######## block 1 ########
block_1/metal_stack.png
(3 px per um) Two of the layers only.
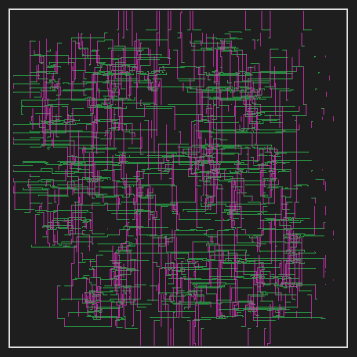

<file path="config.mk">
export PLATFORM = sky130hd
export DESIGN_NAME = conv_3x3_sched
export DESIGN_NICKNAME = d
export VERILOG_FILES = /design/src/rtl/conv_3x3_sched.sv
export SDC_FILE = /design/constraint.sdc
export NUM_CORES = 1
export LEC_CHECK = 0
export CAP_MARGIN = 15
export CORE_MARGIN = 4
export CORE_UTILIZATION = 40
export CTS_CLUSTER_DIAMETER = 60
export DETAILED_ROUTE_END_ITERATION = 10
export PLACE_DENSITY_LB_ADDON = 0.05
export SKIP_LAST_GASP = 1
export SLEW_MARGIN = 15
export SYNTH_ARGS = -nofsm -noshare
export SYNTH_HDL_FRONTEND = slang
export SYNTH_SLANG_ARGS = --single-unit
</file>
<file path="constraint.sdc">
create_clock -name clk -period 2.7 [get_ports clk]
set_input_delay 0.405 -clock clk [delete_from_list [all_inputs] [get_ports clk]]
set_output_delay 0.405 -clock clk [all_outputs]
set_load 0.02 [all_outputs]
</file>
<file path="src/rtl/conv_3x3_sched.sv">
// rtl/conv_3x3_sched.sv - weight/pixel read sequencer for one 3x3 convolution layer
module conv_3x3_sched #(
  parameter int DATA_WIDTH      = 32,
  parameter int IMAGE_WIDTH     = 16,
  parameter int IMAGE_HEIGHT    = 16,
  parameter int CHANNEL_NUM_IN  = 512,
  parameter int CHANNEL_NUM_OUT = 512,
  parameter int KERNEL_SIZE     = 9,
  parameter int PXL_ADDR_WIDTH  = 17,
  parameter int WGT_ADDR_WIDTH  = 22
) (
  input  logic                      clk,
  input  logic                      reset,
  input  logic                      start,
  input  logic                      hold,
  output logic                      wgt_rd_en,
  output logic [WGT_ADDR_WIDTH-1:0] wgt_rd_addr,
  output logic                      pxl_rd_en,
  output logic [PXL_ADDR_WIDTH-1:0] pxl_rd_addr,
  output logic                      wgt_valid,
  output logic                      pxl_valid,
  output logic                      first_ch,
  output logic                      last_ch,
  output logic [9:0]                ch_out_idx,
  output logic                      busy,
  output logic                      done
);

  localparam int IMAGE_SIZE = IMAGE_WIDTH * IMAGE_HEIGHT;
  localparam int K_W  = (KERNEL_SIZE > 1)    ? $clog2(KERNEL_SIZE)    : 1;
  localparam int P_W  = (IMAGE_SIZE > 1)     ? $clog2(IMAGE_SIZE)     : 1;
  localparam int CI_W = (CHANNEL_NUM_IN > 1) ? $clog2(CHANNEL_NUM_IN) : 1;

  // Elaboration-time sanity checks on the parameter set.
  if (DATA_WIDTH < 1) begin : g_bad_data_width
    $error("conv_3x3_sched: DATA_WIDTH must be positive");
  end
  if (CHANNEL_NUM_OUT > 1024) begin : g_bad_cout
    $error("conv_3x3_sched: CHANNEL_NUM_OUT does not fit ch_out_idx");
  end
  if ((CHANNEL_NUM_IN * IMAGE_SIZE - 1) >= (1 << PXL_ADDR_WIDTH)) begin : g_bad_pxl_w
    $error("conv_3x3_sched: PXL_ADDR_WIDTH too small");
  end
  if ((CHANNEL_NUM_OUT * CHANNEL_NUM_IN * KERNEL_SIZE - 1) >= (1 << WGT_ADDR_WIDTH)) begin : g_bad_wgt_w
    $error("conv_3x3_sched: WGT_ADDR_WIDTH too small");
  end

  typedef enum logic [2:0] {
    IDLE   = 3'd0,
    LOAD_W = 3'd1,
    STREAM = 3'd2,
    NEXT   = 3'd3,
    DONE   = 3'd4
  } state_t;

  state_t                    state_q, state_d;
  logic [K_W-1:0]            k_q, k_d;
  logic [P_W-1:0]            p_q, p_d;
  logic [CI_W-1:0]           ci_q, ci_d;
  logic [9:0]                co_q, co_d;
  logic [WGT_ADDR_WIDTH-1:0] wgt_rd_addr_q, wgt_rd_addr_d;
  logic [PXL_ADDR_WIDTH-1:0] pxl_rd_addr_q, pxl_rd_addr_d;
  logic                      wgt_valid_q, wgt_valid_d;
  logic                      pxl_valid_q, pxl_valid_d;
  logic                      first_ch_q, first_ch_d;
  logic                      last_ch_q, last_ch_d;
  logic [9:0]                ch_out_idx_q, ch_out_idx_d;

  // State, counters, addresses and the read-aligned strobe/flag registers.
  always_ff @(posedge clk or negedge reset) begin
    if (!reset) begin
      state_q       <= IDLE;
      k_q           <= '0;
      p_q           <= '0;
      ci_q          <= '0;
      co_q          <= '0;
      wgt_rd_addr_q <= '0;
      pxl_rd_addr_q <= '0;
      wgt_valid_q   <= 1'b0;
      pxl_valid_q   <= 1'b0;
      first_ch_q    <= 1'b0;
      last_ch_q     <= 1'b0;
      ch_out_idx_q  <= '0;
    end else begin
      state_q       <= state_d;
      k_q           <= k_d;
      p_q           <= p_d;
      ci_q          <= ci_d;
      co_q          <= co_d;
      wgt_rd_addr_q <= wgt_rd_addr_d;
      pxl_rd_addr_q <= pxl_rd_addr_d;
      wgt_valid_q   <= wgt_valid_d;
      pxl_valid_q   <= pxl_valid_d;
      first_ch_q    <= first_ch_d;
      last_ch_q     <= last_ch_d;
      ch_out_idx_q  <= ch_out_idx_d;
    end
  end

  // Next-state, counter stepping and read enables; hold only stalls the two read states.
  always_comb begin
    state_d       = state_q;
    k_d           = k_q;
    p_d           = p_q;
    ci_d          = ci_q;
    co_d          = co_q;
    wgt_rd_addr_d = wgt_rd_addr_q;
    pxl_rd_addr_d = pxl_rd_addr_q;
    wgt_rd_en     = 1'b0;
    pxl_rd_en     = 1'b0;

    unique case (state_q)
      IDLE: begin
        if (start) begin
          state_d       = LOAD_W;
          k_d           = '0;
          p_d           = '0;
          ci_d          = '0;
          co_d          = '0;
          wgt_rd_addr_d = '0;
          pxl_rd_addr_d = '0;
        end
      end
      LOAD_W: begin
        if (!hold) begin
          wgt_rd_en     = 1'b1;
          wgt_rd_addr_d = wgt_rd_addr_q + WGT_ADDR_WIDTH'(1);
          if (k_q == K_W'(KERNEL_SIZE - 1)) begin
            k_d     = '0;
            state_d = STREAM;
          end else begin
            k_d = k_q + K_W'(1);
          end
        end
      end
      STREAM: begin
        if (!hold) begin
          pxl_rd_en     = 1'b1;
          pxl_rd_addr_d = pxl_rd_addr_q + PXL_ADDR_WIDTH'(1);
          if (p_q == P_W'(IMAGE_SIZE - 1)) begin
            p_d     = '0;
            state_d = NEXT;
          end else begin
            p_d = p_q + P_W'(1);
          end
        end
      end
      NEXT: begin
        if (ci_q < CI_W'(CHANNEL_NUM_IN - 1)) begin
          ci_d    = ci_q + CI_W'(1);
          state_d = LOAD_W;
        end else if (co_q < 10'(CHANNEL_NUM_OUT - 1)) begin
          co_d          = co_q + 10'd1;
          ci_d          = '0;
          pxl_rd_addr_d = '0;
          state_d       = LOAD_W;
        end else begin
          state_d = DONE;
        end
      end
      DONE: begin
        state_d = IDLE;
      end
      default: begin
        state_d = IDLE;
      end
    endcase
  end

  // One-cycle delayed strobes and channel flags, aligned with the returned memory data.
  always_comb begin
    wgt_valid_d  = wgt_rd_en;
    pxl_valid_d  = pxl_rd_en;
    first_ch_d   = pxl_rd_en && (ci_q == '0);
    last_ch_d    = pxl_rd_en && (ci_q == CI_W'(CHANNEL_NUM_IN - 1));
    ch_out_idx_d = co_q;
  end

  assign wgt_rd_addr = wgt_rd_addr_q;
  assign pxl_rd_addr = pxl_rd_addr_q;
  assign wgt_valid   = wgt_valid_q;
  assign pxl_valid   = pxl_valid_q;
  assign first_ch    = first_ch_q;
  assign last_ch     = last_ch_q;
  assign ch_out_idx  = ch_out_idx_q;
  assign busy        = (state_q != IDLE);
  assign done        = (state_q == DONE);

endmodule

</file>
######## block 2 ########
## src/rtl/child_dispatch_pkg.sv

```systemverilog
// Shared types and constants for the child round-robin dispatcher.
// Latency: n/a (types only).
// Backpressure: n/a (types only).
package child_dispatch_pkg;

  // Dispatcher FSM: IDLE waits for a buffered word, OFFER holds a word on one child
  typedef enum logic [0:0] {
    DISP_IDLE  = 1'b0,
    DISP_OFFER = 1'b1
  } disp_state_e;

  // Width of each per-child handshake counter
  localparam int STATS_CNT_W = 16;

  // Index width for a port count; never narrower than one bit
  function automatic int ptr_w(input int n);
    return (n <= 1) ? 1 : $clog2(n);
  endfunction

endpackage

```

## src/rtl/child_rr_dispatcher_if.sv

```systemverilog
// Parent-side and child-side handshake bundle of the dispatcher; CHILD_DISPATCH_STATS_EN adds stats signals.
// Latency: n/a (wiring only).
// Backpressure: in_ready toward the parent, per-child out_ready toward the dispatcher.
interface child_rr_dispatcher_if #(
  parameter int DATA_W     = 32,
  parameter int NUM_CHILD  = 5,
  parameter int FIFO_DEPTH = 4
);
  import child_dispatch_pkg::*;

  localparam int PTR_W = ptr_w(NUM_CHILD);
  localparam int LVL_W = $clog2(FIFO_DEPTH) + 1;

  logic                  in_valid;
  logic                  in_ready;
  logic [DATA_W-1:0]     in_data;
  logic [NUM_CHILD-1:0]  out_valid;
  logic [NUM_CHILD-1:0]  out_ready;
  logic [DATA_W-1:0]     out_data;
  logic [PTR_W-1:0]      rr_ptr;
  logic [LVL_W-1:0]      fifo_level;
`ifdef CHILD_DISPATCH_STATS_EN
  logic                                   stats_clr;
  logic [NUM_CHILD-1:0][STATS_CNT_W-1:0]  dispatch_cnt;
`endif

`ifdef CHILD_DISPATCH_STATS_EN
  modport master (
    output in_valid, in_data, out_ready, stats_clr,
    input  in_ready, out_valid, out_data, rr_ptr, fifo_level, dispatch_cnt
  );
  modport slave (
    input  in_valid, in_data, out_ready, stats_clr,
    output in_ready, out_valid, out_data, rr_ptr, fifo_level, dispatch_cnt
  );
`else
  modport master (
    output in_valid, in_data, out_ready,
    input  in_ready, out_valid, out_data, rr_ptr, fifo_level
  );
  modport slave (
    input  in_valid, in_data, out_ready,
    output in_ready, out_valid, out_data, rr_ptr, fifo_level
  );
`endif

endinterface

```

## src/rtl/child_dispatch_fifo.sv

```systemverilog
// Synchronous circular-buffer FIFO with an occupancy level output.
// Latency: a pushed word is visible at o_rdata the cycle after the push.
// Backpressure: none internally; the caller must not push when full or pop when empty.
module child_dispatch_fifo #(
  parameter int DATA_W = 32,
  parameter int DEPTH  = 4
) (
  input  logic                     clk,
  input  logic                     rst_n,
  input  logic                     i_push,
  input  logic [DATA_W-1:0]        i_wdata,
  input  logic                     i_pop,
  output logic [DATA_W-1:0]        o_rdata,
  output logic [$clog2(DEPTH):0]   o_level,
  output logic                     o_empty
);
  localparam int AW = $clog2(DEPTH);

  logic [DATA_W-1:0] r_mem [DEPTH];
  logic [AW-1:0]     r_wr_ptr;
  logic [AW-1:0]     r_rd_ptr;
  logic [AW:0]       r_level;

  // Storage is data-only, so it carries no reset
  always_ff @(posedge clk) begin
    if (i_push) r_mem[r_wr_ptr] <= i_wdata;
  end

  // Pointers wrap naturally since DEPTH is a power of two; push+pop keeps the level
  always_ff @(posedge clk or negedge rst_n) begin
    if (!rst_n) begin
      r_wr_ptr <= '0;
      r_rd_ptr <= '0;
      r_level  <= '0;
    end else begin
      if (i_push) r_wr_ptr <= r_wr_ptr + 1'b1;
      if (i_pop)  r_rd_ptr <= r_rd_ptr + 1'b1;
      case ({i_push, i_pop})
        2'b10:   r_level <= r_level + 1'b1;
        2'b01:   r_level <= r_level - 1'b1;
        default: r_level <= r_level;
      endcase
    end
  end

  assign o_rdata = r_mem[r_rd_ptr];
  assign o_level = r_level;
  assign o_empty = (r_level == '0);

endmodule

```

## src/rtl/child_rr_dispatcher.sv

```systemverilog
// Buffers a parent word stream and deals it to NUM_CHILD children in strict round-robin (stats: CHILD_DISPATCH_STATS_EN).
// Latency: word accepted into an empty dispatcher is offered two edges later; 1 word/cycle when targets are ready.
// Backpressure: the current target's out_ready stalls the offer; in_ready drops when the FIFO is full.
module child_rr_dispatcher
  import child_dispatch_pkg::*;
#(
  parameter int DATA_W     = 32,
  parameter int NUM_CHILD  = 5,
  parameter int FIFO_DEPTH = 4
) (
  input  logic               clk,
  input  logic               rst_n,
  child_rr_dispatcher_if.slave bus
);
  localparam int PTR_W = ptr_w(NUM_CHILD);
  localparam int LVL_W = $clog2(FIFO_DEPTH) + 1;

  disp_state_e           r_state;
  disp_state_e           w_state_nxt;
  logic                  r_in_en;
  logic [PTR_W-1:0]      r_rr_ptr;
  logic [PTR_W-1:0]      w_ptr_inc;
  logic [PTR_W-1:0]      w_ptr_nxt;
  logic [NUM_CHILD-1:0]  r_out_valid;
  logic [NUM_CHILD-1:0]  w_onehot_nxt;
  logic [DATA_W-1:0]     r_out_data;
  logic [DATA_W-1:0]     w_head;
  logic [LVL_W-1:0]      w_level;
  logic                  w_empty;
  logic                  w_push;
  logic                  w_pop;
  logic                  w_hs;

  // in_ready depends only on registered state, never on in_valid
  assign bus.in_ready = r_in_en & (w_level != LVL_W'(FIFO_DEPTH));
  assign w_push       = bus.in_valid & bus.in_ready;

  child_dispatch_fifo #(
    .DATA_W (DATA_W),
    .DEPTH  (FIFO_DEPTH)
  ) u_fifo (
    .clk     (clk),
    .rst_n   (rst_n),
    .i_push  (w_push),
    .i_wdata (bus.in_data),
    .i_pop   (w_pop),
    .o_rdata (w_head),
    .o_level (w_level),
    .o_empty (w_empty)
  );

  // Only the current target's ready counts; other ready bits are ignored
  assign w_hs         = (r_state == DISP_OFFER) & bus.out_ready[r_rr_ptr];
  assign w_ptr_inc    = (r_rr_ptr == PTR_W'(NUM_CHILD - 1)) ? '0 : r_rr_ptr + 1'b1;
  assign w_ptr_nxt    = w_hs ? w_ptr_inc : r_rr_ptr;
  assign w_onehot_nxt = {{(NUM_CHILD-1){1'b0}}, 1'b1} << w_ptr_nxt;

  // Next state and pop: load from IDLE, or reload on a handshake to avoid a bubble
  always_comb begin
    w_state_nxt = r_state;
    w_pop       = 1'b0;
    case (r_state)
      DISP_IDLE: begin
        if (!w_empty) begin
          w_pop       = 1'b1;
          w_state_nxt = DISP_OFFER;
        end
      end
      DISP_OFFER: begin
        if (w_hs) begin
          if (!w_empty) w_pop = 1'b1;
          else          w_state_nxt = DISP_IDLE;
        end
      end
      default: w_state_nxt = DISP_IDLE;
    endcase
  end

  // State, pointer and output register; reset drops out_valid asynchronously
  always_ff @(posedge clk or negedge rst_n) begin
    if (!rst_n) begin
      r_state     <= DISP_IDLE;
      r_in_en     <= 1'b0;
      r_rr_ptr    <= '0;
      r_out_valid <= '0;
      r_out_data  <= '0;
    end else begin
      r_state  <= w_state_nxt;
      r_in_en  <= 1'b1;
      r_rr_ptr <= w_ptr_nxt;
      if (w_pop) begin
        r_out_valid <= w_onehot_nxt;
        r_out_data  <= w_head;
      end else if (w_hs) begin
        r_out_valid <= '0;
      end
    end
  end

  assign bus.out_valid  = r_out_valid;
  assign bus.out_data   = r_out_data;
  assign bus.rr_ptr     = r_rr_ptr;
  assign bus.fifo_level = w_level;

`ifdef CHILD_DISPATCH_STATS_EN
  logic [NUM_CHILD-1:0][STATS_CNT_W-1:0] r_cnt;

  // Per-child saturating handshake counters; clear wins over a coincident increment
  always_ff @(posedge clk or negedge rst_n) begin
    if (!rst_n) begin
      r_cnt <= '0;
    end else begin
      for (int i = 0; i < NUM_CHILD; i++) begin
        if (bus.stats_clr) begin
          r_cnt[i] <= '0;
        end else if (w_hs && (r_rr_ptr == PTR_W'(i)) && (r_cnt[i] != '1)) begin
          r_cnt[i] <= r_cnt[i] + 1'b1;
        end
      end
    end
  end

  assign bus.dispatch_cnt = r_cnt;
`endif

endmodule

```

## src/flat_wrapper.sv

```systemverilog
// flat-port wrapper written by rule: the top's interface ports become plain ports
module child_rr_dispatcher_flat import child_dispatch_pkg::*;
#(
  parameter int DATA_W     = 32,
  parameter int NUM_CHILD  = 5,
  parameter int FIFO_DEPTH = 4
)
  (clk, rst_n, bus_in_valid, bus_in_data, bus_out_ready, bus_in_ready, bus_out_valid, bus_out_data, bus_rr_ptr, bus_fifo_level);
  child_rr_dispatcher_if #(.DATA_W(DATA_W), .NUM_CHILD(NUM_CHILD), .FIFO_DEPTH(FIFO_DEPTH)) bus_i ();
  input  logic clk;
  input  logic rst_n;
  input wire logic [$bits(bus_i.in_valid)-1:0] bus_in_valid;
  input wire logic [$bits(bus_i.in_data)-1:0] bus_in_data;
  input wire logic [$bits(bus_i.out_ready)-1:0] bus_out_ready;
  output wire logic [$bits(bus_i.in_ready)-1:0] bus_in_ready;
  output wire logic [$bits(bus_i.out_valid)-1:0] bus_out_valid;
  output wire logic [$bits(bus_i.out_data)-1:0] bus_out_data;
  output wire logic [$bits(bus_i.rr_ptr)-1:0] bus_rr_ptr;
  output wire logic [$bits(bus_i.fifo_level)-1:0] bus_fifo_level;
  assign bus_i.in_valid = bus_in_valid;
  assign bus_i.in_data = bus_in_data;
  assign bus_i.out_ready = bus_out_ready;
  assign bus_in_ready = bus_i.in_ready;
  assign bus_out_valid = bus_i.out_valid;
  assign bus_out_data = bus_i.out_data;
  assign bus_rr_ptr = bus_i.rr_ptr;
  assign bus_fifo_level = bus_i.fifo_level;
  child_rr_dispatcher #(.DATA_W(DATA_W), .NUM_CHILD(NUM_CHILD), .FIFO_DEPTH(FIFO_DEPTH)) u_core (.clk(clk), .rst_n(rst_n), .bus(bus_i));
endmodule
```

## config.mk

```make
export PLATFORM = sky130hd
export DESIGN_NAME = child_rr_dispatcher_flat
export DESIGN_NICKNAME = d
export VERILOG_FILES = /design/src/rtl/child_dispatch_pkg.sv /design/src/rtl/child_rr_dispatcher_if.sv /design/src/rtl/child_dispatch_fifo.sv /design/src/rtl/child_rr_dispatcher.sv /design/src/flat_wrapper.sv
export SDC_FILE = /design/constraint.sdc
export NUM_CORES = 1
export LEC_CHECK = 0
export CAP_MARGIN = 20
export CORE_MARGIN = 2
export CORE_UTILIZATION = 59
export CTS_BUF_LIST = sky130_fd_sc_hd__clkbuf_4 sky130_fd_sc_hd__clkbuf_8 sky130_fd_sc_hd__clkbuf_16
export DETAILED_ROUTE_END_ITERATION = 8
export PLACE_DENSITY = 0.84
export SYNTH_ARGS = -nofsm -noshare
export SYNTH_HDL_FRONTEND = slang
export SYNTH_SLANG_ARGS = --single-unit
export TNS_END_PERCENT = 10
```

## constraint.sdc

```tcl
create_clock -name clk -period 4.8 [get_ports clk]
set_input_delay 0.72 -clock clk [delete_from_list [all_inputs] [get_ports clk]]
set_output_delay 0.72 -clock clk [all_outputs]
set_load 0.02 [all_outputs]
```

block_1/final_placement.png
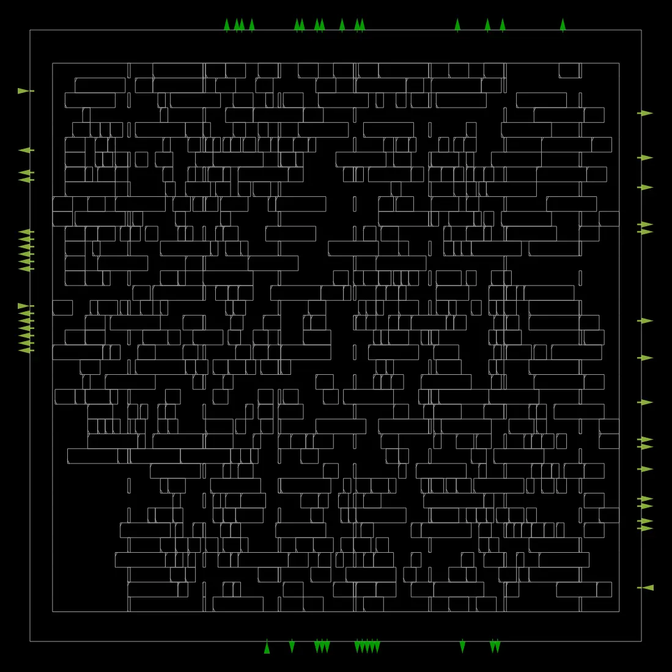
number of sequential cells in the layout: 87
sequential portion of the cell area: 40.8%
core box area: 0.0105 sq mm
final core area utilization: 51.0%
number of tap cells added at floorplan: 136

## Picture notes: block_1/metal_stack.png
magenta -> met2  # wire length 4,540 um
green -> met1  # wire length 4,830 um
mean routed wirelength per cell: 14.9 um
overall fraction of global-route tracks in use: 16.3%

==> Implementation_results.wiki, block 1 <==
== Run summary ==
{| class="wikitable"
! Metric !! Value
|-
| Max-area cell share || 50.2%
|-
| Reg-to-reg endpoint || ch_out_idx_d[3]
|-
| Met2 capacity usage during global routing || 25.2%
|-
| AND/OR/NAND/NOR Cells, Area Fraction || 25.9%
|-
| Post-detailed-placement cell area || 0.00515 sq mm
|-
| Clk slew on worst S/H paths || about 0.080 ns
|-
| Critical path capture point || pxl_rd_en
|-
| Cts bufs inserted || 9
|-
| Total count of hold-check failures in the final report || 0
|-
| Async set-reset flop share out of synthesis || 100%
|-
| Post-CTS Hold Buffers || 0
|-
| Layout Area Growth over Synthesis || 23.0%
|-
| Max-cap violations || 0
|-
| XOR-XNOR Cells, Area Fraction || 3.43%
|-
| Number of instances in the placed design || roughly 650
|-
| Outcome || completed
|-
| FILL cells || 1,035
|-
| Largest delay share family, worst path || buffers and inverters
|-
| Top cells excl fill/tap || 87 x sky130_fd_sc_hd__dfrtp_1, 59 x sky130_fd_sc_hd__clkdlybuf4s50_1, 45 x sky130_fd_sc_hd__nor2_1
|-
| Min Tclk post-route || approximately 2.5 ns
|-
| Mux share of post-synthesis cell area || less than 1%
|-
| Fmax || 0.397 GHz
|-
| Post-Synth AOI/OAI Area || 14.4%
|-
| CP Launch Type || flip-flop
|-
| Worst-case setup slack after placement || 0.339 ns
|-
| Count of vias placed by the detailed router || ~3,600
|-
| I/O pin cnt || around 61
|-
| Global-route wire length before repair || about 17 mm
|-
| Distinct cells, synth || 63
|-
| Sequential-cell power consumption || 1.49 mW
|}
[block 1: cell type report]
class / instances / area, sq um / area share, %
well taps: 136 / 170 / 3.19
flip-flops and latches: 87 / 2180 / 40.8
multi-input cells: 333 / 2030 / 38.1
repair buffers: 72 / 701 / 13.1
clock buffers: 13 / 149 / 2.79
inverters: 18 / 67.6 / 1.27
clock inverters: 3 / 42.5 / 0.797
[block 1: worst reg2reg max path: cells and delay by family, from the launching register on]
family / cells / cell delay [ns]
simple gates: 2 / 1.02
compound gates: 3 / 0.55
flops: 1 / 0.52
block_2/zoom.png
Region (36, 36) to (76, 76) um. Cells in grey, sequential cells in the stronger grey; small squares are vias.
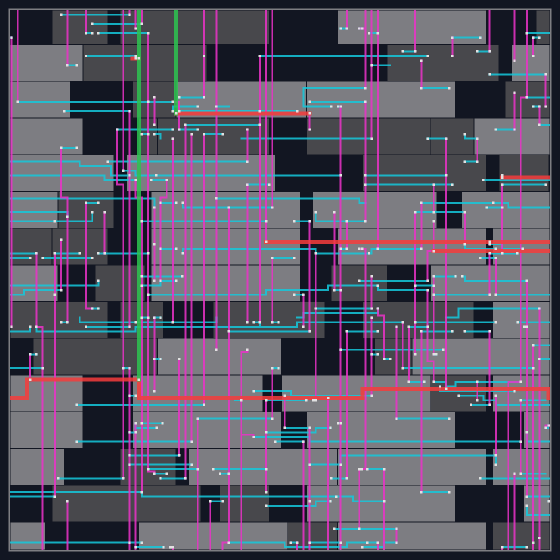
cyan -> met1
magenta -> met2
red -> met3
green -> met4
most frequent = edfxtp_1 (19), mux2_2 (7), mux4_2 (6)
sequential cells in the window = 24
netlist names of flops here include = u_core.u_fifo.r_mem (19), u_core.bus.out_data (3), u_core.u_fifo.r_rd_ptr (2)
cells with their middle in the window = 52

==> Implementation_results.wiki, block 2 <==
== Run summary ==
{| class="wikitable"
! Metric !! Value
|-
| Outcome || completed
|-
| Mux share of post-synthesis cell area || between 15 and 20%
|-
| Slowest CP cell || sky130_fd_sc_hd__clkdlybuf4s50_1
|-
| Layout Area Growth over Synthesis || 23.3%
|-
| Count of vias placed by the detailed router || 3,295
|-
| Sequential-cell power consumption || 2.25 mW
|-
| Cell internal pwr || roughly 3.8 mW
|-
| Portion of the clock cycle consumed by the worst path in the final layout || 56.9%
|-
| Min Tclk post-route || 2.73 ns
|-
| Slew at the pin closest to its max-slew limit || 0.912 ns
|-
| Die W || 111 um
|-
| Crit path buf inv count || 2
|-
| Die Footprint || 0.0124 sq mm
|-
| Clock group power || 1.43 mW
|-
| Core box area || about 0.011 sq mm
|-
| Most frequent logic cell in the layout || sky130_fd_sc_hd__edfxtp_1
|-
| Layer carrying the most global-route usage || met2
|-
| Reg-to-reg endpoint || u_core.u_fifo.o_level[2]
|-
| Initial Utilization || about 60%
|-
| Synthesized net count || about 380
|-
| Critical path start-end classification || flip-flop to output port
|-
| Number of cells on the worst reg-to-reg path || 9
|-
| Cell breakdown of the critical path || inv_1, a31oi_1, clkdlybuf4s50_1
|-
| Layout cell share with drive strength beyond 1 || 26.1%
|-
| Critical path capture point || bus_in_ready
|-
| Global-route met1 utilization || 27.0%
|}
## block 2: metrics by stage
step           setup slack [ns]  total power, mW  instance area, sq um  utilization, %
2_1_floorplan              2.28             3.53                  6790               -
3_3_place_gp               1.93             4.10                  7750            68.5
3_5_place_dp               1.84             4.18                  7750            68.5
4_1_cts                    2.04             5.64                  8380            74.0
5_1_grt                    1.96             5.85                  8380            74.0
6_report                   2.07             5.57                  8380            74.0
## block 2: cell type report
cell class	instances	share of cell area (%)
sequential	177	60.6
multi-input combinational	126	19.2
timing repair buffer	86	10.1
clock buffer	17	5.08
clock inverter	15	2.39
tap	143	2.14
inverter	12	0.538

######## block 3 ########
block_3/final_placement.png
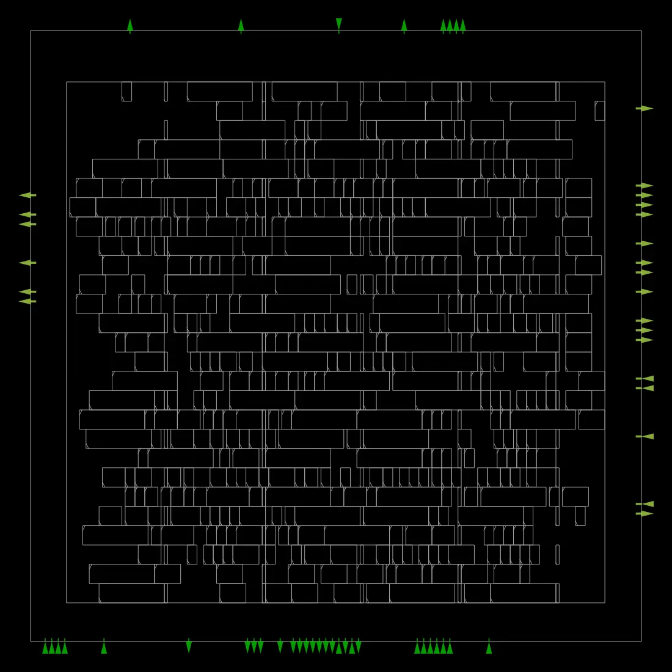

$ cat src/rtl/ram_test_sequencer_pkg.sv
// Shared definitions for the RAM test sequencer: state encoding, pattern
// constants and the error-counter width helper.
// Optional feature macro: RAM_SEQ_LFSR_EN (selects the LFSR pattern source).
package ram_test_sequencer_pkg;

  typedef enum logic [2:0] {
    ST_IDLE  = 3'd0,
    ST_WRITE = 3'd1,
    ST_READ  = 3'd2,
    ST_DRAIN = 3'd3,
    ST_DONE  = 3'd4
  } seq_state_e;

  // Fibonacci taps 16,14,13,11 as a mask over lfsr[15:0]
  localparam logic [15:0] LFSR_TAPS = 16'hB400;

  // Alternating-nibble constant; MSB-aligned slices give 0x5A5..., 0x5A5A...
  localparam logic [31:0] ALT_BITS = 32'h5A5A_5A5A;

  // ERR_CNT must hold the full depth 2**adr_width without saturating
  function automatic int err_cnt_width(input int adr_width);
    return adr_width + 1;
  endfunction

endpackage

$ cat src/rtl/ram_seq_pattern_gen.sv
// Test-pattern source for the RAM sequencer. clear restarts the sequence at
// word 0, step advances one word. The generator is chosen by RAM_SEQ_LFSR_EN:
// defined   -> 16-bit Fibonacci LFSR seeded with SEED, low bits used
// undefined -> word index XOR the alternating-bit constant
module ram_seq_pattern_gen
  import ram_test_sequencer_pkg::*;
#(
  parameter int          BITWIDTH_IN = 12,
  parameter logic [15:0] SEED        = 16'hACE1
) (
  input  logic                   clk,
  input  logic                   rst,
  input  logic                   clear,
  input  logic                   step,
  output logic [BITWIDTH_IN-1:0] pattern
);

`ifdef RAM_SEQ_LFSR_EN
  logic [15:0] lfsr;
  logic        feedback;

  assign feedback = ^(lfsr & LFSR_TAPS);

  // LFSR register: reseeded on clear, shifted once per word
  always_ff @(posedge clk or posedge rst) begin
    if (rst)        lfsr <= SEED;
    else if (clear) lfsr <= SEED;
    else if (step)  lfsr <= {lfsr[14:0], feedback};
  end

  assign pattern = BITWIDTH_IN'(lfsr);
`else
  // A BITWIDTH_IN-wide index equals the address truncated or zero-extended
  // to the payload width, since it starts at 0 and steps with the address.
  localparam logic [BITWIDTH_IN-1:0] ALT_MASK = BITWIDTH_IN'(ALT_BITS >> (32 - BITWIDTH_IN));

  logic [BITWIDTH_IN-1:0] index;
  logic                   unused_seed;

  assign unused_seed = ^SEED;

  // Word index: restarted on clear, incremented once per word
  always_ff @(posedge clk or posedge rst) begin
    if (rst)        index <= '0;
    else if (clear) index <= '0;
    else if (step)  index <= index + 1'b1;
  end

  assign pattern = index ^ ALT_MASK;
`endif

endmodule

$ cat src/rtl/ram_test_sequencer.sv
// RAM test sequencer: on TRGG_START sweeps the RAM skeleton with a full
// write pass then a full read pass, comparing each read payload against the
// regenerated pattern; reports mismatch count and first failing address.
// Optional feature macro: RAM_SEQ_LFSR_EN (LFSR pattern instead of addr^0x5A5...).
//
// state | meaning
// IDLE  | waiting for start, results held
// WRITE | writing pattern to addresses 0..N-1
// READ  | reading addresses 0..N-1, compare lags one cycle
// DRAIN | RAM idle, comparing the last read word
// DONE  | one-cycle DONE pulse, results valid
module ram_test_sequencer
  import ram_test_sequencer_pkg::*;
#(
  parameter int          BITWIDTH_IN  = 12,
  parameter int          BITWIDTH_SYS = 16,
  parameter int          BITWIDTH_ADR = 6,
  parameter logic [15:0] SEED         = 16'hACE1
) (
  input  logic                    CLK_SYS,
  input  logic                    RST,
  input  logic                    TRGG_START,
  output logic                    RAM_EN,
  output logic                    RAM_WE,
  output logic [BITWIDTH_ADR-1:0] RAM_ADR,
  output logic [BITWIDTH_SYS-1:0] RAM_DIN,
  input  logic [BITWIDTH_SYS-1:0] RAM_DOUT,
  output logic                    BUSY,
  output logic                    DONE,
  output logic [BITWIDTH_ADR:0]   ERR_CNT,
  output logic [BITWIDTH_ADR-1:0] ERR_FIRST_ADR,
  output logic                    ERR_FLAG
);

  localparam int                      ERR_W    = err_cnt_width(BITWIDTH_ADR);
  localparam int                      PAD_W    = BITWIDTH_SYS - BITWIDTH_IN;
  localparam logic [BITWIDTH_ADR-1:0] ADR_LAST = '1;

  seq_state_e              state_q, state_d;
  logic [BITWIDTH_ADR-1:0] cnt_q, cnt_d;
  logic                    gen_clear, gen_step;
  logic                    clr_res;
  logic                    sample_exp;
  logic [BITWIDTH_IN-1:0]  pattern;

  logic                    ram_en_q, ram_we_q, busy_q, done_q;
  logic                    cmp_vld_q;
  logic [BITWIDTH_IN-1:0]  exp_q;
  logic [BITWIDTH_ADR-1:0] exp_adr_q;
  logic [BITWIDTH_IN-1:0]  dout_payload;
  logic                    mismatch;
  logic                    unused_dout_pad;

  logic [ERR_W-1:0]        err_cnt_q;
  logic [BITWIDTH_ADR-1:0] err_first_q;
  logic                    err_flag_q;

  ram_seq_pattern_gen #(
    .BITWIDTH_IN (BITWIDTH_IN),
    .SEED        (SEED)
  ) u_pattern_gen (
    .clk     (CLK_SYS),
    .rst     (RST),
    .clear   (gen_clear),
    .step    (gen_step),
    .pattern (pattern)
  );

  // State and address counter registers
  always_ff @(posedge CLK_SYS or posedge RST) begin
    if (RST) begin
      state_q <= ST_IDLE;
      cnt_q   <= '0;
    end else begin
      state_q <= state_d;
      cnt_q   <= cnt_d;
    end
  end

  // Next-state, counter and pattern-generator control
  always_comb begin
    state_d    = state_q;
    cnt_d      = cnt_q;
    gen_clear  = 1'b0;
    gen_step   = 1'b0;
    clr_res    = 1'b0;
    sample_exp = 1'b0;
    case (state_q)
      ST_IDLE: begin
        if (TRGG_START) begin
          state_d   = ST_WRITE;
          cnt_d     = '0;
          gen_clear = 1'b1;
          clr_res   = 1'b1;
        end
      end
      ST_WRITE: begin
        if (cnt_q == ADR_LAST) begin
          state_d   = ST_READ;
          cnt_d     = '0;
          gen_clear = 1'b1;
        end else begin
          cnt_d    = cnt_q + 1'b1;
          gen_step = 1'b1;
        end
      end
      ST_READ: begin
        sample_exp = 1'b1;
        if (cnt_q == ADR_LAST) begin
          state_d = ST_DRAIN;
          cnt_d   = '0;
        end else begin
          cnt_d    = cnt_q + 1'b1;
          gen_step = 1'b1;
        end
      end
      ST_DRAIN: state_d = ST_DONE;
      ST_DONE:  state_d = ST_IDLE;
      default:  state_d = ST_IDLE;
    endcase
  end

  // Registered RAM strobes and status, decoded from the upcoming state
  always_ff @(posedge CLK_SYS or posedge RST) begin
    if (RST) begin
      ram_en_q <= 1'b0;
      ram_we_q <= 1'b0;
      busy_q   <= 1'b0;
      done_q   <= 1'b0;
    end else begin
      ram_en_q <= (state_d == ST_WRITE) || (state_d == ST_READ);
      ram_we_q <= (state_d == ST_WRITE);
      busy_q   <= (state_d == ST_WRITE) || (state_d == ST_READ) || (state_d == ST_DRAIN);
      done_q   <= (state_d == ST_DONE);
    end
  end

  // Expected word and address delayed one cycle to line up with read data
  always_ff @(posedge CLK_SYS or posedge RST) begin
    if (RST) begin
      cmp_vld_q <= 1'b0;
      exp_q     <= '0;
      exp_adr_q <= '0;
    end else begin
      cmp_vld_q <= sample_exp;
      if (sample_exp) begin
        exp_q     <= pattern;
        exp_adr_q <= cnt_q;
      end
    end
  end

  // Only the payload MSBs are compared; the padding LSBs are don't-care
  assign dout_payload    = RAM_DOUT[BITWIDTH_SYS-1 -: BITWIDTH_IN];
  assign unused_dout_pad = ^RAM_DOUT[PAD_W-1:0];
  assign mismatch        = cmp_vld_q && (dout_payload != exp_q);

  // Result registers: cleared on an accepted start, held otherwise
  always_ff @(posedge CLK_SYS or posedge RST) begin
    if (RST) begin
      err_cnt_q   <= '0;
      err_first_q <= '0;
      err_flag_q  <= 1'b0;
    end else if (clr_res) begin
      err_cnt_q   <= '0;
      err_first_q <= '0;
      err_flag_q  <= 1'b0;
    end else if (mismatch) begin
      err_cnt_q  <= err_cnt_q + 1'b1;
      err_flag_q <= 1'b1;
      if (err_cnt_q == '0) err_first_q <= exp_adr_q;
    end
  end

  assign RAM_EN        = ram_en_q;
  assign RAM_WE        = ram_we_q;
  assign RAM_ADR       = cnt_q;
  assign RAM_DIN       = ram_we_q ? {pattern, {PAD_W{1'b0}}} : '0;
  assign BUSY          = busy_q;
  assign DONE          = done_q;
  assign ERR_CNT       = err_cnt_q;
  assign ERR_FIRST_ADR = err_first_q;
  assign ERR_FLAG      = err_flag_q;

endmodule
$ cat config.mk
export PLATFORM = sky130hd
export DESIGN_NAME = ram_test_sequencer
export DESIGN_NICKNAME = d
export VERILOG_FILES = /design/src/rtl/ram_test_sequencer_pkg.sv /design/src/rtl/ram_seq_pattern_gen.sv /design/src/rtl/ram_test_sequencer.sv
export SDC_FILE = /design/constraint.sdc
export NUM_CORES = 1
export LEC_CHECK = 0
export ABC_AREA = 1
export CORE_MARGIN = 5
export CORE_UTILIZATION = 52
export CTS_BUF_LIST = sky130_fd_sc_hd__clkbuf_16
export DETAILED_ROUTE_END_ITERATION = 16
export PLACE_DENSITY = 0.8
export RECOVER_POWER = 50
export SLEW_MARGIN = 20
export SYNTH_ARGS = -nofsm -noshare
export SYNTH_HDL_FRONTEND = slang
export SYNTH_SLANG_ARGS = --single-unit
$ cat constraint.sdc
create_clock -name CLK_SYS -period 2.5 [get_ports CLK_SYS]
set_clock_uncertainty 0.15 [all_clocks]
set_input_delay 0.5 -clock CLK_SYS [delete_from_list [all_inputs] [get_ports CLK_SYS]]
set_output_delay 0.5 -clock CLK_SYS [all_outputs]
set_load 0.01 [all_outputs]
######## block 4 ########
`src/rtl/split_6_enum_if.sv`:
```
// Bus between the brute-force sweep generator and its environment:
// sweep control, candidate fields to the checker, checker result and sweep results.
interface split_6_enum_if #(
  parameter int W11 = 4,
  parameter int W16 = 4,
  parameter int W27 = 7
);
  localparam int IW = W11 + W16 + W27;

  logic          start;
  logic          stop_on_first;
  logic          abort;
  logic [W11-1:0] var_11;
  logic [W16-1:0] var_16;
  logic [W27-1:0] var_27;
  logic          x;
  logic          busy;
  logic          done;
  logic          found;
  logic [IW-1:0] first_idx;
  logic [IW:0]   sol_count;

  modport master (
    input  start, stop_on_first, abort, x,
    output var_11, var_16, var_27, busy, done, found, first_idx, sol_count
  );

  modport slave (
    output start, stop_on_first, abort, x,
    input  var_11, var_16, var_27, busy, done, found, first_idx, sol_count
  );
endinterface

```
`src/rtl/split_6_enum.sv`:
```
// Sweeps every {var_27, var_16, var_11} candidate through an external checker,
// recording the first satisfying index and the number of satisfying candidates.
module split_6_enum #(
  parameter int W11       = 4,
  parameter int W16       = 4,
  parameter int W27       = 7,
  parameter int CHECK_LAT = 1
) (
  input  logic           clk,
  input  logic           rst,
  split_6_enum_if.master bus
);
  localparam int              IW       = W11 + W16 + W27;
  localparam logic [1:0]      LAT_LOAD = 2'(CHECK_LAT - 1);
  localparam logic [IW-1:0]   IDX_ONE  = {{(IW-1){1'b0}}, 1'b1};
  localparam logic [IW-1:0]   IDX_LAST = {IW{1'b1}};
  localparam logic [IW:0]     CNT_ONE  = {{IW{1'b0}}, 1'b1};

  typedef enum logic [2:0] {
    IDLE   = 3'd0,
    DRIVE  = 3'd1,
    WAIT   = 3'd2,
    SAMPLE = 3'd3,
    FIN    = 3'd4
  } state_t;

  state_t        state_r;
  state_t        state_nxt_s;
  logic [IW-1:0] index_r;
  logic [1:0]    lat_r;
  logic          stop_r;
  logic          busy_r;
  logic          done_r;
  logic          found_r;
  logic [IW-1:0] first_r;
  logic [IW:0]   count_r;
  logic [W11-1:0] v11_r;
  logic [W16-1:0] v16_r;
  logic [W27-1:0] v27_r;

  logic clear_s;
  logic drive_s;
  logic wait_s;
  logic hit_s;
  logic advance_s;
  logic fin_s;
  logic last_s;

  assign last_s = (index_r == IDX_LAST) || (bus.x && stop_r);

  // State register
  always_ff @(posedge clk) begin
    if (rst) begin
      state_r <= IDLE;
    end else begin
      state_r <= state_nxt_s;
    end
  end

  // Next-state logic; abort only acts while a candidate is in flight
  always_comb begin
    state_nxt_s = state_r;
    case (state_r)
      IDLE: begin
        if (bus.start) state_nxt_s = DRIVE;
        else           state_nxt_s = IDLE;
      end
      DRIVE: begin
        if (bus.abort)           state_nxt_s = FIN;
        else if (CHECK_LAT == 1) state_nxt_s = SAMPLE;
        else                     state_nxt_s = WAIT;
      end
      WAIT: begin
        if (bus.abort)          state_nxt_s = FIN;
        else if (lat_r == 2'd1) state_nxt_s = SAMPLE;
        else                    state_nxt_s = WAIT;
      end
      SAMPLE: begin
        if (bus.abort)   state_nxt_s = FIN;
        else if (last_s) state_nxt_s = FIN;
        else             state_nxt_s = DRIVE;
      end
      FIN:     state_nxt_s = IDLE;
      default: state_nxt_s = IDLE;
    endcase
  end

  // Datapath control decode
  always_comb begin
    clear_s   = 1'b0;
    drive_s   = 1'b0;
    wait_s    = 1'b0;
    hit_s     = 1'b0;
    advance_s = 1'b0;
    case (state_r)
      IDLE:   clear_s = bus.start;
      DRIVE:  drive_s = 1'b1;
      WAIT:   wait_s  = 1'b1;
      SAMPLE: begin
        hit_s     = bus.x && !bus.abort;
        advance_s = (state_nxt_s == DRIVE);
      end
      default: clear_s = 1'b0;
    endcase
    fin_s = (state_nxt_s == FIN);
  end

  // Index, latency counter, candidate outputs and result registers
  always_ff @(posedge clk) begin
    if (rst) begin
      index_r <= {IW{1'b0}};
      lat_r   <= 2'd0;
      stop_r  <= 1'b0;
      busy_r  <= 1'b0;
      done_r  <= 1'b0;
      found_r <= 1'b0;
      first_r <= {IW{1'b0}};
      count_r <= {(IW+1){1'b0}};
      v11_r   <= {W11{1'b0}};
      v16_r   <= {W16{1'b0}};
      v27_r   <= {W27{1'b0}};
    end else begin
      done_r <= fin_s;
      if (clear_s) begin
        index_r <= {IW{1'b0}};
        found_r <= 1'b0;
        first_r <= {IW{1'b0}};
        count_r <= {(IW+1){1'b0}};
        stop_r  <= bus.stop_on_first;
        busy_r  <= 1'b1;
      end else if (fin_s) begin
        busy_r <= 1'b0;
      end
      if (drive_s) begin
        {v27_r, v16_r, v11_r} <= index_r;
        lat_r <= LAT_LOAD;
      end
      if (wait_s) begin
        lat_r <= lat_r - 2'd1;
      end
      if (hit_s) begin
        count_r <= count_r + CNT_ONE;
        if (!found_r) begin
          found_r <= 1'b1;
          first_r <= index_r;
        end
      end
      if (advance_s) begin
        index_r <= index_r + IDX_ONE;
      end
    end
  end

  assign bus.var_11    = v11_r;
  assign bus.var_16    = v16_r;
  assign bus.var_27    = v27_r;
  assign bus.busy      = busy_r;
  assign bus.done      = done_r;
  assign bus.found     = found_r;
  assign bus.first_idx = first_r;
  assign bus.sol_count = count_r;
endmodule

```
`src/flat_wrapper.sv`:
```
// flat-port wrapper written by rule: the top's interface ports become plain ports
module split_6_enum_flat 
#(
  parameter int W11       = 4,
  parameter int W16       = 4,
  parameter int W27       = 7,
  parameter int CHECK_LAT = 1
)
  (clk, rst, bus_start, bus_stop_on_first, bus_abort, bus_x, bus_var_11, bus_var_16, bus_var_27, bus_busy, bus_done, bus_found, bus_first_idx, bus_sol_count);
  split_6_enum_if #(.W11(W11), .W16(W16), .W27(W27)) bus_i ();
  input  logic clk;
  input  logic rst;
  input wire logic [$bits(bus_i.start)-1:0] bus_start;
  input wire logic [$bits(bus_i.stop_on_first)-1:0] bus_stop_on_first;
  input wire logic [$bits(bus_i.abort)-1:0] bus_abort;
  input wire logic [$bits(bus_i.x)-1:0] bus_x;
  output wire logic [$bits(bus_i.var_11)-1:0] bus_var_11;
  output wire logic [$bits(bus_i.var_16)-1:0] bus_var_16;
  output wire logic [$bits(bus_i.var_27)-1:0] bus_var_27;
  output wire logic [$bits(bus_i.busy)-1:0] bus_busy;
  output wire logic [$bits(bus_i.done)-1:0] bus_done;
  output wire logic [$bits(bus_i.found)-1:0] bus_found;
  output wire logic [$bits(bus_i.first_idx)-1:0] bus_first_idx;
  output wire logic [$bits(bus_i.sol_count)-1:0] bus_sol_count;
  assign bus_i.start = bus_start;
  assign bus_i.stop_on_first = bus_stop_on_first;
  assign bus_i.abort = bus_abort;
  assign bus_i.x = bus_x;
  assign bus_var_11 = bus_i.var_11;
  assign bus_var_16 = bus_i.var_16;
  assign bus_var_27 = bus_i.var_27;
  assign bus_busy = bus_i.busy;
  assign bus_done = bus_i.done;
  assign bus_found = bus_i.found;
  assign bus_first_idx = bus_i.first_idx;
  assign bus_sol_count = bus_i.sol_count;
  split_6_enum #(.W11(W11), .W16(W16), .W27(W27), .CHECK_LAT(CHECK_LAT)) u_core (.clk(clk), .rst(rst), .bus(bus_i));
endmodule
```
`config.mk`:
```
export PLATFORM = sky130hd
export DESIGN_NAME = split_6_enum_flat
export DESIGN_NICKNAME = d
export VERILOG_FILES = /design/src/rtl/split_6_enum_if.sv /design/src/rtl/split_6_enum.sv /design/src/flat_wrapper.sv
export SDC_FILE = /design/constraint.sdc
export NUM_CORES = 1
export LEC_CHECK = 0
export CAP_MARGIN = 40
export CORE_AREA = 8 8 79 116
export CTS_BUF_LIST = sky130_fd_sc_hd__clkbuf_2 sky130_fd_sc_hd__clkbuf_4 sky130_fd_sc_hd__clkbuf_8
export DETAILED_ROUTE_END_ITERATION = 6
export DIE_AREA = 0 0 87 124
export GPL_ROUTABILITY_DRIVEN = 0
export GPL_TIMING_DRIVEN = 0
export PLACE_DENSITY = 0.7
export SYNTH_ARGS = -nofsm -noshare
export SYNTH_HDL_FRONTEND = slang
export SYNTH_SLANG_ARGS = --single-unit
```
`constraint.sdc`:
```
create_clock -name clk -period 1.85 [get_ports clk]
set_clock_uncertainty 0.15 [all_clocks]
set_input_delay 0.4625 -clock clk [delete_from_list [all_inputs] [get_ports clk]]
set_output_delay 0.4625 -clock clk [all_outputs]
set_load 0.005 [all_outputs]
```
######## block 5 ########
==> src/rtl/cpu_controller_pkg.sv <==
// Shared types for the RISC core sequencer: IR opcode encoding and controller state.
package cpu_controller_pkg;

    typedef enum logic [2:0] {
        HLT = 3'd0,
        SKZ = 3'd1,
        ADD = 3'd2,
        AND = 3'd3,
        XOR = 3'd4,
        LDA = 3'd5,
        STO = 3'd6,
        JMP = 3'd7
    } opcode_t;

    // States 0..7 form the fetch/execute ring; HALTED sits outside it and reports phase 4.
    typedef enum logic [3:0] {
        INST_ADDR  = 4'd0,
        INST_FETCH = 4'd1,
        INST_LOAD  = 4'd2,
        IDLE       = 4'd3,
        OP_ADDR    = 4'd4,
        OP_FETCH   = 4'd5,
        ALU_OP     = 4'd6,
        STORE      = 4'd7,
        HALTED     = 4'd8
    } state_t;

    function automatic logic [2:0] phase_of(input state_t s);
        return (s == HALTED) ? 3'd4 : s[2:0];
    endfunction

    function automatic logic is_alu_op(input opcode_t op);
        return (op == ADD) || (op == AND) || (op == XOR) || (op == LDA);
    endfunction

endpackage

==> src/rtl/cpu_controller.sv <==
// Fetch/execute sequencer: eight-state ring plus a terminal HALTED state,
// with memory/IR/PC/accumulator strobes decoded combinationally from the state.
module cpu_controller
    import cpu_controller_pkg::*;
(
    input  logic       clk,
    input  logic       rst,
    input  logic [2:0] opcode,
    input  logic       zero,
    output logic       sel,
    output logic       mem_rd,
    output logic       mem_wr,
    output logic       load_ir,
    output logic       load_ac,
    output logic       inc_pc,
    output logic       load_pc,
    output logic       halt,
    output logic [2:0] phase
);

    state_t  state_reg;
    state_t  state_next;
    state_t  dec_state;
    opcode_t op;
    logic    alu_op;

    assign op     = opcode_t'(opcode);
    assign alu_op = is_alu_op(op);

    always_ff @(posedge clk) begin
        if (rst) begin
            state_reg <= INST_ADDR;
        end else begin
            state_reg <= state_next;
        end
    end

    always_comb begin
        state_next = state_reg;
        case (state_reg)
            INST_ADDR:  state_next = INST_FETCH;
            INST_FETCH: state_next = INST_LOAD;
            INST_LOAD:  state_next = IDLE;
            IDLE:       state_next = OP_ADDR;
            OP_ADDR:    state_next = (op == HLT) ? HALTED : OP_FETCH;
            OP_FETCH:   state_next = ALU_OP;
            ALU_OP:     state_next = STORE;
            STORE:      state_next = INST_ADDR;
            HALTED:     state_next = HALTED;
            default:    state_next = INST_ADDR;
        endcase
    end

    // While reset is held the strobes already show INST_ADDR, not the stale state.
    assign dec_state = rst ? INST_ADDR : state_reg;
    assign phase     = phase_of(dec_state);

    always_comb begin
        sel     = 1'b0;
        mem_rd  = 1'b0;
        mem_wr  = 1'b0;
        load_ir = 1'b0;
        load_ac = 1'b0;
        inc_pc  = 1'b0;
        load_pc = 1'b0;
        halt    = 1'b0;
        case (dec_state)
            INST_ADDR: begin
                sel = 1'b1;
            end
            INST_FETCH: begin
                sel    = 1'b1;
                mem_rd = 1'b1;
            end
            INST_LOAD, IDLE: begin
                sel     = 1'b1;
                mem_rd  = 1'b1;
                load_ir = 1'b1;
            end
            OP_ADDR: begin
                inc_pc = 1'b1;
                halt   = (op == HLT);
            end
            OP_FETCH: begin
                mem_rd = alu_op;
            end
            ALU_OP: begin
                mem_rd  = alu_op;
                load_ac = alu_op;
                inc_pc  = (op == SKZ) && zero;
                load_pc = (op == JMP);
            end
            STORE: begin
                mem_rd  = alu_op;
                load_ac = alu_op;
                inc_pc  = (op == JMP);
                load_pc = (op == JMP);
                mem_wr  = (op == STO);
            end
            HALTED: begin
                halt = 1'b1;
            end
            default: begin
                sel = 1'b0;
            end
        endcase
    end

    a_opcode_known: assert property (@(posedge clk) disable iff (rst)
        (state_reg inside {OP_ADDR, OP_FETCH, ALU_OP, STORE}) |-> !$isunknown(opcode));

endmodule

==> config.mk <==
export PLATFORM = sky130hd
export DESIGN_NAME = cpu_controller
export DESIGN_NICKNAME = d
export VERILOG_FILES = /design/src/rtl/cpu_controller_pkg.sv /design/src/rtl/cpu_controller.sv
export SDC_FILE = /design/constraint.sdc
export NUM_CORES = 1
export LEC_CHECK = 0
export CAP_MARGIN = 20
export CORE_AREA = 4 4 41 43
export CTS_BUF_LIST = sky130_fd_sc_hd__clkbuf_4
export CTS_CLUSTER_DIAMETER = 60
export CTS_CLUSTER_SIZE = 24
export DETAILED_ROUTE_END_ITERATION = 8
export DIE_AREA = 0 0 45 47
export SYNTH_ARGS = -nofsm -noshare
export SYNTH_HDL_FRONTEND = slang
export SYNTH_SLANG_ARGS = --single-unit
==> constraint.sdc <==
create_clock -name clk -period 2.13 [get_ports clk]
set_input_delay 0.426 -clock clk [delete_from_list [all_inputs] [get_ports clk]]
set_output_delay 0.426 -clock clk [all_outputs]
set_load 0.01 [all_outputs]
######## block 6 ########
$ cat src/rtl/core_alu_arbiter.sv
// Round-robin arbiter that shares one registered ALU among N_REQ requesters and
// returns tagged results through a small show-ahead FIFO with credit-based issue.
module core_alu_arbiter #(
    parameter int W     = 16,
    parameter int N_REQ = 4,
    parameter int IMM_W = 8,
    parameter int RD_W  = 4,
    parameter int DEPTH = 2
) (
    input  logic                       clk,
    input  logic                       rst,
    input  logic [N_REQ-1:0]           req_valid,
    output logic [N_REQ-1:0]           req_ready,
    input  logic [N_REQ*3-1:0]         req_op,
    input  logic [N_REQ*W-1:0]         req_a,
    input  logic [N_REQ*W-1:0]         req_b,
    input  logic [N_REQ*IMM_W-1:0]     req_imm,
    input  logic [N_REQ-1:0]           req_uses_imm,
    input  logic [N_REQ*RD_W-1:0]      req_rd,
    output logic                       alu_start,
    output logic [2:0]                 alu_op,
    output logic [W-1:0]               alu_a,
    output logic [W-1:0]               alu_b,
    output logic [IMM_W-1:0]           alu_imm,
    output logic                       alu_uses_imm,
    output logic [RD_W-1:0]            alu_rd,
    input  logic [W-1:0]               alu_wb_value,
    input  logic [RD_W-1:0]            alu_wb_rd,
    output logic                       rsp_valid,
    input  logic                       rsp_ready,
    output logic [$clog2(N_REQ)-1:0]   rsp_id,
    output logic [RD_W-1:0]            rsp_rd,
    output logic [W-1:0]               rsp_value
);

    localparam int ID_W  = $clog2(N_REQ);
    localparam int PTR_W = $clog2(DEPTH);
    localparam int CNT_W = $clog2(DEPTH + 1);

    typedef struct packed {
        logic [ID_W-1:0] id;
        logic [RD_W-1:0] rd;
        logic [W-1:0]    value;
    } rsp_entry_t;

    logic [ID_W-1:0]  rr_ptr;
    logic             inflight;
    logic [ID_W-1:0]  id_q;

    logic [2:0]       op_q;
    logic [W-1:0]     a_q;
    logic [W-1:0]     b_q;
    logic [IMM_W-1:0] imm_q;
    logic             uses_imm_q;
    logic [RD_W-1:0]  rd_q;

    rsp_entry_t       fifo_mem [DEPTH];
    logic [PTR_W-1:0] wr_ptr;
    logic [PTR_W-1:0] rd_ptr;
    logic [CNT_W-1:0] fifo_count;

    logic             push;
    logic             pop;
    logic [CNT_W:0]   credit_used;
    logic             issue_ok;
    logic             grant_vld;
    logic [ID_W-1:0]  grant_idx;
    logic [ID_W-1:0]  cand;
    rsp_entry_t       head;

    assign push        = inflight;
    assign rsp_valid   = (fifo_count != '0);
    assign pop         = rsp_valid && rsp_ready;
    assign credit_used = {1'b0, fifo_count} + (CNT_W+1)'(inflight) - (CNT_W+1)'(pop);
    assign issue_ok    = credit_used < (CNT_W+1)'(DEPTH);

    // Search upward from the pointer; the first valid requester wins.
    always_comb begin
        // NOTE: combinational blocks use blocking '=' and assign every output a default first, so no latch can be inferred.
        grant_vld = 1'b0;
        grant_idx = '0;
        cand      = '0;
        for (int k = 0; k < N_REQ; k++) begin
            cand = ID_W'((int'(rr_ptr) + k) % N_REQ);
            if (!grant_vld && req_valid[cand]) begin
                grant_vld = 1'b1;
                grant_idx = cand;
            end
        end
        grant_vld = grant_vld && issue_ok && !rst;
    end

    assign req_ready    = N_REQ'(grant_vld) << grant_idx;
    assign alu_start    = grant_vld;
    assign alu_op       = grant_vld ? req_op[int'(grant_idx)*3 +: 3]            : op_q;
    assign alu_a        = grant_vld ? req_a[int'(grant_idx)*W +: W]             : a_q;
    assign alu_b        = grant_vld ? req_b[int'(grant_idx)*W +: W]             : b_q;
    assign alu_imm      = grant_vld ? req_imm[int'(grant_idx)*IMM_W +: IMM_W]   : imm_q;
    assign alu_uses_imm = grant_vld ? req_uses_imm[grant_idx]                   : uses_imm_q;
    assign alu_rd       = grant_vld ? req_rd[int'(grant_idx)*RD_W +: RD_W]      : rd_q;

    always_ff @(posedge clk or posedge rst) begin
        if (rst) begin
            rr_ptr     <= '0;
            inflight   <= 1'b0;
            id_q       <= '0;
            op_q       <= '0;
            a_q        <= '0;
            b_q        <= '0;
            imm_q      <= '0;
            uses_imm_q <= 1'b0;
            rd_q       <= '0;
        end else begin
            inflight <= grant_vld;
            if (grant_vld) begin
                rr_ptr     <= (grant_idx == ID_W'(N_REQ - 1)) ? '0 : grant_idx + 1'b1;
                id_q       <= grant_idx;
                op_q       <= alu_op;
                a_q        <= alu_a;
                b_q        <= alu_b;
                imm_q      <= alu_imm;
                uses_imm_q <= alu_uses_imm;
                rd_q       <= alu_rd;
            end
        end
    end

    always_ff @(posedge clk or posedge rst) begin
        if (rst) begin
            wr_ptr     <= '0;
            rd_ptr     <= '0;
            fifo_count <= '0;
        end else begin
            if (push) wr_ptr <= (wr_ptr == PTR_W'(DEPTH - 1)) ? '0 : wr_ptr + 1'b1;
            if (pop)  rd_ptr <= (rd_ptr == PTR_W'(DEPTH - 1)) ? '0 : rd_ptr + 1'b1;
            fifo_count <= fifo_count + CNT_W'(push) - CNT_W'(pop);
        end
    end

    // NOTE: storage is not reset; the pointers and count alone define which entries are live.
    always_ff @(posedge clk) begin
        if (push) fifo_mem[wr_ptr] <= '{id: id_q, rd: alu_wb_rd, value: alu_wb_value};
    end

    assign head      = fifo_mem[rd_ptr];
    assign rsp_id    = head.id;
    assign rsp_rd    = head.rd;
    assign rsp_value = head.value;

endmodule

$ cat config.mk
export PLATFORM = sky130hd
export DESIGN_NAME = core_alu_arbiter
export DESIGN_NICKNAME = d
export VERILOG_FILES = /design/src/rtl/core_alu_arbiter.sv
export SDC_FILE = /design/constraint.sdc
export NUM_CORES = 1
export LEC_CHECK = 0
export CORE_UTILIZATION = 29
export DETAILED_ROUTE_END_ITERATION = 12
export PLACE_DENSITY_LB_ADDON = 0.08
export SLEW_MARGIN = 0
export SYNTH_ARGS = -nofsm -noshare
export SYNTH_HDL_FRONTEND = slang
export SYNTH_SLANG_ARGS = --single-unit
export TNS_END_PERCENT = 30
$ cat constraint.sdc
create_clock -name clk -period 7.3 [get_ports clk]
set_input_delay 1.46 -clock clk [delete_from_list [all_inputs] [get_ports clk]]
set_output_delay 1.46 -clock clk [all_outputs]
set_load 0.02 [all_outputs]
block_3/metal_stack.png
(4 px per um) Two of the layers only.
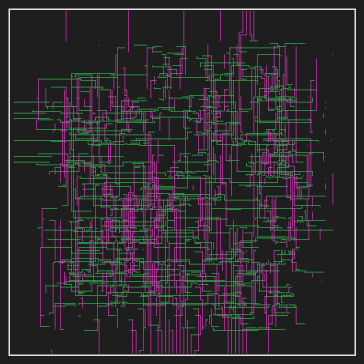
green -> met1  # wire length 2,840 um
magenta -> met2  # wire length 3,350 um
count of vias placed by the detailed router: 2,604
mean routed wirelength per cell: 13.3 um
total wire length after detailed routing: 6.79 mm

Notes on block_3/final_placement.png above:
FILL cells: 449
final core area utilization: 69.0%
number of tap cells added at floorplan: 72
core box area: 0.00557 sq mm
number of standard-cell rows in the floorplan: 27

==> Implementation_results.wiki, block 3 <==
== Run summary ==
{| class="wikitable"
! Metric !! Value
|-
| Switching power share of the total || about a quarter
|-
| Synthesized netlist cell count || 376
|-
| Post-route insts no fill || 511
|-
| Worst hold slack || between 0.3 and 0.4 ns
|-
| Number of storage elements in the synthesis netlist || 58
|-
| MI comb area || 0.00128 sq mm
|-
| Sequential cell area || 0.00145 sq mm
|-
| Largest area class, layout || flip-flops and latches
|-
| Buffer count from post-CTS setup fixing || 0
|-
| Combinational logic power || 0.386 mW
|-
| Part of the power in the clock network || 41.5%
|-
| Layout clock buffer count || 9
|-
| Die W || 86.1 um
|-
| Met3 layer wire length in the routed design || 450 um
|-
| Total count of hold-check failures in the final report || 0
|-
| Adder share || ~1.7%
|-
| Outcome || completed
|-
| Cell area after synthesis || approximately 0.0030 sq mm
|-
| Slew at the pin closest to its max-slew limit || 0.648 ns
|-
| Crit-path max FO || 8
|-
| Critical path start-end classification || flip-flop to output port
|-
| VDD IR max || 0.379 mV
|-
| HP Start || exp_adr_q[4]
|-
| Cell count listed in synth_stat.txt || 376
|-
| Clock group power || 1.04 mW
|-
| I/O pin cnt || 59
|-
| Finished layout cell area || 0.00384 sq mm
|-
| Post-detailed-placement cell area || 0.00361 sq mm
|}
-- block 3: critical path: stages, from the launching register on --
cell and delay, ns:
sky130_fd_sc_hd__dfrtp_1 0.47, sky130_fd_sc_hd__inv_1 0.15, sky130_fd_sc_hd__nor2_1 0.12, sky130_fd_sc_hd__clkdlybuf4s50_1 0.56
-- block 3: worst min path at each step --
stage	end
2_1_floorplan	exp_adr_q[1]
3_3_place_gp	exp_adr_q[4]
3_5_place_dp	exp_adr_q[3]
4_1_cts	exp_q[6]
5_1_grt	exp_adr_q[3]
6_report	exp_adr_q[4]
block_5/final_placement.png
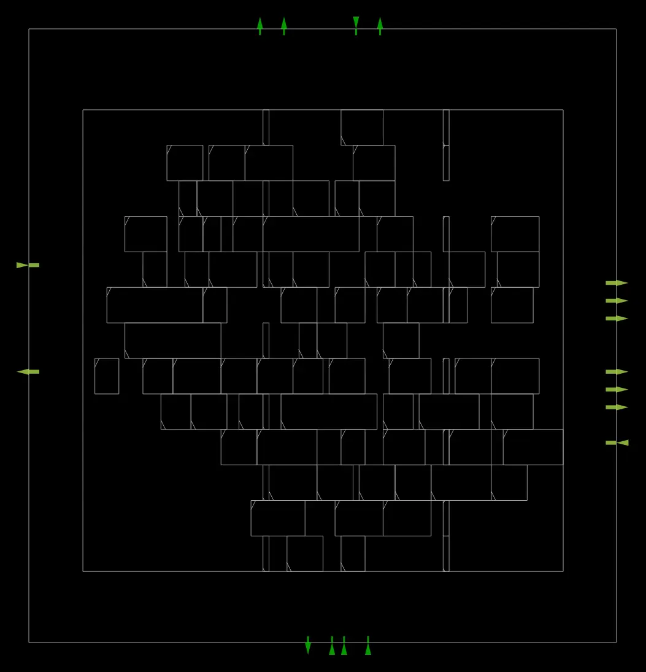
final core area utilization: 46.8%
number of sequential cells in the layout: 4
core box area: 0.00130 sq mm
number of tap cells added at floorplan: 15

block_5/met2.png
(8 px per um)
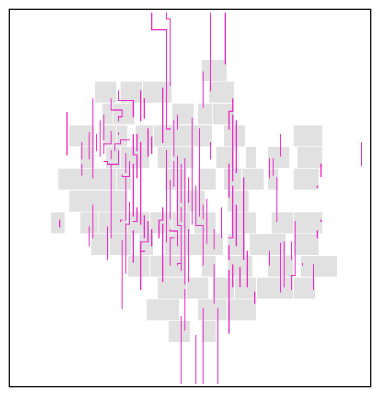
wire length on this layer = 508 um
main direction = vertical
share of all routed wire = 49%
longest straight run = 15.6 um
nets with wire on the layer = 71
total wire length after detailed routing: 1.05 mm
met2 capacity usage during global routing: 19.2%
count of vias placed by the detailed router: 450

==> Implementation_results.wiki, block 5 <==
== Run summary ==
{| class="wikitable"
! Metric !! Value
|-
| Arrival time at the worst endpoint || 1.62 ns
|-
| Fmax || about 0.5 GHz
|-
| Synthesized netlist cell count || between 40 and 50
|-
| Most frequent logic cell in the layout || sky130_fd_sc_hd__buf_4
|-
| Outcome || completed
|-
| Average cell area after synthesis || 7.73 sq um
|-
| PD cells || 443 mW/mm^2
|-
| H-tree depth reported by CTS || 1
|-
| Crit-path max cell delay || 0.53 ns
|-
| Clk tree area frac || ~3.7%
|-
| Async set-reset flop share out of synthesis || 0%
|-
| Post-CTS Hold Buffers || 0
|-
| Global-route wire length before repair || ~1.8 mm
|-
| 1st-pass router iterations || 4
|-
| Sequential portion of the cell area || roughly an eighth
|-
| Clock latency reported for the late side of the worst-skew pair || 0.24 ns
|-
| Library cell with the highest instance count after synthesis || sky130_fd_sc_hd__nor4_1
|-
| Setup violation total in the final timing report || 0
|-
| AND/OR/NAND/NOR Cells, Area Fraction || a little over two fifths
|-
| Largest net degree at the start of global routing || 10
|}
block 5: cells by family after synthesis:
family / count (synthesis)
XOR/XNOR: 2
multiplexers: 1
flip-flops: 4
buffers and inverters: 7
AND-OR/OR-AND: 8
AND/OR/NAND/NOR: 23
block 5: path summary, 6_finish.rpt:
| kind | start | end | slack [ns] |
|---|---|---|---|
| worst max register to register | state_reg[1] | state_reg[2] | 1.00 |
| worst min-delay path | state_reg[2] | state_reg[0] | 0.60 |
| worst min register to register | state_reg[2] | state_reg[0] | 0.60 |
| worst max-delay path | rst | inc_pc | 0.09 |
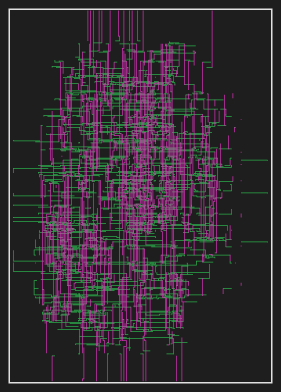
block_4/metal_stack.png
(3 px per um) Two of the layers only.
green -> met1  # wire length 4,050 um
magenta -> met2  # wire length 5,260 um
overall fraction of global-route tracks in use: 18.7%
total wire length after detailed routing: 10.4 mm
count of vias placed by the detailed router: 3,470

==> Implementation_results.wiki, block 4 <==
== Run summary ==
{| class="wikitable"
! Metric !! Value
|-
| Number of global-route vias before repair || approximately 3,300
|-
| Max-cap violations || 0
|-
| Crit-path max FO || 7
|-
| Routed vias/inst || 5.89
|-
| Post-cts sizing count || 63
|-
| Final critical-path setup slack || -0.0842 ns
|-
| Number of standard-cell rows in the floorplan || 39
|-
| Cell breakdown of the critical path || nand4_1, nor4_4, buf_6, clkbuf_16, o211ai_1, a31oi_1
|-
| Outcome || finished, violations left
|-
| Initial Utilization || a little over two fifths
|-
| XOR-XNOR Cells, Area Fraction || less than 1%
|-
| Multi-input combinational area share || about two fifths
|-
| Worst hold slack || 0.173 ns
|-
| Most frequent logic cell in the layout || sky130_fd_sc_hd__a21oi_1
|-
| Number of tap cells added at floorplan || slightly above 100
|-
| Setup violation total in the final timing report || 13
|-
| Violated checks || negative setup slack
|-
| Number of storage elements in the synthesis netlist || 70
|-
| Buffer count from post-CTS setup fixing || 6
|-
| Mux share of post-synthesis cell area || 0.345%
|-
| Worst-case setup slack after placement || -0.664 ns
|-
| Die height || 124 um
|-
| Min Tclk post-route || 1.93 ns
|-
| Library cell with the highest instance count after synthesis || sky130_fd_sc_hd__dfxtp_1
|-
| Mean routed wirelength per cell || 17.7 um
|-
| Category of the worst setup path capture point || flip-flop
|-
| Total negative slack for setup checks || -0.585 ns
|-
| Combinational power share || about 6.6%
|-
| Global-route wire length before repair || 15.9 mm
|-
| Yosys-reported design area after synthesis || 0.00326 sq mm
|}
## block 4: per-layer routing
layer	track usage, %	share of wire, %
met1	20.4	39
met2	33.0	50
met4	8.12	3.2
met5	0	0
met3	5.09	7.5
## block 4: path summary, 6_finish.rpt
| kind | start | to | slack, ns | cells past startpoint |
|---|---|---|---|---|
| setup / recovery | u_core.index_r[6] | u_core.index_r[7] | -0.08 | 6 |
| hold / removal | bus_abort | u_core.state_r[1] | 0.17 | 2 |
| setup reg to reg | u_core.index_r[6] | u_core.index_r[7] | -0.08 | 6 |
| hold reg to reg | u_core.bus.var_11[1] | u_core.bus.var_11[1] | 0.31 | 2 |
block_6/zoom.png
Region (54, 54) to (94, 94) um. Cells in grey, sequential cells in the stronger grey; small squares are vias.
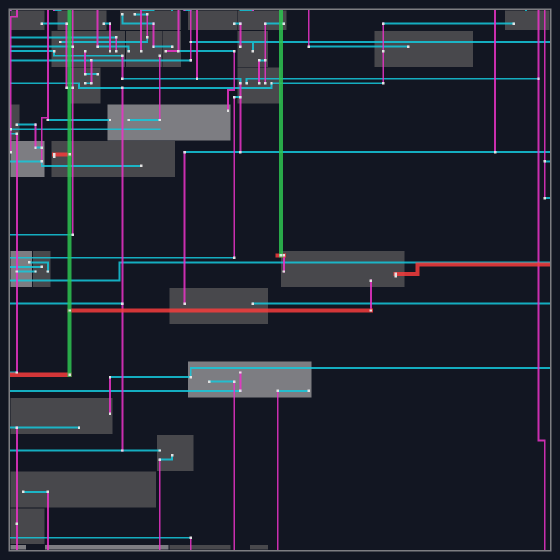
magenta -> met2
green -> met4
cyan -> met1
red -> met3
sequential cells in the window = 2
cells with their middle in the window = 24
netlist names of flops here include = b_q (2)
most frequent = clkdlybuf4s50_1 (4), nor2_1 (3), clkbuf_16 (3)

block_6/metal_stack.png
(2 px per um) Two of the layers only.
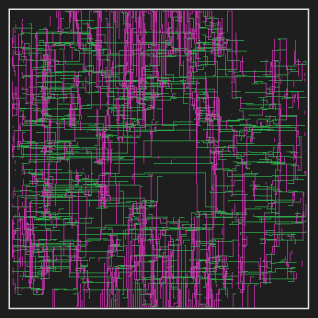
magenta -> met2  # wire length 10,200 um
green -> met1  # wire length 7,850 um
count of vias placed by the detailed router: 5,172
mean routed wirelength per cell: 18.9 um
overall fraction of global-route tracks in use: 17.8%

==> Implementation_results.wiki, block 6 <==
== Run summary ==
{| class="wikitable"
! Metric !! Value
|-
| Average cell area after synthesis || 12.4 sq um
|-
| Number of diodes added for antenna fixing || 0
|-
| Number of instances in the placed design || 1,037
|-
| Core box area || ~0.021 sq mm
|-
| Slowest CP cell || sky130_fd_sc_hd__a221oi_1
|-
| Sequential-cell power consumption || 0.872 mW
|-
| Max-cap violations || 0
|-
| Total negative slack for setup checks || 0 ns
|-
| Crit path buf inv count || 4
|-
| Combinational logic power || 2.32 mW
|-
| Slew at the pin closest to its max-slew limit || 1.21 ns
|-
| Post-CTS Hold Buffers || 0
|-
| Max-slew violation count || 0
|-
| Worst min-delay path category || flip-flop to flip-flop
|-
| Switching power share of the total || 43.3%
|-
| Top power group || combinational cells
|-
| P_sw || 1.59 mW
|-
| Total wire length after detailed routing || 19.9 mm
|-
| Outcome || completed
|-
| Top cell types by occurrence after synthesis || 57 x sky130_fd_sc_hd__dfrtp_1, 56 x sky130_fd_sc_hd__a211oi_1, 51 x sky130_fd_sc_hd__and2_1, 51 x sky130_fd_sc_hd__nor2_1, 48 x sky130_fd_sc_hd__mux2i_1
|-
| Instance count on the critical path || 13
|-
| Required time at the endpoint of the critical path || slightly below 6 ns
|-
| Primary flip-flop cell chosen by synthesis mapping || sky130_fd_sc_hd__dfrtp_1
|-
| Die Footprint || between 0.02 and 0.025 sq mm
|-
| Part of the power in the clock network || 13.4%
|}
==> block 6: layout make-up <==
| cell class | count | area, sq um |
|---|---|---|
| clock inverter | 6 | 72.6 |
| sequential | 101 | 2750 |
| timing repair buffer | 302 | 3030 |
| inverter | 8 | 30.0 |
| fill | 1941 | 11500 |
| multi-input combinational | 351 | 3160 |
| tap | 275 | 344 |
| clock buffer | 10 | 229 |

######## block 7 ########
block_7/final_placement.png
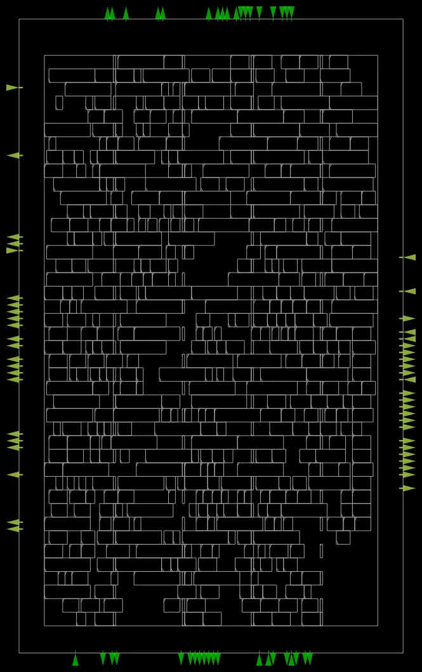

===== config.mk =====
export PLATFORM = sky130hd
export DESIGN_NAME = ecc_scrubber
export DESIGN_NICKNAME = d
export VERILOG_FILES = /design/src/rtl/ecc_pkg.sv /design/src/rtl/ecc_scrub_timer.sv /design/src/rtl/hamming_decoder.sv /design/src/rtl/hamming_encoder.sv /design/src/rtl/ecc_scrubber.sv
export SDC_FILE = /design/constraint.sdc
export NUM_CORES = 1
export LEC_CHECK = 0
export CORE_ASPECT_RATIO = 1.75
export CORE_MARGIN = 5
export CORE_UTILIZATION = 52
export CTS_CLUSTER_DIAMETER = 150
export DETAILED_ROUTE_END_ITERATION = 6
export GPL_TIMING_DRIVEN = 1
export PLACE_DENSITY_LB_ADDON = 0.25
export SLEW_MARGIN = 20
export SYNTH_ARGS = -nofsm -noshare
export SYNTH_HDL_FRONTEND = slang
export SYNTH_HIERARCHICAL = 1
export SYNTH_SLANG_ARGS = --single-unit

===== constraint.sdc =====
create_clock -name clk -period 3.9 [get_ports clk]
set_clock_uncertainty 0.1 [all_clocks]
set_input_delay 0.585 -clock clk [delete_from_list [all_inputs] [get_ports clk]]
set_output_delay 0.585 -clock clk [all_outputs]
set_load 0.02 [all_outputs]

===== src/rtl/ecc_pkg.sv =====
// ecc_pkg: shared definitions for the ECC scrub engine.
//   CODE_W        width of a SECDED codeword (8 data + 4 Hamming + 1 overall parity)
//   DATA_W        width of the data payload
//   scrub_state_t scrubber FSM states; IDLE encodes as 0 so a reset state reads as all-zero
package ecc_pkg;

    localparam int CODE_W = 13;
    localparam int DATA_W = 8;

    typedef enum logic [2:0] {
        IDLE  = 3'd0,
        RD    = 3'd1,
        RWAIT = 3'd2,
        CHK   = 3'd3,
        WR    = 3'd4,
        NEXT  = 3'd5,
        DONE  = 3'd6
    } scrub_state_t;

endpackage


===== src/rtl/ecc_scrub_timer.sv =====
// ecc_scrub_timer: idle-interval counter for automatic scrub passes.
// Only built when ECC_SCRUB_AUTO_EN is defined.
// Ports:
//   clk    in   1  clock
//   rst_n  in   1  async active-low reset
//   idle   in   1  scrubber is in IDLE; counter clears whenever this is low
//   fire   out  1  high on the INTERVAL-th consecutive idle cycle
`ifdef ECC_SCRUB_AUTO_EN
module ecc_scrub_timer #(
    parameter int INTERVAL = 1024
) (
    input  logic clk,
    input  logic rst_n,
    input  logic idle,
    output logic fire
);

    localparam int W = $clog2(INTERVAL + 1);

    logic [W-1:0] cnt;

    assign fire = idle && (cnt == W'(INTERVAL - 1));

    always_ff @(posedge clk or negedge rst_n) begin
        if (!rst_n) begin
            cnt <= '0;
        end else if (!idle || fire) begin
            cnt <= '0;
        end else begin
            cnt <= cnt + W'(1);
        end
    end

endmodule
`endif


===== src/rtl/hamming_decoder.sv =====
// hamming_decoder: SECDED decoder for the hamming_encoder codeword layout.
// Ports:
//   code_in         in   13  received codeword
//   data_out        out  8   data, with a single-bit error corrected
//   error           out  1   any error detected
//   undefined_data  out  1   uncorrectable error; data_out is not trustworthy
module hamming_decoder
    import ecc_pkg::*;
(
    input  logic [CODE_W-1:0] code_in,
    output logic [DATA_W-1:0] data_out,
    output logic              error,
    output logic              undefined_data
);

    logic [3:0]  syn;
    logic        par;
    logic [11:0] flip;
    logic [11:0] fixed;

    assign syn[0] = code_in[0] ^ code_in[2] ^ code_in[4] ^ code_in[6] ^ code_in[8] ^ code_in[10];
    assign syn[1] = code_in[1] ^ code_in[2] ^ code_in[5] ^ code_in[6] ^ code_in[9] ^ code_in[10];
    assign syn[2] = code_in[3] ^ code_in[4] ^ code_in[5] ^ code_in[6] ^ code_in[11];
    assign syn[3] = code_in[7] ^ code_in[8] ^ code_in[9] ^ code_in[10] ^ code_in[11];
    assign par    = ^code_in;

    // Odd overall parity means a single flip; the syndrome then names the
    // Hamming position (0 = the overall parity bit itself, no data repair).
    always_comb begin
        flip = '0;
        if (par && (syn != 4'd0) && (syn <= 4'd12)) begin
            flip[syn - 4'd1] = 1'b1;
        end
    end

    assign fixed          = code_in[11:0] ^ flip;
    assign data_out       = {fixed[11], fixed[10], fixed[9], fixed[8],
                             fixed[6], fixed[5], fixed[4], fixed[2]};
    assign error          = (syn != 4'd0) || par;
    // Even parity with a nonzero syndrome is a double flip; odd parity with a
    // syndrome beyond position 12 cannot come from any single flip.
    assign undefined_data = ((syn != 4'd0) && !par) || (par && (syn > 4'd12));

endmodule


===== src/rtl/hamming_encoder.sv =====
// hamming_encoder: SECDED encoder, 8 data bits -> 13-bit codeword.
// Codeword layout (index = Hamming position - 1 for bits 0..11):
//   [0]=p1 [1]=p2 [2]=d0 [3]=p4 [4]=d1 [5]=d2 [6]=d3 [7]=p8
//   [8]=d4 [9]=d5 [10]=d6 [11]=d7 [12]=overall parity of [11:0]
// Ports:
//   data_in   in   8   data to protect
//   code_out  out  13  encoded codeword
module hamming_encoder
    import ecc_pkg::*;
(
    input  logic [DATA_W-1:0] data_in,
    output logic [CODE_W-1:0] code_out
);

    logic [11:0] ham;

    always_comb begin
        ham     = '0;
        ham[2]  = data_in[0];
        ham[4]  = data_in[1];
        ham[5]  = data_in[2];
        ham[6]  = data_in[3];
        ham[8]  = data_in[4];
        ham[9]  = data_in[5];
        ham[10] = data_in[6];
        ham[11] = data_in[7];
        ham[0]  = data_in[0] ^ data_in[1] ^ data_in[3] ^ data_in[4] ^ data_in[6];
        ham[1]  = data_in[0] ^ data_in[2] ^ data_in[3] ^ data_in[5] ^ data_in[6];
        ham[3]  = data_in[1] ^ data_in[2] ^ data_in[3] ^ data_in[7];
        ham[7]  = data_in[4] ^ data_in[5] ^ data_in[6] ^ data_in[7];
    end

    assign code_out = {^ham, ham};

endmodule


===== src/rtl/ecc_scrubber.sv =====
// ecc_scrubber: background scrub engine for a 2**ADDR_W x 13-bit SECDED memory.
// Walks the address range, corrects single-bit errors by writing back a clean
// codeword, and counts/flags double-bit errors without writing.
// Optional feature macro: ECC_SCRUB_AUTO_EN (self-start after SCRUB_INTERVAL idle cycles).
// Ports:
//   clk, rst_n      clock, async active-low reset
//   start           begin one pass (ignored while busy, or when stop is high)
//   stop            abort the pass once the current memory transaction ends
//   clr_cnt         clear corr_cnt / uncorr_cnt / last_err_addr
//   mem_req/mem_we/mem_addr/mem_wdata, mem_ready, mem_rdata   memory port
//   busy            pass in progress (any state but IDLE)
//   done            1-cycle pulse when a full pass completes
//   corr_cnt        saturating count of corrected words
//   uncorr_cnt      saturating count of uncorrectable words
//   last_err_addr   address of the most recent uncorrectable word
//   err_irq         1-cycle pulse per uncorrectable word
//   state_dbg       current FSM state
//
// Memory handshake: a request (mem_req with mem_we/mem_addr/mem_wdata) is held
// stable until the cycle mem_ready is high; that cycle is the transfer. Read
// data arrives on mem_rdata in the cycle after the read transfer.
module ecc_scrubber
    import ecc_pkg::*;
#(
    parameter int ADDR_W         = 6,
    parameter int CNT_W          = 16,
    parameter int SCRUB_INTERVAL = 1024
) (
    input  logic              clk,
    input  logic              rst_n,
    input  logic              start,
    input  logic              stop,
    input  logic              clr_cnt,
    output logic              mem_req,
    output logic              mem_we,
    output logic [ADDR_W-1:0] mem_addr,
    output logic [CODE_W-1:0] mem_wdata,
    input  logic              mem_ready,
    input  logic [CODE_W-1:0] mem_rdata,
    output logic              busy,
    output logic              done,
    output logic [CNT_W-1:0]  corr_cnt,
    output logic [CNT_W-1:0]  uncorr_cnt,
    output logic [ADDR_W-1:0] last_err_addr,
    output logic              err_irq,
    output logic [2:0]        state_dbg
);

    scrub_state_t      state, state_next;
    logic [ADDR_W-1:0] ptr;
    logic [CODE_W-1:0] code_q;
    logic              stop_pend;
    logic [DATA_W-1:0] dec_data;
    logic              dec_error;
    logic              dec_undef;
    logic [CODE_W-1:0] enc_code;
    logic              go;
    logic              abort;
    logic              ptr_last;
    logic              corr_evt;
    logic              uncorr_evt;

    hamming_decoder u_dec (
        .code_in        (code_q),
        .data_out       (dec_data),
        .error          (dec_error),
        .undefined_data (dec_undef)
    );

    hamming_encoder u_enc (
        .data_in  (dec_data),
        .code_out (enc_code)
    );

`ifdef ECC_SCRUB_AUTO_EN
    logic auto_fire;

    ecc_scrub_timer #(
        .INTERVAL (SCRUB_INTERVAL)
    ) u_timer (
        .clk   (clk),
        .rst_n (rst_n),
        .idle  (state == IDLE),
        .fire  (auto_fire)
    );

    assign go = (start || auto_fire) && !stop;
`else
    assign go = start && !stop;
`endif

    // A stop seen mid-transaction is remembered until the FSM can honour it.
    assign abort      = stop || stop_pend;
    assign ptr_last   = (ptr == {ADDR_W{1'b1}});
    assign corr_evt   = (state == CHK) && dec_error && !dec_undef;
    assign uncorr_evt = (state == CHK) && dec_error && dec_undef;

    always_ff @(posedge clk or negedge rst_n) begin
        if (!rst_n) begin
            state <= IDLE;
        end else begin
            state <= state_next;
        end
    end

    always_comb begin
        state_next = state;
        case (state)
            IDLE:    if (go) state_next = RD;
            RD:      if (mem_ready) state_next = abort ? IDLE : RWAIT;
            RWAIT:   state_next = abort ? IDLE : CHK;
            CHK: begin
                if (abort)         state_next = IDLE;
                else if (corr_evt) state_next = WR;
                else               state_next = NEXT;
            end
            WR:      if (mem_ready) state_next = abort ? IDLE : NEXT;
            NEXT: begin
                if (abort)         state_next = IDLE;
                else if (ptr_last) state_next = DONE;
                else               state_next = RD;
            end
            DONE:    state_next = IDLE;
            default: state_next = IDLE;
        endcase
    end

    assign mem_req   = (state == RD) || (state == WR);
    assign mem_we    = (state == WR);
    assign mem_addr  = ptr;
    assign mem_wdata = (state == WR) ? enc_code : '0;
    assign busy      = (state != IDLE);
    assign done      = (state == DONE);
    assign err_irq   = uncorr_evt;
    assign state_dbg = state;

    // Pointer returns to 0 on pass completion and on every abort.
    always_ff @(posedge clk or negedge rst_n) begin
        if (!rst_n) begin
            ptr <= '0;
        end else if ((state_next == IDLE) || ((state == NEXT) && ptr_last)) begin
            ptr <= '0;
        end else if (state == NEXT) begin
            ptr <= ptr + ADDR_W'(1);
        end
    end

    always_ff @(posedge clk or negedge rst_n) begin
        if (!rst_n) begin
            stop_pend <= 1'b0;
        end else if (state_next == IDLE) begin
            stop_pend <= 1'b0;
        end else if (stop) begin
            stop_pend <= 1'b1;
        end
    end

    always_ff @(posedge clk or negedge rst_n) begin
        if (!rst_n) begin
            code_q <= '0;
        end else if (state == RWAIT) begin
            code_q <= mem_rdata;
        end
    end

    // clr_cnt takes priority over a same-cycle event; counters stick at max.
    always_ff @(posedge clk or negedge rst_n) begin
        if (!rst_n) begin
            corr_cnt      <= '0;
            uncorr_cnt    <= '0;
            last_err_addr <= '0;
        end else if (clr_cnt) begin
            corr_cnt      <= '0;
            uncorr_cnt    <= '0;
            last_err_addr <= '0;
        end else begin
            if (corr_evt && (corr_cnt != {CNT_W{1'b1}})) begin
                corr_cnt <= corr_cnt + CNT_W'(1);
            end
            if (uncorr_evt) begin
                last_err_addr <= ptr;
                if (uncorr_cnt != {CNT_W{1'b1}}) begin
                    uncorr_cnt <= uncorr_cnt + CNT_W'(1);
                end
            end
        end
    end

endmodule

######## block 8 ########
`src/rtl/mem_port_arbiter_if.sv`:
```
// mem_port_arbiter_if
//   Bundles every request, response and memory-port signal handled by
//   mem_port_arbiter. Clock and reset stay plain module ports.
//
//   Modports
//     slave  : the arbiter's view. It takes requests from the fetch and
//              memory stages and drives the shared memory port.
//     master : the surrounding system's view (pipeline stages plus memory).
//
//   Parameter
//     N : address/data width. It must match the N of mem_port_arbiter.
interface mem_port_arbiter_if #(
    parameter int N = 32
);
    // fetch requester
    logic         i_req;
    logic [N-1:0] i_addr;
    logic         flush;
    logic [N-1:0] i_rdata;
    logic         i_done;
    logic         i_stall;

    // data requester
    logic         d_req;
    logic         d_wr;
    logic [N-1:0] d_addr;
    logic [N-1:0] d_wdata;
    logic [N-1:0] d_rdata;
    logic         d_done;
    logic         d_stall;

    // halt / dump gating
    logic         halt;
    logic         halted;

    // shared memory port
    logic         mem_en;
    logic         mem_wr_en;
    logic [N-1:0] mem_addr;
    logic [N-1:0] mem_wdata;
    logic         mem_valid;
    logic [N-1:0] mem_rdata;

    modport slave (
        input  i_req, i_addr, flush,
        input  d_req, d_wr, d_addr, d_wdata,
        input  halt,
        input  mem_valid, mem_rdata,
        output i_rdata, i_done, i_stall,
        output d_rdata, d_done, d_stall,
        output halted,
        output mem_en, mem_wr_en, mem_addr, mem_wdata
    );

    modport master (
        output i_req, i_addr, flush,
        output d_req, d_wr, d_addr, d_wdata,
        output halt,
        output mem_valid, mem_rdata,
        input  i_rdata, i_done, i_stall,
        input  d_rdata, d_done, d_stall,
        input  halted,
        input  mem_en, mem_wr_en, mem_addr, mem_wdata
    );
endinterface

```
`src/rtl/mem_port_arbiter.sv`:
```
// mem_port_arbiter
//   Shares one memory port between the fetch stage (instruction reads) and
//   the memory stage (data reads/writes). Only one access is in flight at
//   a time. Each access follows this sequence:
//     IDLE --grant--> WAIT_x (mem_en pulses in the first cycle)
//          --mem_valid--> RESP_x (done pulses) --> IDLE
//   Read data is registered toward the winning requester. A requester that
//   is still waiting sees stall. halt blocks new grants, and halted reports
//   that the port is idle so a memory dump can proceed safely.
//
//   Ports
//     clk    : system clock, rising edge
//     rst_n  : asynchronous active-low reset
//     bus    : mem_port_arbiter_if.slave carrying these signals:
//              i_req/i_addr/flush        fetch request and redirect
//              d_req/d_wr/d_addr/d_wdata data request
//              halt/halted               grant gating and idle indication
//              mem_en/mem_wr_en/mem_addr/mem_wdata/mem_valid/mem_rdata
//              i_rdata/i_done/i_stall, d_rdata/d_done/d_stall
//
//   Build option
//     ARB_ROUND_ROBIN_EN : when defined, simultaneous requests alternate
//                          between the two requesters using a last_grant
//                          register. When undefined, data always wins.
module mem_port_arbiter #(
    parameter int N = 32
) (
    input  logic              clk,
    input  logic              rst_n,
    mem_port_arbiter_if.slave bus
);

    localparam logic [2:0] ST_IDLE   = 3'd0;
    localparam logic [2:0] ST_WAIT_D = 3'd1;
    localparam logic [2:0] ST_WAIT_I = 3'd2;
    localparam logic [2:0] ST_RESP_D = 3'd3;
    localparam logic [2:0] ST_RESP_I = 3'd4;

    logic [2:0]   state_reg,     state_next;
    logic         drop_reg,      drop_next;
    logic         mem_en_reg,    mem_en_next;
    logic         mem_wr_en_reg, mem_wr_en_next;
    logic [N-1:0] mem_addr_reg,  mem_addr_next;
    logic [N-1:0] mem_wdata_reg, mem_wdata_next;
    logic [N-1:0] i_rdata_reg,   i_rdata_next;
    logic [N-1:0] d_rdata_reg,   d_rdata_next;
    logic         i_done_reg,    i_done_next;
    logic         d_done_reg,    d_done_next;
    // Set at the first clock edge after reset. It keeps halted low while
    // reset is asserted and until the FSM has actually been clocked.
    logic         started_reg;

    logic         i_eligible;
    logic         grant_d;
    logic         grant_i;

    // A redirected fetch is not worth starting.
    assign i_eligible = bus.i_req & ~bus.flush;

`ifdef ARB_ROUND_ROBIN_EN
    // last_grant: 0 = instruction, 1 = data. On a tie, the requester that
    // did not win last time gets the port.
    logic last_grant_reg, last_grant_next;

    assign grant_d = bus.d_req & (~i_eligible | ~last_grant_reg);
`else
    assign grant_d = bus.d_req;
`endif
    assign grant_i = i_eligible & ~grant_d;

    always_comb begin
        state_next     = state_reg;
        drop_next      = drop_reg;
        mem_en_next    = 1'b0;
        mem_wr_en_next = mem_wr_en_reg;
        mem_addr_next  = mem_addr_reg;
        mem_wdata_next = mem_wdata_reg;
        i_rdata_next   = i_rdata_reg;
        d_rdata_next   = d_rdata_reg;
        i_done_next    = 1'b0;
        d_done_next    = 1'b0;
`ifdef ARB_ROUND_ROBIN_EN
        last_grant_next = last_grant_reg;
`endif

        case (state_reg)
            ST_IDLE: begin
                if (!bus.halt) begin
                    if (grant_d) begin
                        mem_en_next    = 1'b1;
                        mem_wr_en_next = bus.d_wr;
                        mem_addr_next  = bus.d_addr;
                        mem_wdata_next = bus.d_wdata;
                        drop_next      = 1'b0;
                        state_next     = ST_WAIT_D;
`ifdef ARB_ROUND_ROBIN_EN
                        last_grant_next = 1'b1;
`endif
                    end else if (grant_i) begin
                        // mem_wdata keeps its old value; reads ignore it.
                        mem_en_next    = 1'b1;
                        mem_wr_en_next = 1'b0;
                        mem_addr_next  = bus.i_addr;
                        drop_next      = 1'b0;
                        state_next     = ST_WAIT_I;
`ifdef ARB_ROUND_ROBIN_EN
                        last_grant_next = 1'b0;
`endif
                    end
                end
            end

            ST_WAIT_D: begin
                if (bus.mem_valid) begin
                    // Writes return no data. Keep the last read value.
                    if (!mem_wr_en_reg) begin
                        d_rdata_next = bus.mem_rdata;
                    end
                    d_done_next = 1'b1;
                    state_next  = ST_RESP_D;
                end
            end

            ST_WAIT_I: begin
                if (bus.mem_valid) begin
                    // A fetch redirected at any point during the access is
                    // drained silently. The memory must still finish it
                    // before the port can be reused.
                    if (drop_reg || bus.flush) begin
                        state_next = ST_IDLE;
                    end else begin
                        i_rdata_next = bus.mem_rdata;
                        i_done_next  = 1'b1;
                        state_next   = ST_RESP_I;
                    end
                    drop_next = 1'b0;
                end else if (bus.flush) begin
                    drop_next = 1'b1;
                end
            end

            ST_RESP_D: state_next = ST_IDLE;
            ST_RESP_I: state_next = ST_IDLE;
            default:   state_next = ST_IDLE;
        endcase
    end

    always_ff @(posedge clk or negedge rst_n) begin
        if (!rst_n) begin
            state_reg     <= ST_IDLE;
            drop_reg      <= 1'b0;
            mem_en_reg    <= 1'b0;
            mem_wr_en_reg <= 1'b0;
            mem_addr_reg  <= '0;
            mem_wdata_reg <= '0;
            i_rdata_reg   <= '0;
            d_rdata_reg   <= '0;
            i_done_reg    <= 1'b0;
            d_done_reg    <= 1'b0;
            started_reg   <= 1'b0;
        end else begin
            state_reg     <= state_next;
            drop_reg      <= drop_next;
            mem_en_reg    <= mem_en_next;
            mem_wr_en_reg <= mem_wr_en_next;
            mem_addr_reg  <= mem_addr_next;
            mem_wdata_reg <= mem_wdata_next;
            i_rdata_reg   <= i_rdata_next;
            d_rdata_reg   <= d_rdata_next;
            i_done_reg    <= i_done_next;
            d_done_reg    <= d_done_next;
            started_reg   <= 1'b1;
        end
    end

`ifdef ARB_ROUND_ROBIN_EN
    always_ff @(posedge clk or negedge rst_n) begin
        if (!rst_n) begin
            last_grant_reg <= 1'b0;
        end else begin
            last_grant_reg <= last_grant_next;
        end
    end
`endif

    assign bus.mem_en    = mem_en_reg;
    assign bus.mem_wr_en = mem_wr_en_reg;
    assign bus.mem_addr  = mem_addr_reg;
    assign bus.mem_wdata = mem_wdata_reg;
    assign bus.i_rdata   = i_rdata_reg;
    assign bus.d_rdata   = d_rdata_reg;
    assign bus.i_done    = i_done_reg;
    assign bus.d_done    = d_done_reg;
    assign bus.i_stall   = bus.i_req & ~i_done_reg;
    assign bus.d_stall   = bus.d_req & ~d_done_reg;
    assign bus.halted    = bus.halt & (state_reg == ST_IDLE) & started_reg;

endmodule

```
`src/flat_wrapper.sv`:
```
// flat-port wrapper written by rule: the top's interface ports become plain ports
module mem_port_arbiter_flat 
#(
    parameter int N = 32
)
  (clk, rst_n, bus_i_req, bus_i_addr, bus_flush, bus_d_req, bus_d_wr, bus_d_addr, bus_d_wdata, bus_halt, bus_mem_valid, bus_mem_rdata, bus_i_rdata, bus_i_done, bus_i_stall, bus_d_rdata, bus_d_done, bus_d_stall, bus_halted, bus_mem_en, bus_mem_wr_en, bus_mem_addr, bus_mem_wdata);
  mem_port_arbiter_if #(.N(N)) bus_i ();
  input  logic clk;
  input  logic rst_n;
  input wire logic [$bits(bus_i.i_req)-1:0] bus_i_req;
  input wire logic [$bits(bus_i.i_addr)-1:0] bus_i_addr;
  input wire logic [$bits(bus_i.flush)-1:0] bus_flush;
  input wire logic [$bits(bus_i.d_req)-1:0] bus_d_req;
  input wire logic [$bits(bus_i.d_wr)-1:0] bus_d_wr;
  input wire logic [$bits(bus_i.d_addr)-1:0] bus_d_addr;
  input wire logic [$bits(bus_i.d_wdata)-1:0] bus_d_wdata;
  input wire logic [$bits(bus_i.halt)-1:0] bus_halt;
  input wire logic [$bits(bus_i.mem_valid)-1:0] bus_mem_valid;
  input wire logic [$bits(bus_i.mem_rdata)-1:0] bus_mem_rdata;
  output wire logic [$bits(bus_i.i_rdata)-1:0] bus_i_rdata;
  output wire logic [$bits(bus_i.i_done)-1:0] bus_i_done;
  output wire logic [$bits(bus_i.i_stall)-1:0] bus_i_stall;
  output wire logic [$bits(bus_i.d_rdata)-1:0] bus_d_rdata;
  output wire logic [$bits(bus_i.d_done)-1:0] bus_d_done;
  output wire logic [$bits(bus_i.d_stall)-1:0] bus_d_stall;
  output wire logic [$bits(bus_i.halted)-1:0] bus_halted;
  output wire logic [$bits(bus_i.mem_en)-1:0] bus_mem_en;
  output wire logic [$bits(bus_i.mem_wr_en)-1:0] bus_mem_wr_en;
  output wire logic [$bits(bus_i.mem_addr)-1:0] bus_mem_addr;
  output wire logic [$bits(bus_i.mem_wdata)-1:0] bus_mem_wdata;
  assign bus_i.i_req = bus_i_req;
  assign bus_i.i_addr = bus_i_addr;
  assign bus_i.flush = bus_flush;
  assign bus_i.d_req = bus_d_req;
  assign bus_i.d_wr = bus_d_wr;
  assign bus_i.d_addr = bus_d_addr;
  assign bus_i.d_wdata = bus_d_wdata;
  assign bus_i.halt = bus_halt;
  assign bus_i.mem_valid = bus_mem_valid;
  assign bus_i.mem_rdata = bus_mem_rdata;
  assign bus_i_rdata = bus_i.i_rdata;
  assign bus_i_done = bus_i.i_done;
  assign bus_i_stall = bus_i.i_stall;
  assign bus_d_rdata = bus_i.d_rdata;
  assign bus_d_done = bus_i.d_done;
  assign bus_d_stall = bus_i.d_stall;
  assign bus_halted = bus_i.halted;
  assign bus_mem_en = bus_i.mem_en;
  assign bus_mem_wr_en = bus_i.mem_wr_en;
  assign bus_mem_addr = bus_i.mem_addr;
  assign bus_mem_wdata = bus_i.mem_wdata;
  mem_port_arbiter #(.N(N)) u_core (.clk(clk), .rst_n(rst_n), .bus(bus_i));
endmodule
```
`config.mk`:
```
export PLATFORM = sky130hd
export DESIGN_NAME = mem_port_arbiter_flat
export DESIGN_NICKNAME = d
export VERILOG_FILES = /design/src/rtl/mem_port_arbiter_if.sv /design/src/rtl/mem_port_arbiter.sv /design/src/flat_wrapper.sv
export SDC_FILE = /design/constraint.sdc
export NUM_CORES = 1
export LEC_CHECK = 0
export CORE_AREA = 2 2 122 124
export CTS_CLUSTER_SIZE = 14
export DETAILED_ROUTE_END_ITERATION = 7
export DIE_AREA = 0 0 124 126
export HOLD_SLACK_MARGIN = 0.15
export PLACE_DENSITY = 0.79
export SLEW_MARGIN = 20
export SYNTH_ARGS = -nofsm -noshare
export SYNTH_HDL_FRONTEND = slang
export SYNTH_SLANG_ARGS = --single-unit
export TNS_END_PERCENT = 100
```
`constraint.sdc`:
```
create_clock -name clk -period 4.3 [get_ports clk]
set_input_delay 0.645 -clock clk [delete_from_list [all_inputs] [get_ports clk]]
set_output_delay 0.645 -clock clk [all_outputs]
set_load 0.1 [all_outputs]
```
block_7/metal_stack.png
(4 px per um) Two of the layers only.
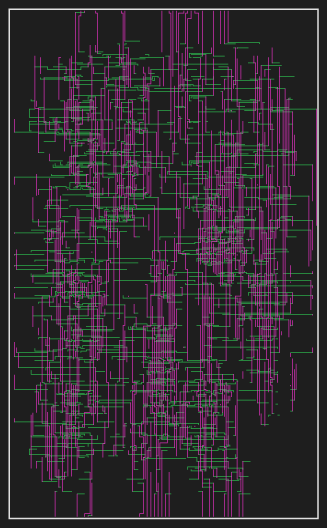
green -> met1  # wire length 3,900 um
magenta -> met2  # wire length 5,750 um
count of vias placed by the detailed router: 3,414
total wire length after detailed routing: 10.3 mm
overall fraction of global-route tracks in use: 21.4%
mean routed wirelength per cell: 17.3 um

block_7/pins.png
(4 px per um) Pins as bars across the die edge, other pins in grey.
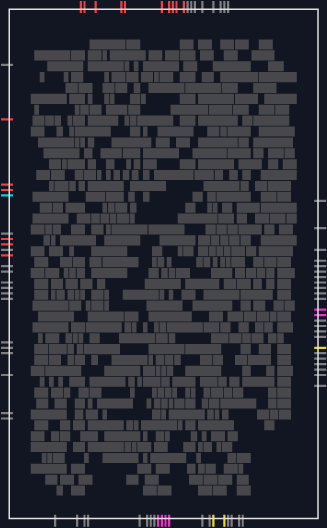
cyan -> clr_cnt  # pins 1, direction input, edge left
yellow -> state_dbg  # pins 3, direction output, edge 2 bottom, 1 right
magenta -> mem_addr  # pins 6, direction output, edge 4 bottom, 2 right
red -> uncorr_cnt  # pins 16, direction output, edge 10 top, 6 left
Die W: 76.8 um
die height: 127 um
number of port buffers: 83

## Picture notes: block_7/final_placement.png
number of standard-cell rows in the floorplan: 42
core box area: 0.00762 sq mm
FILL cells: 573
number of sequential cells in the layout: 61
number of tap cells added at floorplan: 88

==> Implementation_results.wiki, block 7 <==
== Run summary ==
{| class="wikitable"
! Metric !! Value
|-
| Outcome || completed
|-
| Num Clock Sinks || 61
|-
| Required time at the endpoint of the critical path || between 3 and 4 ns
|-
| Number of global-route vias before repair || 3,513
|-
| RePlAce Congestion || approximately 0.88
|-
| Residual DRC || 0
|-
| Post-detailed-placement cell area || 0.00499 sq mm
|-
| Number of diodes added for antenna fixing || 0
|-
| Buffer count from post-CTS setup fixing || 4
|-
| Maximum buffer depth of the clock tree || 2
|-
| Largest delay share family, worst path || XOR/XNOR gates
|-
| 1st-pass router iterations || 4
|-
| Setup violation total in the final timing report || 0
|-
| Portion of the clock cycle consumed by the worst path in the final layout || 97.2%
|-
| Cell breakdown of the critical path || xnor2_4, xnor3_2, buf_4, nand2_2, o31a_1, a2bb2oi_2, xnor3_1, xnor3_1, and2_1, clkdlybuf4s15_2
|-
| XOR-XNOR Cells, Area Fraction || between 10% and 20%
|-
| Mux share of post-synthesis cell area || 4.34%
|-
| Primary flip-flop cell chosen by synthesis mapping || sky130_fd_sc_hd__dfrtp_1
|-
| Top cell types by occurrence after synthesis || 61 x sky130_fd_sc_hd__dfrtp_1, 42 x sky130_fd_sc_hd__nor2_1, 34 x sky130_fd_sc_hd__nand2_1
|-
| Clk slew on worst S/H paths || 0.05 ns
|-
| Max-slew violation count || 0
|-
| Crit-path max FO || 4
|-
| Largest registers || corr_cnt x16, uncorr_cnt x16, code_q x13
|-
| Library cell with the highest instance count after synthesis || sky130_fd_sc_hd__dfrtp_1
|-
| Max-area cell share || 37.6%
|-
| CP Launch Type || flip-flop
|-
| Register share after synthesis || 37.6%
|}
==> block 7: cell type report <==
type                       instances  area (sq um)  share of cell area, %
inverter                           7          26.3                  0.480
timing repair buffer             109          1010                   18.5
clock buffer                      14           264                   4.82
clock inverter                     1          30.0                  0.548
sequential                        61          1530                   28.0
multi-input combinational        315          2500                   45.7
tap                               88           110                   2.01
==> block 7: routing by layer <==
layer	vias to the layer above	GRT usage [%]
li1	1621	-
met1	1659	22.9
met2	117	39.5
met3	17	4.89
met4	0	8.65
met5	-	0
block_8/metal_stack.png
(3 px per um) Two of the layers only.
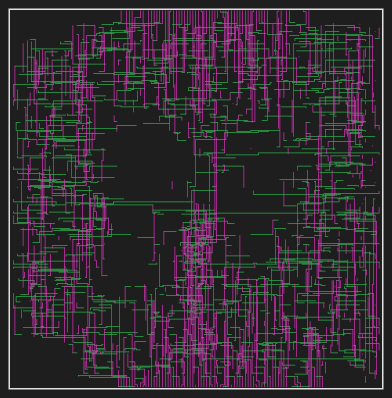
green -> met1  # wire length 5,280 um
magenta -> met2  # wire length 7,280 um
total wire length after detailed routing: 14.4 mm
overall fraction of global-route tracks in use: 18.7%
mean routed wirelength per cell: 17.4 um
count of vias placed by the detailed router: 3,890

==> Implementation_results.wiki, block 8 <==
== Run summary ==
{| class="wikitable"
! Metric !! Value
|-
| Layout clock buffer count || 22
|-
| Yosys-reported design area after synthesis || 0.00561 sq mm
|-
| Post-cts sizing count || 0
|-
| Launch point of the critical path || bus_i_req
|-
| Worst hold slack || 0.334 ns
|-
| Most frequent logic cell in the layout || sky130_fd_sc_hd__clkdlybuf4s50_1
|-
| Maximum buffer depth of the clock tree || 2
|-
| Synthesized net count || 487
|-
| Post-route insts no fill || 824
|-
| Cts bufs inserted || 17
|-
| Cell breakdown of the critical path || clkdlybuf4s50_1, nor2b_1, clkdlybuf4s50_1
|-
| Worst-case setup slack after placement || 1.25 ns
|-
| Max-slew violation count || 0
|-
| Fmax || about 0.33 GHz
|-
| Clk slew on worst S/H paths || roughly 0.060 ns
|-
| Portion of the clock cycle consumed by the worst path in the final layout || 71.0%
|-
| RSZ-0062 raised after global routing || no
|-
| Outcome || completed
|-
| Number of enable flip-flop cells || 0
|-
| Die Footprint || 0.0156 sq mm
|-
| Distinct cells, synth || 27
|}
## block 8: routing by layer
layer | GRT usage [%] | up-vias | routed length [um]
met5 | 0 | - | 0
met3 | 7.47 | 24 | 1500
met1 | 20.3 | 1898 | 5280
met2 | 32.2 | 172 | 7280
met4 | 7.73 | 0 | 319
li1 | - | 1796 | -
## block 8: logic make-up (layout without fill, tap and decap cells)
group	after synthesis	in the layout	synth area share, %
buffers and inverters	26	315	2.74
multiplexers	161	161	32.9
flip-flops	137	137	61.1
AND/OR/NAND/NOR	19	19	2.03
AND-OR/OR-AND	7	7	1.18
other	1	1	0.0668

######## block 9 ########
block_9/metal_stack.png
(6 px per um) Two of the layers only.
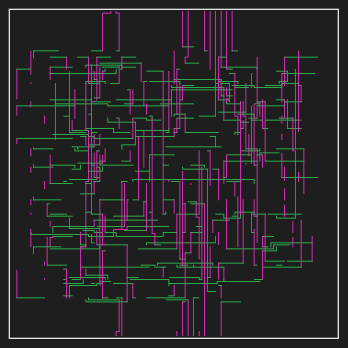

<file path="src/rtl/mux_and_pkg.sv">
// Shared types and constants for the gated, registered mux-and merge cell.
// Build option MUX_AND_RR_EN (see mux_and_pipe) does not affect this package.
package mux_and_pkg;

  localparam int unsigned DefaultWidth = 8;

  // Every bit of y_o clears to this value on reset.
  localparam logic YResetBit = 1'b0;

  typedef logic [DefaultWidth-1:0] data_t;

endpackage

</file>
<file path="src/rtl/mux_and_rr_arb.sv">
// Round-robin arbiter for mux_and_pipe: pointer register plus wrap-around
// priority search starting at the pointer. Only used with MUX_AND_RR_EN.
module mux_and_rr_arb #(
  parameter int NumInputs = 4,
  localparam int SelWidth = $clog2(NumInputs)
) (
  input  logic                 clk_i,
  input  logic                 rst_ni,
  input  logic [NumInputs-1:0] valid_i,
  input  logic                 advance_i,
  output logic [SelWidth-1:0]  grant_o,
  output logic                 grant_valid_o
);

  logic [SelWidth-1:0] ptr_q;
  logic [SelWidth-1:0] idx;

  // Search downwards so the valid channel closest to ptr_q wins last.
  always_comb begin
    grant_o       = '0;
    grant_valid_o = 1'b0;
    idx           = '0;
    for (int k = NumInputs - 1; k >= 0; k--) begin
      idx = SelWidth'((int'(ptr_q) + k) % NumInputs);
      if (valid_i[idx]) begin
        grant_o       = idx;
        grant_valid_o = 1'b1;
      end
    end
  end

  always_ff @(posedge clk_i or negedge rst_ni) begin
    if (!rst_ni) begin
      ptr_q <= '0;
    end else if (advance_i && grant_valid_o) begin
      ptr_q <= (int'(grant_o) == NumInputs - 1) ? '0 : grant_o + 1'b1;
    end
  end

endmodule

</file>
<file path="src/rtl/mux_and_pipe.sv">
// Registered N-way select-and-mask cell with a valid/ready output stage.
// Define MUX_AND_RR_EN to add rr_mode_i and the round-robin arbiter.
module mux_and_pipe
  import mux_and_pkg::*;
#(
  parameter int NumInputs = 4,
  parameter int Width = 8,
  localparam int SelWidth = $clog2(NumInputs)
) (
  input  logic                             clk_i,
  input  logic                             rst_ni,
  input  logic [NumInputs-1:0][Width-1:0]  i_i,
  input  logic [NumInputs-1:0]             valid_i,
  output logic [NumInputs-1:0]             ready_o,
  input  logic [SelWidth-1:0]              s_i,
  input  logic [Width-1:0]                 b_i,
`ifdef MUX_AND_RR_EN
  input  logic                             rr_mode_i,
`endif
  output logic [Width-1:0]                 y_o,
  output logic                             valid_o,
  input  logic                             ready_i
);

  typedef logic [Width-1:0] word_t;
  localparam word_t YResetVal = {Width{YResetBit}};

  logic                load;
  logic                sel_in_range;
  logic [SelWidth-1:0] cand;
  logic                cand_ok;
  logic                accept;

  assign load         = !valid_o || ready_i;
  assign sel_in_range = (int'(s_i) < NumInputs);

`ifdef MUX_AND_RR_EN
  logic [SelWidth-1:0] rr_grant;
  logic                rr_grant_valid;

  mux_and_rr_arb #(
    .NumInputs(NumInputs)
  ) u_rr_arb (
    .clk_i         (clk_i),
    .rst_ni        (rst_ni),
    .valid_i       (valid_i),
    .advance_i     (accept && rr_mode_i),
    .grant_o       (rr_grant),
    .grant_valid_o (rr_grant_valid)
  );

  assign cand    = rr_mode_i ? rr_grant : s_i;
  assign cand_ok = rr_mode_i ? rr_grant_valid : sel_in_range;
`else
  assign cand    = s_i;
  assign cand_ok = sel_in_range;
`endif

  assign accept = cand_ok && load && valid_i[cand];

  always_comb begin
    ready_o = '0;
    if (cand_ok) begin
      ready_o[cand] = load;
    end
  end

  // Mask is applied only on capture; a held word is never re-masked.
  always_ff @(posedge clk_i or negedge rst_ni) begin
    if (!rst_ni) begin
      y_o     <= YResetVal;
      valid_o <= 1'b0;
    end else if (load) begin
      valid_o <= accept;
      if (accept) begin
        y_o <= i_i[cand] & b_i;
      end
    end
  end

endmodule

</file>
<file path="config.mk">
export PLATFORM = sky130hd
export DESIGN_NAME = mux_and_pipe
export DESIGN_NICKNAME = d
export VERILOG_FILES = /design/src/rtl/mux_and_pkg.sv /design/src/rtl/mux_and_rr_arb.sv /design/src/rtl/mux_and_pipe.sv
export SDC_FILE = /design/constraint.sdc
export NUM_CORES = 1
export LEC_CHECK = 0
export CAP_MARGIN = 20
export CORE_MARGIN = 3
export CORE_UTILIZATION = 31
export CTS_BUF_LIST = sky130_fd_sc_hd__clkbuf_8 sky130_fd_sc_hd__clkbuf_16
export CTS_CLUSTER_SIZE = 12
export DETAILED_ROUTE_END_ITERATION = 16
export MAX_ROUTING_LAYER = met4
export PLACE_DENSITY = 0.78
export RECOVER_POWER = 25
export SYNTH_ARGS = -nofsm -noshare
export SYNTH_HDL_FRONTEND = slang
export SYNTH_HIERARCHICAL = 1
export SYNTH_SLANG_ARGS = --single-unit
</file>
<file path="constraint.sdc">
create_clock -name clk_i -period 1.7 [get_ports clk_i]
set_clock_uncertainty 0.15 [all_clocks]
set_input_delay 0.17 -clock clk_i [delete_from_list [all_inputs] [get_ports clk_i]]
set_output_delay 0.17 -clock clk_i [all_outputs]
set_load 0.01 [all_outputs]
</file>
######## block 10 ########
**config.mk**
```make
export PLATFORM = sky130hd
export DESIGN_NAME = decode_issue_buffer
export DESIGN_NICKNAME = d
export VERILOG_FILES = /design/src/rtl/decode_issue_buffer.sv
export SDC_FILE = /design/constraint.sdc
export NUM_CORES = 1
export LEC_CHECK = 0
export ABC_CLOCK_PERIOD_IN_PS = 12600
export CORE_UTILIZATION = 35
export DETAILED_ROUTE_END_ITERATION = 10
export PLACE_DENSITY = 0.61
export SLEW_MARGIN = 20
export SYNTH_ARGS = -nofsm -noshare
export SYNTH_HDL_FRONTEND = slang
export SYNTH_SLANG_ARGS = --single-unit
```
**constraint.sdc**
```tcl
create_clock -name clk -period 12.6 [get_ports clk]
set_clock_uncertainty 0.2 [all_clocks]
set_input_delay 3.15 -clock clk [delete_from_list [all_inputs] [get_ports clk]]
set_output_delay 3.15 -clock clk [all_outputs]
set_load 0.05 [all_outputs]
```
**src/rtl/decode_issue_buffer.sv**
```systemverilog
// In-order N-lane instruction buffer between the instruction queue and the operand stage.
// Accepts a prefix-valid group per cycle and presents the oldest LANES entries for partial in-order issue.
module decode_issue_buffer #(
  parameter int                LANES       = 2,
  parameter int                SLOTS       = 4,
  parameter int                PC_W        = 64,
  parameter int                INST_W      = 32,
  parameter logic [INST_W-1:0] ENDSIM_INST = INST_W'(32'h0000_006b)
) (
  input  logic                          clk,
  input  logic                          rst,
  input  logic [LANES-1:0]              in_valid_i,
  input  logic [LANES*PC_W-1:0]         in_pc_i,
  input  logic [LANES*INST_W-1:0]       in_inst_i,
  output logic                          in_ready_o,
  output logic [LANES-1:0]              out_valid_o,
  output logic [LANES*PC_W-1:0]         out_pc_o,
  output logic [LANES*INST_W-1:0]       out_inst_o,
  output logic [LANES-1:0]              out_endsim_o,
  input  logic [$clog2(LANES+1)-1:0]    out_accept_i,
  input  logic                          flush_i,
  output logic [$clog2(SLOTS+1)-1:0]    count_o
);

  localparam int PTR_W = (SLOTS > 1) ? $clog2(SLOTS) : 1;
  localparam int CNT_W = $clog2(SLOTS + 1);
  localparam int ACC_W = $clog2(LANES + 1);

  logic [PC_W-1:0]   pc_mem   [SLOTS];
  logic [INST_W-1:0] inst_mem [SLOTS];

  logic [PTR_W-1:0] head_reg, head_next;
  logic [PTR_W-1:0] tail_reg, tail_next;
  logic [CNT_W-1:0] cnt_reg, cnt_next;

  logic [ACC_W-1:0] n_in, n_in_eff, n_out;
  logic             run;
  logic             ready;
  logic [PTR_W-1:0] wr_idx [LANES];
  logic [PTR_W-1:0] rd_idx [LANES];

  // Registered occupancy only, so a same-cycle dequeue never opens the input.
  assign ready      = (int'(cnt_reg) + LANES) <= SLOTS;
  assign in_ready_o = ready;
  assign count_o    = cnt_reg;

  // Only the leading run of valid lanes counts; anything after the first gap is ignored.
  always_comb begin
    n_in = '0;
    run  = 1'b1;
    for (int i = 0; i < LANES; i++) begin
      run = run & in_valid_i[i];
      if (run) n_in = n_in + ACC_W'(1);
    end
  end

  always_comb begin
    n_out     = (int'(out_accept_i) > int'(cnt_reg)) ? ACC_W'(cnt_reg) : out_accept_i;
    n_in_eff  = ready ? n_in : '0;
    head_next = PTR_W'((int'(head_reg) + int'(n_out)) % SLOTS);
    tail_next = PTR_W'((int'(tail_reg) + int'(n_in_eff)) % SLOTS);
    cnt_next  = CNT_W'(int'(cnt_reg) + int'(n_in_eff) - int'(n_out));
    if (flush_i) begin
      head_next = '0;
      tail_next = '0;
      cnt_next  = '0;
    end
  end

  always_ff @(posedge clk) begin
    if (rst) begin
      head_reg <= '0;
      tail_reg <= '0;
      cnt_reg  <= '0;
      for (int s = 0; s < SLOTS; s++) begin
        pc_mem[s]   <= '0;
        inst_mem[s] <= '0;
      end
    end else begin
      head_reg <= head_next;
      tail_reg <= tail_next;
      cnt_reg  <= cnt_next;
      if (!flush_i) begin
        for (int i = 0; i < LANES; i++) begin
          if (i < int'(n_in_eff)) begin
            pc_mem[wr_idx[i]]   <= in_pc_i[i*PC_W +: PC_W];
            inst_mem[wr_idx[i]] <= in_inst_i[i*INST_W +: INST_W];
          end
        end
      end
    end
  end

  genvar gi;
  generate
    for (gi = 0; gi < LANES; gi++) begin : g_lane
      assign wr_idx[gi]       = PTR_W'((int'(tail_reg) + gi) % SLOTS);
      assign rd_idx[gi]       = PTR_W'((int'(head_reg) + gi) % SLOTS);
      assign out_valid_o[gi]  = gi < int'(cnt_reg);
      assign out_pc_o[gi*PC_W +: PC_W]       = out_valid_o[gi] ? pc_mem[rd_idx[gi]] : '0;
      assign out_inst_o[gi*INST_W +: INST_W] = out_valid_o[gi] ? inst_mem[rd_idx[gi]] : '0;
      assign out_endsim_o[gi] = out_valid_o[gi] && (inst_mem[rd_idx[gi]] == ENDSIM_INST);
    end
  endgenerate

endmodule

```
block_9/met2.png
(6 px per um)
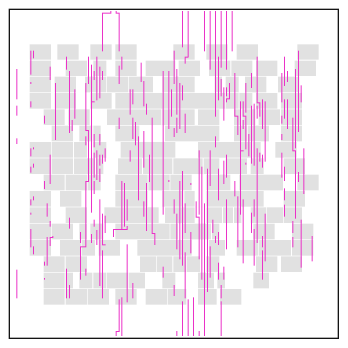
nets with wire on the layer = 168
wire length on this layer = 1,000 um
share of all routed wire = 46%
main direction = vertical
longest straight run = 24.5 um
count of vias placed by the detailed router: 820
total wire length after detailed routing: 2.20 mm
met2 capacity usage during global routing: 27.0%

Notes on block_9/metal_stack.png above:
green -> met1  # wire length 842 um
magenta -> met2  # wire length 1,000 um
overall fraction of global-route tracks in use: 16.4%
mean routed wirelength per cell: 12.7 um

==> Implementation_results.wiki, block 9 <==
== Run summary ==
{| class="wikitable"
! Metric !! Value
|-
| Cell internal pwr || 0.700 mW
|-
| MI comb area || 515 sq um
|-
| Number of cells on the worst reg-to-reg path || 6
|-
| Tool warnings || 27
|-
| Detailed-route wire length on metal 1 || 841 um
|-
| Crit path buf inv count || 3
|-
| Cts bufs inserted || 3
|-
| Layout cell share with drive strength beyond 1 || 19.2%
|-
| Met3 layer wire length in the routed design || 304 um
|-
| XOR-XNOR Cells, Area Fraction || 0%
|-
| Finished layout cell area || between 0.0015 and 0.002 sq mm
|-
| Routed vias/inst || about 4.7
|-
| Combinational logic power || 0.422 mW
|-
| Buffer count from post-CTS setup fixing || 0
|-
| Top cell types by occurrence after synthesis || 17 x sky130_fd_sc_hd__mux2i_1, 11 x sky130_fd_sc_hd__nand2_1, 9 x sky130_fd_sc_hd__dfrtp_1, 9 x sky130_fd_sc_hd__nand2b_1
|-
| Worst-case setup slack after placement || -0.330 ns
|-
| VDD IR max || 0.500 mV
|-
| Final critical-path setup slack || 0.0610 ns
|-
| Outcome || completed
|-
| Largest net degree at the start of global routing || 11
|-
| Top power group || combinational cells
|}
[block 9: state kept, by name, indices dropped and copies added, names as in the netlist]
name and count:
y_o 8, valid_o 1
[block 9: stage by stage]
stage                     cells  hold slack [ns]  total power [mW]  TNS [ns]
after global routing        173            0.184             0.989         0
final                       173            0.148             0.940         0
after detailed placement    168            0.333             0.679     -3.60
after floorplan              75           -0.276             0.430         0
after global placement      168            0.330             0.672     -2.97
after CTS                   172           0.0903             0.925   -0.0220
block_10/pins.png
(2 px per um) Pins as bars across the die edge, other pins in grey.
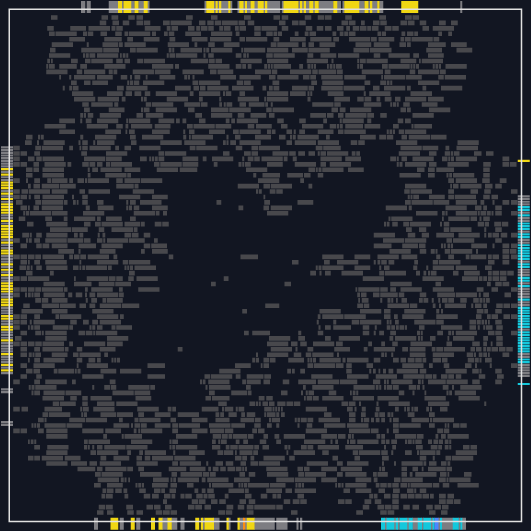
orange -> in_ready_o  # pins 1, direction output, edge bottom
yellow -> out_pc_o  # pins 128, direction output, edge 63 top, 38 left, 26 bottom, 1 right
blue -> out_valid_o  # pins 2, direction output, edge bottom
cyan -> out_inst_o  # pins 64, direction output, edge 39 right, 25 bottom
all pins by edge = 128 top, 114 bottom, 88 left, 69 right
number of port buffers: 398
Die W: 255 um
die height: 255 um

==> Implementation_results.wiki, block 10 <==
== Run summary ==
{| class="wikitable"
! Metric !! Value
|-
| Outcome || completed
|-
| Tool warnings || 30
|-
| Launch point of the critical path || count_o[2]
|-
| Register-to-Register Setup Slack || 7.10 ns
|-
| Mean routed wirelength per cell || 26.2 um
|-
| Amount of wire on met2 after detailed routing || 38.5 mm
|-
| Portion of the clock cycle consumed by the worst path in the final layout || 68.3%
|-
| Slowest CP cell || sky130_fd_sc_hd__nor2_1
|-
| Register share after synthesis || 52.0%
|-
| Min Tclk post-route || 8.61 ns
|-
| Post-Synth AOI/OAI Area || 14.6%
|-
| Number of flip-flops under the largest register name || around 260
|-
| Number of instances in the placed design || 2,812
|-
| Layout cell share with drive strength beyond 1 || 13.9%
|-
| Sequential fraction of design power || 30.9%
|-
| Crit-path max FO || 52
|-
| Post-CTS Hold Buffers || 0
|-
| Mux share of post-synthesis cell area || 18.6%
|-
| Largest net degree at the start of global routing || ~130
|-
| Pwr Total || between 5 and 6 mW
|-
| Initial Utilization || 35.5%
|-
| Normalized max-slew margin || 31.0%
|-
| Buffer share of cell area || ~15%
|-
| Number of antenna-violating nets in the routed design || 0
|}
[block 10: worst max path at each step]
stage                                  to  slack [ns]  depth (start not counted)
after floorplan            inst_mem[3][0]        4.09                          2
after detailed placement    pc_mem[2][34]        3.62                          7
final                     out_endsim_o[0]        3.99                          9
after CTS                 out_endsim_o[1]        3.93                          6
after global routing      out_endsim_o[0]        3.60                          9
after global placement      pc_mem[2][35]        3.71                          7
[block 10: worst max-delay path, delay by kind of cell, from the launching register on]
kind	cells	cell delay (ns)
DFF	1	0.37
buffers and inverters	4	2.73
and+or+nand+nor	5	1.51

## Gallery

Placed standard cells.
image #1
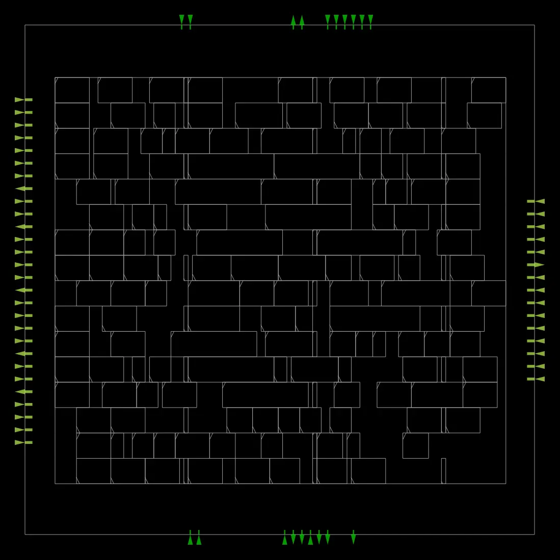
image #2
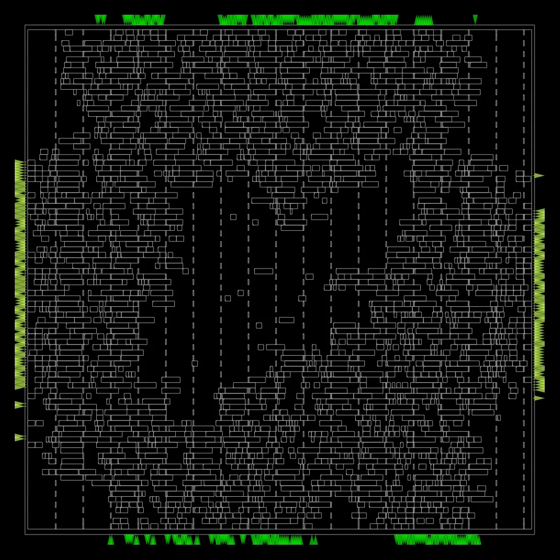
- block 10 = image #2
- block 9 = image #1
- most cells: image #2


######## block 11 ########
$ cat src/rtl/qft_shot_sampler_pkg.sv
// Shared types and constants for the qft_shot_sampler measurement stage.
// TOTAL_BITS normally comes from the fixed-point utilities header; a 16-bit default applies if it is absent.
`ifndef TOTAL_BITS
`define TOTAL_BITS 16
`endif

package qft_shot_sampler_pkg;

    typedef enum logic [1:0] {
        ST_IDLE = 2'd0,
        ST_LOAD = 2'd1,
        ST_RUN  = 2'd2,
        ST_DONE = 2'd3
    } state_e;

    localparam int              LFSR_W    = 16;
    localparam logic [LFSR_W-1:0] LFSR_POLY = 16'hB400;

    localparam int MAG_W = `TOTAL_BITS;
    localparam int CDF_W = `TOTAL_BITS + 2;

    // Probabilities are non-negative; a negative fixed-point input counts as zero.
    function automatic logic [CDF_W-1:0] clamp_mag(input logic [MAG_W-1:0] m);
        return m[MAG_W-1] ? '0 : CDF_W'(m);
    endfunction

endpackage

$ cat src/rtl/lfsr16_galois.sv
// 16-bit right-shifting Galois LFSR with synchronous load; zero seeds are forced to 1.
module lfsr16_galois
    import qft_shot_sampler_pkg::*;
#(
    parameter logic [LFSR_W-1:0] SEED = 16'hACE1
) (
    input  logic              clk,
    input  logic              rst_n,
    input  logic              advance,
    input  logic              load,
    input  logic [LFSR_W-1:0] load_val,
    output logic [LFSR_W-1:0] value
);

    localparam logic [LFSR_W-1:0] SEED_NZ = (SEED == '0) ? 16'h0001 : SEED;

    logic [LFSR_W-1:0] lfsr_q;
    logic [LFSR_W-1:0] lfsr_d;

    always_comb begin
        lfsr_d = lfsr_q;
        if (load) begin
            lfsr_d = (load_val == '0) ? 16'h0001 : load_val;
        end else if (advance) begin
            lfsr_d = (lfsr_q >> 1) ^ (lfsr_q[0] ? LFSR_POLY : '0);
        end
    end

    always_ff @(posedge clk) begin
        if (!rst_n) begin
            lfsr_q <= SEED_NZ;
        end else begin
            lfsr_q <= lfsr_d;
        end
    end

    assign value = lfsr_q;

endmodule

$ cat src/rtl/qft_shot_sampler.sv
// Draws SHOTS measurement outcomes from four |amp|^2 values and accumulates a 4-bin histogram.
// Optional macro QFT_SAMPLER_SEED_LOAD_EN adds seed_load/seed_in for reseeding the LFSR while idle.
//
// state   | meaning
// --------+-----------------------------------------------------------
// IDLE    | waiting for start; outputs hold the last run's results
// LOAD    | latch magnitudes, build CDF, clear histogram and err
// RUN     | one draw per cycle until SHOTS draws are made
// DONE    | one-cycle done pulse
module qft_shot_sampler
    import qft_shot_sampler_pkg::*;
#(
    parameter int unsigned       SHOTS     = 256,
    parameter int unsigned       CNT_W     = 16,
    parameter logic [LFSR_W-1:0] LFSR_SEED = 16'hACE1
) (
    input  logic                 clk,
    input  logic                 rst_n,
    input  logic                 start,
`ifdef QFT_SAMPLER_SEED_LOAD_EN
    input  logic                 seed_load,
    input  logic [LFSR_W-1:0]    seed_in,
`endif
    input  logic [MAG_W*4-1:0]   mag_sq_in,
    output logic                 busy,
    output logic                 shot_valid,
    output logic [1:0]           shot_idx,
    output logic                 done,
    output logic                 err,
    output logic [CNT_W*4-1:0]   hist_out
);

    state_e state_q, state_d;

    logic [CDF_W-1:0] c0_q, c0_d, c1_q, c1_d, c2_q, c2_d, total_q, total_d;
    logic [CNT_W-1:0] hist_q [4];
    logic [CNT_W-1:0] hist_d [4];
    logic [15:0]      shot_cnt_q, shot_cnt_d;
    logic             shot_valid_q, shot_valid_d;
    logic [1:0]       shot_idx_q, shot_idx_d;
    logic             err_q, err_d;

    logic [CDF_W-1:0] m0, m1, m2, m3;
    logic [CDF_W-1:0] c0_in, c1_in, c2_in, total_in;
    logic [LFSR_W-1:0] lfsr_val;
    logic [LFSR_W-1:0] lfsr_load_val;
    logic              lfsr_load;
    logic              lfsr_advance;
    logic [LFSR_W+CDF_W-1:0] prod;
    logic [CDF_W-1:0]  r;
    logic [1:0]        idx;
    logic              last_shot;

    assign m0 = clamp_mag(mag_sq_in[4*MAG_W-1 -: MAG_W]);
    assign m1 = clamp_mag(mag_sq_in[3*MAG_W-1 -: MAG_W]);
    assign m2 = clamp_mag(mag_sq_in[2*MAG_W-1 -: MAG_W]);
    assign m3 = clamp_mag(mag_sq_in[1*MAG_W-1 -: MAG_W]);

    assign c0_in    = m0;
    assign c1_in    = c0_in + m1;
    assign c2_in    = c1_in + m2;
    assign total_in = c2_in + m3;

    // Scaling a uniform 16-bit value by total keeps r strictly below total.
    assign prod = (LFSR_W+CDF_W)'(lfsr_val) * (LFSR_W+CDF_W)'(total_q);
    assign r    = CDF_W'(prod >> LFSR_W);

    always_comb begin
        idx = 2'd3;
        if (r < c0_q) begin
            idx = 2'd0;
        end else if (r < c1_q) begin
            idx = 2'd1;
        end else if (r < c2_q) begin
            idx = 2'd2;
        end
    end

    assign last_shot    = (shot_cnt_q == 16'(SHOTS - 1));
    assign lfsr_advance = (state_q == ST_RUN);

`ifdef QFT_SAMPLER_SEED_LOAD_EN
    assign lfsr_load     = seed_load && (state_q == ST_IDLE);
    assign lfsr_load_val = seed_in;
`else
    assign lfsr_load     = 1'b0;
    assign lfsr_load_val = '0;
`endif

    lfsr16_galois #(
        .SEED (LFSR_SEED)
    ) u_lfsr (
        .clk      (clk),
        .rst_n    (rst_n),
        .advance  (lfsr_advance),
        .load     (lfsr_load),
        .load_val (lfsr_load_val),
        .value    (lfsr_val)
    );

    always_ff @(posedge clk) begin
        if (!rst_n) begin
            state_q <= ST_IDLE;
        end else begin
            state_q <= state_d;
        end
    end

    always_comb begin
        state_d = state_q;
        case (state_q)
            ST_IDLE: if (start) state_d = ST_LOAD;
            ST_LOAD: state_d = (total_in == '0) ? ST_DONE : ST_RUN;
            ST_RUN:  if (last_shot) state_d = ST_DONE;
            ST_DONE: state_d = ST_IDLE;
            default: state_d = ST_IDLE;
        endcase
    end

    always_comb begin
        busy = (state_q != ST_IDLE);
        done = (state_q == ST_DONE);
    end

    always_comb begin
        c0_d         = c0_q;
        c1_d         = c1_q;
        c2_d         = c2_q;
        total_d      = total_q;
        shot_cnt_d   = shot_cnt_q;
        shot_idx_d   = shot_idx_q;
        shot_valid_d = 1'b0;
        err_d        = err_q;
        for (int i = 0; i < 4; i++) begin
            hist_d[i] = hist_q[i];
        end
        case (state_q)
            ST_LOAD: begin
                c0_d       = c0_in;
                c1_d       = c1_in;
                c2_d       = c2_in;
                total_d    = total_in;
                shot_cnt_d = '0;
                err_d      = (total_in == '0);
                for (int i = 0; i < 4; i++) begin
                    hist_d[i] = '0;
                end
            end
            ST_RUN: begin
                shot_valid_d = 1'b1;
                shot_idx_d   = idx;
                shot_cnt_d   = shot_cnt_q + 16'd1;
                if (hist_q[idx] != '1) begin
                    hist_d[idx] = hist_q[idx] + CNT_W'(1);
                end
            end
            default: ;
        endcase
    end

    always_ff @(posedge clk) begin
        if (!rst_n) begin
            c0_q         <= '0;
            c1_q         <= '0;
            c2_q         <= '0;
            total_q      <= '0;
            shot_cnt_q   <= '0;
            shot_valid_q <= 1'b0;
            shot_idx_q   <= '0;
            err_q        <= 1'b0;
            for (int i = 0; i < 4; i++) begin
                hist_q[i] <= '0;
            end
        end else begin
            c0_q         <= c0_d;
            c1_q         <= c1_d;
            c2_q         <= c2_d;
            total_q      <= total_d;
            shot_cnt_q   <= shot_cnt_d;
            shot_valid_q <= shot_valid_d;
            shot_idx_q   <= shot_idx_d;
            err_q        <= err_d;
            for (int i = 0; i < 4; i++) begin
                hist_q[i] <= hist_d[i];
            end
        end
    end

    assign shot_valid = shot_valid_q;
    assign shot_idx   = shot_idx_q;
    assign err        = err_q;
    assign hist_out   = {hist_q[0], hist_q[1], hist_q[2], hist_q[3]};

endmodule
$ cat config.mk
export PLATFORM = sky130hd
export DESIGN_NAME = qft_shot_sampler
export DESIGN_NICKNAME = d
export VERILOG_FILES = /design/src/rtl/qft_shot_sampler_pkg.sv /design/src/rtl/lfsr16_galois.sv /design/src/rtl/qft_shot_sampler.sv
export SDC_FILE = /design/constraint.sdc
export NUM_CORES = 1
export LEC_CHECK = 0
export ABC_AREA = 1
export CAP_MARGIN = 10
export CORE_UTILIZATION = 55
export DETAILED_ROUTE_END_ITERATION = 7
export PLACE_DENSITY = 0.75
export SYNTH_ARGS = -nofsm -noshare
export SYNTH_HDL_FRONTEND = slang
export SYNTH_HIERARCHICAL = 1
export SYNTH_SLANG_ARGS = --single-unit
$ cat constraint.sdc
create_clock -name clk -period 14.1 [get_ports clk]
set_input_delay 2.82 -clock clk [delete_from_list [all_inputs] [get_ports clk]]
set_output_delay 2.82 -clock clk [all_outputs]
set_load 0.01 [all_outputs]
######## block 12 ########
### config.mk
export PLATFORM = sky130hd
export DESIGN_NAME = mips_multiciclo_ctrl
export DESIGN_NICKNAME = d
export VERILOG_FILES = /design/src/rtl/mips_multiciclo_ctrl.sv
export SDC_FILE = /design/constraint.sdc
export NUM_CORES = 1
export LEC_CHECK = 0
export CAP_MARGIN = 20
export CORE_UTILIZATION = 50
export CTS_CLUSTER_DIAMETER = 40
export DETAILED_ROUTE_END_ITERATION = 7
export PLACE_DENSITY_LB_ADDON = 0.25
export SETUP_SLACK_MARGIN = 0.05
export SYNTH_ARGS = -nofsm -noshare
export SYNTH_HDL_FRONTEND = slang
export SYNTH_SLANG_ARGS = --single-unit
### constraint.sdc
create_clock -name clk -period 6.1 [get_ports clk]
set_clock_uncertainty 0.05 [all_clocks]
set_input_delay 1.22 -clock clk [delete_from_list [all_inputs] [get_ports clk]]
set_output_delay 1.22 -clock clk [all_outputs]
set_load 0.01 [all_outputs]
### src/rtl/mips_multiciclo_ctrl.sv
// Multicycle MIPS main control FSM: fetch/decode/execute/mem/writeback,
// mem_ready stalls, retired-instruction counter.
// Ports: clk, rst_n, opcode, zero, mem_ready in; datapath controls,
// estado, halted, instr_cnt out.
module mips_multiciclo_ctrl #(
  parameter int CNT_W       = 32,
  parameter bit HALT_ILEGAL = 1'b1
) (
  input  logic             clk,
  input  logic             rst_n,
  input  logic [5:0]       opcode,
  input  logic             zero,
  input  logic             mem_ready,
  output logic             pc_en,
  output logic             IorD,
  output logic             MemRead,
  output logic             MemWrite,
  output logic             IRWrite,
  output logic             MemtoReg,
  output logic             RegDst,
  output logic             RegWrite,
  output logic             ULASrcA,
  output logic [1:0]       ULASrcB,
  output logic [1:0]       ULAOp,
  output logic [1:0]       PCSource,
  output logic [3:0]       estado,
  output logic             halted,
  output logic [CNT_W-1:0] instr_cnt
);

  localparam logic [5:0] OP_R    = 6'b000000;
  localparam logic [5:0] OP_J    = 6'b000010;
  localparam logic [5:0] OP_BEQ  = 6'b000100;
  localparam logic [5:0] OP_BNE  = 6'b000101;
  localparam logic [5:0] OP_ADDI = 6'b001000;
  localparam logic [5:0] OP_LW   = 6'b100011;
  localparam logic [5:0] OP_SW   = 6'b101011;

  typedef enum logic [3:0] {
    S_IDLE   = 4'd0,
    S_FETCH  = 4'd1,
    S_DECODE = 4'd2,
    S_MEMADR = 4'd3,
    S_MEMRD  = 4'd4,
    S_MEMWB  = 4'd5,
    S_MEMWR  = 4'd6,
    S_EXEC   = 4'd7,
    S_RWB    = 4'd8,
    S_BRANCH = 4'd9,
    S_JUMP   = 4'd10,
    S_ADDIEX = 4'd11,
    S_ADDIWB = 4'd12,
    S_HALT   = 4'd13
  } state_t;

  state_t           state_q, state_d;
  logic [CNT_W-1:0] cnt_q, cnt_d;
  logic             retire;
  logic             pc_write;
  logic             pc_write_cond;
  logic             is_bne;

  always_ff @(posedge clk or negedge rst_n) begin
    if (!rst_n) begin
      state_q <= S_IDLE;
      cnt_q   <= '0;
    end else begin
      state_q <= state_d;
      cnt_q   <= cnt_d;
    end
  end

  assign is_bne = (opcode == OP_BNE);

  always_comb begin
    state_d       = state_q;
    retire        = 1'b0;
    pc_write      = 1'b0;
    pc_write_cond = 1'b0;
    IorD          = 1'b0;
    MemRead       = 1'b0;
    MemWrite      = 1'b0;
    IRWrite       = 1'b0;
    MemtoReg      = 1'b0;
    RegDst        = 1'b0;
    RegWrite      = 1'b0;
    ULASrcA       = 1'b0;
    ULASrcB       = 2'b00;
    ULAOp         = 2'b00;
    PCSource      = 2'b00;
    halted        = 1'b0;
    case (state_q)
      S_IDLE: state_d = S_FETCH;
      S_FETCH: begin
        MemRead  = 1'b1;
        ULASrcB  = 2'b01;
        // PC and IR only move once the fetch really completes
        pc_write = mem_ready;
        IRWrite  = mem_ready;
        if (mem_ready) state_d = S_DECODE;
      end
      S_DECODE: begin
        ULASrcB = 2'b11;
        case (opcode)
          OP_LW, OP_SW:   state_d = S_MEMADR;
          OP_R:           state_d = S_EXEC;
          OP_BEQ, OP_BNE: state_d = S_BRANCH;
          OP_J:           state_d = S_JUMP;
          OP_ADDI:        state_d = S_ADDIEX;
          default: begin
            if (HALT_ILEGAL) begin
              state_d = S_HALT;
            end else begin
              state_d = S_FETCH;
              retire  = 1'b1;
            end
          end
        endcase
      end
      S_MEMADR: begin
        ULASrcA = 1'b1;
        ULASrcB = 2'b10;
        state_d = (opcode == OP_LW) ? S_MEMRD : S_MEMWR;
      end
      S_MEMRD: begin
        MemRead = 1'b1;
        IorD    = 1'b1;
        if (mem_ready) state_d = S_MEMWB;
      end
      S_MEMWB: begin
        RegWrite = 1'b1;
        MemtoReg = 1'b1;
        retire   = 1'b1;
        state_d  = S_FETCH;
      end
      S_MEMWR: begin
        MemWrite = 1'b1;
        IorD     = 1'b1;
        if (mem_ready) begin
          retire  = 1'b1;
          state_d = S_FETCH;
        end
      end
      S_EXEC: begin
        ULASrcA = 1'b1;
        ULAOp   = 2'b10;
        state_d = S_RWB;
      end
      S_RWB: begin
        RegWrite = 1'b1;
        RegDst   = 1'b1;
        retire   = 1'b1;
        state_d  = S_FETCH;
      end
      S_BRANCH: begin
        ULASrcA       = 1'b1;
        ULAOp         = is_bne ? 2'b11 : 2'b01;
        pc_write_cond = 1'b1;
        PCSource      = 2'b01;
        retire        = 1'b1;
        state_d       = S_FETCH;
      end
      S_JUMP: begin
        pc_write = 1'b1;
        PCSource = 2'b10;
        retire   = 1'b1;
        state_d  = S_FETCH;
      end
      S_ADDIEX: begin
        ULASrcA = 1'b1;
        ULASrcB = 2'b10;
        state_d = S_ADDIWB;
      end
      S_ADDIWB: begin
        RegWrite = 1'b1;
        retire   = 1'b1;
        state_d  = S_FETCH;
      end
      S_HALT: halted = 1'b1;
      default: state_d = S_FETCH;
    endcase
    pc_en = pc_write | (pc_write_cond & (zero ^ is_bne));
    cnt_d = retire ? cnt_q + CNT_W'(1) : cnt_q;
  end

  assign estado    = state_q;
  assign instr_cnt = cnt_q;

endmodule

######## block 13 ########
==> src/rtl/lsu_pkg.sv <==
// rtl/lsu_pkg.sv - shared encodings and types for the load/store unit
// Holds the funct3 access-size codes, the FSM state enum and the timeout counter width.
package lsu_pkg;

    localparam logic [2:0] LSU_B  = 3'b000;
    localparam logic [2:0] LSU_H  = 3'b001;
    localparam logic [2:0] LSU_W  = 3'b010;
    localparam logic [2:0] LSU_BU = 3'b100;
    localparam logic [2:0] LSU_HU = 3'b101;

    localparam int TMO_W = 8;

    typedef enum logic [1:0] {
        ST_IDLE = 2'd0,
        ST_BUS  = 2'd1,
        ST_RESP = 2'd2
    } lsu_state_e;

endpackage

==> src/rtl/lsu_align.sv <==
// rtl/lsu_align.sv - combinational lane alignment for the load/store unit
// Ports: funct3/addr_lo select the access; wdata -> wdata_rep (lane replicated),
// rdata -> rdata_ext (extracted and extended), mask = byte lanes,
// illegal = unknown funct3, misaligned = fault (only with LSU_MISALIGN_TRAP_EN).
// Without LSU_MISALIGN_TRAP_EN, halfword/word accesses ignore the offending low
// address bits, which the mask and extract logic already do by construction.
module lsu_align
    import lsu_pkg::*;
(
    input  logic [2:0]  funct3,
    input  logic [1:0]  addr_lo,
    input  logic [31:0] wdata,
    input  logic [31:0] rdata,
    output logic [3:0]  mask,
    output logic [31:0] wdata_rep,
    output logic [31:0] rdata_ext,
    output logic        illegal,
    output logic        misaligned
);

    logic [31:0] byte_src;
    logic [15:0] half_src;

    assign byte_src = rdata >> {addr_lo, 3'b000};
    assign half_src = addr_lo[1] ? rdata[31:16] : rdata[15:0];

    // funct3[2] set means the unsigned variant, so it suppresses sign extension.
    always_comb begin
        mask      = 4'b0000;
        wdata_rep = 32'h0;
        rdata_ext = 32'h0;
        illegal   = 1'b0;
        case (funct3)
            LSU_B, LSU_BU: begin
                mask      = 4'b0001 << addr_lo;
                wdata_rep = {4{wdata[7:0]}};
                rdata_ext = {{24{byte_src[7] & ~funct3[2]}}, byte_src[7:0]};
            end
            LSU_H, LSU_HU: begin
                mask      = 4'b0011 << {addr_lo[1], 1'b0};
                wdata_rep = {2{wdata[15:0]}};
                rdata_ext = {{16{half_src[15] & ~funct3[2]}}, half_src};
            end
            LSU_W: begin
                mask      = 4'b1111;
                wdata_rep = wdata;
                rdata_ext = rdata;
            end
            default: illegal = 1'b1;
        endcase
    end

`ifdef LSU_MISALIGN_TRAP_EN
    assign misaligned = (((funct3 == LSU_H) || (funct3 == LSU_HU)) && addr_lo[0]) ||
                        ((funct3 == LSU_W) && (addr_lo != 2'b00));
`else
    assign misaligned = 1'b0;
`endif

endmodule

==> src/rtl/lsu.sv <==
// rtl/lsu.sv - load/store unit: request/acknowledge data-memory access FSM
// Ports: i_valid/o_ready/o_busy request handshake from execute; i_wen, i_funct3,
// i_addr, i_wdata describe the access; o_dmem_* / i_dmem_ack / i_dmem_rdata form the
// memory port; o_done pulses with o_rdata (extended load data) and o_err.
// Optional macro: LSU_MISALIGN_TRAP_EN (misaligned h/w accesses fault instead of
// being silently aligned).
module lsu
    import lsu_pkg::*;
#(
    parameter int TIMEOUT_CYCLES = 255
) (
    input  logic        i_clk,
    input  logic        i_rst_n,
    input  logic        i_valid,
    output logic        o_ready,
    input  logic        i_wen,
    input  logic [2:0]  i_funct3,
    input  logic [31:0] i_addr,
    input  logic [31:0] i_wdata,
    output logic        o_dmem_req,
    output logic        o_dmem_wen,
    output logic [31:0] o_dmem_addr,
    output logic [3:0]  o_dmem_mask,
    output logic [31:0] o_dmem_wdata,
    input  logic        i_dmem_ack,
    input  logic [31:0] i_dmem_rdata,
    output logic        o_done,
    output logic [31:0] o_rdata,
    output logic        o_err,
    output logic        o_busy
);

    // The abort fires in the BUS cycle whose count is TIMEOUT_CYCLES-1, so the
    // request is visible for exactly TIMEOUT_CYCLES cycles.
    localparam logic [TMO_W-1:0] TMO_LAST = TMO_W'(TIMEOUT_CYCLES - 1);

    lsu_state_e       state_q, state_d;
    logic [31:0]      addr_q, addr_d;
    logic [2:0]       funct3_q, funct3_d;
    logic             wen_q, wen_d;
    logic [31:0]      wdata_q, wdata_d;
    logic [TMO_W-1:0] cnt_q, cnt_d;
    logic             err_q, err_d;
    logic [31:0]      rdata_q, rdata_d;

    logic        idle, in_bus;
    logic [2:0]  al_funct3;
    logic [1:0]  al_addr_lo;
    logic [31:0] al_wdata;
    logic [3:0]  al_mask;
    logic [31:0] al_wdata_rep;
    logic [31:0] al_rdata_ext;
    logic        al_illegal;
    logic        al_misaligned;

    assign idle   = (state_q == ST_IDLE);
    assign in_bus = (state_q == ST_BUS);

    // In IDLE the aligner inspects the incoming request to decide on a fault;
    // afterwards it works from the captured request so bus outputs stay stable.
    assign al_funct3  = idle ? i_funct3    : funct3_q;
    assign al_addr_lo = idle ? i_addr[1:0] : addr_q[1:0];
    assign al_wdata   = idle ? i_wdata     : wdata_q;

    lsu_align u_align (
        .funct3     (al_funct3),
        .addr_lo    (al_addr_lo),
        .wdata      (al_wdata),
        .rdata      (i_dmem_rdata),
        .mask       (al_mask),
        .wdata_rep  (al_wdata_rep),
        .rdata_ext  (al_rdata_ext),
        .illegal    (al_illegal),
        .misaligned (al_misaligned)
    );

    always_comb begin
        state_d  = state_q;
        addr_d   = addr_q;
        funct3_d = funct3_q;
        wen_d    = wen_q;
        wdata_d  = wdata_q;
        cnt_d    = cnt_q;
        err_d    = err_q;
        rdata_d  = rdata_q;
        case (state_q)
            ST_IDLE: begin
                if (i_valid) begin
                    addr_d   = i_addr;
                    funct3_d = i_funct3;
                    wen_d    = i_wen;
                    wdata_d  = i_wdata;
                    cnt_d    = '0;
                    rdata_d  = 32'h0;
                    if (al_illegal || al_misaligned) begin
                        err_d   = 1'b1;
                        state_d = ST_RESP;
                    end else begin
                        err_d   = 1'b0;
                        state_d = ST_BUS;
                    end
                end
            end
            ST_BUS: begin
                // Ack is tested first so an ack in the expiry cycle still completes.
                if (i_dmem_ack) begin
                    rdata_d = wen_q ? 32'h0 : al_rdata_ext;
                    err_d   = 1'b0;
                    state_d = ST_RESP;
                end else if (cnt_q == TMO_LAST) begin
                    err_d   = 1'b1;
                    state_d = ST_RESP;
                end else begin
                    cnt_d = cnt_q + 1'b1;
                end
            end
            ST_RESP: begin
                rdata_d = 32'h0;
                err_d   = 1'b0;
                state_d = ST_IDLE;
            end
            default: state_d = ST_IDLE;
        endcase
    end

    always_ff @(posedge i_clk or negedge i_rst_n) begin
        if (!i_rst_n) begin
            state_q  <= ST_IDLE;
            addr_q   <= 32'h0;
            funct3_q <= 3'b000;
            wen_q    <= 1'b0;
            wdata_q  <= 32'h0;
            cnt_q    <= '0;
            err_q    <= 1'b0;
            rdata_q  <= 32'h0;
        end else begin
            state_q  <= state_d;
            addr_q   <= addr_d;
            funct3_q <= funct3_d;
            wen_q    <= wen_d;
            wdata_q  <= wdata_d;
            cnt_q    <= cnt_d;
            err_q    <= err_d;
            rdata_q  <= rdata_d;
        end
    end

    assign o_ready      = idle;
    assign o_busy       = !idle;
    assign o_dmem_req   = in_bus;
    assign o_dmem_wen   = in_bus & wen_q;
    assign o_dmem_addr  = in_bus ? {addr_q[31:2], 2'b00} : 32'h0;
    assign o_dmem_mask  = in_bus ? al_mask : 4'b0000;
    assign o_dmem_wdata = in_bus ? al_wdata_rep : 32'h0;
    assign o_done       = (state_q == ST_RESP);
    assign o_err        = o_done & err_q;
    assign o_rdata      = o_done ? rdata_q : 32'h0;

endmodule
==> config.mk <==
export PLATFORM = sky130hd
export DESIGN_NAME = lsu
export DESIGN_NICKNAME = d
export VERILOG_FILES = /design/src/rtl/lsu_pkg.sv /design/src/rtl/lsu_align.sv /design/src/rtl/lsu.sv
export SDC_FILE = /design/constraint.sdc
export NUM_CORES = 1
export LEC_CHECK = 0
export ABC_CLOCK_PERIOD_IN_PS = 4800
export CORE_MARGIN = 4
export CORE_UTILIZATION = 45
export CTS_BUF_LIST = sky130_fd_sc_hd__clkbuf_4
export DETAILED_ROUTE_END_ITERATION = 12
export HOLD_SLACK_MARGIN = 0.08
export PLACE_DENSITY_LB_ADDON = 0.15
export SLEW_MARGIN = 30
export SYNTH_ARGS = -nofsm -noshare
export SYNTH_HDL_FRONTEND = slang
export SYNTH_SLANG_ARGS = --single-unit
==> constraint.sdc <==
create_clock -name i_clk -period 4.8 [get_ports i_clk]
set_clock_uncertainty 0.05 [all_clocks]
set_input_delay 0.48 -clock i_clk [delete_from_list [all_inputs] [get_ports i_clk]]
set_output_delay 0.48 -clock i_clk [all_outputs]
set_load 0.005 [all_outputs]
block_12/pins.png
(6 px per um) Pins as bars across the die edge, other pins in grey.
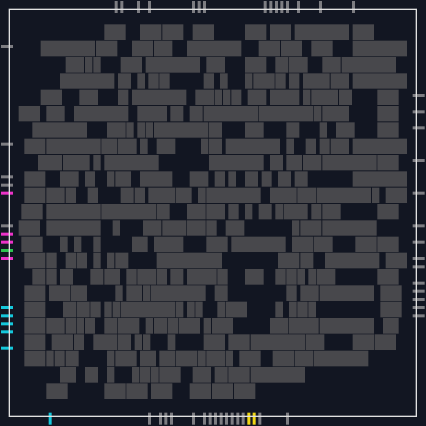
cyan -> opcode  # pins 6, direction input, edge 5 left, 1 bottom
yellow -> PCSource  # pins 2, direction output, edge bottom
magenta -> estado  # pins 4, direction output, edge left
green -> mem_ready  # pins 1, direction input, edge left
number of port buffers: 61
Die W: 67.6 um
die height: 67.6 um

==> Implementation_results.wiki, block 12 <==
== Run summary ==
{| class="wikitable"
! Metric !! Value
|-
| Layout clock buffer count || 6
|-
| Clock tree from TritonCTS || yes
|-
| Outcome || completed
|-
| Reg-to-reg endpoint || instr_cnt[21]
|-
| Endpoint with the worst hold slack || instr_cnt[31]
|-
| Initial Utilization || 53.0%
|-
| Post-CTS Hold Buffers || 0
|-
| Number of tap cells added at floorplan || 50
|-
| Cell depth of the worst hold path || 1
|-
| Number of standard-cell rows in the floorplan || 23
|-
| Slew at the pin closest to its max-slew limit || 0.844 ns
|-
| Met2 capacity usage during global routing || 38.0%
|-
| Final core area utilization || 71.0%
|-
| Maximum buffer depth of the clock tree || 2
|-
| AND/OR/NAND/NOR Cells, Area Fraction || 28.8%
|-
| Max-area cell share || 41.9%
|-
| Cell count listed in synth_stat.txt || ~240
|-
| Worst hold slack || 0.424 ns
|}
-- block 12: routing by layer --
metal / vias to the layer above / share of wire [%]
li1: 936 / -
met1: 931 / 45
met2: 52 / 49
met3: 6 / 4.5
met4: 0 / 1.4
met5: - / 0
-- block 12: how the worst max path moves through the flow --
stage              start    end  slack [ns]  cells after the start
3_3_place_gp   opcode[1]  pc_en        1.18                      6
2_1_floorplan  opcode[1]  pc_en        2.23                      4
3_5_place_dp   opcode[1]  pc_en        1.10                      6
5_1_grt        opcode[1]  pc_en        1.01                      6
4_1_cts        opcode[1]  pc_en        1.13                      6
6_report       opcode[1]  pc_en        1.15                      6
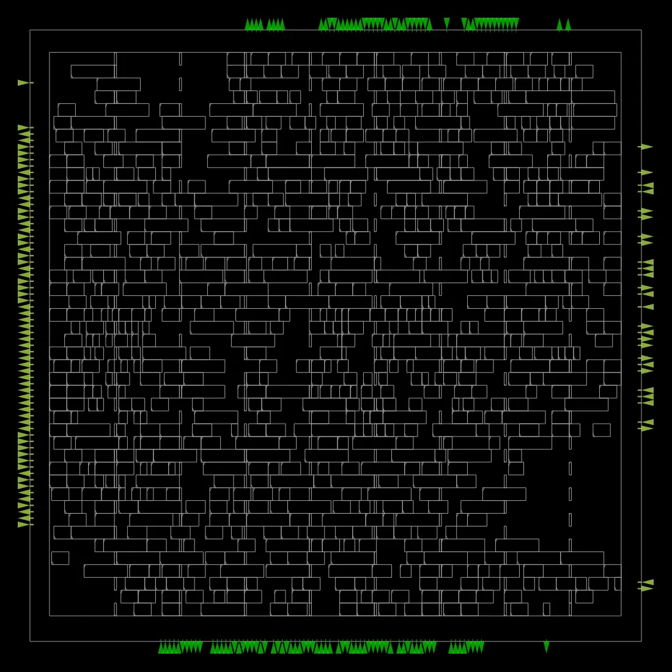
block_13/final_placement.png
sequential portion of the cell area: 31.1%
number of sequential cells in the layout: 111
core box area: 0.0145 sq mm
number of tap cells added at floorplan: 184

==> Implementation_results.wiki, block 13 <==
== Run summary ==
{| class="wikitable"
! Metric !! Value
|-
| Mean routed wirelength per cell || between 20 and 25 um
|-
| Number of global-route vias before repair || 5,951
|-
| 1st-pass router iterations || 7
|-
| HPWL reported at the end of detailed placement || 15.1 mm
|-
| Outcome || completed
|-
| Final critical-path setup slack || 0.529 ns
|-
| Layer carrying the most global-route usage || met2
|-
| Cell type with the largest total area || sky130_fd_sc_hd__dfrtp_1
|-
| Residual DRC || 0
|-
| MI comb area || between 0.003 and 0.004 sq mm
|-
| Endpoint with the worst hold slack || rdata_q[20]
|-
| Total Nets Final || between 900 and 1,000
|-
| Num Clock Sinks || 111
|-
| Clock tree from TritonCTS || yes
|-
| Setup violation total in the final timing report || 0
|-
| Critical register-to-register path startpoint || state_q[1]
|-
| H-tree depth reported by CTS || 3
|-
| Die W || 130 um
|-
| I/O pin cnt || 210
|-
| Layout cell share with drive strength beyond 1 || 17.8%
|-
| Cell breakdown of the critical path || inv_1, ha_2, mux2i_1, buf_4, a211o_2, nand2_2, a21oi_1, clkdlybuf4s50_1
|-
| Distinct cells, synth || 61
|}
-- block 13: sequential cells by signal, summed over array words and instances, names as in the netlist --
name / flops
funct3_q: 3
err_q: 1
rdata_q: 32
addr_q: 32
wdata_q: 32
state_q: 2
wen_q: 1
cnt_q: 8
-- block 13: kinds of logic after synthesis --
group	count (synthesis)	share of synthesized area, %
muxes	120	21.7
and+or+nand+nor	154	13.0
AOI/OAI and AO/OA	174	18.0
adders and majority gates	6	1.12
DFF	111	41.6
buffers and inverters	59	4.59
other	1	0.0561
block_11/metal_stack.png
(2 px per um) Two of the layers only.
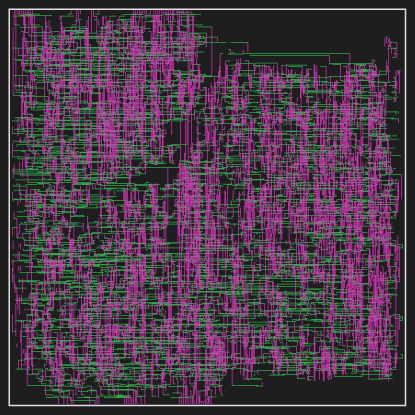
green -> met1  # wire length 24.8 mm
magenta -> met2  # wire length 27.3 mm
overall fraction of global-route tracks in use: 31.2%
mean routed wirelength per cell: 16.0 um
count of vias placed by the detailed router: 18,892

==> Implementation_results.wiki, block 11 <==
== Run summary ==
{| class="wikitable"
! Metric !! Value
|-
| Number of diodes added for antenna fixing || 0
|-
| Total negative slack for setup checks || 0 ns
|-
| Outcome || completed
|-
| HP Start || err
|-
| Endpoint with the worst hold slack || err
|-
| Register share after synthesis || 16.0%
|-
| Final setup skew || 0.0110 ns
|-
| Die Footprint || 0.0390 sq mm
|-
| Reg-to-reg endpoint || hist_q[0][14]
|-
| Tool warnings || 30
|-
| Finished layout cell area || between 0.02 and 0.025 sq mm
|-
| Core box area || 0.0376 sq mm
|-
| Synthesis warning total || 6
|-
| Max-area cell share || 21.4%
|-
| I/O pin cnt || 137
|}
[block 11: area by class of cell]
class	count	area (sq um)	area share, %
multi-input cells	2018	14400	62.2
repair buffers	147	1440	6.20
clock inverters	14	153	0.658
flip-flops and latches	168	3360	14.5
well taps	511	639	2.75
inverters	732	2750	11.8
clock buffers	18	439	1.89
[block 11: state kept, by name, summed over array words and instances (netlist names)]
name,flops
c0_q,15
c1_q,16
c2_q,17
err,1
hist_q,64
shot_cnt_q,16
shot_idx,2
shot_valid,1
state_q,2
total_q,18
u_lfsr/value,16

######## block 14 ########
===== src/rtl/led_seq_pkg.sv =====
//==========================================================================
// Module : led_seq_pkg
// Brief  : Shared types and constants for the LED sequencer.
// Rev    : 1.0
//==========================================================================
`timescale 1ns/1ps
`default_nettype none

package led_seq_pkg;

   typedef enum logic [1:0] {
      STOP  = 2'd0,
      RUN   = 2'd1,
      PAUSE = 2'd2
   } state_t;

   localparam logic [2:0] LED_INIT = 3'b110;
   localparam int         SPEED_W  = 2;

   function automatic logic [2:0] rotate_led(input logic [2:0] value);
      return {value[1:0], value[2]};
   endfunction

endpackage

`default_nettype wire


===== src/rtl/led_seq_ctrl_debounce.sv =====
//==========================================================================
// Module : button_debounce
// Brief  : Active-low button synchronizer, debouncer and press-event pulse.
// Rev    : 1.0
//==========================================================================
`timescale 1ns/1ps
`default_nettype none

module button_debounce #(
   parameter int DEBOUNCE_CYCLES = 270_000
) (
   input  logic clk,
   input  logic rst_n,
   input  logic button_n,
   output logic press
);

   localparam int                c_cnt_w = (DEBOUNCE_CYCLES > 1) ? $clog2(DEBOUNCE_CYCLES) : 1;
   localparam logic [c_cnt_w-1:0] c_last  = c_cnt_w'(DEBOUNCE_CYCLES - 1);

   logic [1:0]         r_sync;
   logic               r_level;
   logic [c_cnt_w-1:0] r_cnt;
   logic               r_press;

   // r_cnt counts consecutive samples that disagree with the accepted level;
   // any agreeing sample restarts the count, so bounces never accumulate.
   always_ff @(posedge clk or negedge rst_n) begin
      if (!rst_n) begin
         r_sync  <= 2'b11;
         r_level <= 1'b1;
         r_cnt   <= '0;
         r_press <= 1'b0;
      end else begin
         r_sync  <= {r_sync[0], button_n};
         r_press <= 1'b0;
         if (r_sync[1] == r_level) begin
            r_cnt <= '0;
         end else if (r_cnt == c_last) begin
            r_cnt   <= '0;
            r_level <= r_sync[1];
            r_press <= r_level;
         end else begin
            r_cnt <= r_cnt + c_cnt_w'(1);
         end
      end
   end

   assign press = r_press;

endmodule

`default_nettype wire


===== src/rtl/led_seq_ctrl.sv =====
//==========================================================================
// Module : led_seq_ctrl
// Brief  : Two-button STOP/RUN/PAUSE controller rotating a 3-bit LED pattern.
// Rev    : 1.0
//==========================================================================
`timescale 1ns/1ps
`default_nettype none

module led_seq_ctrl
   import led_seq_pkg::*;
#(
   parameter int DEBOUNCE_CYCLES = 270_000,
   parameter int BASE_PERIOD     = 13_500_000
) (
   input  logic         clk,
   input  logic         rst_n,
   input  logic         button_0,
   input  logic         button_1,
   output logic [2:0]   led,
   output logic         tick,
   output logic [1:0]   state,
   output logic [1:0]   speed
);

   localparam int c_cnt_w = (BASE_PERIOD > 1) ? $clog2(BASE_PERIOD) : 1;

   state_t               r_state;
   state_t               w_state_nxt;
   logic [2:0]           r_led;
   logic [2:0]           w_led_nxt;
   logic [SPEED_W-1:0]   r_speed;
   logic [SPEED_W-1:0]   w_speed_nxt;
   logic [c_cnt_w-1:0]   r_cnt;
   logic [c_cnt_w-1:0]   w_cnt_nxt;
   logic [c_cnt_w-1:0]   w_period_m1;
   logic                 w_tick;
   logic                 w_ev0;
   logic                 w_ev1;

   button_debounce #(.DEBOUNCE_CYCLES(DEBOUNCE_CYCLES)) u_deb_b0 (
      .clk      (clk),
      .rst_n    (rst_n),
      .button_n (button_0),
      .press    (w_ev0)
   );

   button_debounce #(.DEBOUNCE_CYCLES(DEBOUNCE_CYCLES)) u_deb_b1 (
      .clk      (clk),
      .rst_n    (rst_n),
      .button_n (button_1),
      .press    (w_ev1)
   );

   // The full period may not fit the counter, but period-1 always does.
   assign w_period_m1 = c_cnt_w'((BASE_PERIOD >> r_speed) - 1);

   always_ff @(posedge clk or negedge rst_n) begin
      if (!rst_n) begin
         r_state <= STOP;
         r_led   <= LED_INIT;
         r_speed <= '0;
         r_cnt   <= '0;
      end else begin
         r_state <= w_state_nxt;
         r_led   <= w_led_nxt;
         r_speed <= w_speed_nxt;
         r_cnt   <= w_cnt_nxt;
      end
   end

   always_comb begin
      w_state_nxt = r_state;
      w_led_nxt   = r_led;
      w_speed_nxt = r_speed;
      w_cnt_nxt   = r_cnt;
      w_tick      = 1'b0;
      if (w_ev0 && w_ev1) begin
         w_state_nxt = STOP;
         w_led_nxt   = LED_INIT;
         w_speed_nxt = '0;
         w_cnt_nxt   = '0;
      end else begin
         case (r_state)
            STOP: begin
               if (w_ev1) begin
                  w_state_nxt = RUN;
                  w_cnt_nxt   = '0;
               end
            end
            RUN: begin
               if (w_ev1) begin
                  w_speed_nxt = r_speed + SPEED_W'(1);
                  w_cnt_nxt   = '0;
               end else if (w_ev0) begin
                  w_state_nxt = PAUSE;
               end else if (r_cnt == w_period_m1) begin
                  w_cnt_nxt = '0;
                  w_led_nxt = rotate_led(r_led);
                  w_tick    = 1'b1;
               end else begin
                  w_cnt_nxt = r_cnt + c_cnt_w'(1);
               end
            end
            PAUSE: begin
               if (w_ev1) begin
                  w_state_nxt = RUN;
               end else if (w_ev0) begin
                  w_state_nxt = STOP;
                  w_led_nxt   = LED_INIT;
                  w_speed_nxt = '0;
                  w_cnt_nxt   = '0;
               end
            end
            default: begin
               w_state_nxt = STOP;
               w_led_nxt   = LED_INIT;
               w_speed_nxt = '0;
               w_cnt_nxt   = '0;
            end
         endcase
      end
   end

   assign led   = r_led;
   assign tick  = w_tick;
   assign state = r_state;
   assign speed = r_speed;

endmodule

`default_nettype wire


===== config.mk =====
export PLATFORM = sky130hd
export DESIGN_NAME = led_seq_ctrl
export DESIGN_NICKNAME = d
export VERILOG_FILES = /design/src/rtl/led_seq_pkg.sv /design/src/rtl/led_seq_ctrl_debounce.sv /design/src/rtl/led_seq_ctrl.sv
export SDC_FILE = /design/constraint.sdc
export NUM_CORES = 1
export LEC_CHECK = 0
export CORE_MARGIN = 10
export CORE_UTILIZATION = 65
export CTS_CLUSTER_DIAMETER = 120
export DETAILED_ROUTE_END_ITERATION = 8
export PLACE_DENSITY = 0.92
export SETUP_SLACK_MARGIN = 0.1
export SLEW_MARGIN = 0
export SYNTH_ARGS = -nofsm -noshare
export SYNTH_HDL_FRONTEND = slang
export SYNTH_SLANG_ARGS = --single-unit

===== constraint.sdc =====
create_clock -name clk -period 7 [get_ports clk]
set_clock_uncertainty 0.1 [all_clocks]
set_input_delay 1.4 -clock clk [delete_from_list [all_inputs] [get_ports clk]]
set_output_delay 1.4 -clock clk [all_outputs]
set_load 0.03 [all_outputs]

######## block 15 ########
### src/rtl/subneg_pkg.sv
// Shared definitions for the subneg external-bus memory responder.
// Includes pin indices, widths and the bus cycle classifier.
package subneg_pkg;
  localparam int DATA_W           = 8;
  localparam int ADDR_W           = 8;
  localparam int LE_BIT           = 0;
  localparam int MOE_BIT          = 1;
  localparam int MWE_BIT          = 2;
  localparam int DISPLAY_ADDR_DEF = 21;

  typedef enum logic [2:0] {IDLE, LATCH, READ, WRITE, CONFLICT} cyc_e;

  // le dominates; moe/mwe only matter when no address is being latched.
  function automatic cyc_e classify(input logic [2:0] ctl);
    if (ctl[LE_BIT]) return LATCH;
    case ({ctl[MWE_BIT], ctl[MOE_BIT]})
      2'b00:   return IDLE;
      2'b01:   return READ;
      2'b10:   return WRITE;
      default: return CONFLICT;
    endcase
  endfunction
endpackage

### src/rtl/subneg_mem_array.sv
// DEPTH x DATA_W flop array: one combinational read port, one synchronous
// write port, cleared synchronously on reset.
module subneg_mem_array
  import subneg_pkg::*;
#(
  parameter int DEPTH = 32,
  parameter int AW    = (DEPTH > 1) ? $clog2(DEPTH) : 1
) (
  input  logic              clk,
  input  logic              reset,
  input  logic              we_i,
  input  logic [AW-1:0]     waddr_i,
  input  logic [DATA_W-1:0] wdata_i,
  input  logic [AW-1:0]     raddr_i,
  output logic [DATA_W-1:0] rdata_o
);
  logic [DEPTH-1:0][DATA_W-1:0] mem_q;

  always_ff @(posedge clk) begin
    if (reset)     mem_q <= '0;
    else if (we_i) mem_q[waddr_i] <= wdata_i;
  end

  // Non-power-of-two DEPTH leaves unused index codes; read them as zero.
  assign rdata_o = (32'(raddr_i) < DEPTH) ? mem_q[raddr_i] : '0;
endmodule

### src/rtl/subneg_mem_responder.sv
// Memory side of the subneg multiplexed bus: address latch, SRAM,
// memory-mapped display register and sticky protocol error flag.
module subneg_mem_responder
  import subneg_pkg::*;
#(
  parameter int DEPTH        = 32,
  parameter int DISPLAY_ADDR = DISPLAY_ADDR_DEF
) (
  input  logic              clk,
  input  logic              reset,
  input  logic [DATA_W-1:0] bus_in,
  input  logic              le,
  input  logic              moe,
  input  logic              mwe,
  output logic [DATA_W-1:0] bus_out,
  output logic              bus_oe,
  input  logic              ld_we,
  input  logic [ADDR_W-1:0] ld_addr,
  input  logic [DATA_W-1:0] ld_data,
  output logic [DATA_W-1:0] display,
  output logic              display_stb,
  output logic              err
);
  localparam int AW = (DEPTH > 1) ? $clog2(DEPTH) : 1;

  logic [ADDR_W-1:0] addr_q, addr_d;
  logic              addr_valid_q, addr_valid_d;
  logic [DATA_W-1:0] display_q, display_d;
  logic              stb_q, stb_d;
  logic              err_q, err_d;

  logic [2:0]        ctl;
  cyc_e              cyc;
  logic              in_mem, is_disp, ld_in;
  logic              mem_we;
  logic [AW-1:0]     mem_waddr;
  logic [DATA_W-1:0] mem_wdata, mem_rdata;

  always_comb begin
    ctl          = '0;
    ctl[LE_BIT]  = le;
    ctl[MOE_BIT] = moe;
    ctl[MWE_BIT] = mwe;
  end

  assign cyc     = classify(ctl);
  assign in_mem  = 32'(addr_q) < DEPTH;
  assign is_disp = addr_q == ADDR_W'(DISPLAY_ADDR);
  assign ld_in   = 32'(ld_addr) < DEPTH;

  // Display decode wins over the array when DISPLAY_ADDR falls inside DEPTH.
  always_comb begin
    bus_oe  = 1'b0;
    bus_out = '0;
    if (cyc == READ) begin
      bus_oe = 1'b1;
      if (addr_valid_q) begin
        if (is_disp)     bus_out = display_q;
        else if (in_mem) bus_out = mem_rdata;
      end
    end
  end

  always_comb begin
    addr_d       = addr_q;
    addr_valid_d = addr_valid_q;
    display_d    = display_q;
    stb_d        = 1'b0;
    err_d        = err_q;
    mem_we       = 1'b0;
    mem_waddr    = addr_q[AW-1:0];
    mem_wdata    = bus_in;

    if (cyc == LATCH) begin
      addr_d       = bus_in;
      addr_valid_d = 1'b1;
    end
    if (cyc == CONFLICT) err_d = 1'b1;
    if ((cyc == READ || cyc == WRITE) && (!addr_valid_q || (!in_mem && !is_disp)))
      err_d = 1'b1;

    // Loader owns the write port; a colliding bus write is lost and flagged.
    if (ld_we) begin
      if (cyc == WRITE) err_d = 1'b1;
      mem_we    = ld_in;
      mem_waddr = ld_addr[AW-1:0];
      mem_wdata = ld_data;
    end else if (cyc == WRITE && addr_valid_q) begin
      if (is_disp) begin
        display_d = bus_in;
        stb_d     = 1'b1;
      end else if (in_mem) begin
        mem_we = 1'b1;
      end
    end
  end

  always_ff @(posedge clk) begin
    if (reset) begin
      addr_q       <= '0;
      addr_valid_q <= 1'b0;
      display_q    <= '0;
      stb_q        <= 1'b0;
      err_q        <= 1'b0;
    end else begin
      addr_q       <= addr_d;
      addr_valid_q <= addr_valid_d;
      display_q    <= display_d;
      stb_q        <= stb_d;
      err_q        <= err_d;
    end
  end

  subneg_mem_array #(.DEPTH(DEPTH)) u_mem (
    .clk     (clk),
    .reset   (reset),
    .we_i    (mem_we),
    .waddr_i (mem_waddr),
    .wdata_i (mem_wdata),
    .raddr_i (addr_q[AW-1:0]),
    .rdata_o (mem_rdata)
  );

  assign display     = display_q;
  assign display_stb = stb_q;
  assign err         = err_q;
endmodule
### config.mk
export PLATFORM = sky130hd
export DESIGN_NAME = subneg_mem_responder
export DESIGN_NICKNAME = d
export VERILOG_FILES = /design/src/rtl/subneg_pkg.sv /design/src/rtl/subneg_mem_array.sv /design/src/rtl/subneg_mem_responder.sv
export SDC_FILE = /design/constraint.sdc
export NUM_CORES = 1
export LEC_CHECK = 0
export ABC_AREA = 1
export ABC_CLOCK_PERIOD_IN_PS = 2510
export CORE_ASPECT_RATIO = 0.5
export CORE_MARGIN = 2
export CORE_UTILIZATION = 50
export CTS_CLUSTER_SIZE = 28
export DETAILED_ROUTE_END_ITERATION = 10
export PLACE_DENSITY = 0.64
export SLEW_MARGIN = 20
export SYNTH_ARGS = -nofsm -noshare
export SYNTH_HDL_FRONTEND = slang
export SYNTH_SLANG_ARGS = --single-unit
### constraint.sdc
create_clock -name clk -period 2.51 [get_ports clk]
set_input_delay 0.251 -clock clk [delete_from_list [all_inputs] [get_ports clk]]
set_output_delay 0.251 -clock clk [all_outputs]
set_load 0.02 [all_outputs]
######## block 16 ########
[src/rtl/vga_timing_if.sv]
// Sync pins in, recovered pixel coordinates and link status out.
interface vga_timing_if;
  logic       hsync_n;
  logic       vsync_n;
  logic [9:0] x;
  logic [9:0] y;
  logic       active;
  logic       frame_start;
  logic       locked;
  logic       err;

  modport master (
    output hsync_n, vsync_n,
    input  x, y, active, frame_start, locked, err
  );

  modport slave (
    input  hsync_n, vsync_n,
    output x, y, active, frame_start, locked, err
  );
endinterface

[src/rtl/vga_timing_decoder.sv]
// Recovers pixel coordinates from negative-polarity VGA syncs, checks every sample against
// the predicted sync pattern and tracks lock.
module vga_timing_decoder #(
  parameter int unsigned H_RES       = 640,
  parameter int unsigned H_FPORCH    = 16,
  parameter int unsigned H_SYNC      = 96,
  parameter int unsigned H_BPORCH    = 48,
  parameter int unsigned V_RES       = 480,
  parameter int unsigned V_FPORCH    = 10,
  parameter int unsigned V_SYNC      = 2,
  parameter int unsigned V_BPORCH    = 33,
  parameter int unsigned LOCK_FRAMES = 2
) (
  input logic         clk_i,
  input logic         rst_i,
  vga_timing_if.slave vid_io
);

  localparam int unsigned HTotal = H_RES + H_FPORCH + H_SYNC + H_BPORCH;
  localparam int unsigned VTotal = V_RES + V_FPORCH + V_SYNC + V_BPORCH;
  localparam logic [9:0] XLast   = 10'(HTotal - 1);
  localparam logic [9:0] YLast   = 10'(VTotal - 1);
  localparam logic [9:0] HsBegin = 10'(H_RES + H_FPORCH - 1);
  localparam logic [9:0] HsEnd   = 10'(H_RES + H_FPORCH - 1 + H_SYNC);
  localparam logic [9:0] VsBegin = 10'(V_RES + V_FPORCH - 1);
  localparam logic [9:0] VsEnd   = 10'(V_RES + V_FPORCH - 1 + V_SYNC);
  localparam logic [9:0] HRes    = 10'(H_RES);
  localparam logic [9:0] VRes    = 10'(V_RES);
  localparam int unsigned CntW   = $clog2(LOCK_FRAMES + 1) + 2;
  localparam logic [CntW-1:0] LockCnt = CntW'(LOCK_FRAMES);

  typedef enum logic [0:0] {StUnlocked, StLocked} state_e;

  state_e          state_q, state_d;
  logic            rh_q, rv_q, ph_q, pv_q;
  logic [9:0]      x_q, x_d, y_q, y_d;
  logic [CntW-1:0] clean_q, clean_d;
  logic            dirty_q, dirty_d;
  logic            active_q, active_d;
  logic            frame_start_q, frame_start_d;
  logic            err_q, err_d;

  logic            fall_h, fall_v, x_wrap, exph, expv, mismatch, realign;
  logic [9:0]      px, py;

  // Prediction of the next coordinate and the sync levels the pins should show for it.
  always_comb begin
    fall_h   = ph_q & ~rh_q;
    fall_v   = pv_q & ~rv_q;
    x_wrap   = (x_q == XLast);
    px       = x_wrap ? '0 : x_q + 10'd1;
    py       = y_q;
    if (x_wrap) begin
      py = (y_q == YLast) ? '0 : y_q + 10'd1;
    end
    exph     = ~((px >= HsBegin) && (px < HsEnd));
    expv     = ~((py >= VsBegin) && (py < VsEnd));
    mismatch = (rh_q != exph) || (rv_q != expv);
  end

  always_comb begin
    state_d = state_q;
    x_d     = px;
    y_d     = py;
    clean_d = clean_q;
    dirty_d = dirty_q;
    err_d   = 1'b0;
    realign = (state_q == StUnlocked) || mismatch;

    unique case (state_q)
      StUnlocked: begin
        if (mismatch) begin
          clean_d = '0;
          dirty_d = 1'b1;
        end
        // A sync fall starts a fresh frame; only a fully clean previous frame counts.
        if (fall_v) begin
          if (!dirty_q && !mismatch) begin
            clean_d = clean_q + CntW'(1);
          end
          dirty_d = 1'b0;
        end
        if (clean_d >= LockCnt) begin
          state_d = StLocked;
        end
      end
      StLocked: begin
        if (mismatch) begin
          err_d   = 1'b1;
          clean_d = '0;
          dirty_d = 1'b1;
          state_d = StUnlocked;
        end
      end
    endcase

    if (realign && fall_h) begin
      x_d = HsBegin;
    end
    if (realign && fall_v) begin
      y_d = VsBegin;
    end

    active_d      = (state_d == StLocked) && (x_d < HRes) && (y_d < VRes);
    frame_start_d = (state_d == StLocked) && (x_d == '0) && (y_d == '0);
  end

  always_ff @(posedge clk_i) begin
    if (rst_i) begin
      state_q       <= StUnlocked;
      rh_q          <= 1'b1;
      rv_q          <= 1'b1;
      ph_q          <= 1'b1;
      pv_q          <= 1'b1;
      x_q           <= '0;
      y_q           <= '0;
      clean_q       <= '0;
      dirty_q       <= 1'b0;
      active_q      <= 1'b0;
      frame_start_q <= 1'b0;
      err_q         <= 1'b0;
    end else begin
      state_q       <= state_d;
      rh_q          <= vid_io.hsync_n;
      rv_q          <= vid_io.vsync_n;
      ph_q          <= rh_q;
      pv_q          <= rv_q;
      x_q           <= x_d;
      y_q           <= y_d;
      clean_q       <= clean_d;
      dirty_q       <= dirty_d;
      active_q      <= active_d;
      frame_start_q <= frame_start_d;
      err_q         <= err_d;
    end
  end

  assign vid_io.x           = x_q;
  assign vid_io.y           = y_q;
  assign vid_io.active      = active_q;
  assign vid_io.frame_start = frame_start_q;
  assign vid_io.locked      = (state_q == StLocked);
  assign vid_io.err         = err_q;

endmodule

[src/flat_wrapper.sv]
// flat-port wrapper written by rule: the top's interface ports become plain ports
module vga_timing_decoder_flat 
#(
  parameter int unsigned H_RES       = 640,
  parameter int unsigned H_FPORCH    = 16,
  parameter int unsigned H_SYNC      = 96,
  parameter int unsigned H_BPORCH    = 48,
  parameter int unsigned V_RES       = 480,
  parameter int unsigned V_FPORCH    = 10,
  parameter int unsigned V_SYNC      = 2,
  parameter int unsigned V_BPORCH    = 33,
  parameter int unsigned LOCK_FRAMES = 2
)
  (clk_i, rst_i, vid_io_hsync_n, vid_io_vsync_n, vid_io_x, vid_io_y, vid_io_active, vid_io_frame_start, vid_io_locked, vid_io_err);
  vga_timing_if vid_io_i ();
  input logic clk_i;
  input logic rst_i;
  input wire logic [$bits(vid_io_i.hsync_n)-1:0] vid_io_hsync_n;
  input wire logic [$bits(vid_io_i.vsync_n)-1:0] vid_io_vsync_n;
  output wire logic [$bits(vid_io_i.x)-1:0] vid_io_x;
  output wire logic [$bits(vid_io_i.y)-1:0] vid_io_y;
  output wire logic [$bits(vid_io_i.active)-1:0] vid_io_active;
  output wire logic [$bits(vid_io_i.frame_start)-1:0] vid_io_frame_start;
  output wire logic [$bits(vid_io_i.locked)-1:0] vid_io_locked;
  output wire logic [$bits(vid_io_i.err)-1:0] vid_io_err;
  assign vid_io_i.hsync_n = vid_io_hsync_n;
  assign vid_io_i.vsync_n = vid_io_vsync_n;
  assign vid_io_x = vid_io_i.x;
  assign vid_io_y = vid_io_i.y;
  assign vid_io_active = vid_io_i.active;
  assign vid_io_frame_start = vid_io_i.frame_start;
  assign vid_io_locked = vid_io_i.locked;
  assign vid_io_err = vid_io_i.err;
  vga_timing_decoder #(.H_RES(H_RES), .H_FPORCH(H_FPORCH), .H_SYNC(H_SYNC), .H_BPORCH(H_BPORCH), .V_RES(V_RES), .V_FPORCH(V_FPORCH), .V_SYNC(V_SYNC), .V_BPORCH(V_BPORCH), .LOCK_FRAMES(LOCK_FRAMES)) u_core (.clk_i(clk_i), .rst_i(rst_i), .vid_io(vid_io_i));
endmodule
[config.mk]
export PLATFORM = sky130hd
export DESIGN_NAME = vga_timing_decoder_flat
export DESIGN_NICKNAME = d
export VERILOG_FILES = /design/src/rtl/vga_timing_if.sv /design/src/rtl/vga_timing_decoder.sv /design/src/flat_wrapper.sv
export SDC_FILE = /design/constraint.sdc
export NUM_CORES = 1
export LEC_CHECK = 0
export CAP_MARGIN = 30
export CORE_ASPECT_RATIO = 1.4
export CORE_UTILIZATION = 50
export CTS_BUF_LIST = sky130_fd_sc_hd__clkbuf_4 sky130_fd_sc_hd__clkbuf_8 sky130_fd_sc_hd__clkbuf_16
export CTS_CLUSTER_DIAMETER = 80
export DETAILED_ROUTE_END_ITERATION = 12
export PLACE_DENSITY = 0.81
export SYNTH_ARGS = -nofsm -noshare
export SYNTH_HDL_FRONTEND = slang
export SYNTH_SLANG_ARGS = --single-unit
[constraint.sdc]
create_clock -name clk_i -period 2.3 [get_ports clk_i]
set_input_delay 0.23 -clock clk_i [delete_from_list [all_inputs] [get_ports clk_i]]
set_output_delay 0.23 -clock clk_i [all_outputs]
set_load 0.02 [all_outputs]
######## block 17 ########
$ cat src/rtl/seq_detect_fsm.sv
// -----------------------------------------------------------------------------
// seq_detect_fsm
//
// Two-button serial bit entry with pattern detection. btnU enters a 1 and btnD
// enters a 0. Each raw button is synchronised, debounced and edge-detected. The
// last SEQ_LEN accepted bits are compared against PATTERN. Matches may overlap
// (OVERLAP=1), or the history is flushed after every match (OVERLAP=0).
//
// Ports
//   clk    in   system clock, rising edge
//   rst    in   asynchronous reset, active-low
//   btnU   in   raw push-button that enters a 1 (asynchronous, bouncy)
//   btnD   in   raw push-button that enters a 0 (asynchronous, bouncy)
//   clr    in   synchronous clear of history, fill, match count and hold
//   match  out  one-cycle pulse per detected match
//   led    out  [7:0] history, [11:8] fill, [14:12] match count, [15] hold
// -----------------------------------------------------------------------------
module seq_detect_fsm #(
  parameter int unsigned        SEQ_LEN  = 6,
  parameter logic [SEQ_LEN-1:0] PATTERN  = 6'b100110,
  parameter int unsigned        DB_CYC   = 1000,
  parameter bit                 OVERLAP  = 1'b1,
  parameter int unsigned        HOLD_CYC = 50000
) (
  input  logic        clk,
  input  logic        rst,
  input  logic        btnU,
  input  logic        btnD,
  input  logic        clr,
  output logic        match,
  output logic [15:0] led
);

  localparam int unsigned        CNT_W     = $clog2(DB_CYC);
  localparam logic [CNT_W-1:0]   DB_LAST   = CNT_W'(DB_CYC - 1);
  localparam int unsigned        HOLD_W    = (HOLD_CYC < 2) ? 1 : $clog2(HOLD_CYC);
  localparam logic [HOLD_W-1:0]  HOLD_LAST = HOLD_W'(HOLD_CYC - 1);
  localparam logic [3:0]         FILL_FULL = 4'(SEQ_LEN);

  typedef enum logic [1:0] {
    S_IDLE,
    S_FILL,
    S_ARMED
  } state_e;

  // ---------------------------------------------------------------------------
  // Input path. Index 0 is btnU, index 1 is btnD.
  // ---------------------------------------------------------------------------
  logic [1:0]       sync1_q;
  logic [1:0]       sync2_q;
  logic [1:0]       db_q;       // debounced level
  logic [1:0]       armed_q;    // button seen released since reset
  logic [1:0]       rise_q;     // one-cycle strobe on debounced rising edge
  logic [CNT_W-1:0] db_cnt_q  [2];
  logic [CNT_W-1:0] arm_cnt_q [2];

  // NOTE: sequential state is written with non-blocking assignments only, so
  // every flop samples the pre-edge value of its sources regardless of the
  // order statements appear in.
  always_ff @(posedge clk or negedge rst) begin
    if (!rst) begin
      sync1_q <= '0;
      sync2_q <= '0;
      db_q    <= '0;
      armed_q <= '0;
      rise_q  <= '0;
      // NOTE: these small counter arrays are control state and are reset
      // element by element; a real storage memory would be left unreset.
      for (int i = 0; i < 2; i++) begin
        db_cnt_q[i]  <= '0;
        arm_cnt_q[i] <= '0;
      end
    end else begin
      sync1_q <= {btnD, btnU};
      sync2_q <= sync1_q;
      rise_q  <= '0;
      for (int i = 0; i < 2; i++) begin
        // The counter only runs while the synced level disagrees with the
        // debounced level; any bounce back to agreement restarts the window.
        if (sync2_q[i] != db_q[i]) begin
          if (db_cnt_q[i] == DB_LAST) begin
            db_q[i]     <= sync2_q[i];
            db_cnt_q[i] <= '0;
            rise_q[i]   <= sync2_q[i] & armed_q[i];
          end else begin
            db_cnt_q[i] <= db_cnt_q[i] + CNT_W'(1);
          end
        end else begin
          db_cnt_q[i] <= '0;
        end

        // A button held through reset must not produce an entry once its
        // debounced level catches up, so rising edges are ignored until the
        // synced input has been low for a full debounce window.
        if (!armed_q[i]) begin
          if (sync2_q[i]) begin
            arm_cnt_q[i] <= '0;
          end else if (arm_cnt_q[i] == DB_LAST) begin
            armed_q[i] <= 1'b1;
          end else begin
            arm_cnt_q[i] <= arm_cnt_q[i] + CNT_W'(1);
          end
        end
      end
    end
  end

  // Simultaneous rises on both buttons cancel; a rise while the other button
  // is merely held is accepted.
  logic ev;
  logic ev_bit;

  assign ev     = rise_q[0] ^ rise_q[1];
  assign ev_bit = rise_q[0];

  // ---------------------------------------------------------------------------
  // History / fill / match FSM
  // ---------------------------------------------------------------------------
  state_e             state_q;
  logic [SEQ_LEN-1:0] hist_q;
  logic [3:0]         fill_q;
  logic               match_q;
  logic [2:0]         match_cnt_q;
  logic               hold_q;
  logic [HOLD_W-1:0]  hold_cnt_q;

  logic [SEQ_LEN-1:0] hist_base;
  logic [3:0]         fill_base;
  state_e             state_base;
  logic [SEQ_LEN-1:0] hist_d;
  logic [3:0]         fill_d;
  state_e             state_d;
  logic               match_d;

  // NOTE: every signal assigned here gets a value on every path (defaults
  // first), so the block stays purely combinational with no latches.
  always_comb begin
    hist_base  = hist_q;
    fill_base  = fill_q;
    state_base = state_q;
    // Without overlap the matched history is shown for the match cycle and
    // flushed at its end, before any further bit is shifted in.
    if (!OVERLAP && match_q) begin
      hist_base  = '0;
      fill_base  = '0;
      state_base = S_IDLE;
    end

    hist_d = hist_base;
    fill_d = fill_base;
    if (ev) begin
      hist_d = {hist_base[SEQ_LEN-2:0], ev_bit};
      fill_d = (state_base == S_ARMED) ? fill_base : fill_base + 4'd1;
    end

    if (fill_d == 4'd0) begin
      state_d = S_IDLE;
    end else if (fill_d == FILL_FULL) begin
      state_d = S_ARMED;
    end else begin
      state_d = S_FILL;
    end

    // Only a fresh bit can complete a match, so a retained history never
    // re-fires on its own.
    match_d = ev && (state_d == S_ARMED) && (hist_d == PATTERN);
  end

  always_ff @(posedge clk or negedge rst) begin
    if (!rst) begin
      state_q     <= S_IDLE;
      hist_q      <= '0;
      fill_q      <= '0;
      match_q     <= 1'b0;
      match_cnt_q <= '0;
      hold_q      <= 1'b0;
      hold_cnt_q  <= '0;
    end else if (clr) begin
      // Clear wins over an event in the same cycle; that event is dropped.
      state_q     <= S_IDLE;
      hist_q      <= '0;
      fill_q      <= '0;
      match_q     <= 1'b0;
      match_cnt_q <= '0;
      hold_q      <= 1'b0;
      hold_cnt_q  <= '0;
    end else begin
      state_q <= state_d;
      hist_q  <= hist_d;
      fill_q  <= fill_d;
      match_q <= match_d;

      if (match_d && (match_cnt_q != 3'd7)) begin
        match_cnt_q <= match_cnt_q + 3'd1;
      end

      // The hold bit is lit for HOLD_CYC cycles; a new match reloads it.
      if (match_d) begin
        hold_q     <= 1'b1;
        hold_cnt_q <= HOLD_LAST;
      end else if (hold_q) begin
        if (hold_cnt_q == '0) begin
          hold_q <= 1'b0;
        end else begin
          hold_cnt_q <= hold_cnt_q - HOLD_W'(1);
        end
      end
    end
  end

  // ---------------------------------------------------------------------------
  // Outputs come straight from flops.
  // ---------------------------------------------------------------------------
  logic [7:0] hist_led;

  assign hist_led = 8'(hist_q);
  assign match    = match_q;
  assign led      = {hold_q, match_cnt_q, fill_q, hist_led};

endmodule

$ cat config.mk
export PLATFORM = sky130hd
export DESIGN_NAME = seq_detect_fsm
export DESIGN_NICKNAME = d
export VERILOG_FILES = /design/src/rtl/seq_detect_fsm.sv
export SDC_FILE = /design/constraint.sdc
export NUM_CORES = 1
export LEC_CHECK = 0
export CAP_MARGIN = 10
export CORE_UTILIZATION = 55
export CTS_CLUSTER_DIAMETER = 100
export DETAILED_ROUTE_END_ITERATION = 7
export PLACE_DENSITY_LB_ADDON = 0.12
export SLEW_MARGIN = 20
export SYNTH_ARGS = -nofsm -noshare
export SYNTH_HDL_FRONTEND = slang
export SYNTH_SLANG_ARGS = --single-unit
$ cat constraint.sdc
create_clock -name clk -period 3 [get_ports clk]
set_input_delay 0.6 -clock clk [delete_from_list [all_inputs] [get_ports clk]]
set_output_delay 0.6 -clock clk [all_outputs]
set_load 0.1 [all_outputs]
block_17/pins.png
(6 px per um) Pins as bars across the die edge, other pins in grey.
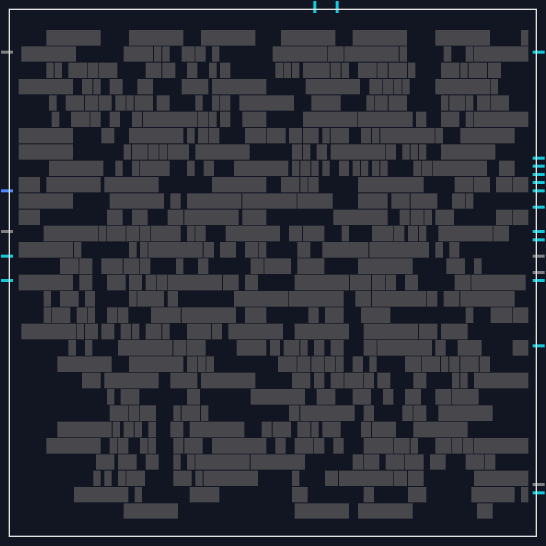
cyan -> led  # pins 16, direction output, edge 12 right, 2 top, 2 left
blue -> btnU  # pins 1, direction input, edge left
number of port buffers: 19
die height: 87.6 um
Die W: 87.6 um

==> Implementation_results.wiki, block 17 <==
== Run summary ==
{| class="wikitable"
! Metric !! Value
|-
| Post-route insts no fill || around 530
|-
| Number of enable flip-flop cells || 0
|-
| Clk slew on worst S/H paths || 0.09 ns
|-
| Core box area || roughly 0.0069 sq mm
|-
| Tool warnings || 27
|-
| Number of non-clock buffers in the layout || 23
|-
| Outcome || completed
|-
| Initial Utilization || 58.0%
|-
| Sequential portion of the cell area || roughly 46%
|-
| Largest area class, layout || flip-flops and latches
|-
| Most frequent logic cell in the layout || sky130_fd_sc_hd__dfrtp_1
|-
| Primary flip-flop cell chosen by synthesis mapping || sky130_fd_sc_hd__dfrtp_1
|-
| Required time at the endpoint of the critical path || 3.22 ns
|-
| Buffer count from post-CTS setup fixing || 0
|-
| Multi-input combinational area share || 41.1%
|-
| Async set-reset flop share out of synthesis || 100%
|-
| Critical path capture point || hold_cnt_q[9]
|-
| Num Clock Sinks || 83
|-
| Post-cts sizing count || 0
|-
| Instance count on the critical path || 5
|-
| Number of cells on the worst reg-to-reg path || 5
|-
| Average cell area after synthesis || 9.90 sq um
|-
| Total negative slack for setup checks || 0 ns
|-
| Initial antenna violation count || 0
|-
| Initial drt markers || 130
|-
| Number of global-route vias before repair || 2,669
|-
| H-tree depth reported by CTS || 3
|-
| Number of sequential cells in the layout || approximately 83
|}
-- block 17: logic make-up (layout without fill, tap and decap cells) --
| family | after synthesis | after routing |
|---|---|---|
| and+or+nand+nor | 186 | 186 |
| DFF | 83 | 83 |
| AOI/OAI and AO/OA | 51 | 51 |
| xor gates and xnor gates | 43 | 43 |
| buffers and inverters | 27 | 51 |
| adders and majority gates | 9 | 9 |
| muxes | 7 | 7 |
| other | 1 | 2 |
-- block 17: power by group --
group | switching (mW) | internal, mW
registers | 0.0171 | 1.13
logic | 0.0585 | 0.0246
clock network | 0.411 | 0.405
total | 0.487 | 1.56
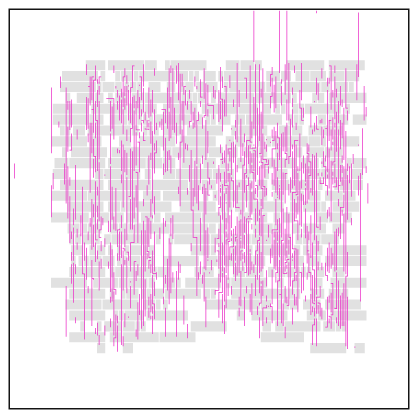
block_14/met2.png
(4 px per um)
share of all routed wire = 49%
main direction = vertical
longest straight run = 35.7 um
nets with wire on the layer = 395
total wire length after detailed routing: 8.64 mm
met2 capacity usage during global routing: 29.4%
count of vias placed by the detailed router: 3,271

==> Implementation_results.wiki, block 14 <==
== Run summary ==
{| class="wikitable"
! Metric !! Value
|-
| Outcome || completed
|-
| Mean routed wirelength per cell || around 16 um
|-
| Number of flip-flops under the largest register name || 24
|-
| Cell area after synthesis || between 0.004 and 0.005 sq mm
|-
| RePlAce Congestion || about 0.9
|-
| Global-route wire length before repair || 14.7 mm
|-
| Pwr Total || between 0.8 and 0.9 mW
|-
| Routed vias/inst || 6.18
|-
| Mux share of post-synthesis cell area || 1.83%
|-
| I/O pin cnt || 12
|-
| Max-area cell share || 42.0%
|-
| Initial Utilization || 68.1%
|-
| Synthesis warning total || 0
|-
| Slew at the pin closest to its max-slew limit || about 0.93 ns
|-
| Number of sequential cells in the layout || between 70 and 80
|-
| Met3 layer wire length in the routed design || 494 um
|-
| Library cell with the highest instance count after synthesis || sky130_fd_sc_hd__nor2_1
|-
| Largest reg by FF count || r_cnt
|-
| Cell internal pwr || 0.668 mW
|-
| Crit-path max FO || 10
|-
| Min Tclk post-route || between 4 and 5 ns
|-
| Tool warnings || 31
|-
| HPWL reported at the end of detailed placement || between 5 and 6 mm
|-
| Critical path start-end classification || flip-flop to output port
|}
block 14: worst max-delay path: stages (launching register included):
cell	delay, ns
sky130_fd_sc_hd__dfrtp_1	0.55
sky130_fd_sc_hd__inv_1	0.17
sky130_fd_sc_hd__ha_1	0.39
sky130_fd_sc_hd__xnor2_1	0.16
sky130_fd_sc_hd__o32a_1	0.32
sky130_fd_sc_hd__nor4_1	0.29
sky130_fd_sc_hd__o2111ai_1	0.20
sky130_fd_sc_hd__nor2_1	0.12
sky130_fd_sc_hd__clkdlybuf4s50_1	0.68
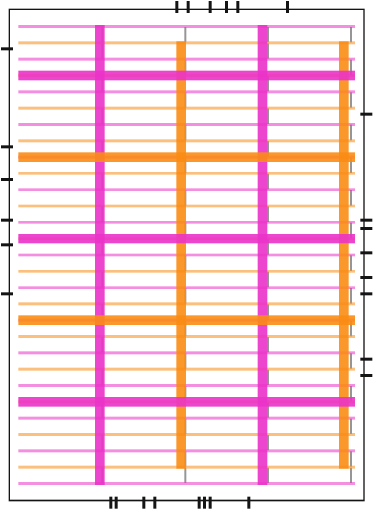
block_16/pdn.png
(6 px per um) Pins as bars on the die edge. Tap cells in grey.
orange -> VDD
magenta -> VSS
met5 straps = 5
rows = 28
Die W: 58.9 um
VDD IR max: 0.514 mV

block_16/pins.png
(6 px per um) Pins as bars across the die edge, other pins in grey.
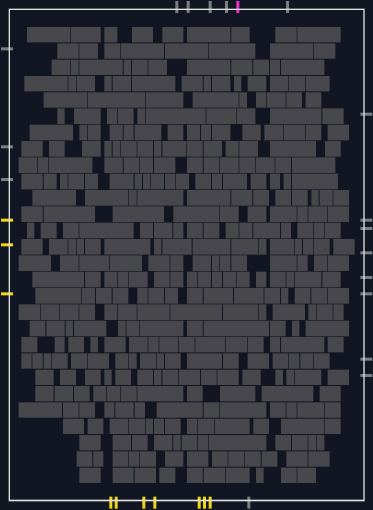
magenta -> vid_io_frame_start  # pins 1, direction output, edge top
yellow -> vid_io_x  # pins 10, direction output, edge 7 bottom, 3 left
die height: 81.6 um
number of port buffers: 27

==> Implementation_results.wiki, block 16 <==
== Run summary ==
{| class="wikitable"
! Metric !! Value
|-
| Total congestion overflow after global routing || 0
|-
| Post-Synth AOI/OAI Area || 21.8%
|-
| Die Footprint || 0.00481 sq mm
|-
| Final critical-path setup slack || -0.493 ns
|-
| Reg-to-reg endpoint || u_core.vid_io.frame_start
|-
| RSZ-0062 raised after global routing || yes
|-
| Setup violation total in the final timing report || 29
|-
| Clock tree from TritonCTS || yes
|-
| Violated checks || negative setup slack
|-
| Outcome || finished, violations left
|-
| Async set-reset flop share out of synthesis || 0%
|-
| Number of non-clock buffers in the layout || 110
|-
| Adder share || 2.76%
|-
| Nonclk inv count || 10
|-
| Max-slew violation count || 0
|-
| Register share after synthesis || 29.2%
|}
block 16: flip-flops by register name, indices dropped and copies added (netlist names):
signal	count
u_core.vid_io.active	1
u_core.pv_q	1
u_core.rv_q	1
u_core.vid_io.x	10
u_core.ph_q	1
u_core.vid_io.frame_start	1
u_core.rh_q	1
u_core.clean_q	4
u_core.dirty_q	1
u_core.vid_io.y	10
u_core.vid_io.locked	1
u_core.vid_io.err	1
block 16: per-layer routing:
metal	wire length, um	vias to the layer above	track usage [%]
met3	644	75	6.30
met4	692	0	23.3
met2	4460	219	61.3
met5	0	-	0
met1	2990	1244	34.7
li1	-	1194	-
block_15/metal_stack.png
(2 px per um) Two of the layers only.
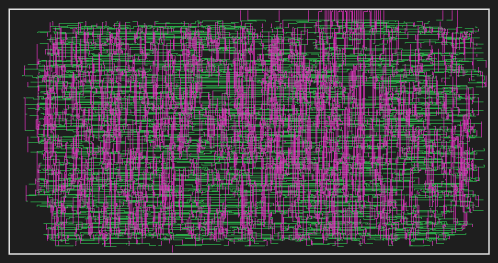
magenta -> met2  # wire length 19,300 um
green -> met1  # wire length 22.9 mm
mean routed wirelength per cell: 18.8 um
overall fraction of global-route tracks in use: 33.1%

==> Implementation_results.wiki, block 15 <==
== Run summary ==
{| class="wikitable"
! Metric !! Value
|-
| Outcome || finished, violations left
|-
| Violated checks || negative setup slack
|-
| Max-slew violation count || 0
|-
| Clock tree from TritonCTS || yes
|-
| Nonclk inv count || between 150 and 200
|-
| Top cell types by occurrence after synthesis || 641 x sky130_fd_sc_hd__nand2_1, 410 x sky130_fd_sc_hd__nand3_1, 296 x sky130_fd_sc_hd__a21oi_1
|-
| Max-cap violations || 0
|-
| Initial antenna violation count || 0
|-
| Sequential-cell power consumption || about 4.4 mW
|-
| Cell type with the largest total area || sky130_fd_sc_hd__dfxtp_1
|-
| Primary flip-flop cell chosen by synthesis mapping || sky130_fd_sc_hd__dfxtp_1
|-
| Largest delay share family, worst path || buffers and inverters
|-
| Final core area utilization || 62.5%
|-
| Total negative slack for setup checks || -0.628 ns
|-
| Register-to-Register Setup Slack || about 0.080 ns
|-
| Reg-to-reg endpoint || u_mem.mem_q[229]
|-
| Final critical-path setup slack || -0.103 ns
|-
| Max-area cell share || 39.8%
|-
| RSZ-0062 raised after global routing || yes
|-
| Setup violation total in the final timing report || 8
|-
| 1st-pass router iterations || 5
|-
| Number of instances in the placed design || between 2,000 and 3,000
|-
| Number of standard-cell rows in the floorplan || 42
|-
| Die height || around 120 um
|-
| Core box area || 0.0268 sq mm
|}
## block 15: per-stage QoR
stage               power (mW)  worst slack (ns)  area [sq um]  hold slack (ns)
finish                    9.96            -0.103         16700            0.138
global route              10.3            -0.170         16700            0.161
CTS                       9.90           -0.0834         16500            0.138
detailed placement        5.95            -0.187         15500            0.449
global placement          5.95            -0.248         15500            0.439
floorplan                 5.26             0.147         13800            0.429
## block 15: cell families after synthesis
kind of cell / after synthesis / share of synthesized area [%]
compound gates: 337 / 12.2
fa+ha+maj: 2 / 0.181
buf+inv: 314 / 9.05
flops: 275 / 39.8
simple gates: 1246 / 38.7


==> notes/layouts.md <==
Pictures saved along the way, in no particular order.

Routed metal, one colour a layer.
(a)
(4 px per um) Two of the layers only.
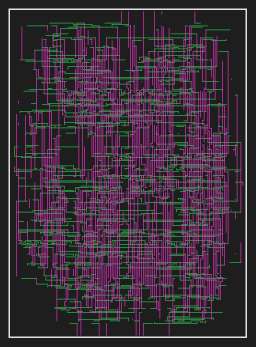
(b)
(3 px per um) Two of the layers only.
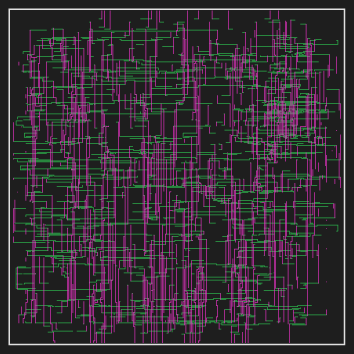
(c)
(8 px per um) Two of the layers only.
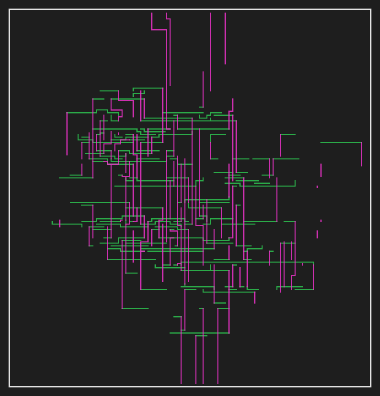
(d)
(3 px per um) Two of the layers only.
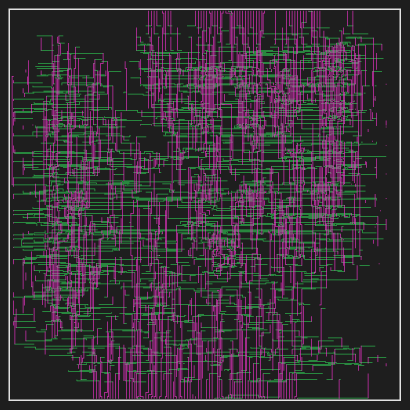
(e)
(4 px per um) Two of the layers only.
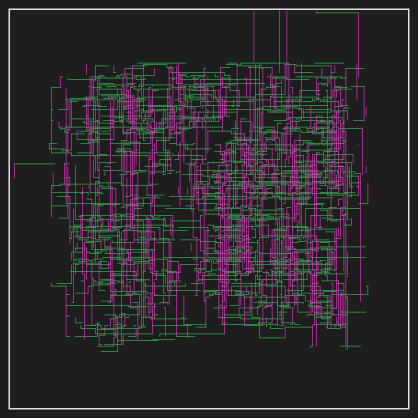
(f)
(6 px per um) Two of the layers only.
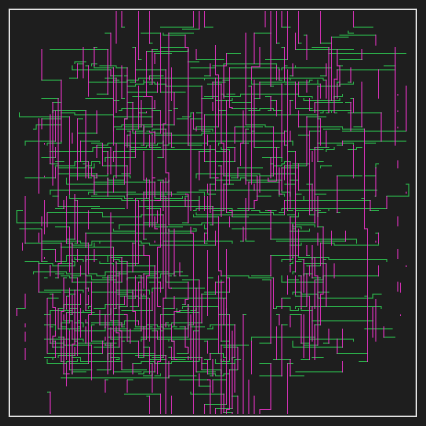
- block 13 = (d)
- block 14 = (e)
- block 12 = (f)
- block 2 = (b)
- block 16 = (a)
- block 5 = (c)

Key to (d):
magenta -> met2  # wire length 9,930 um
green -> met1  # wire length 8,810 um


==> gallery <==
Placed standard cells.
Plate I
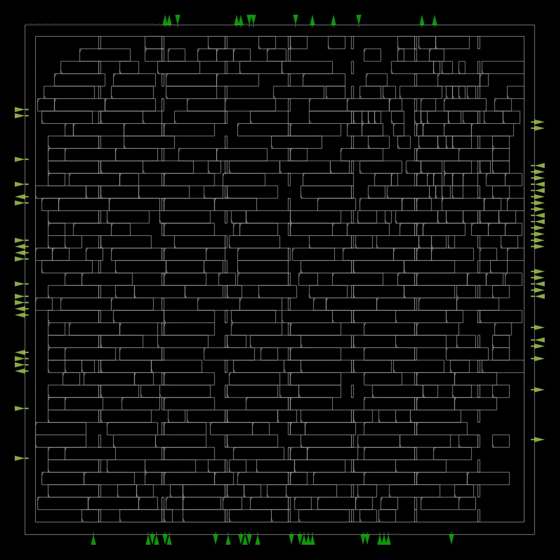
Plate II
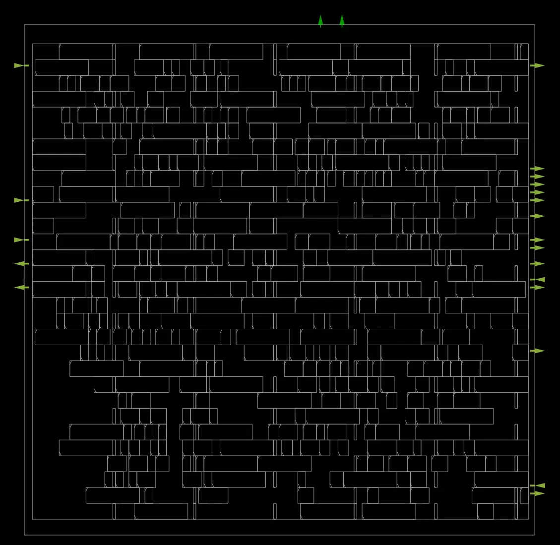
Plate III
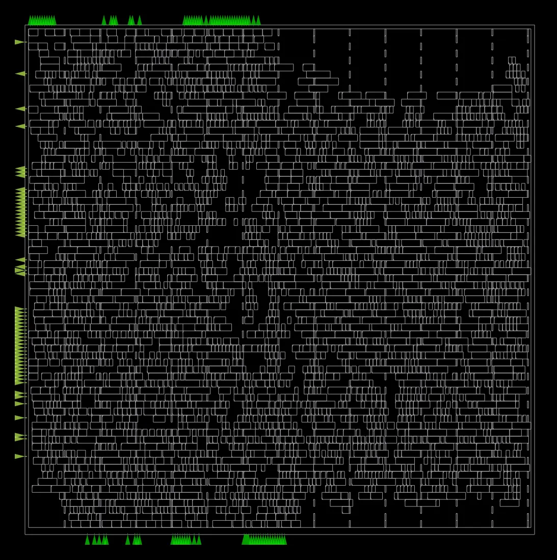
Plate IV
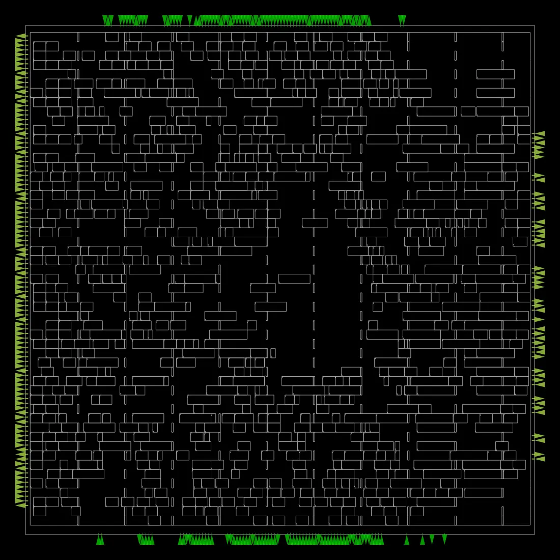
Plate V
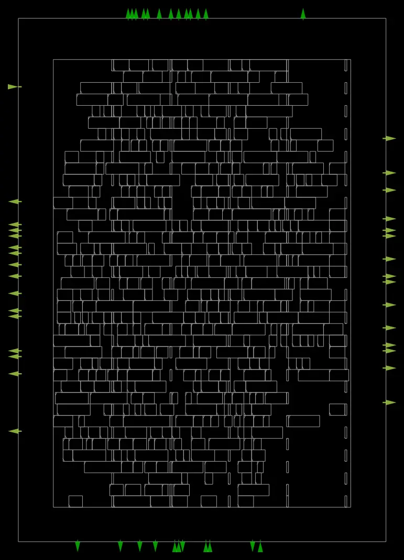
Plate VI
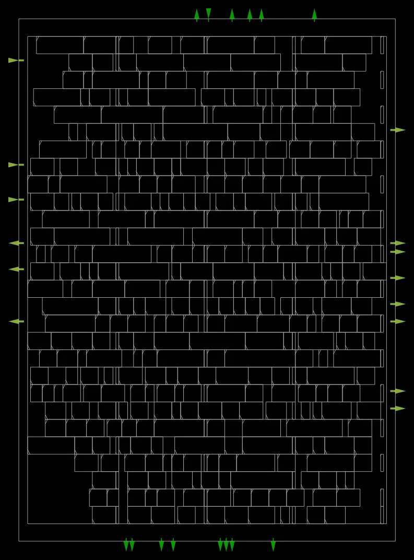
- Plate IV = block 6
- Plate I = block 2
- Plate V = block 4
- Plate II = block 17
- Plate VI = block 16
- Plate III = block 11
- fewest sequential cells: Plate VI

Power figures rest on the tool's default switching activity, not on a simulated workload.
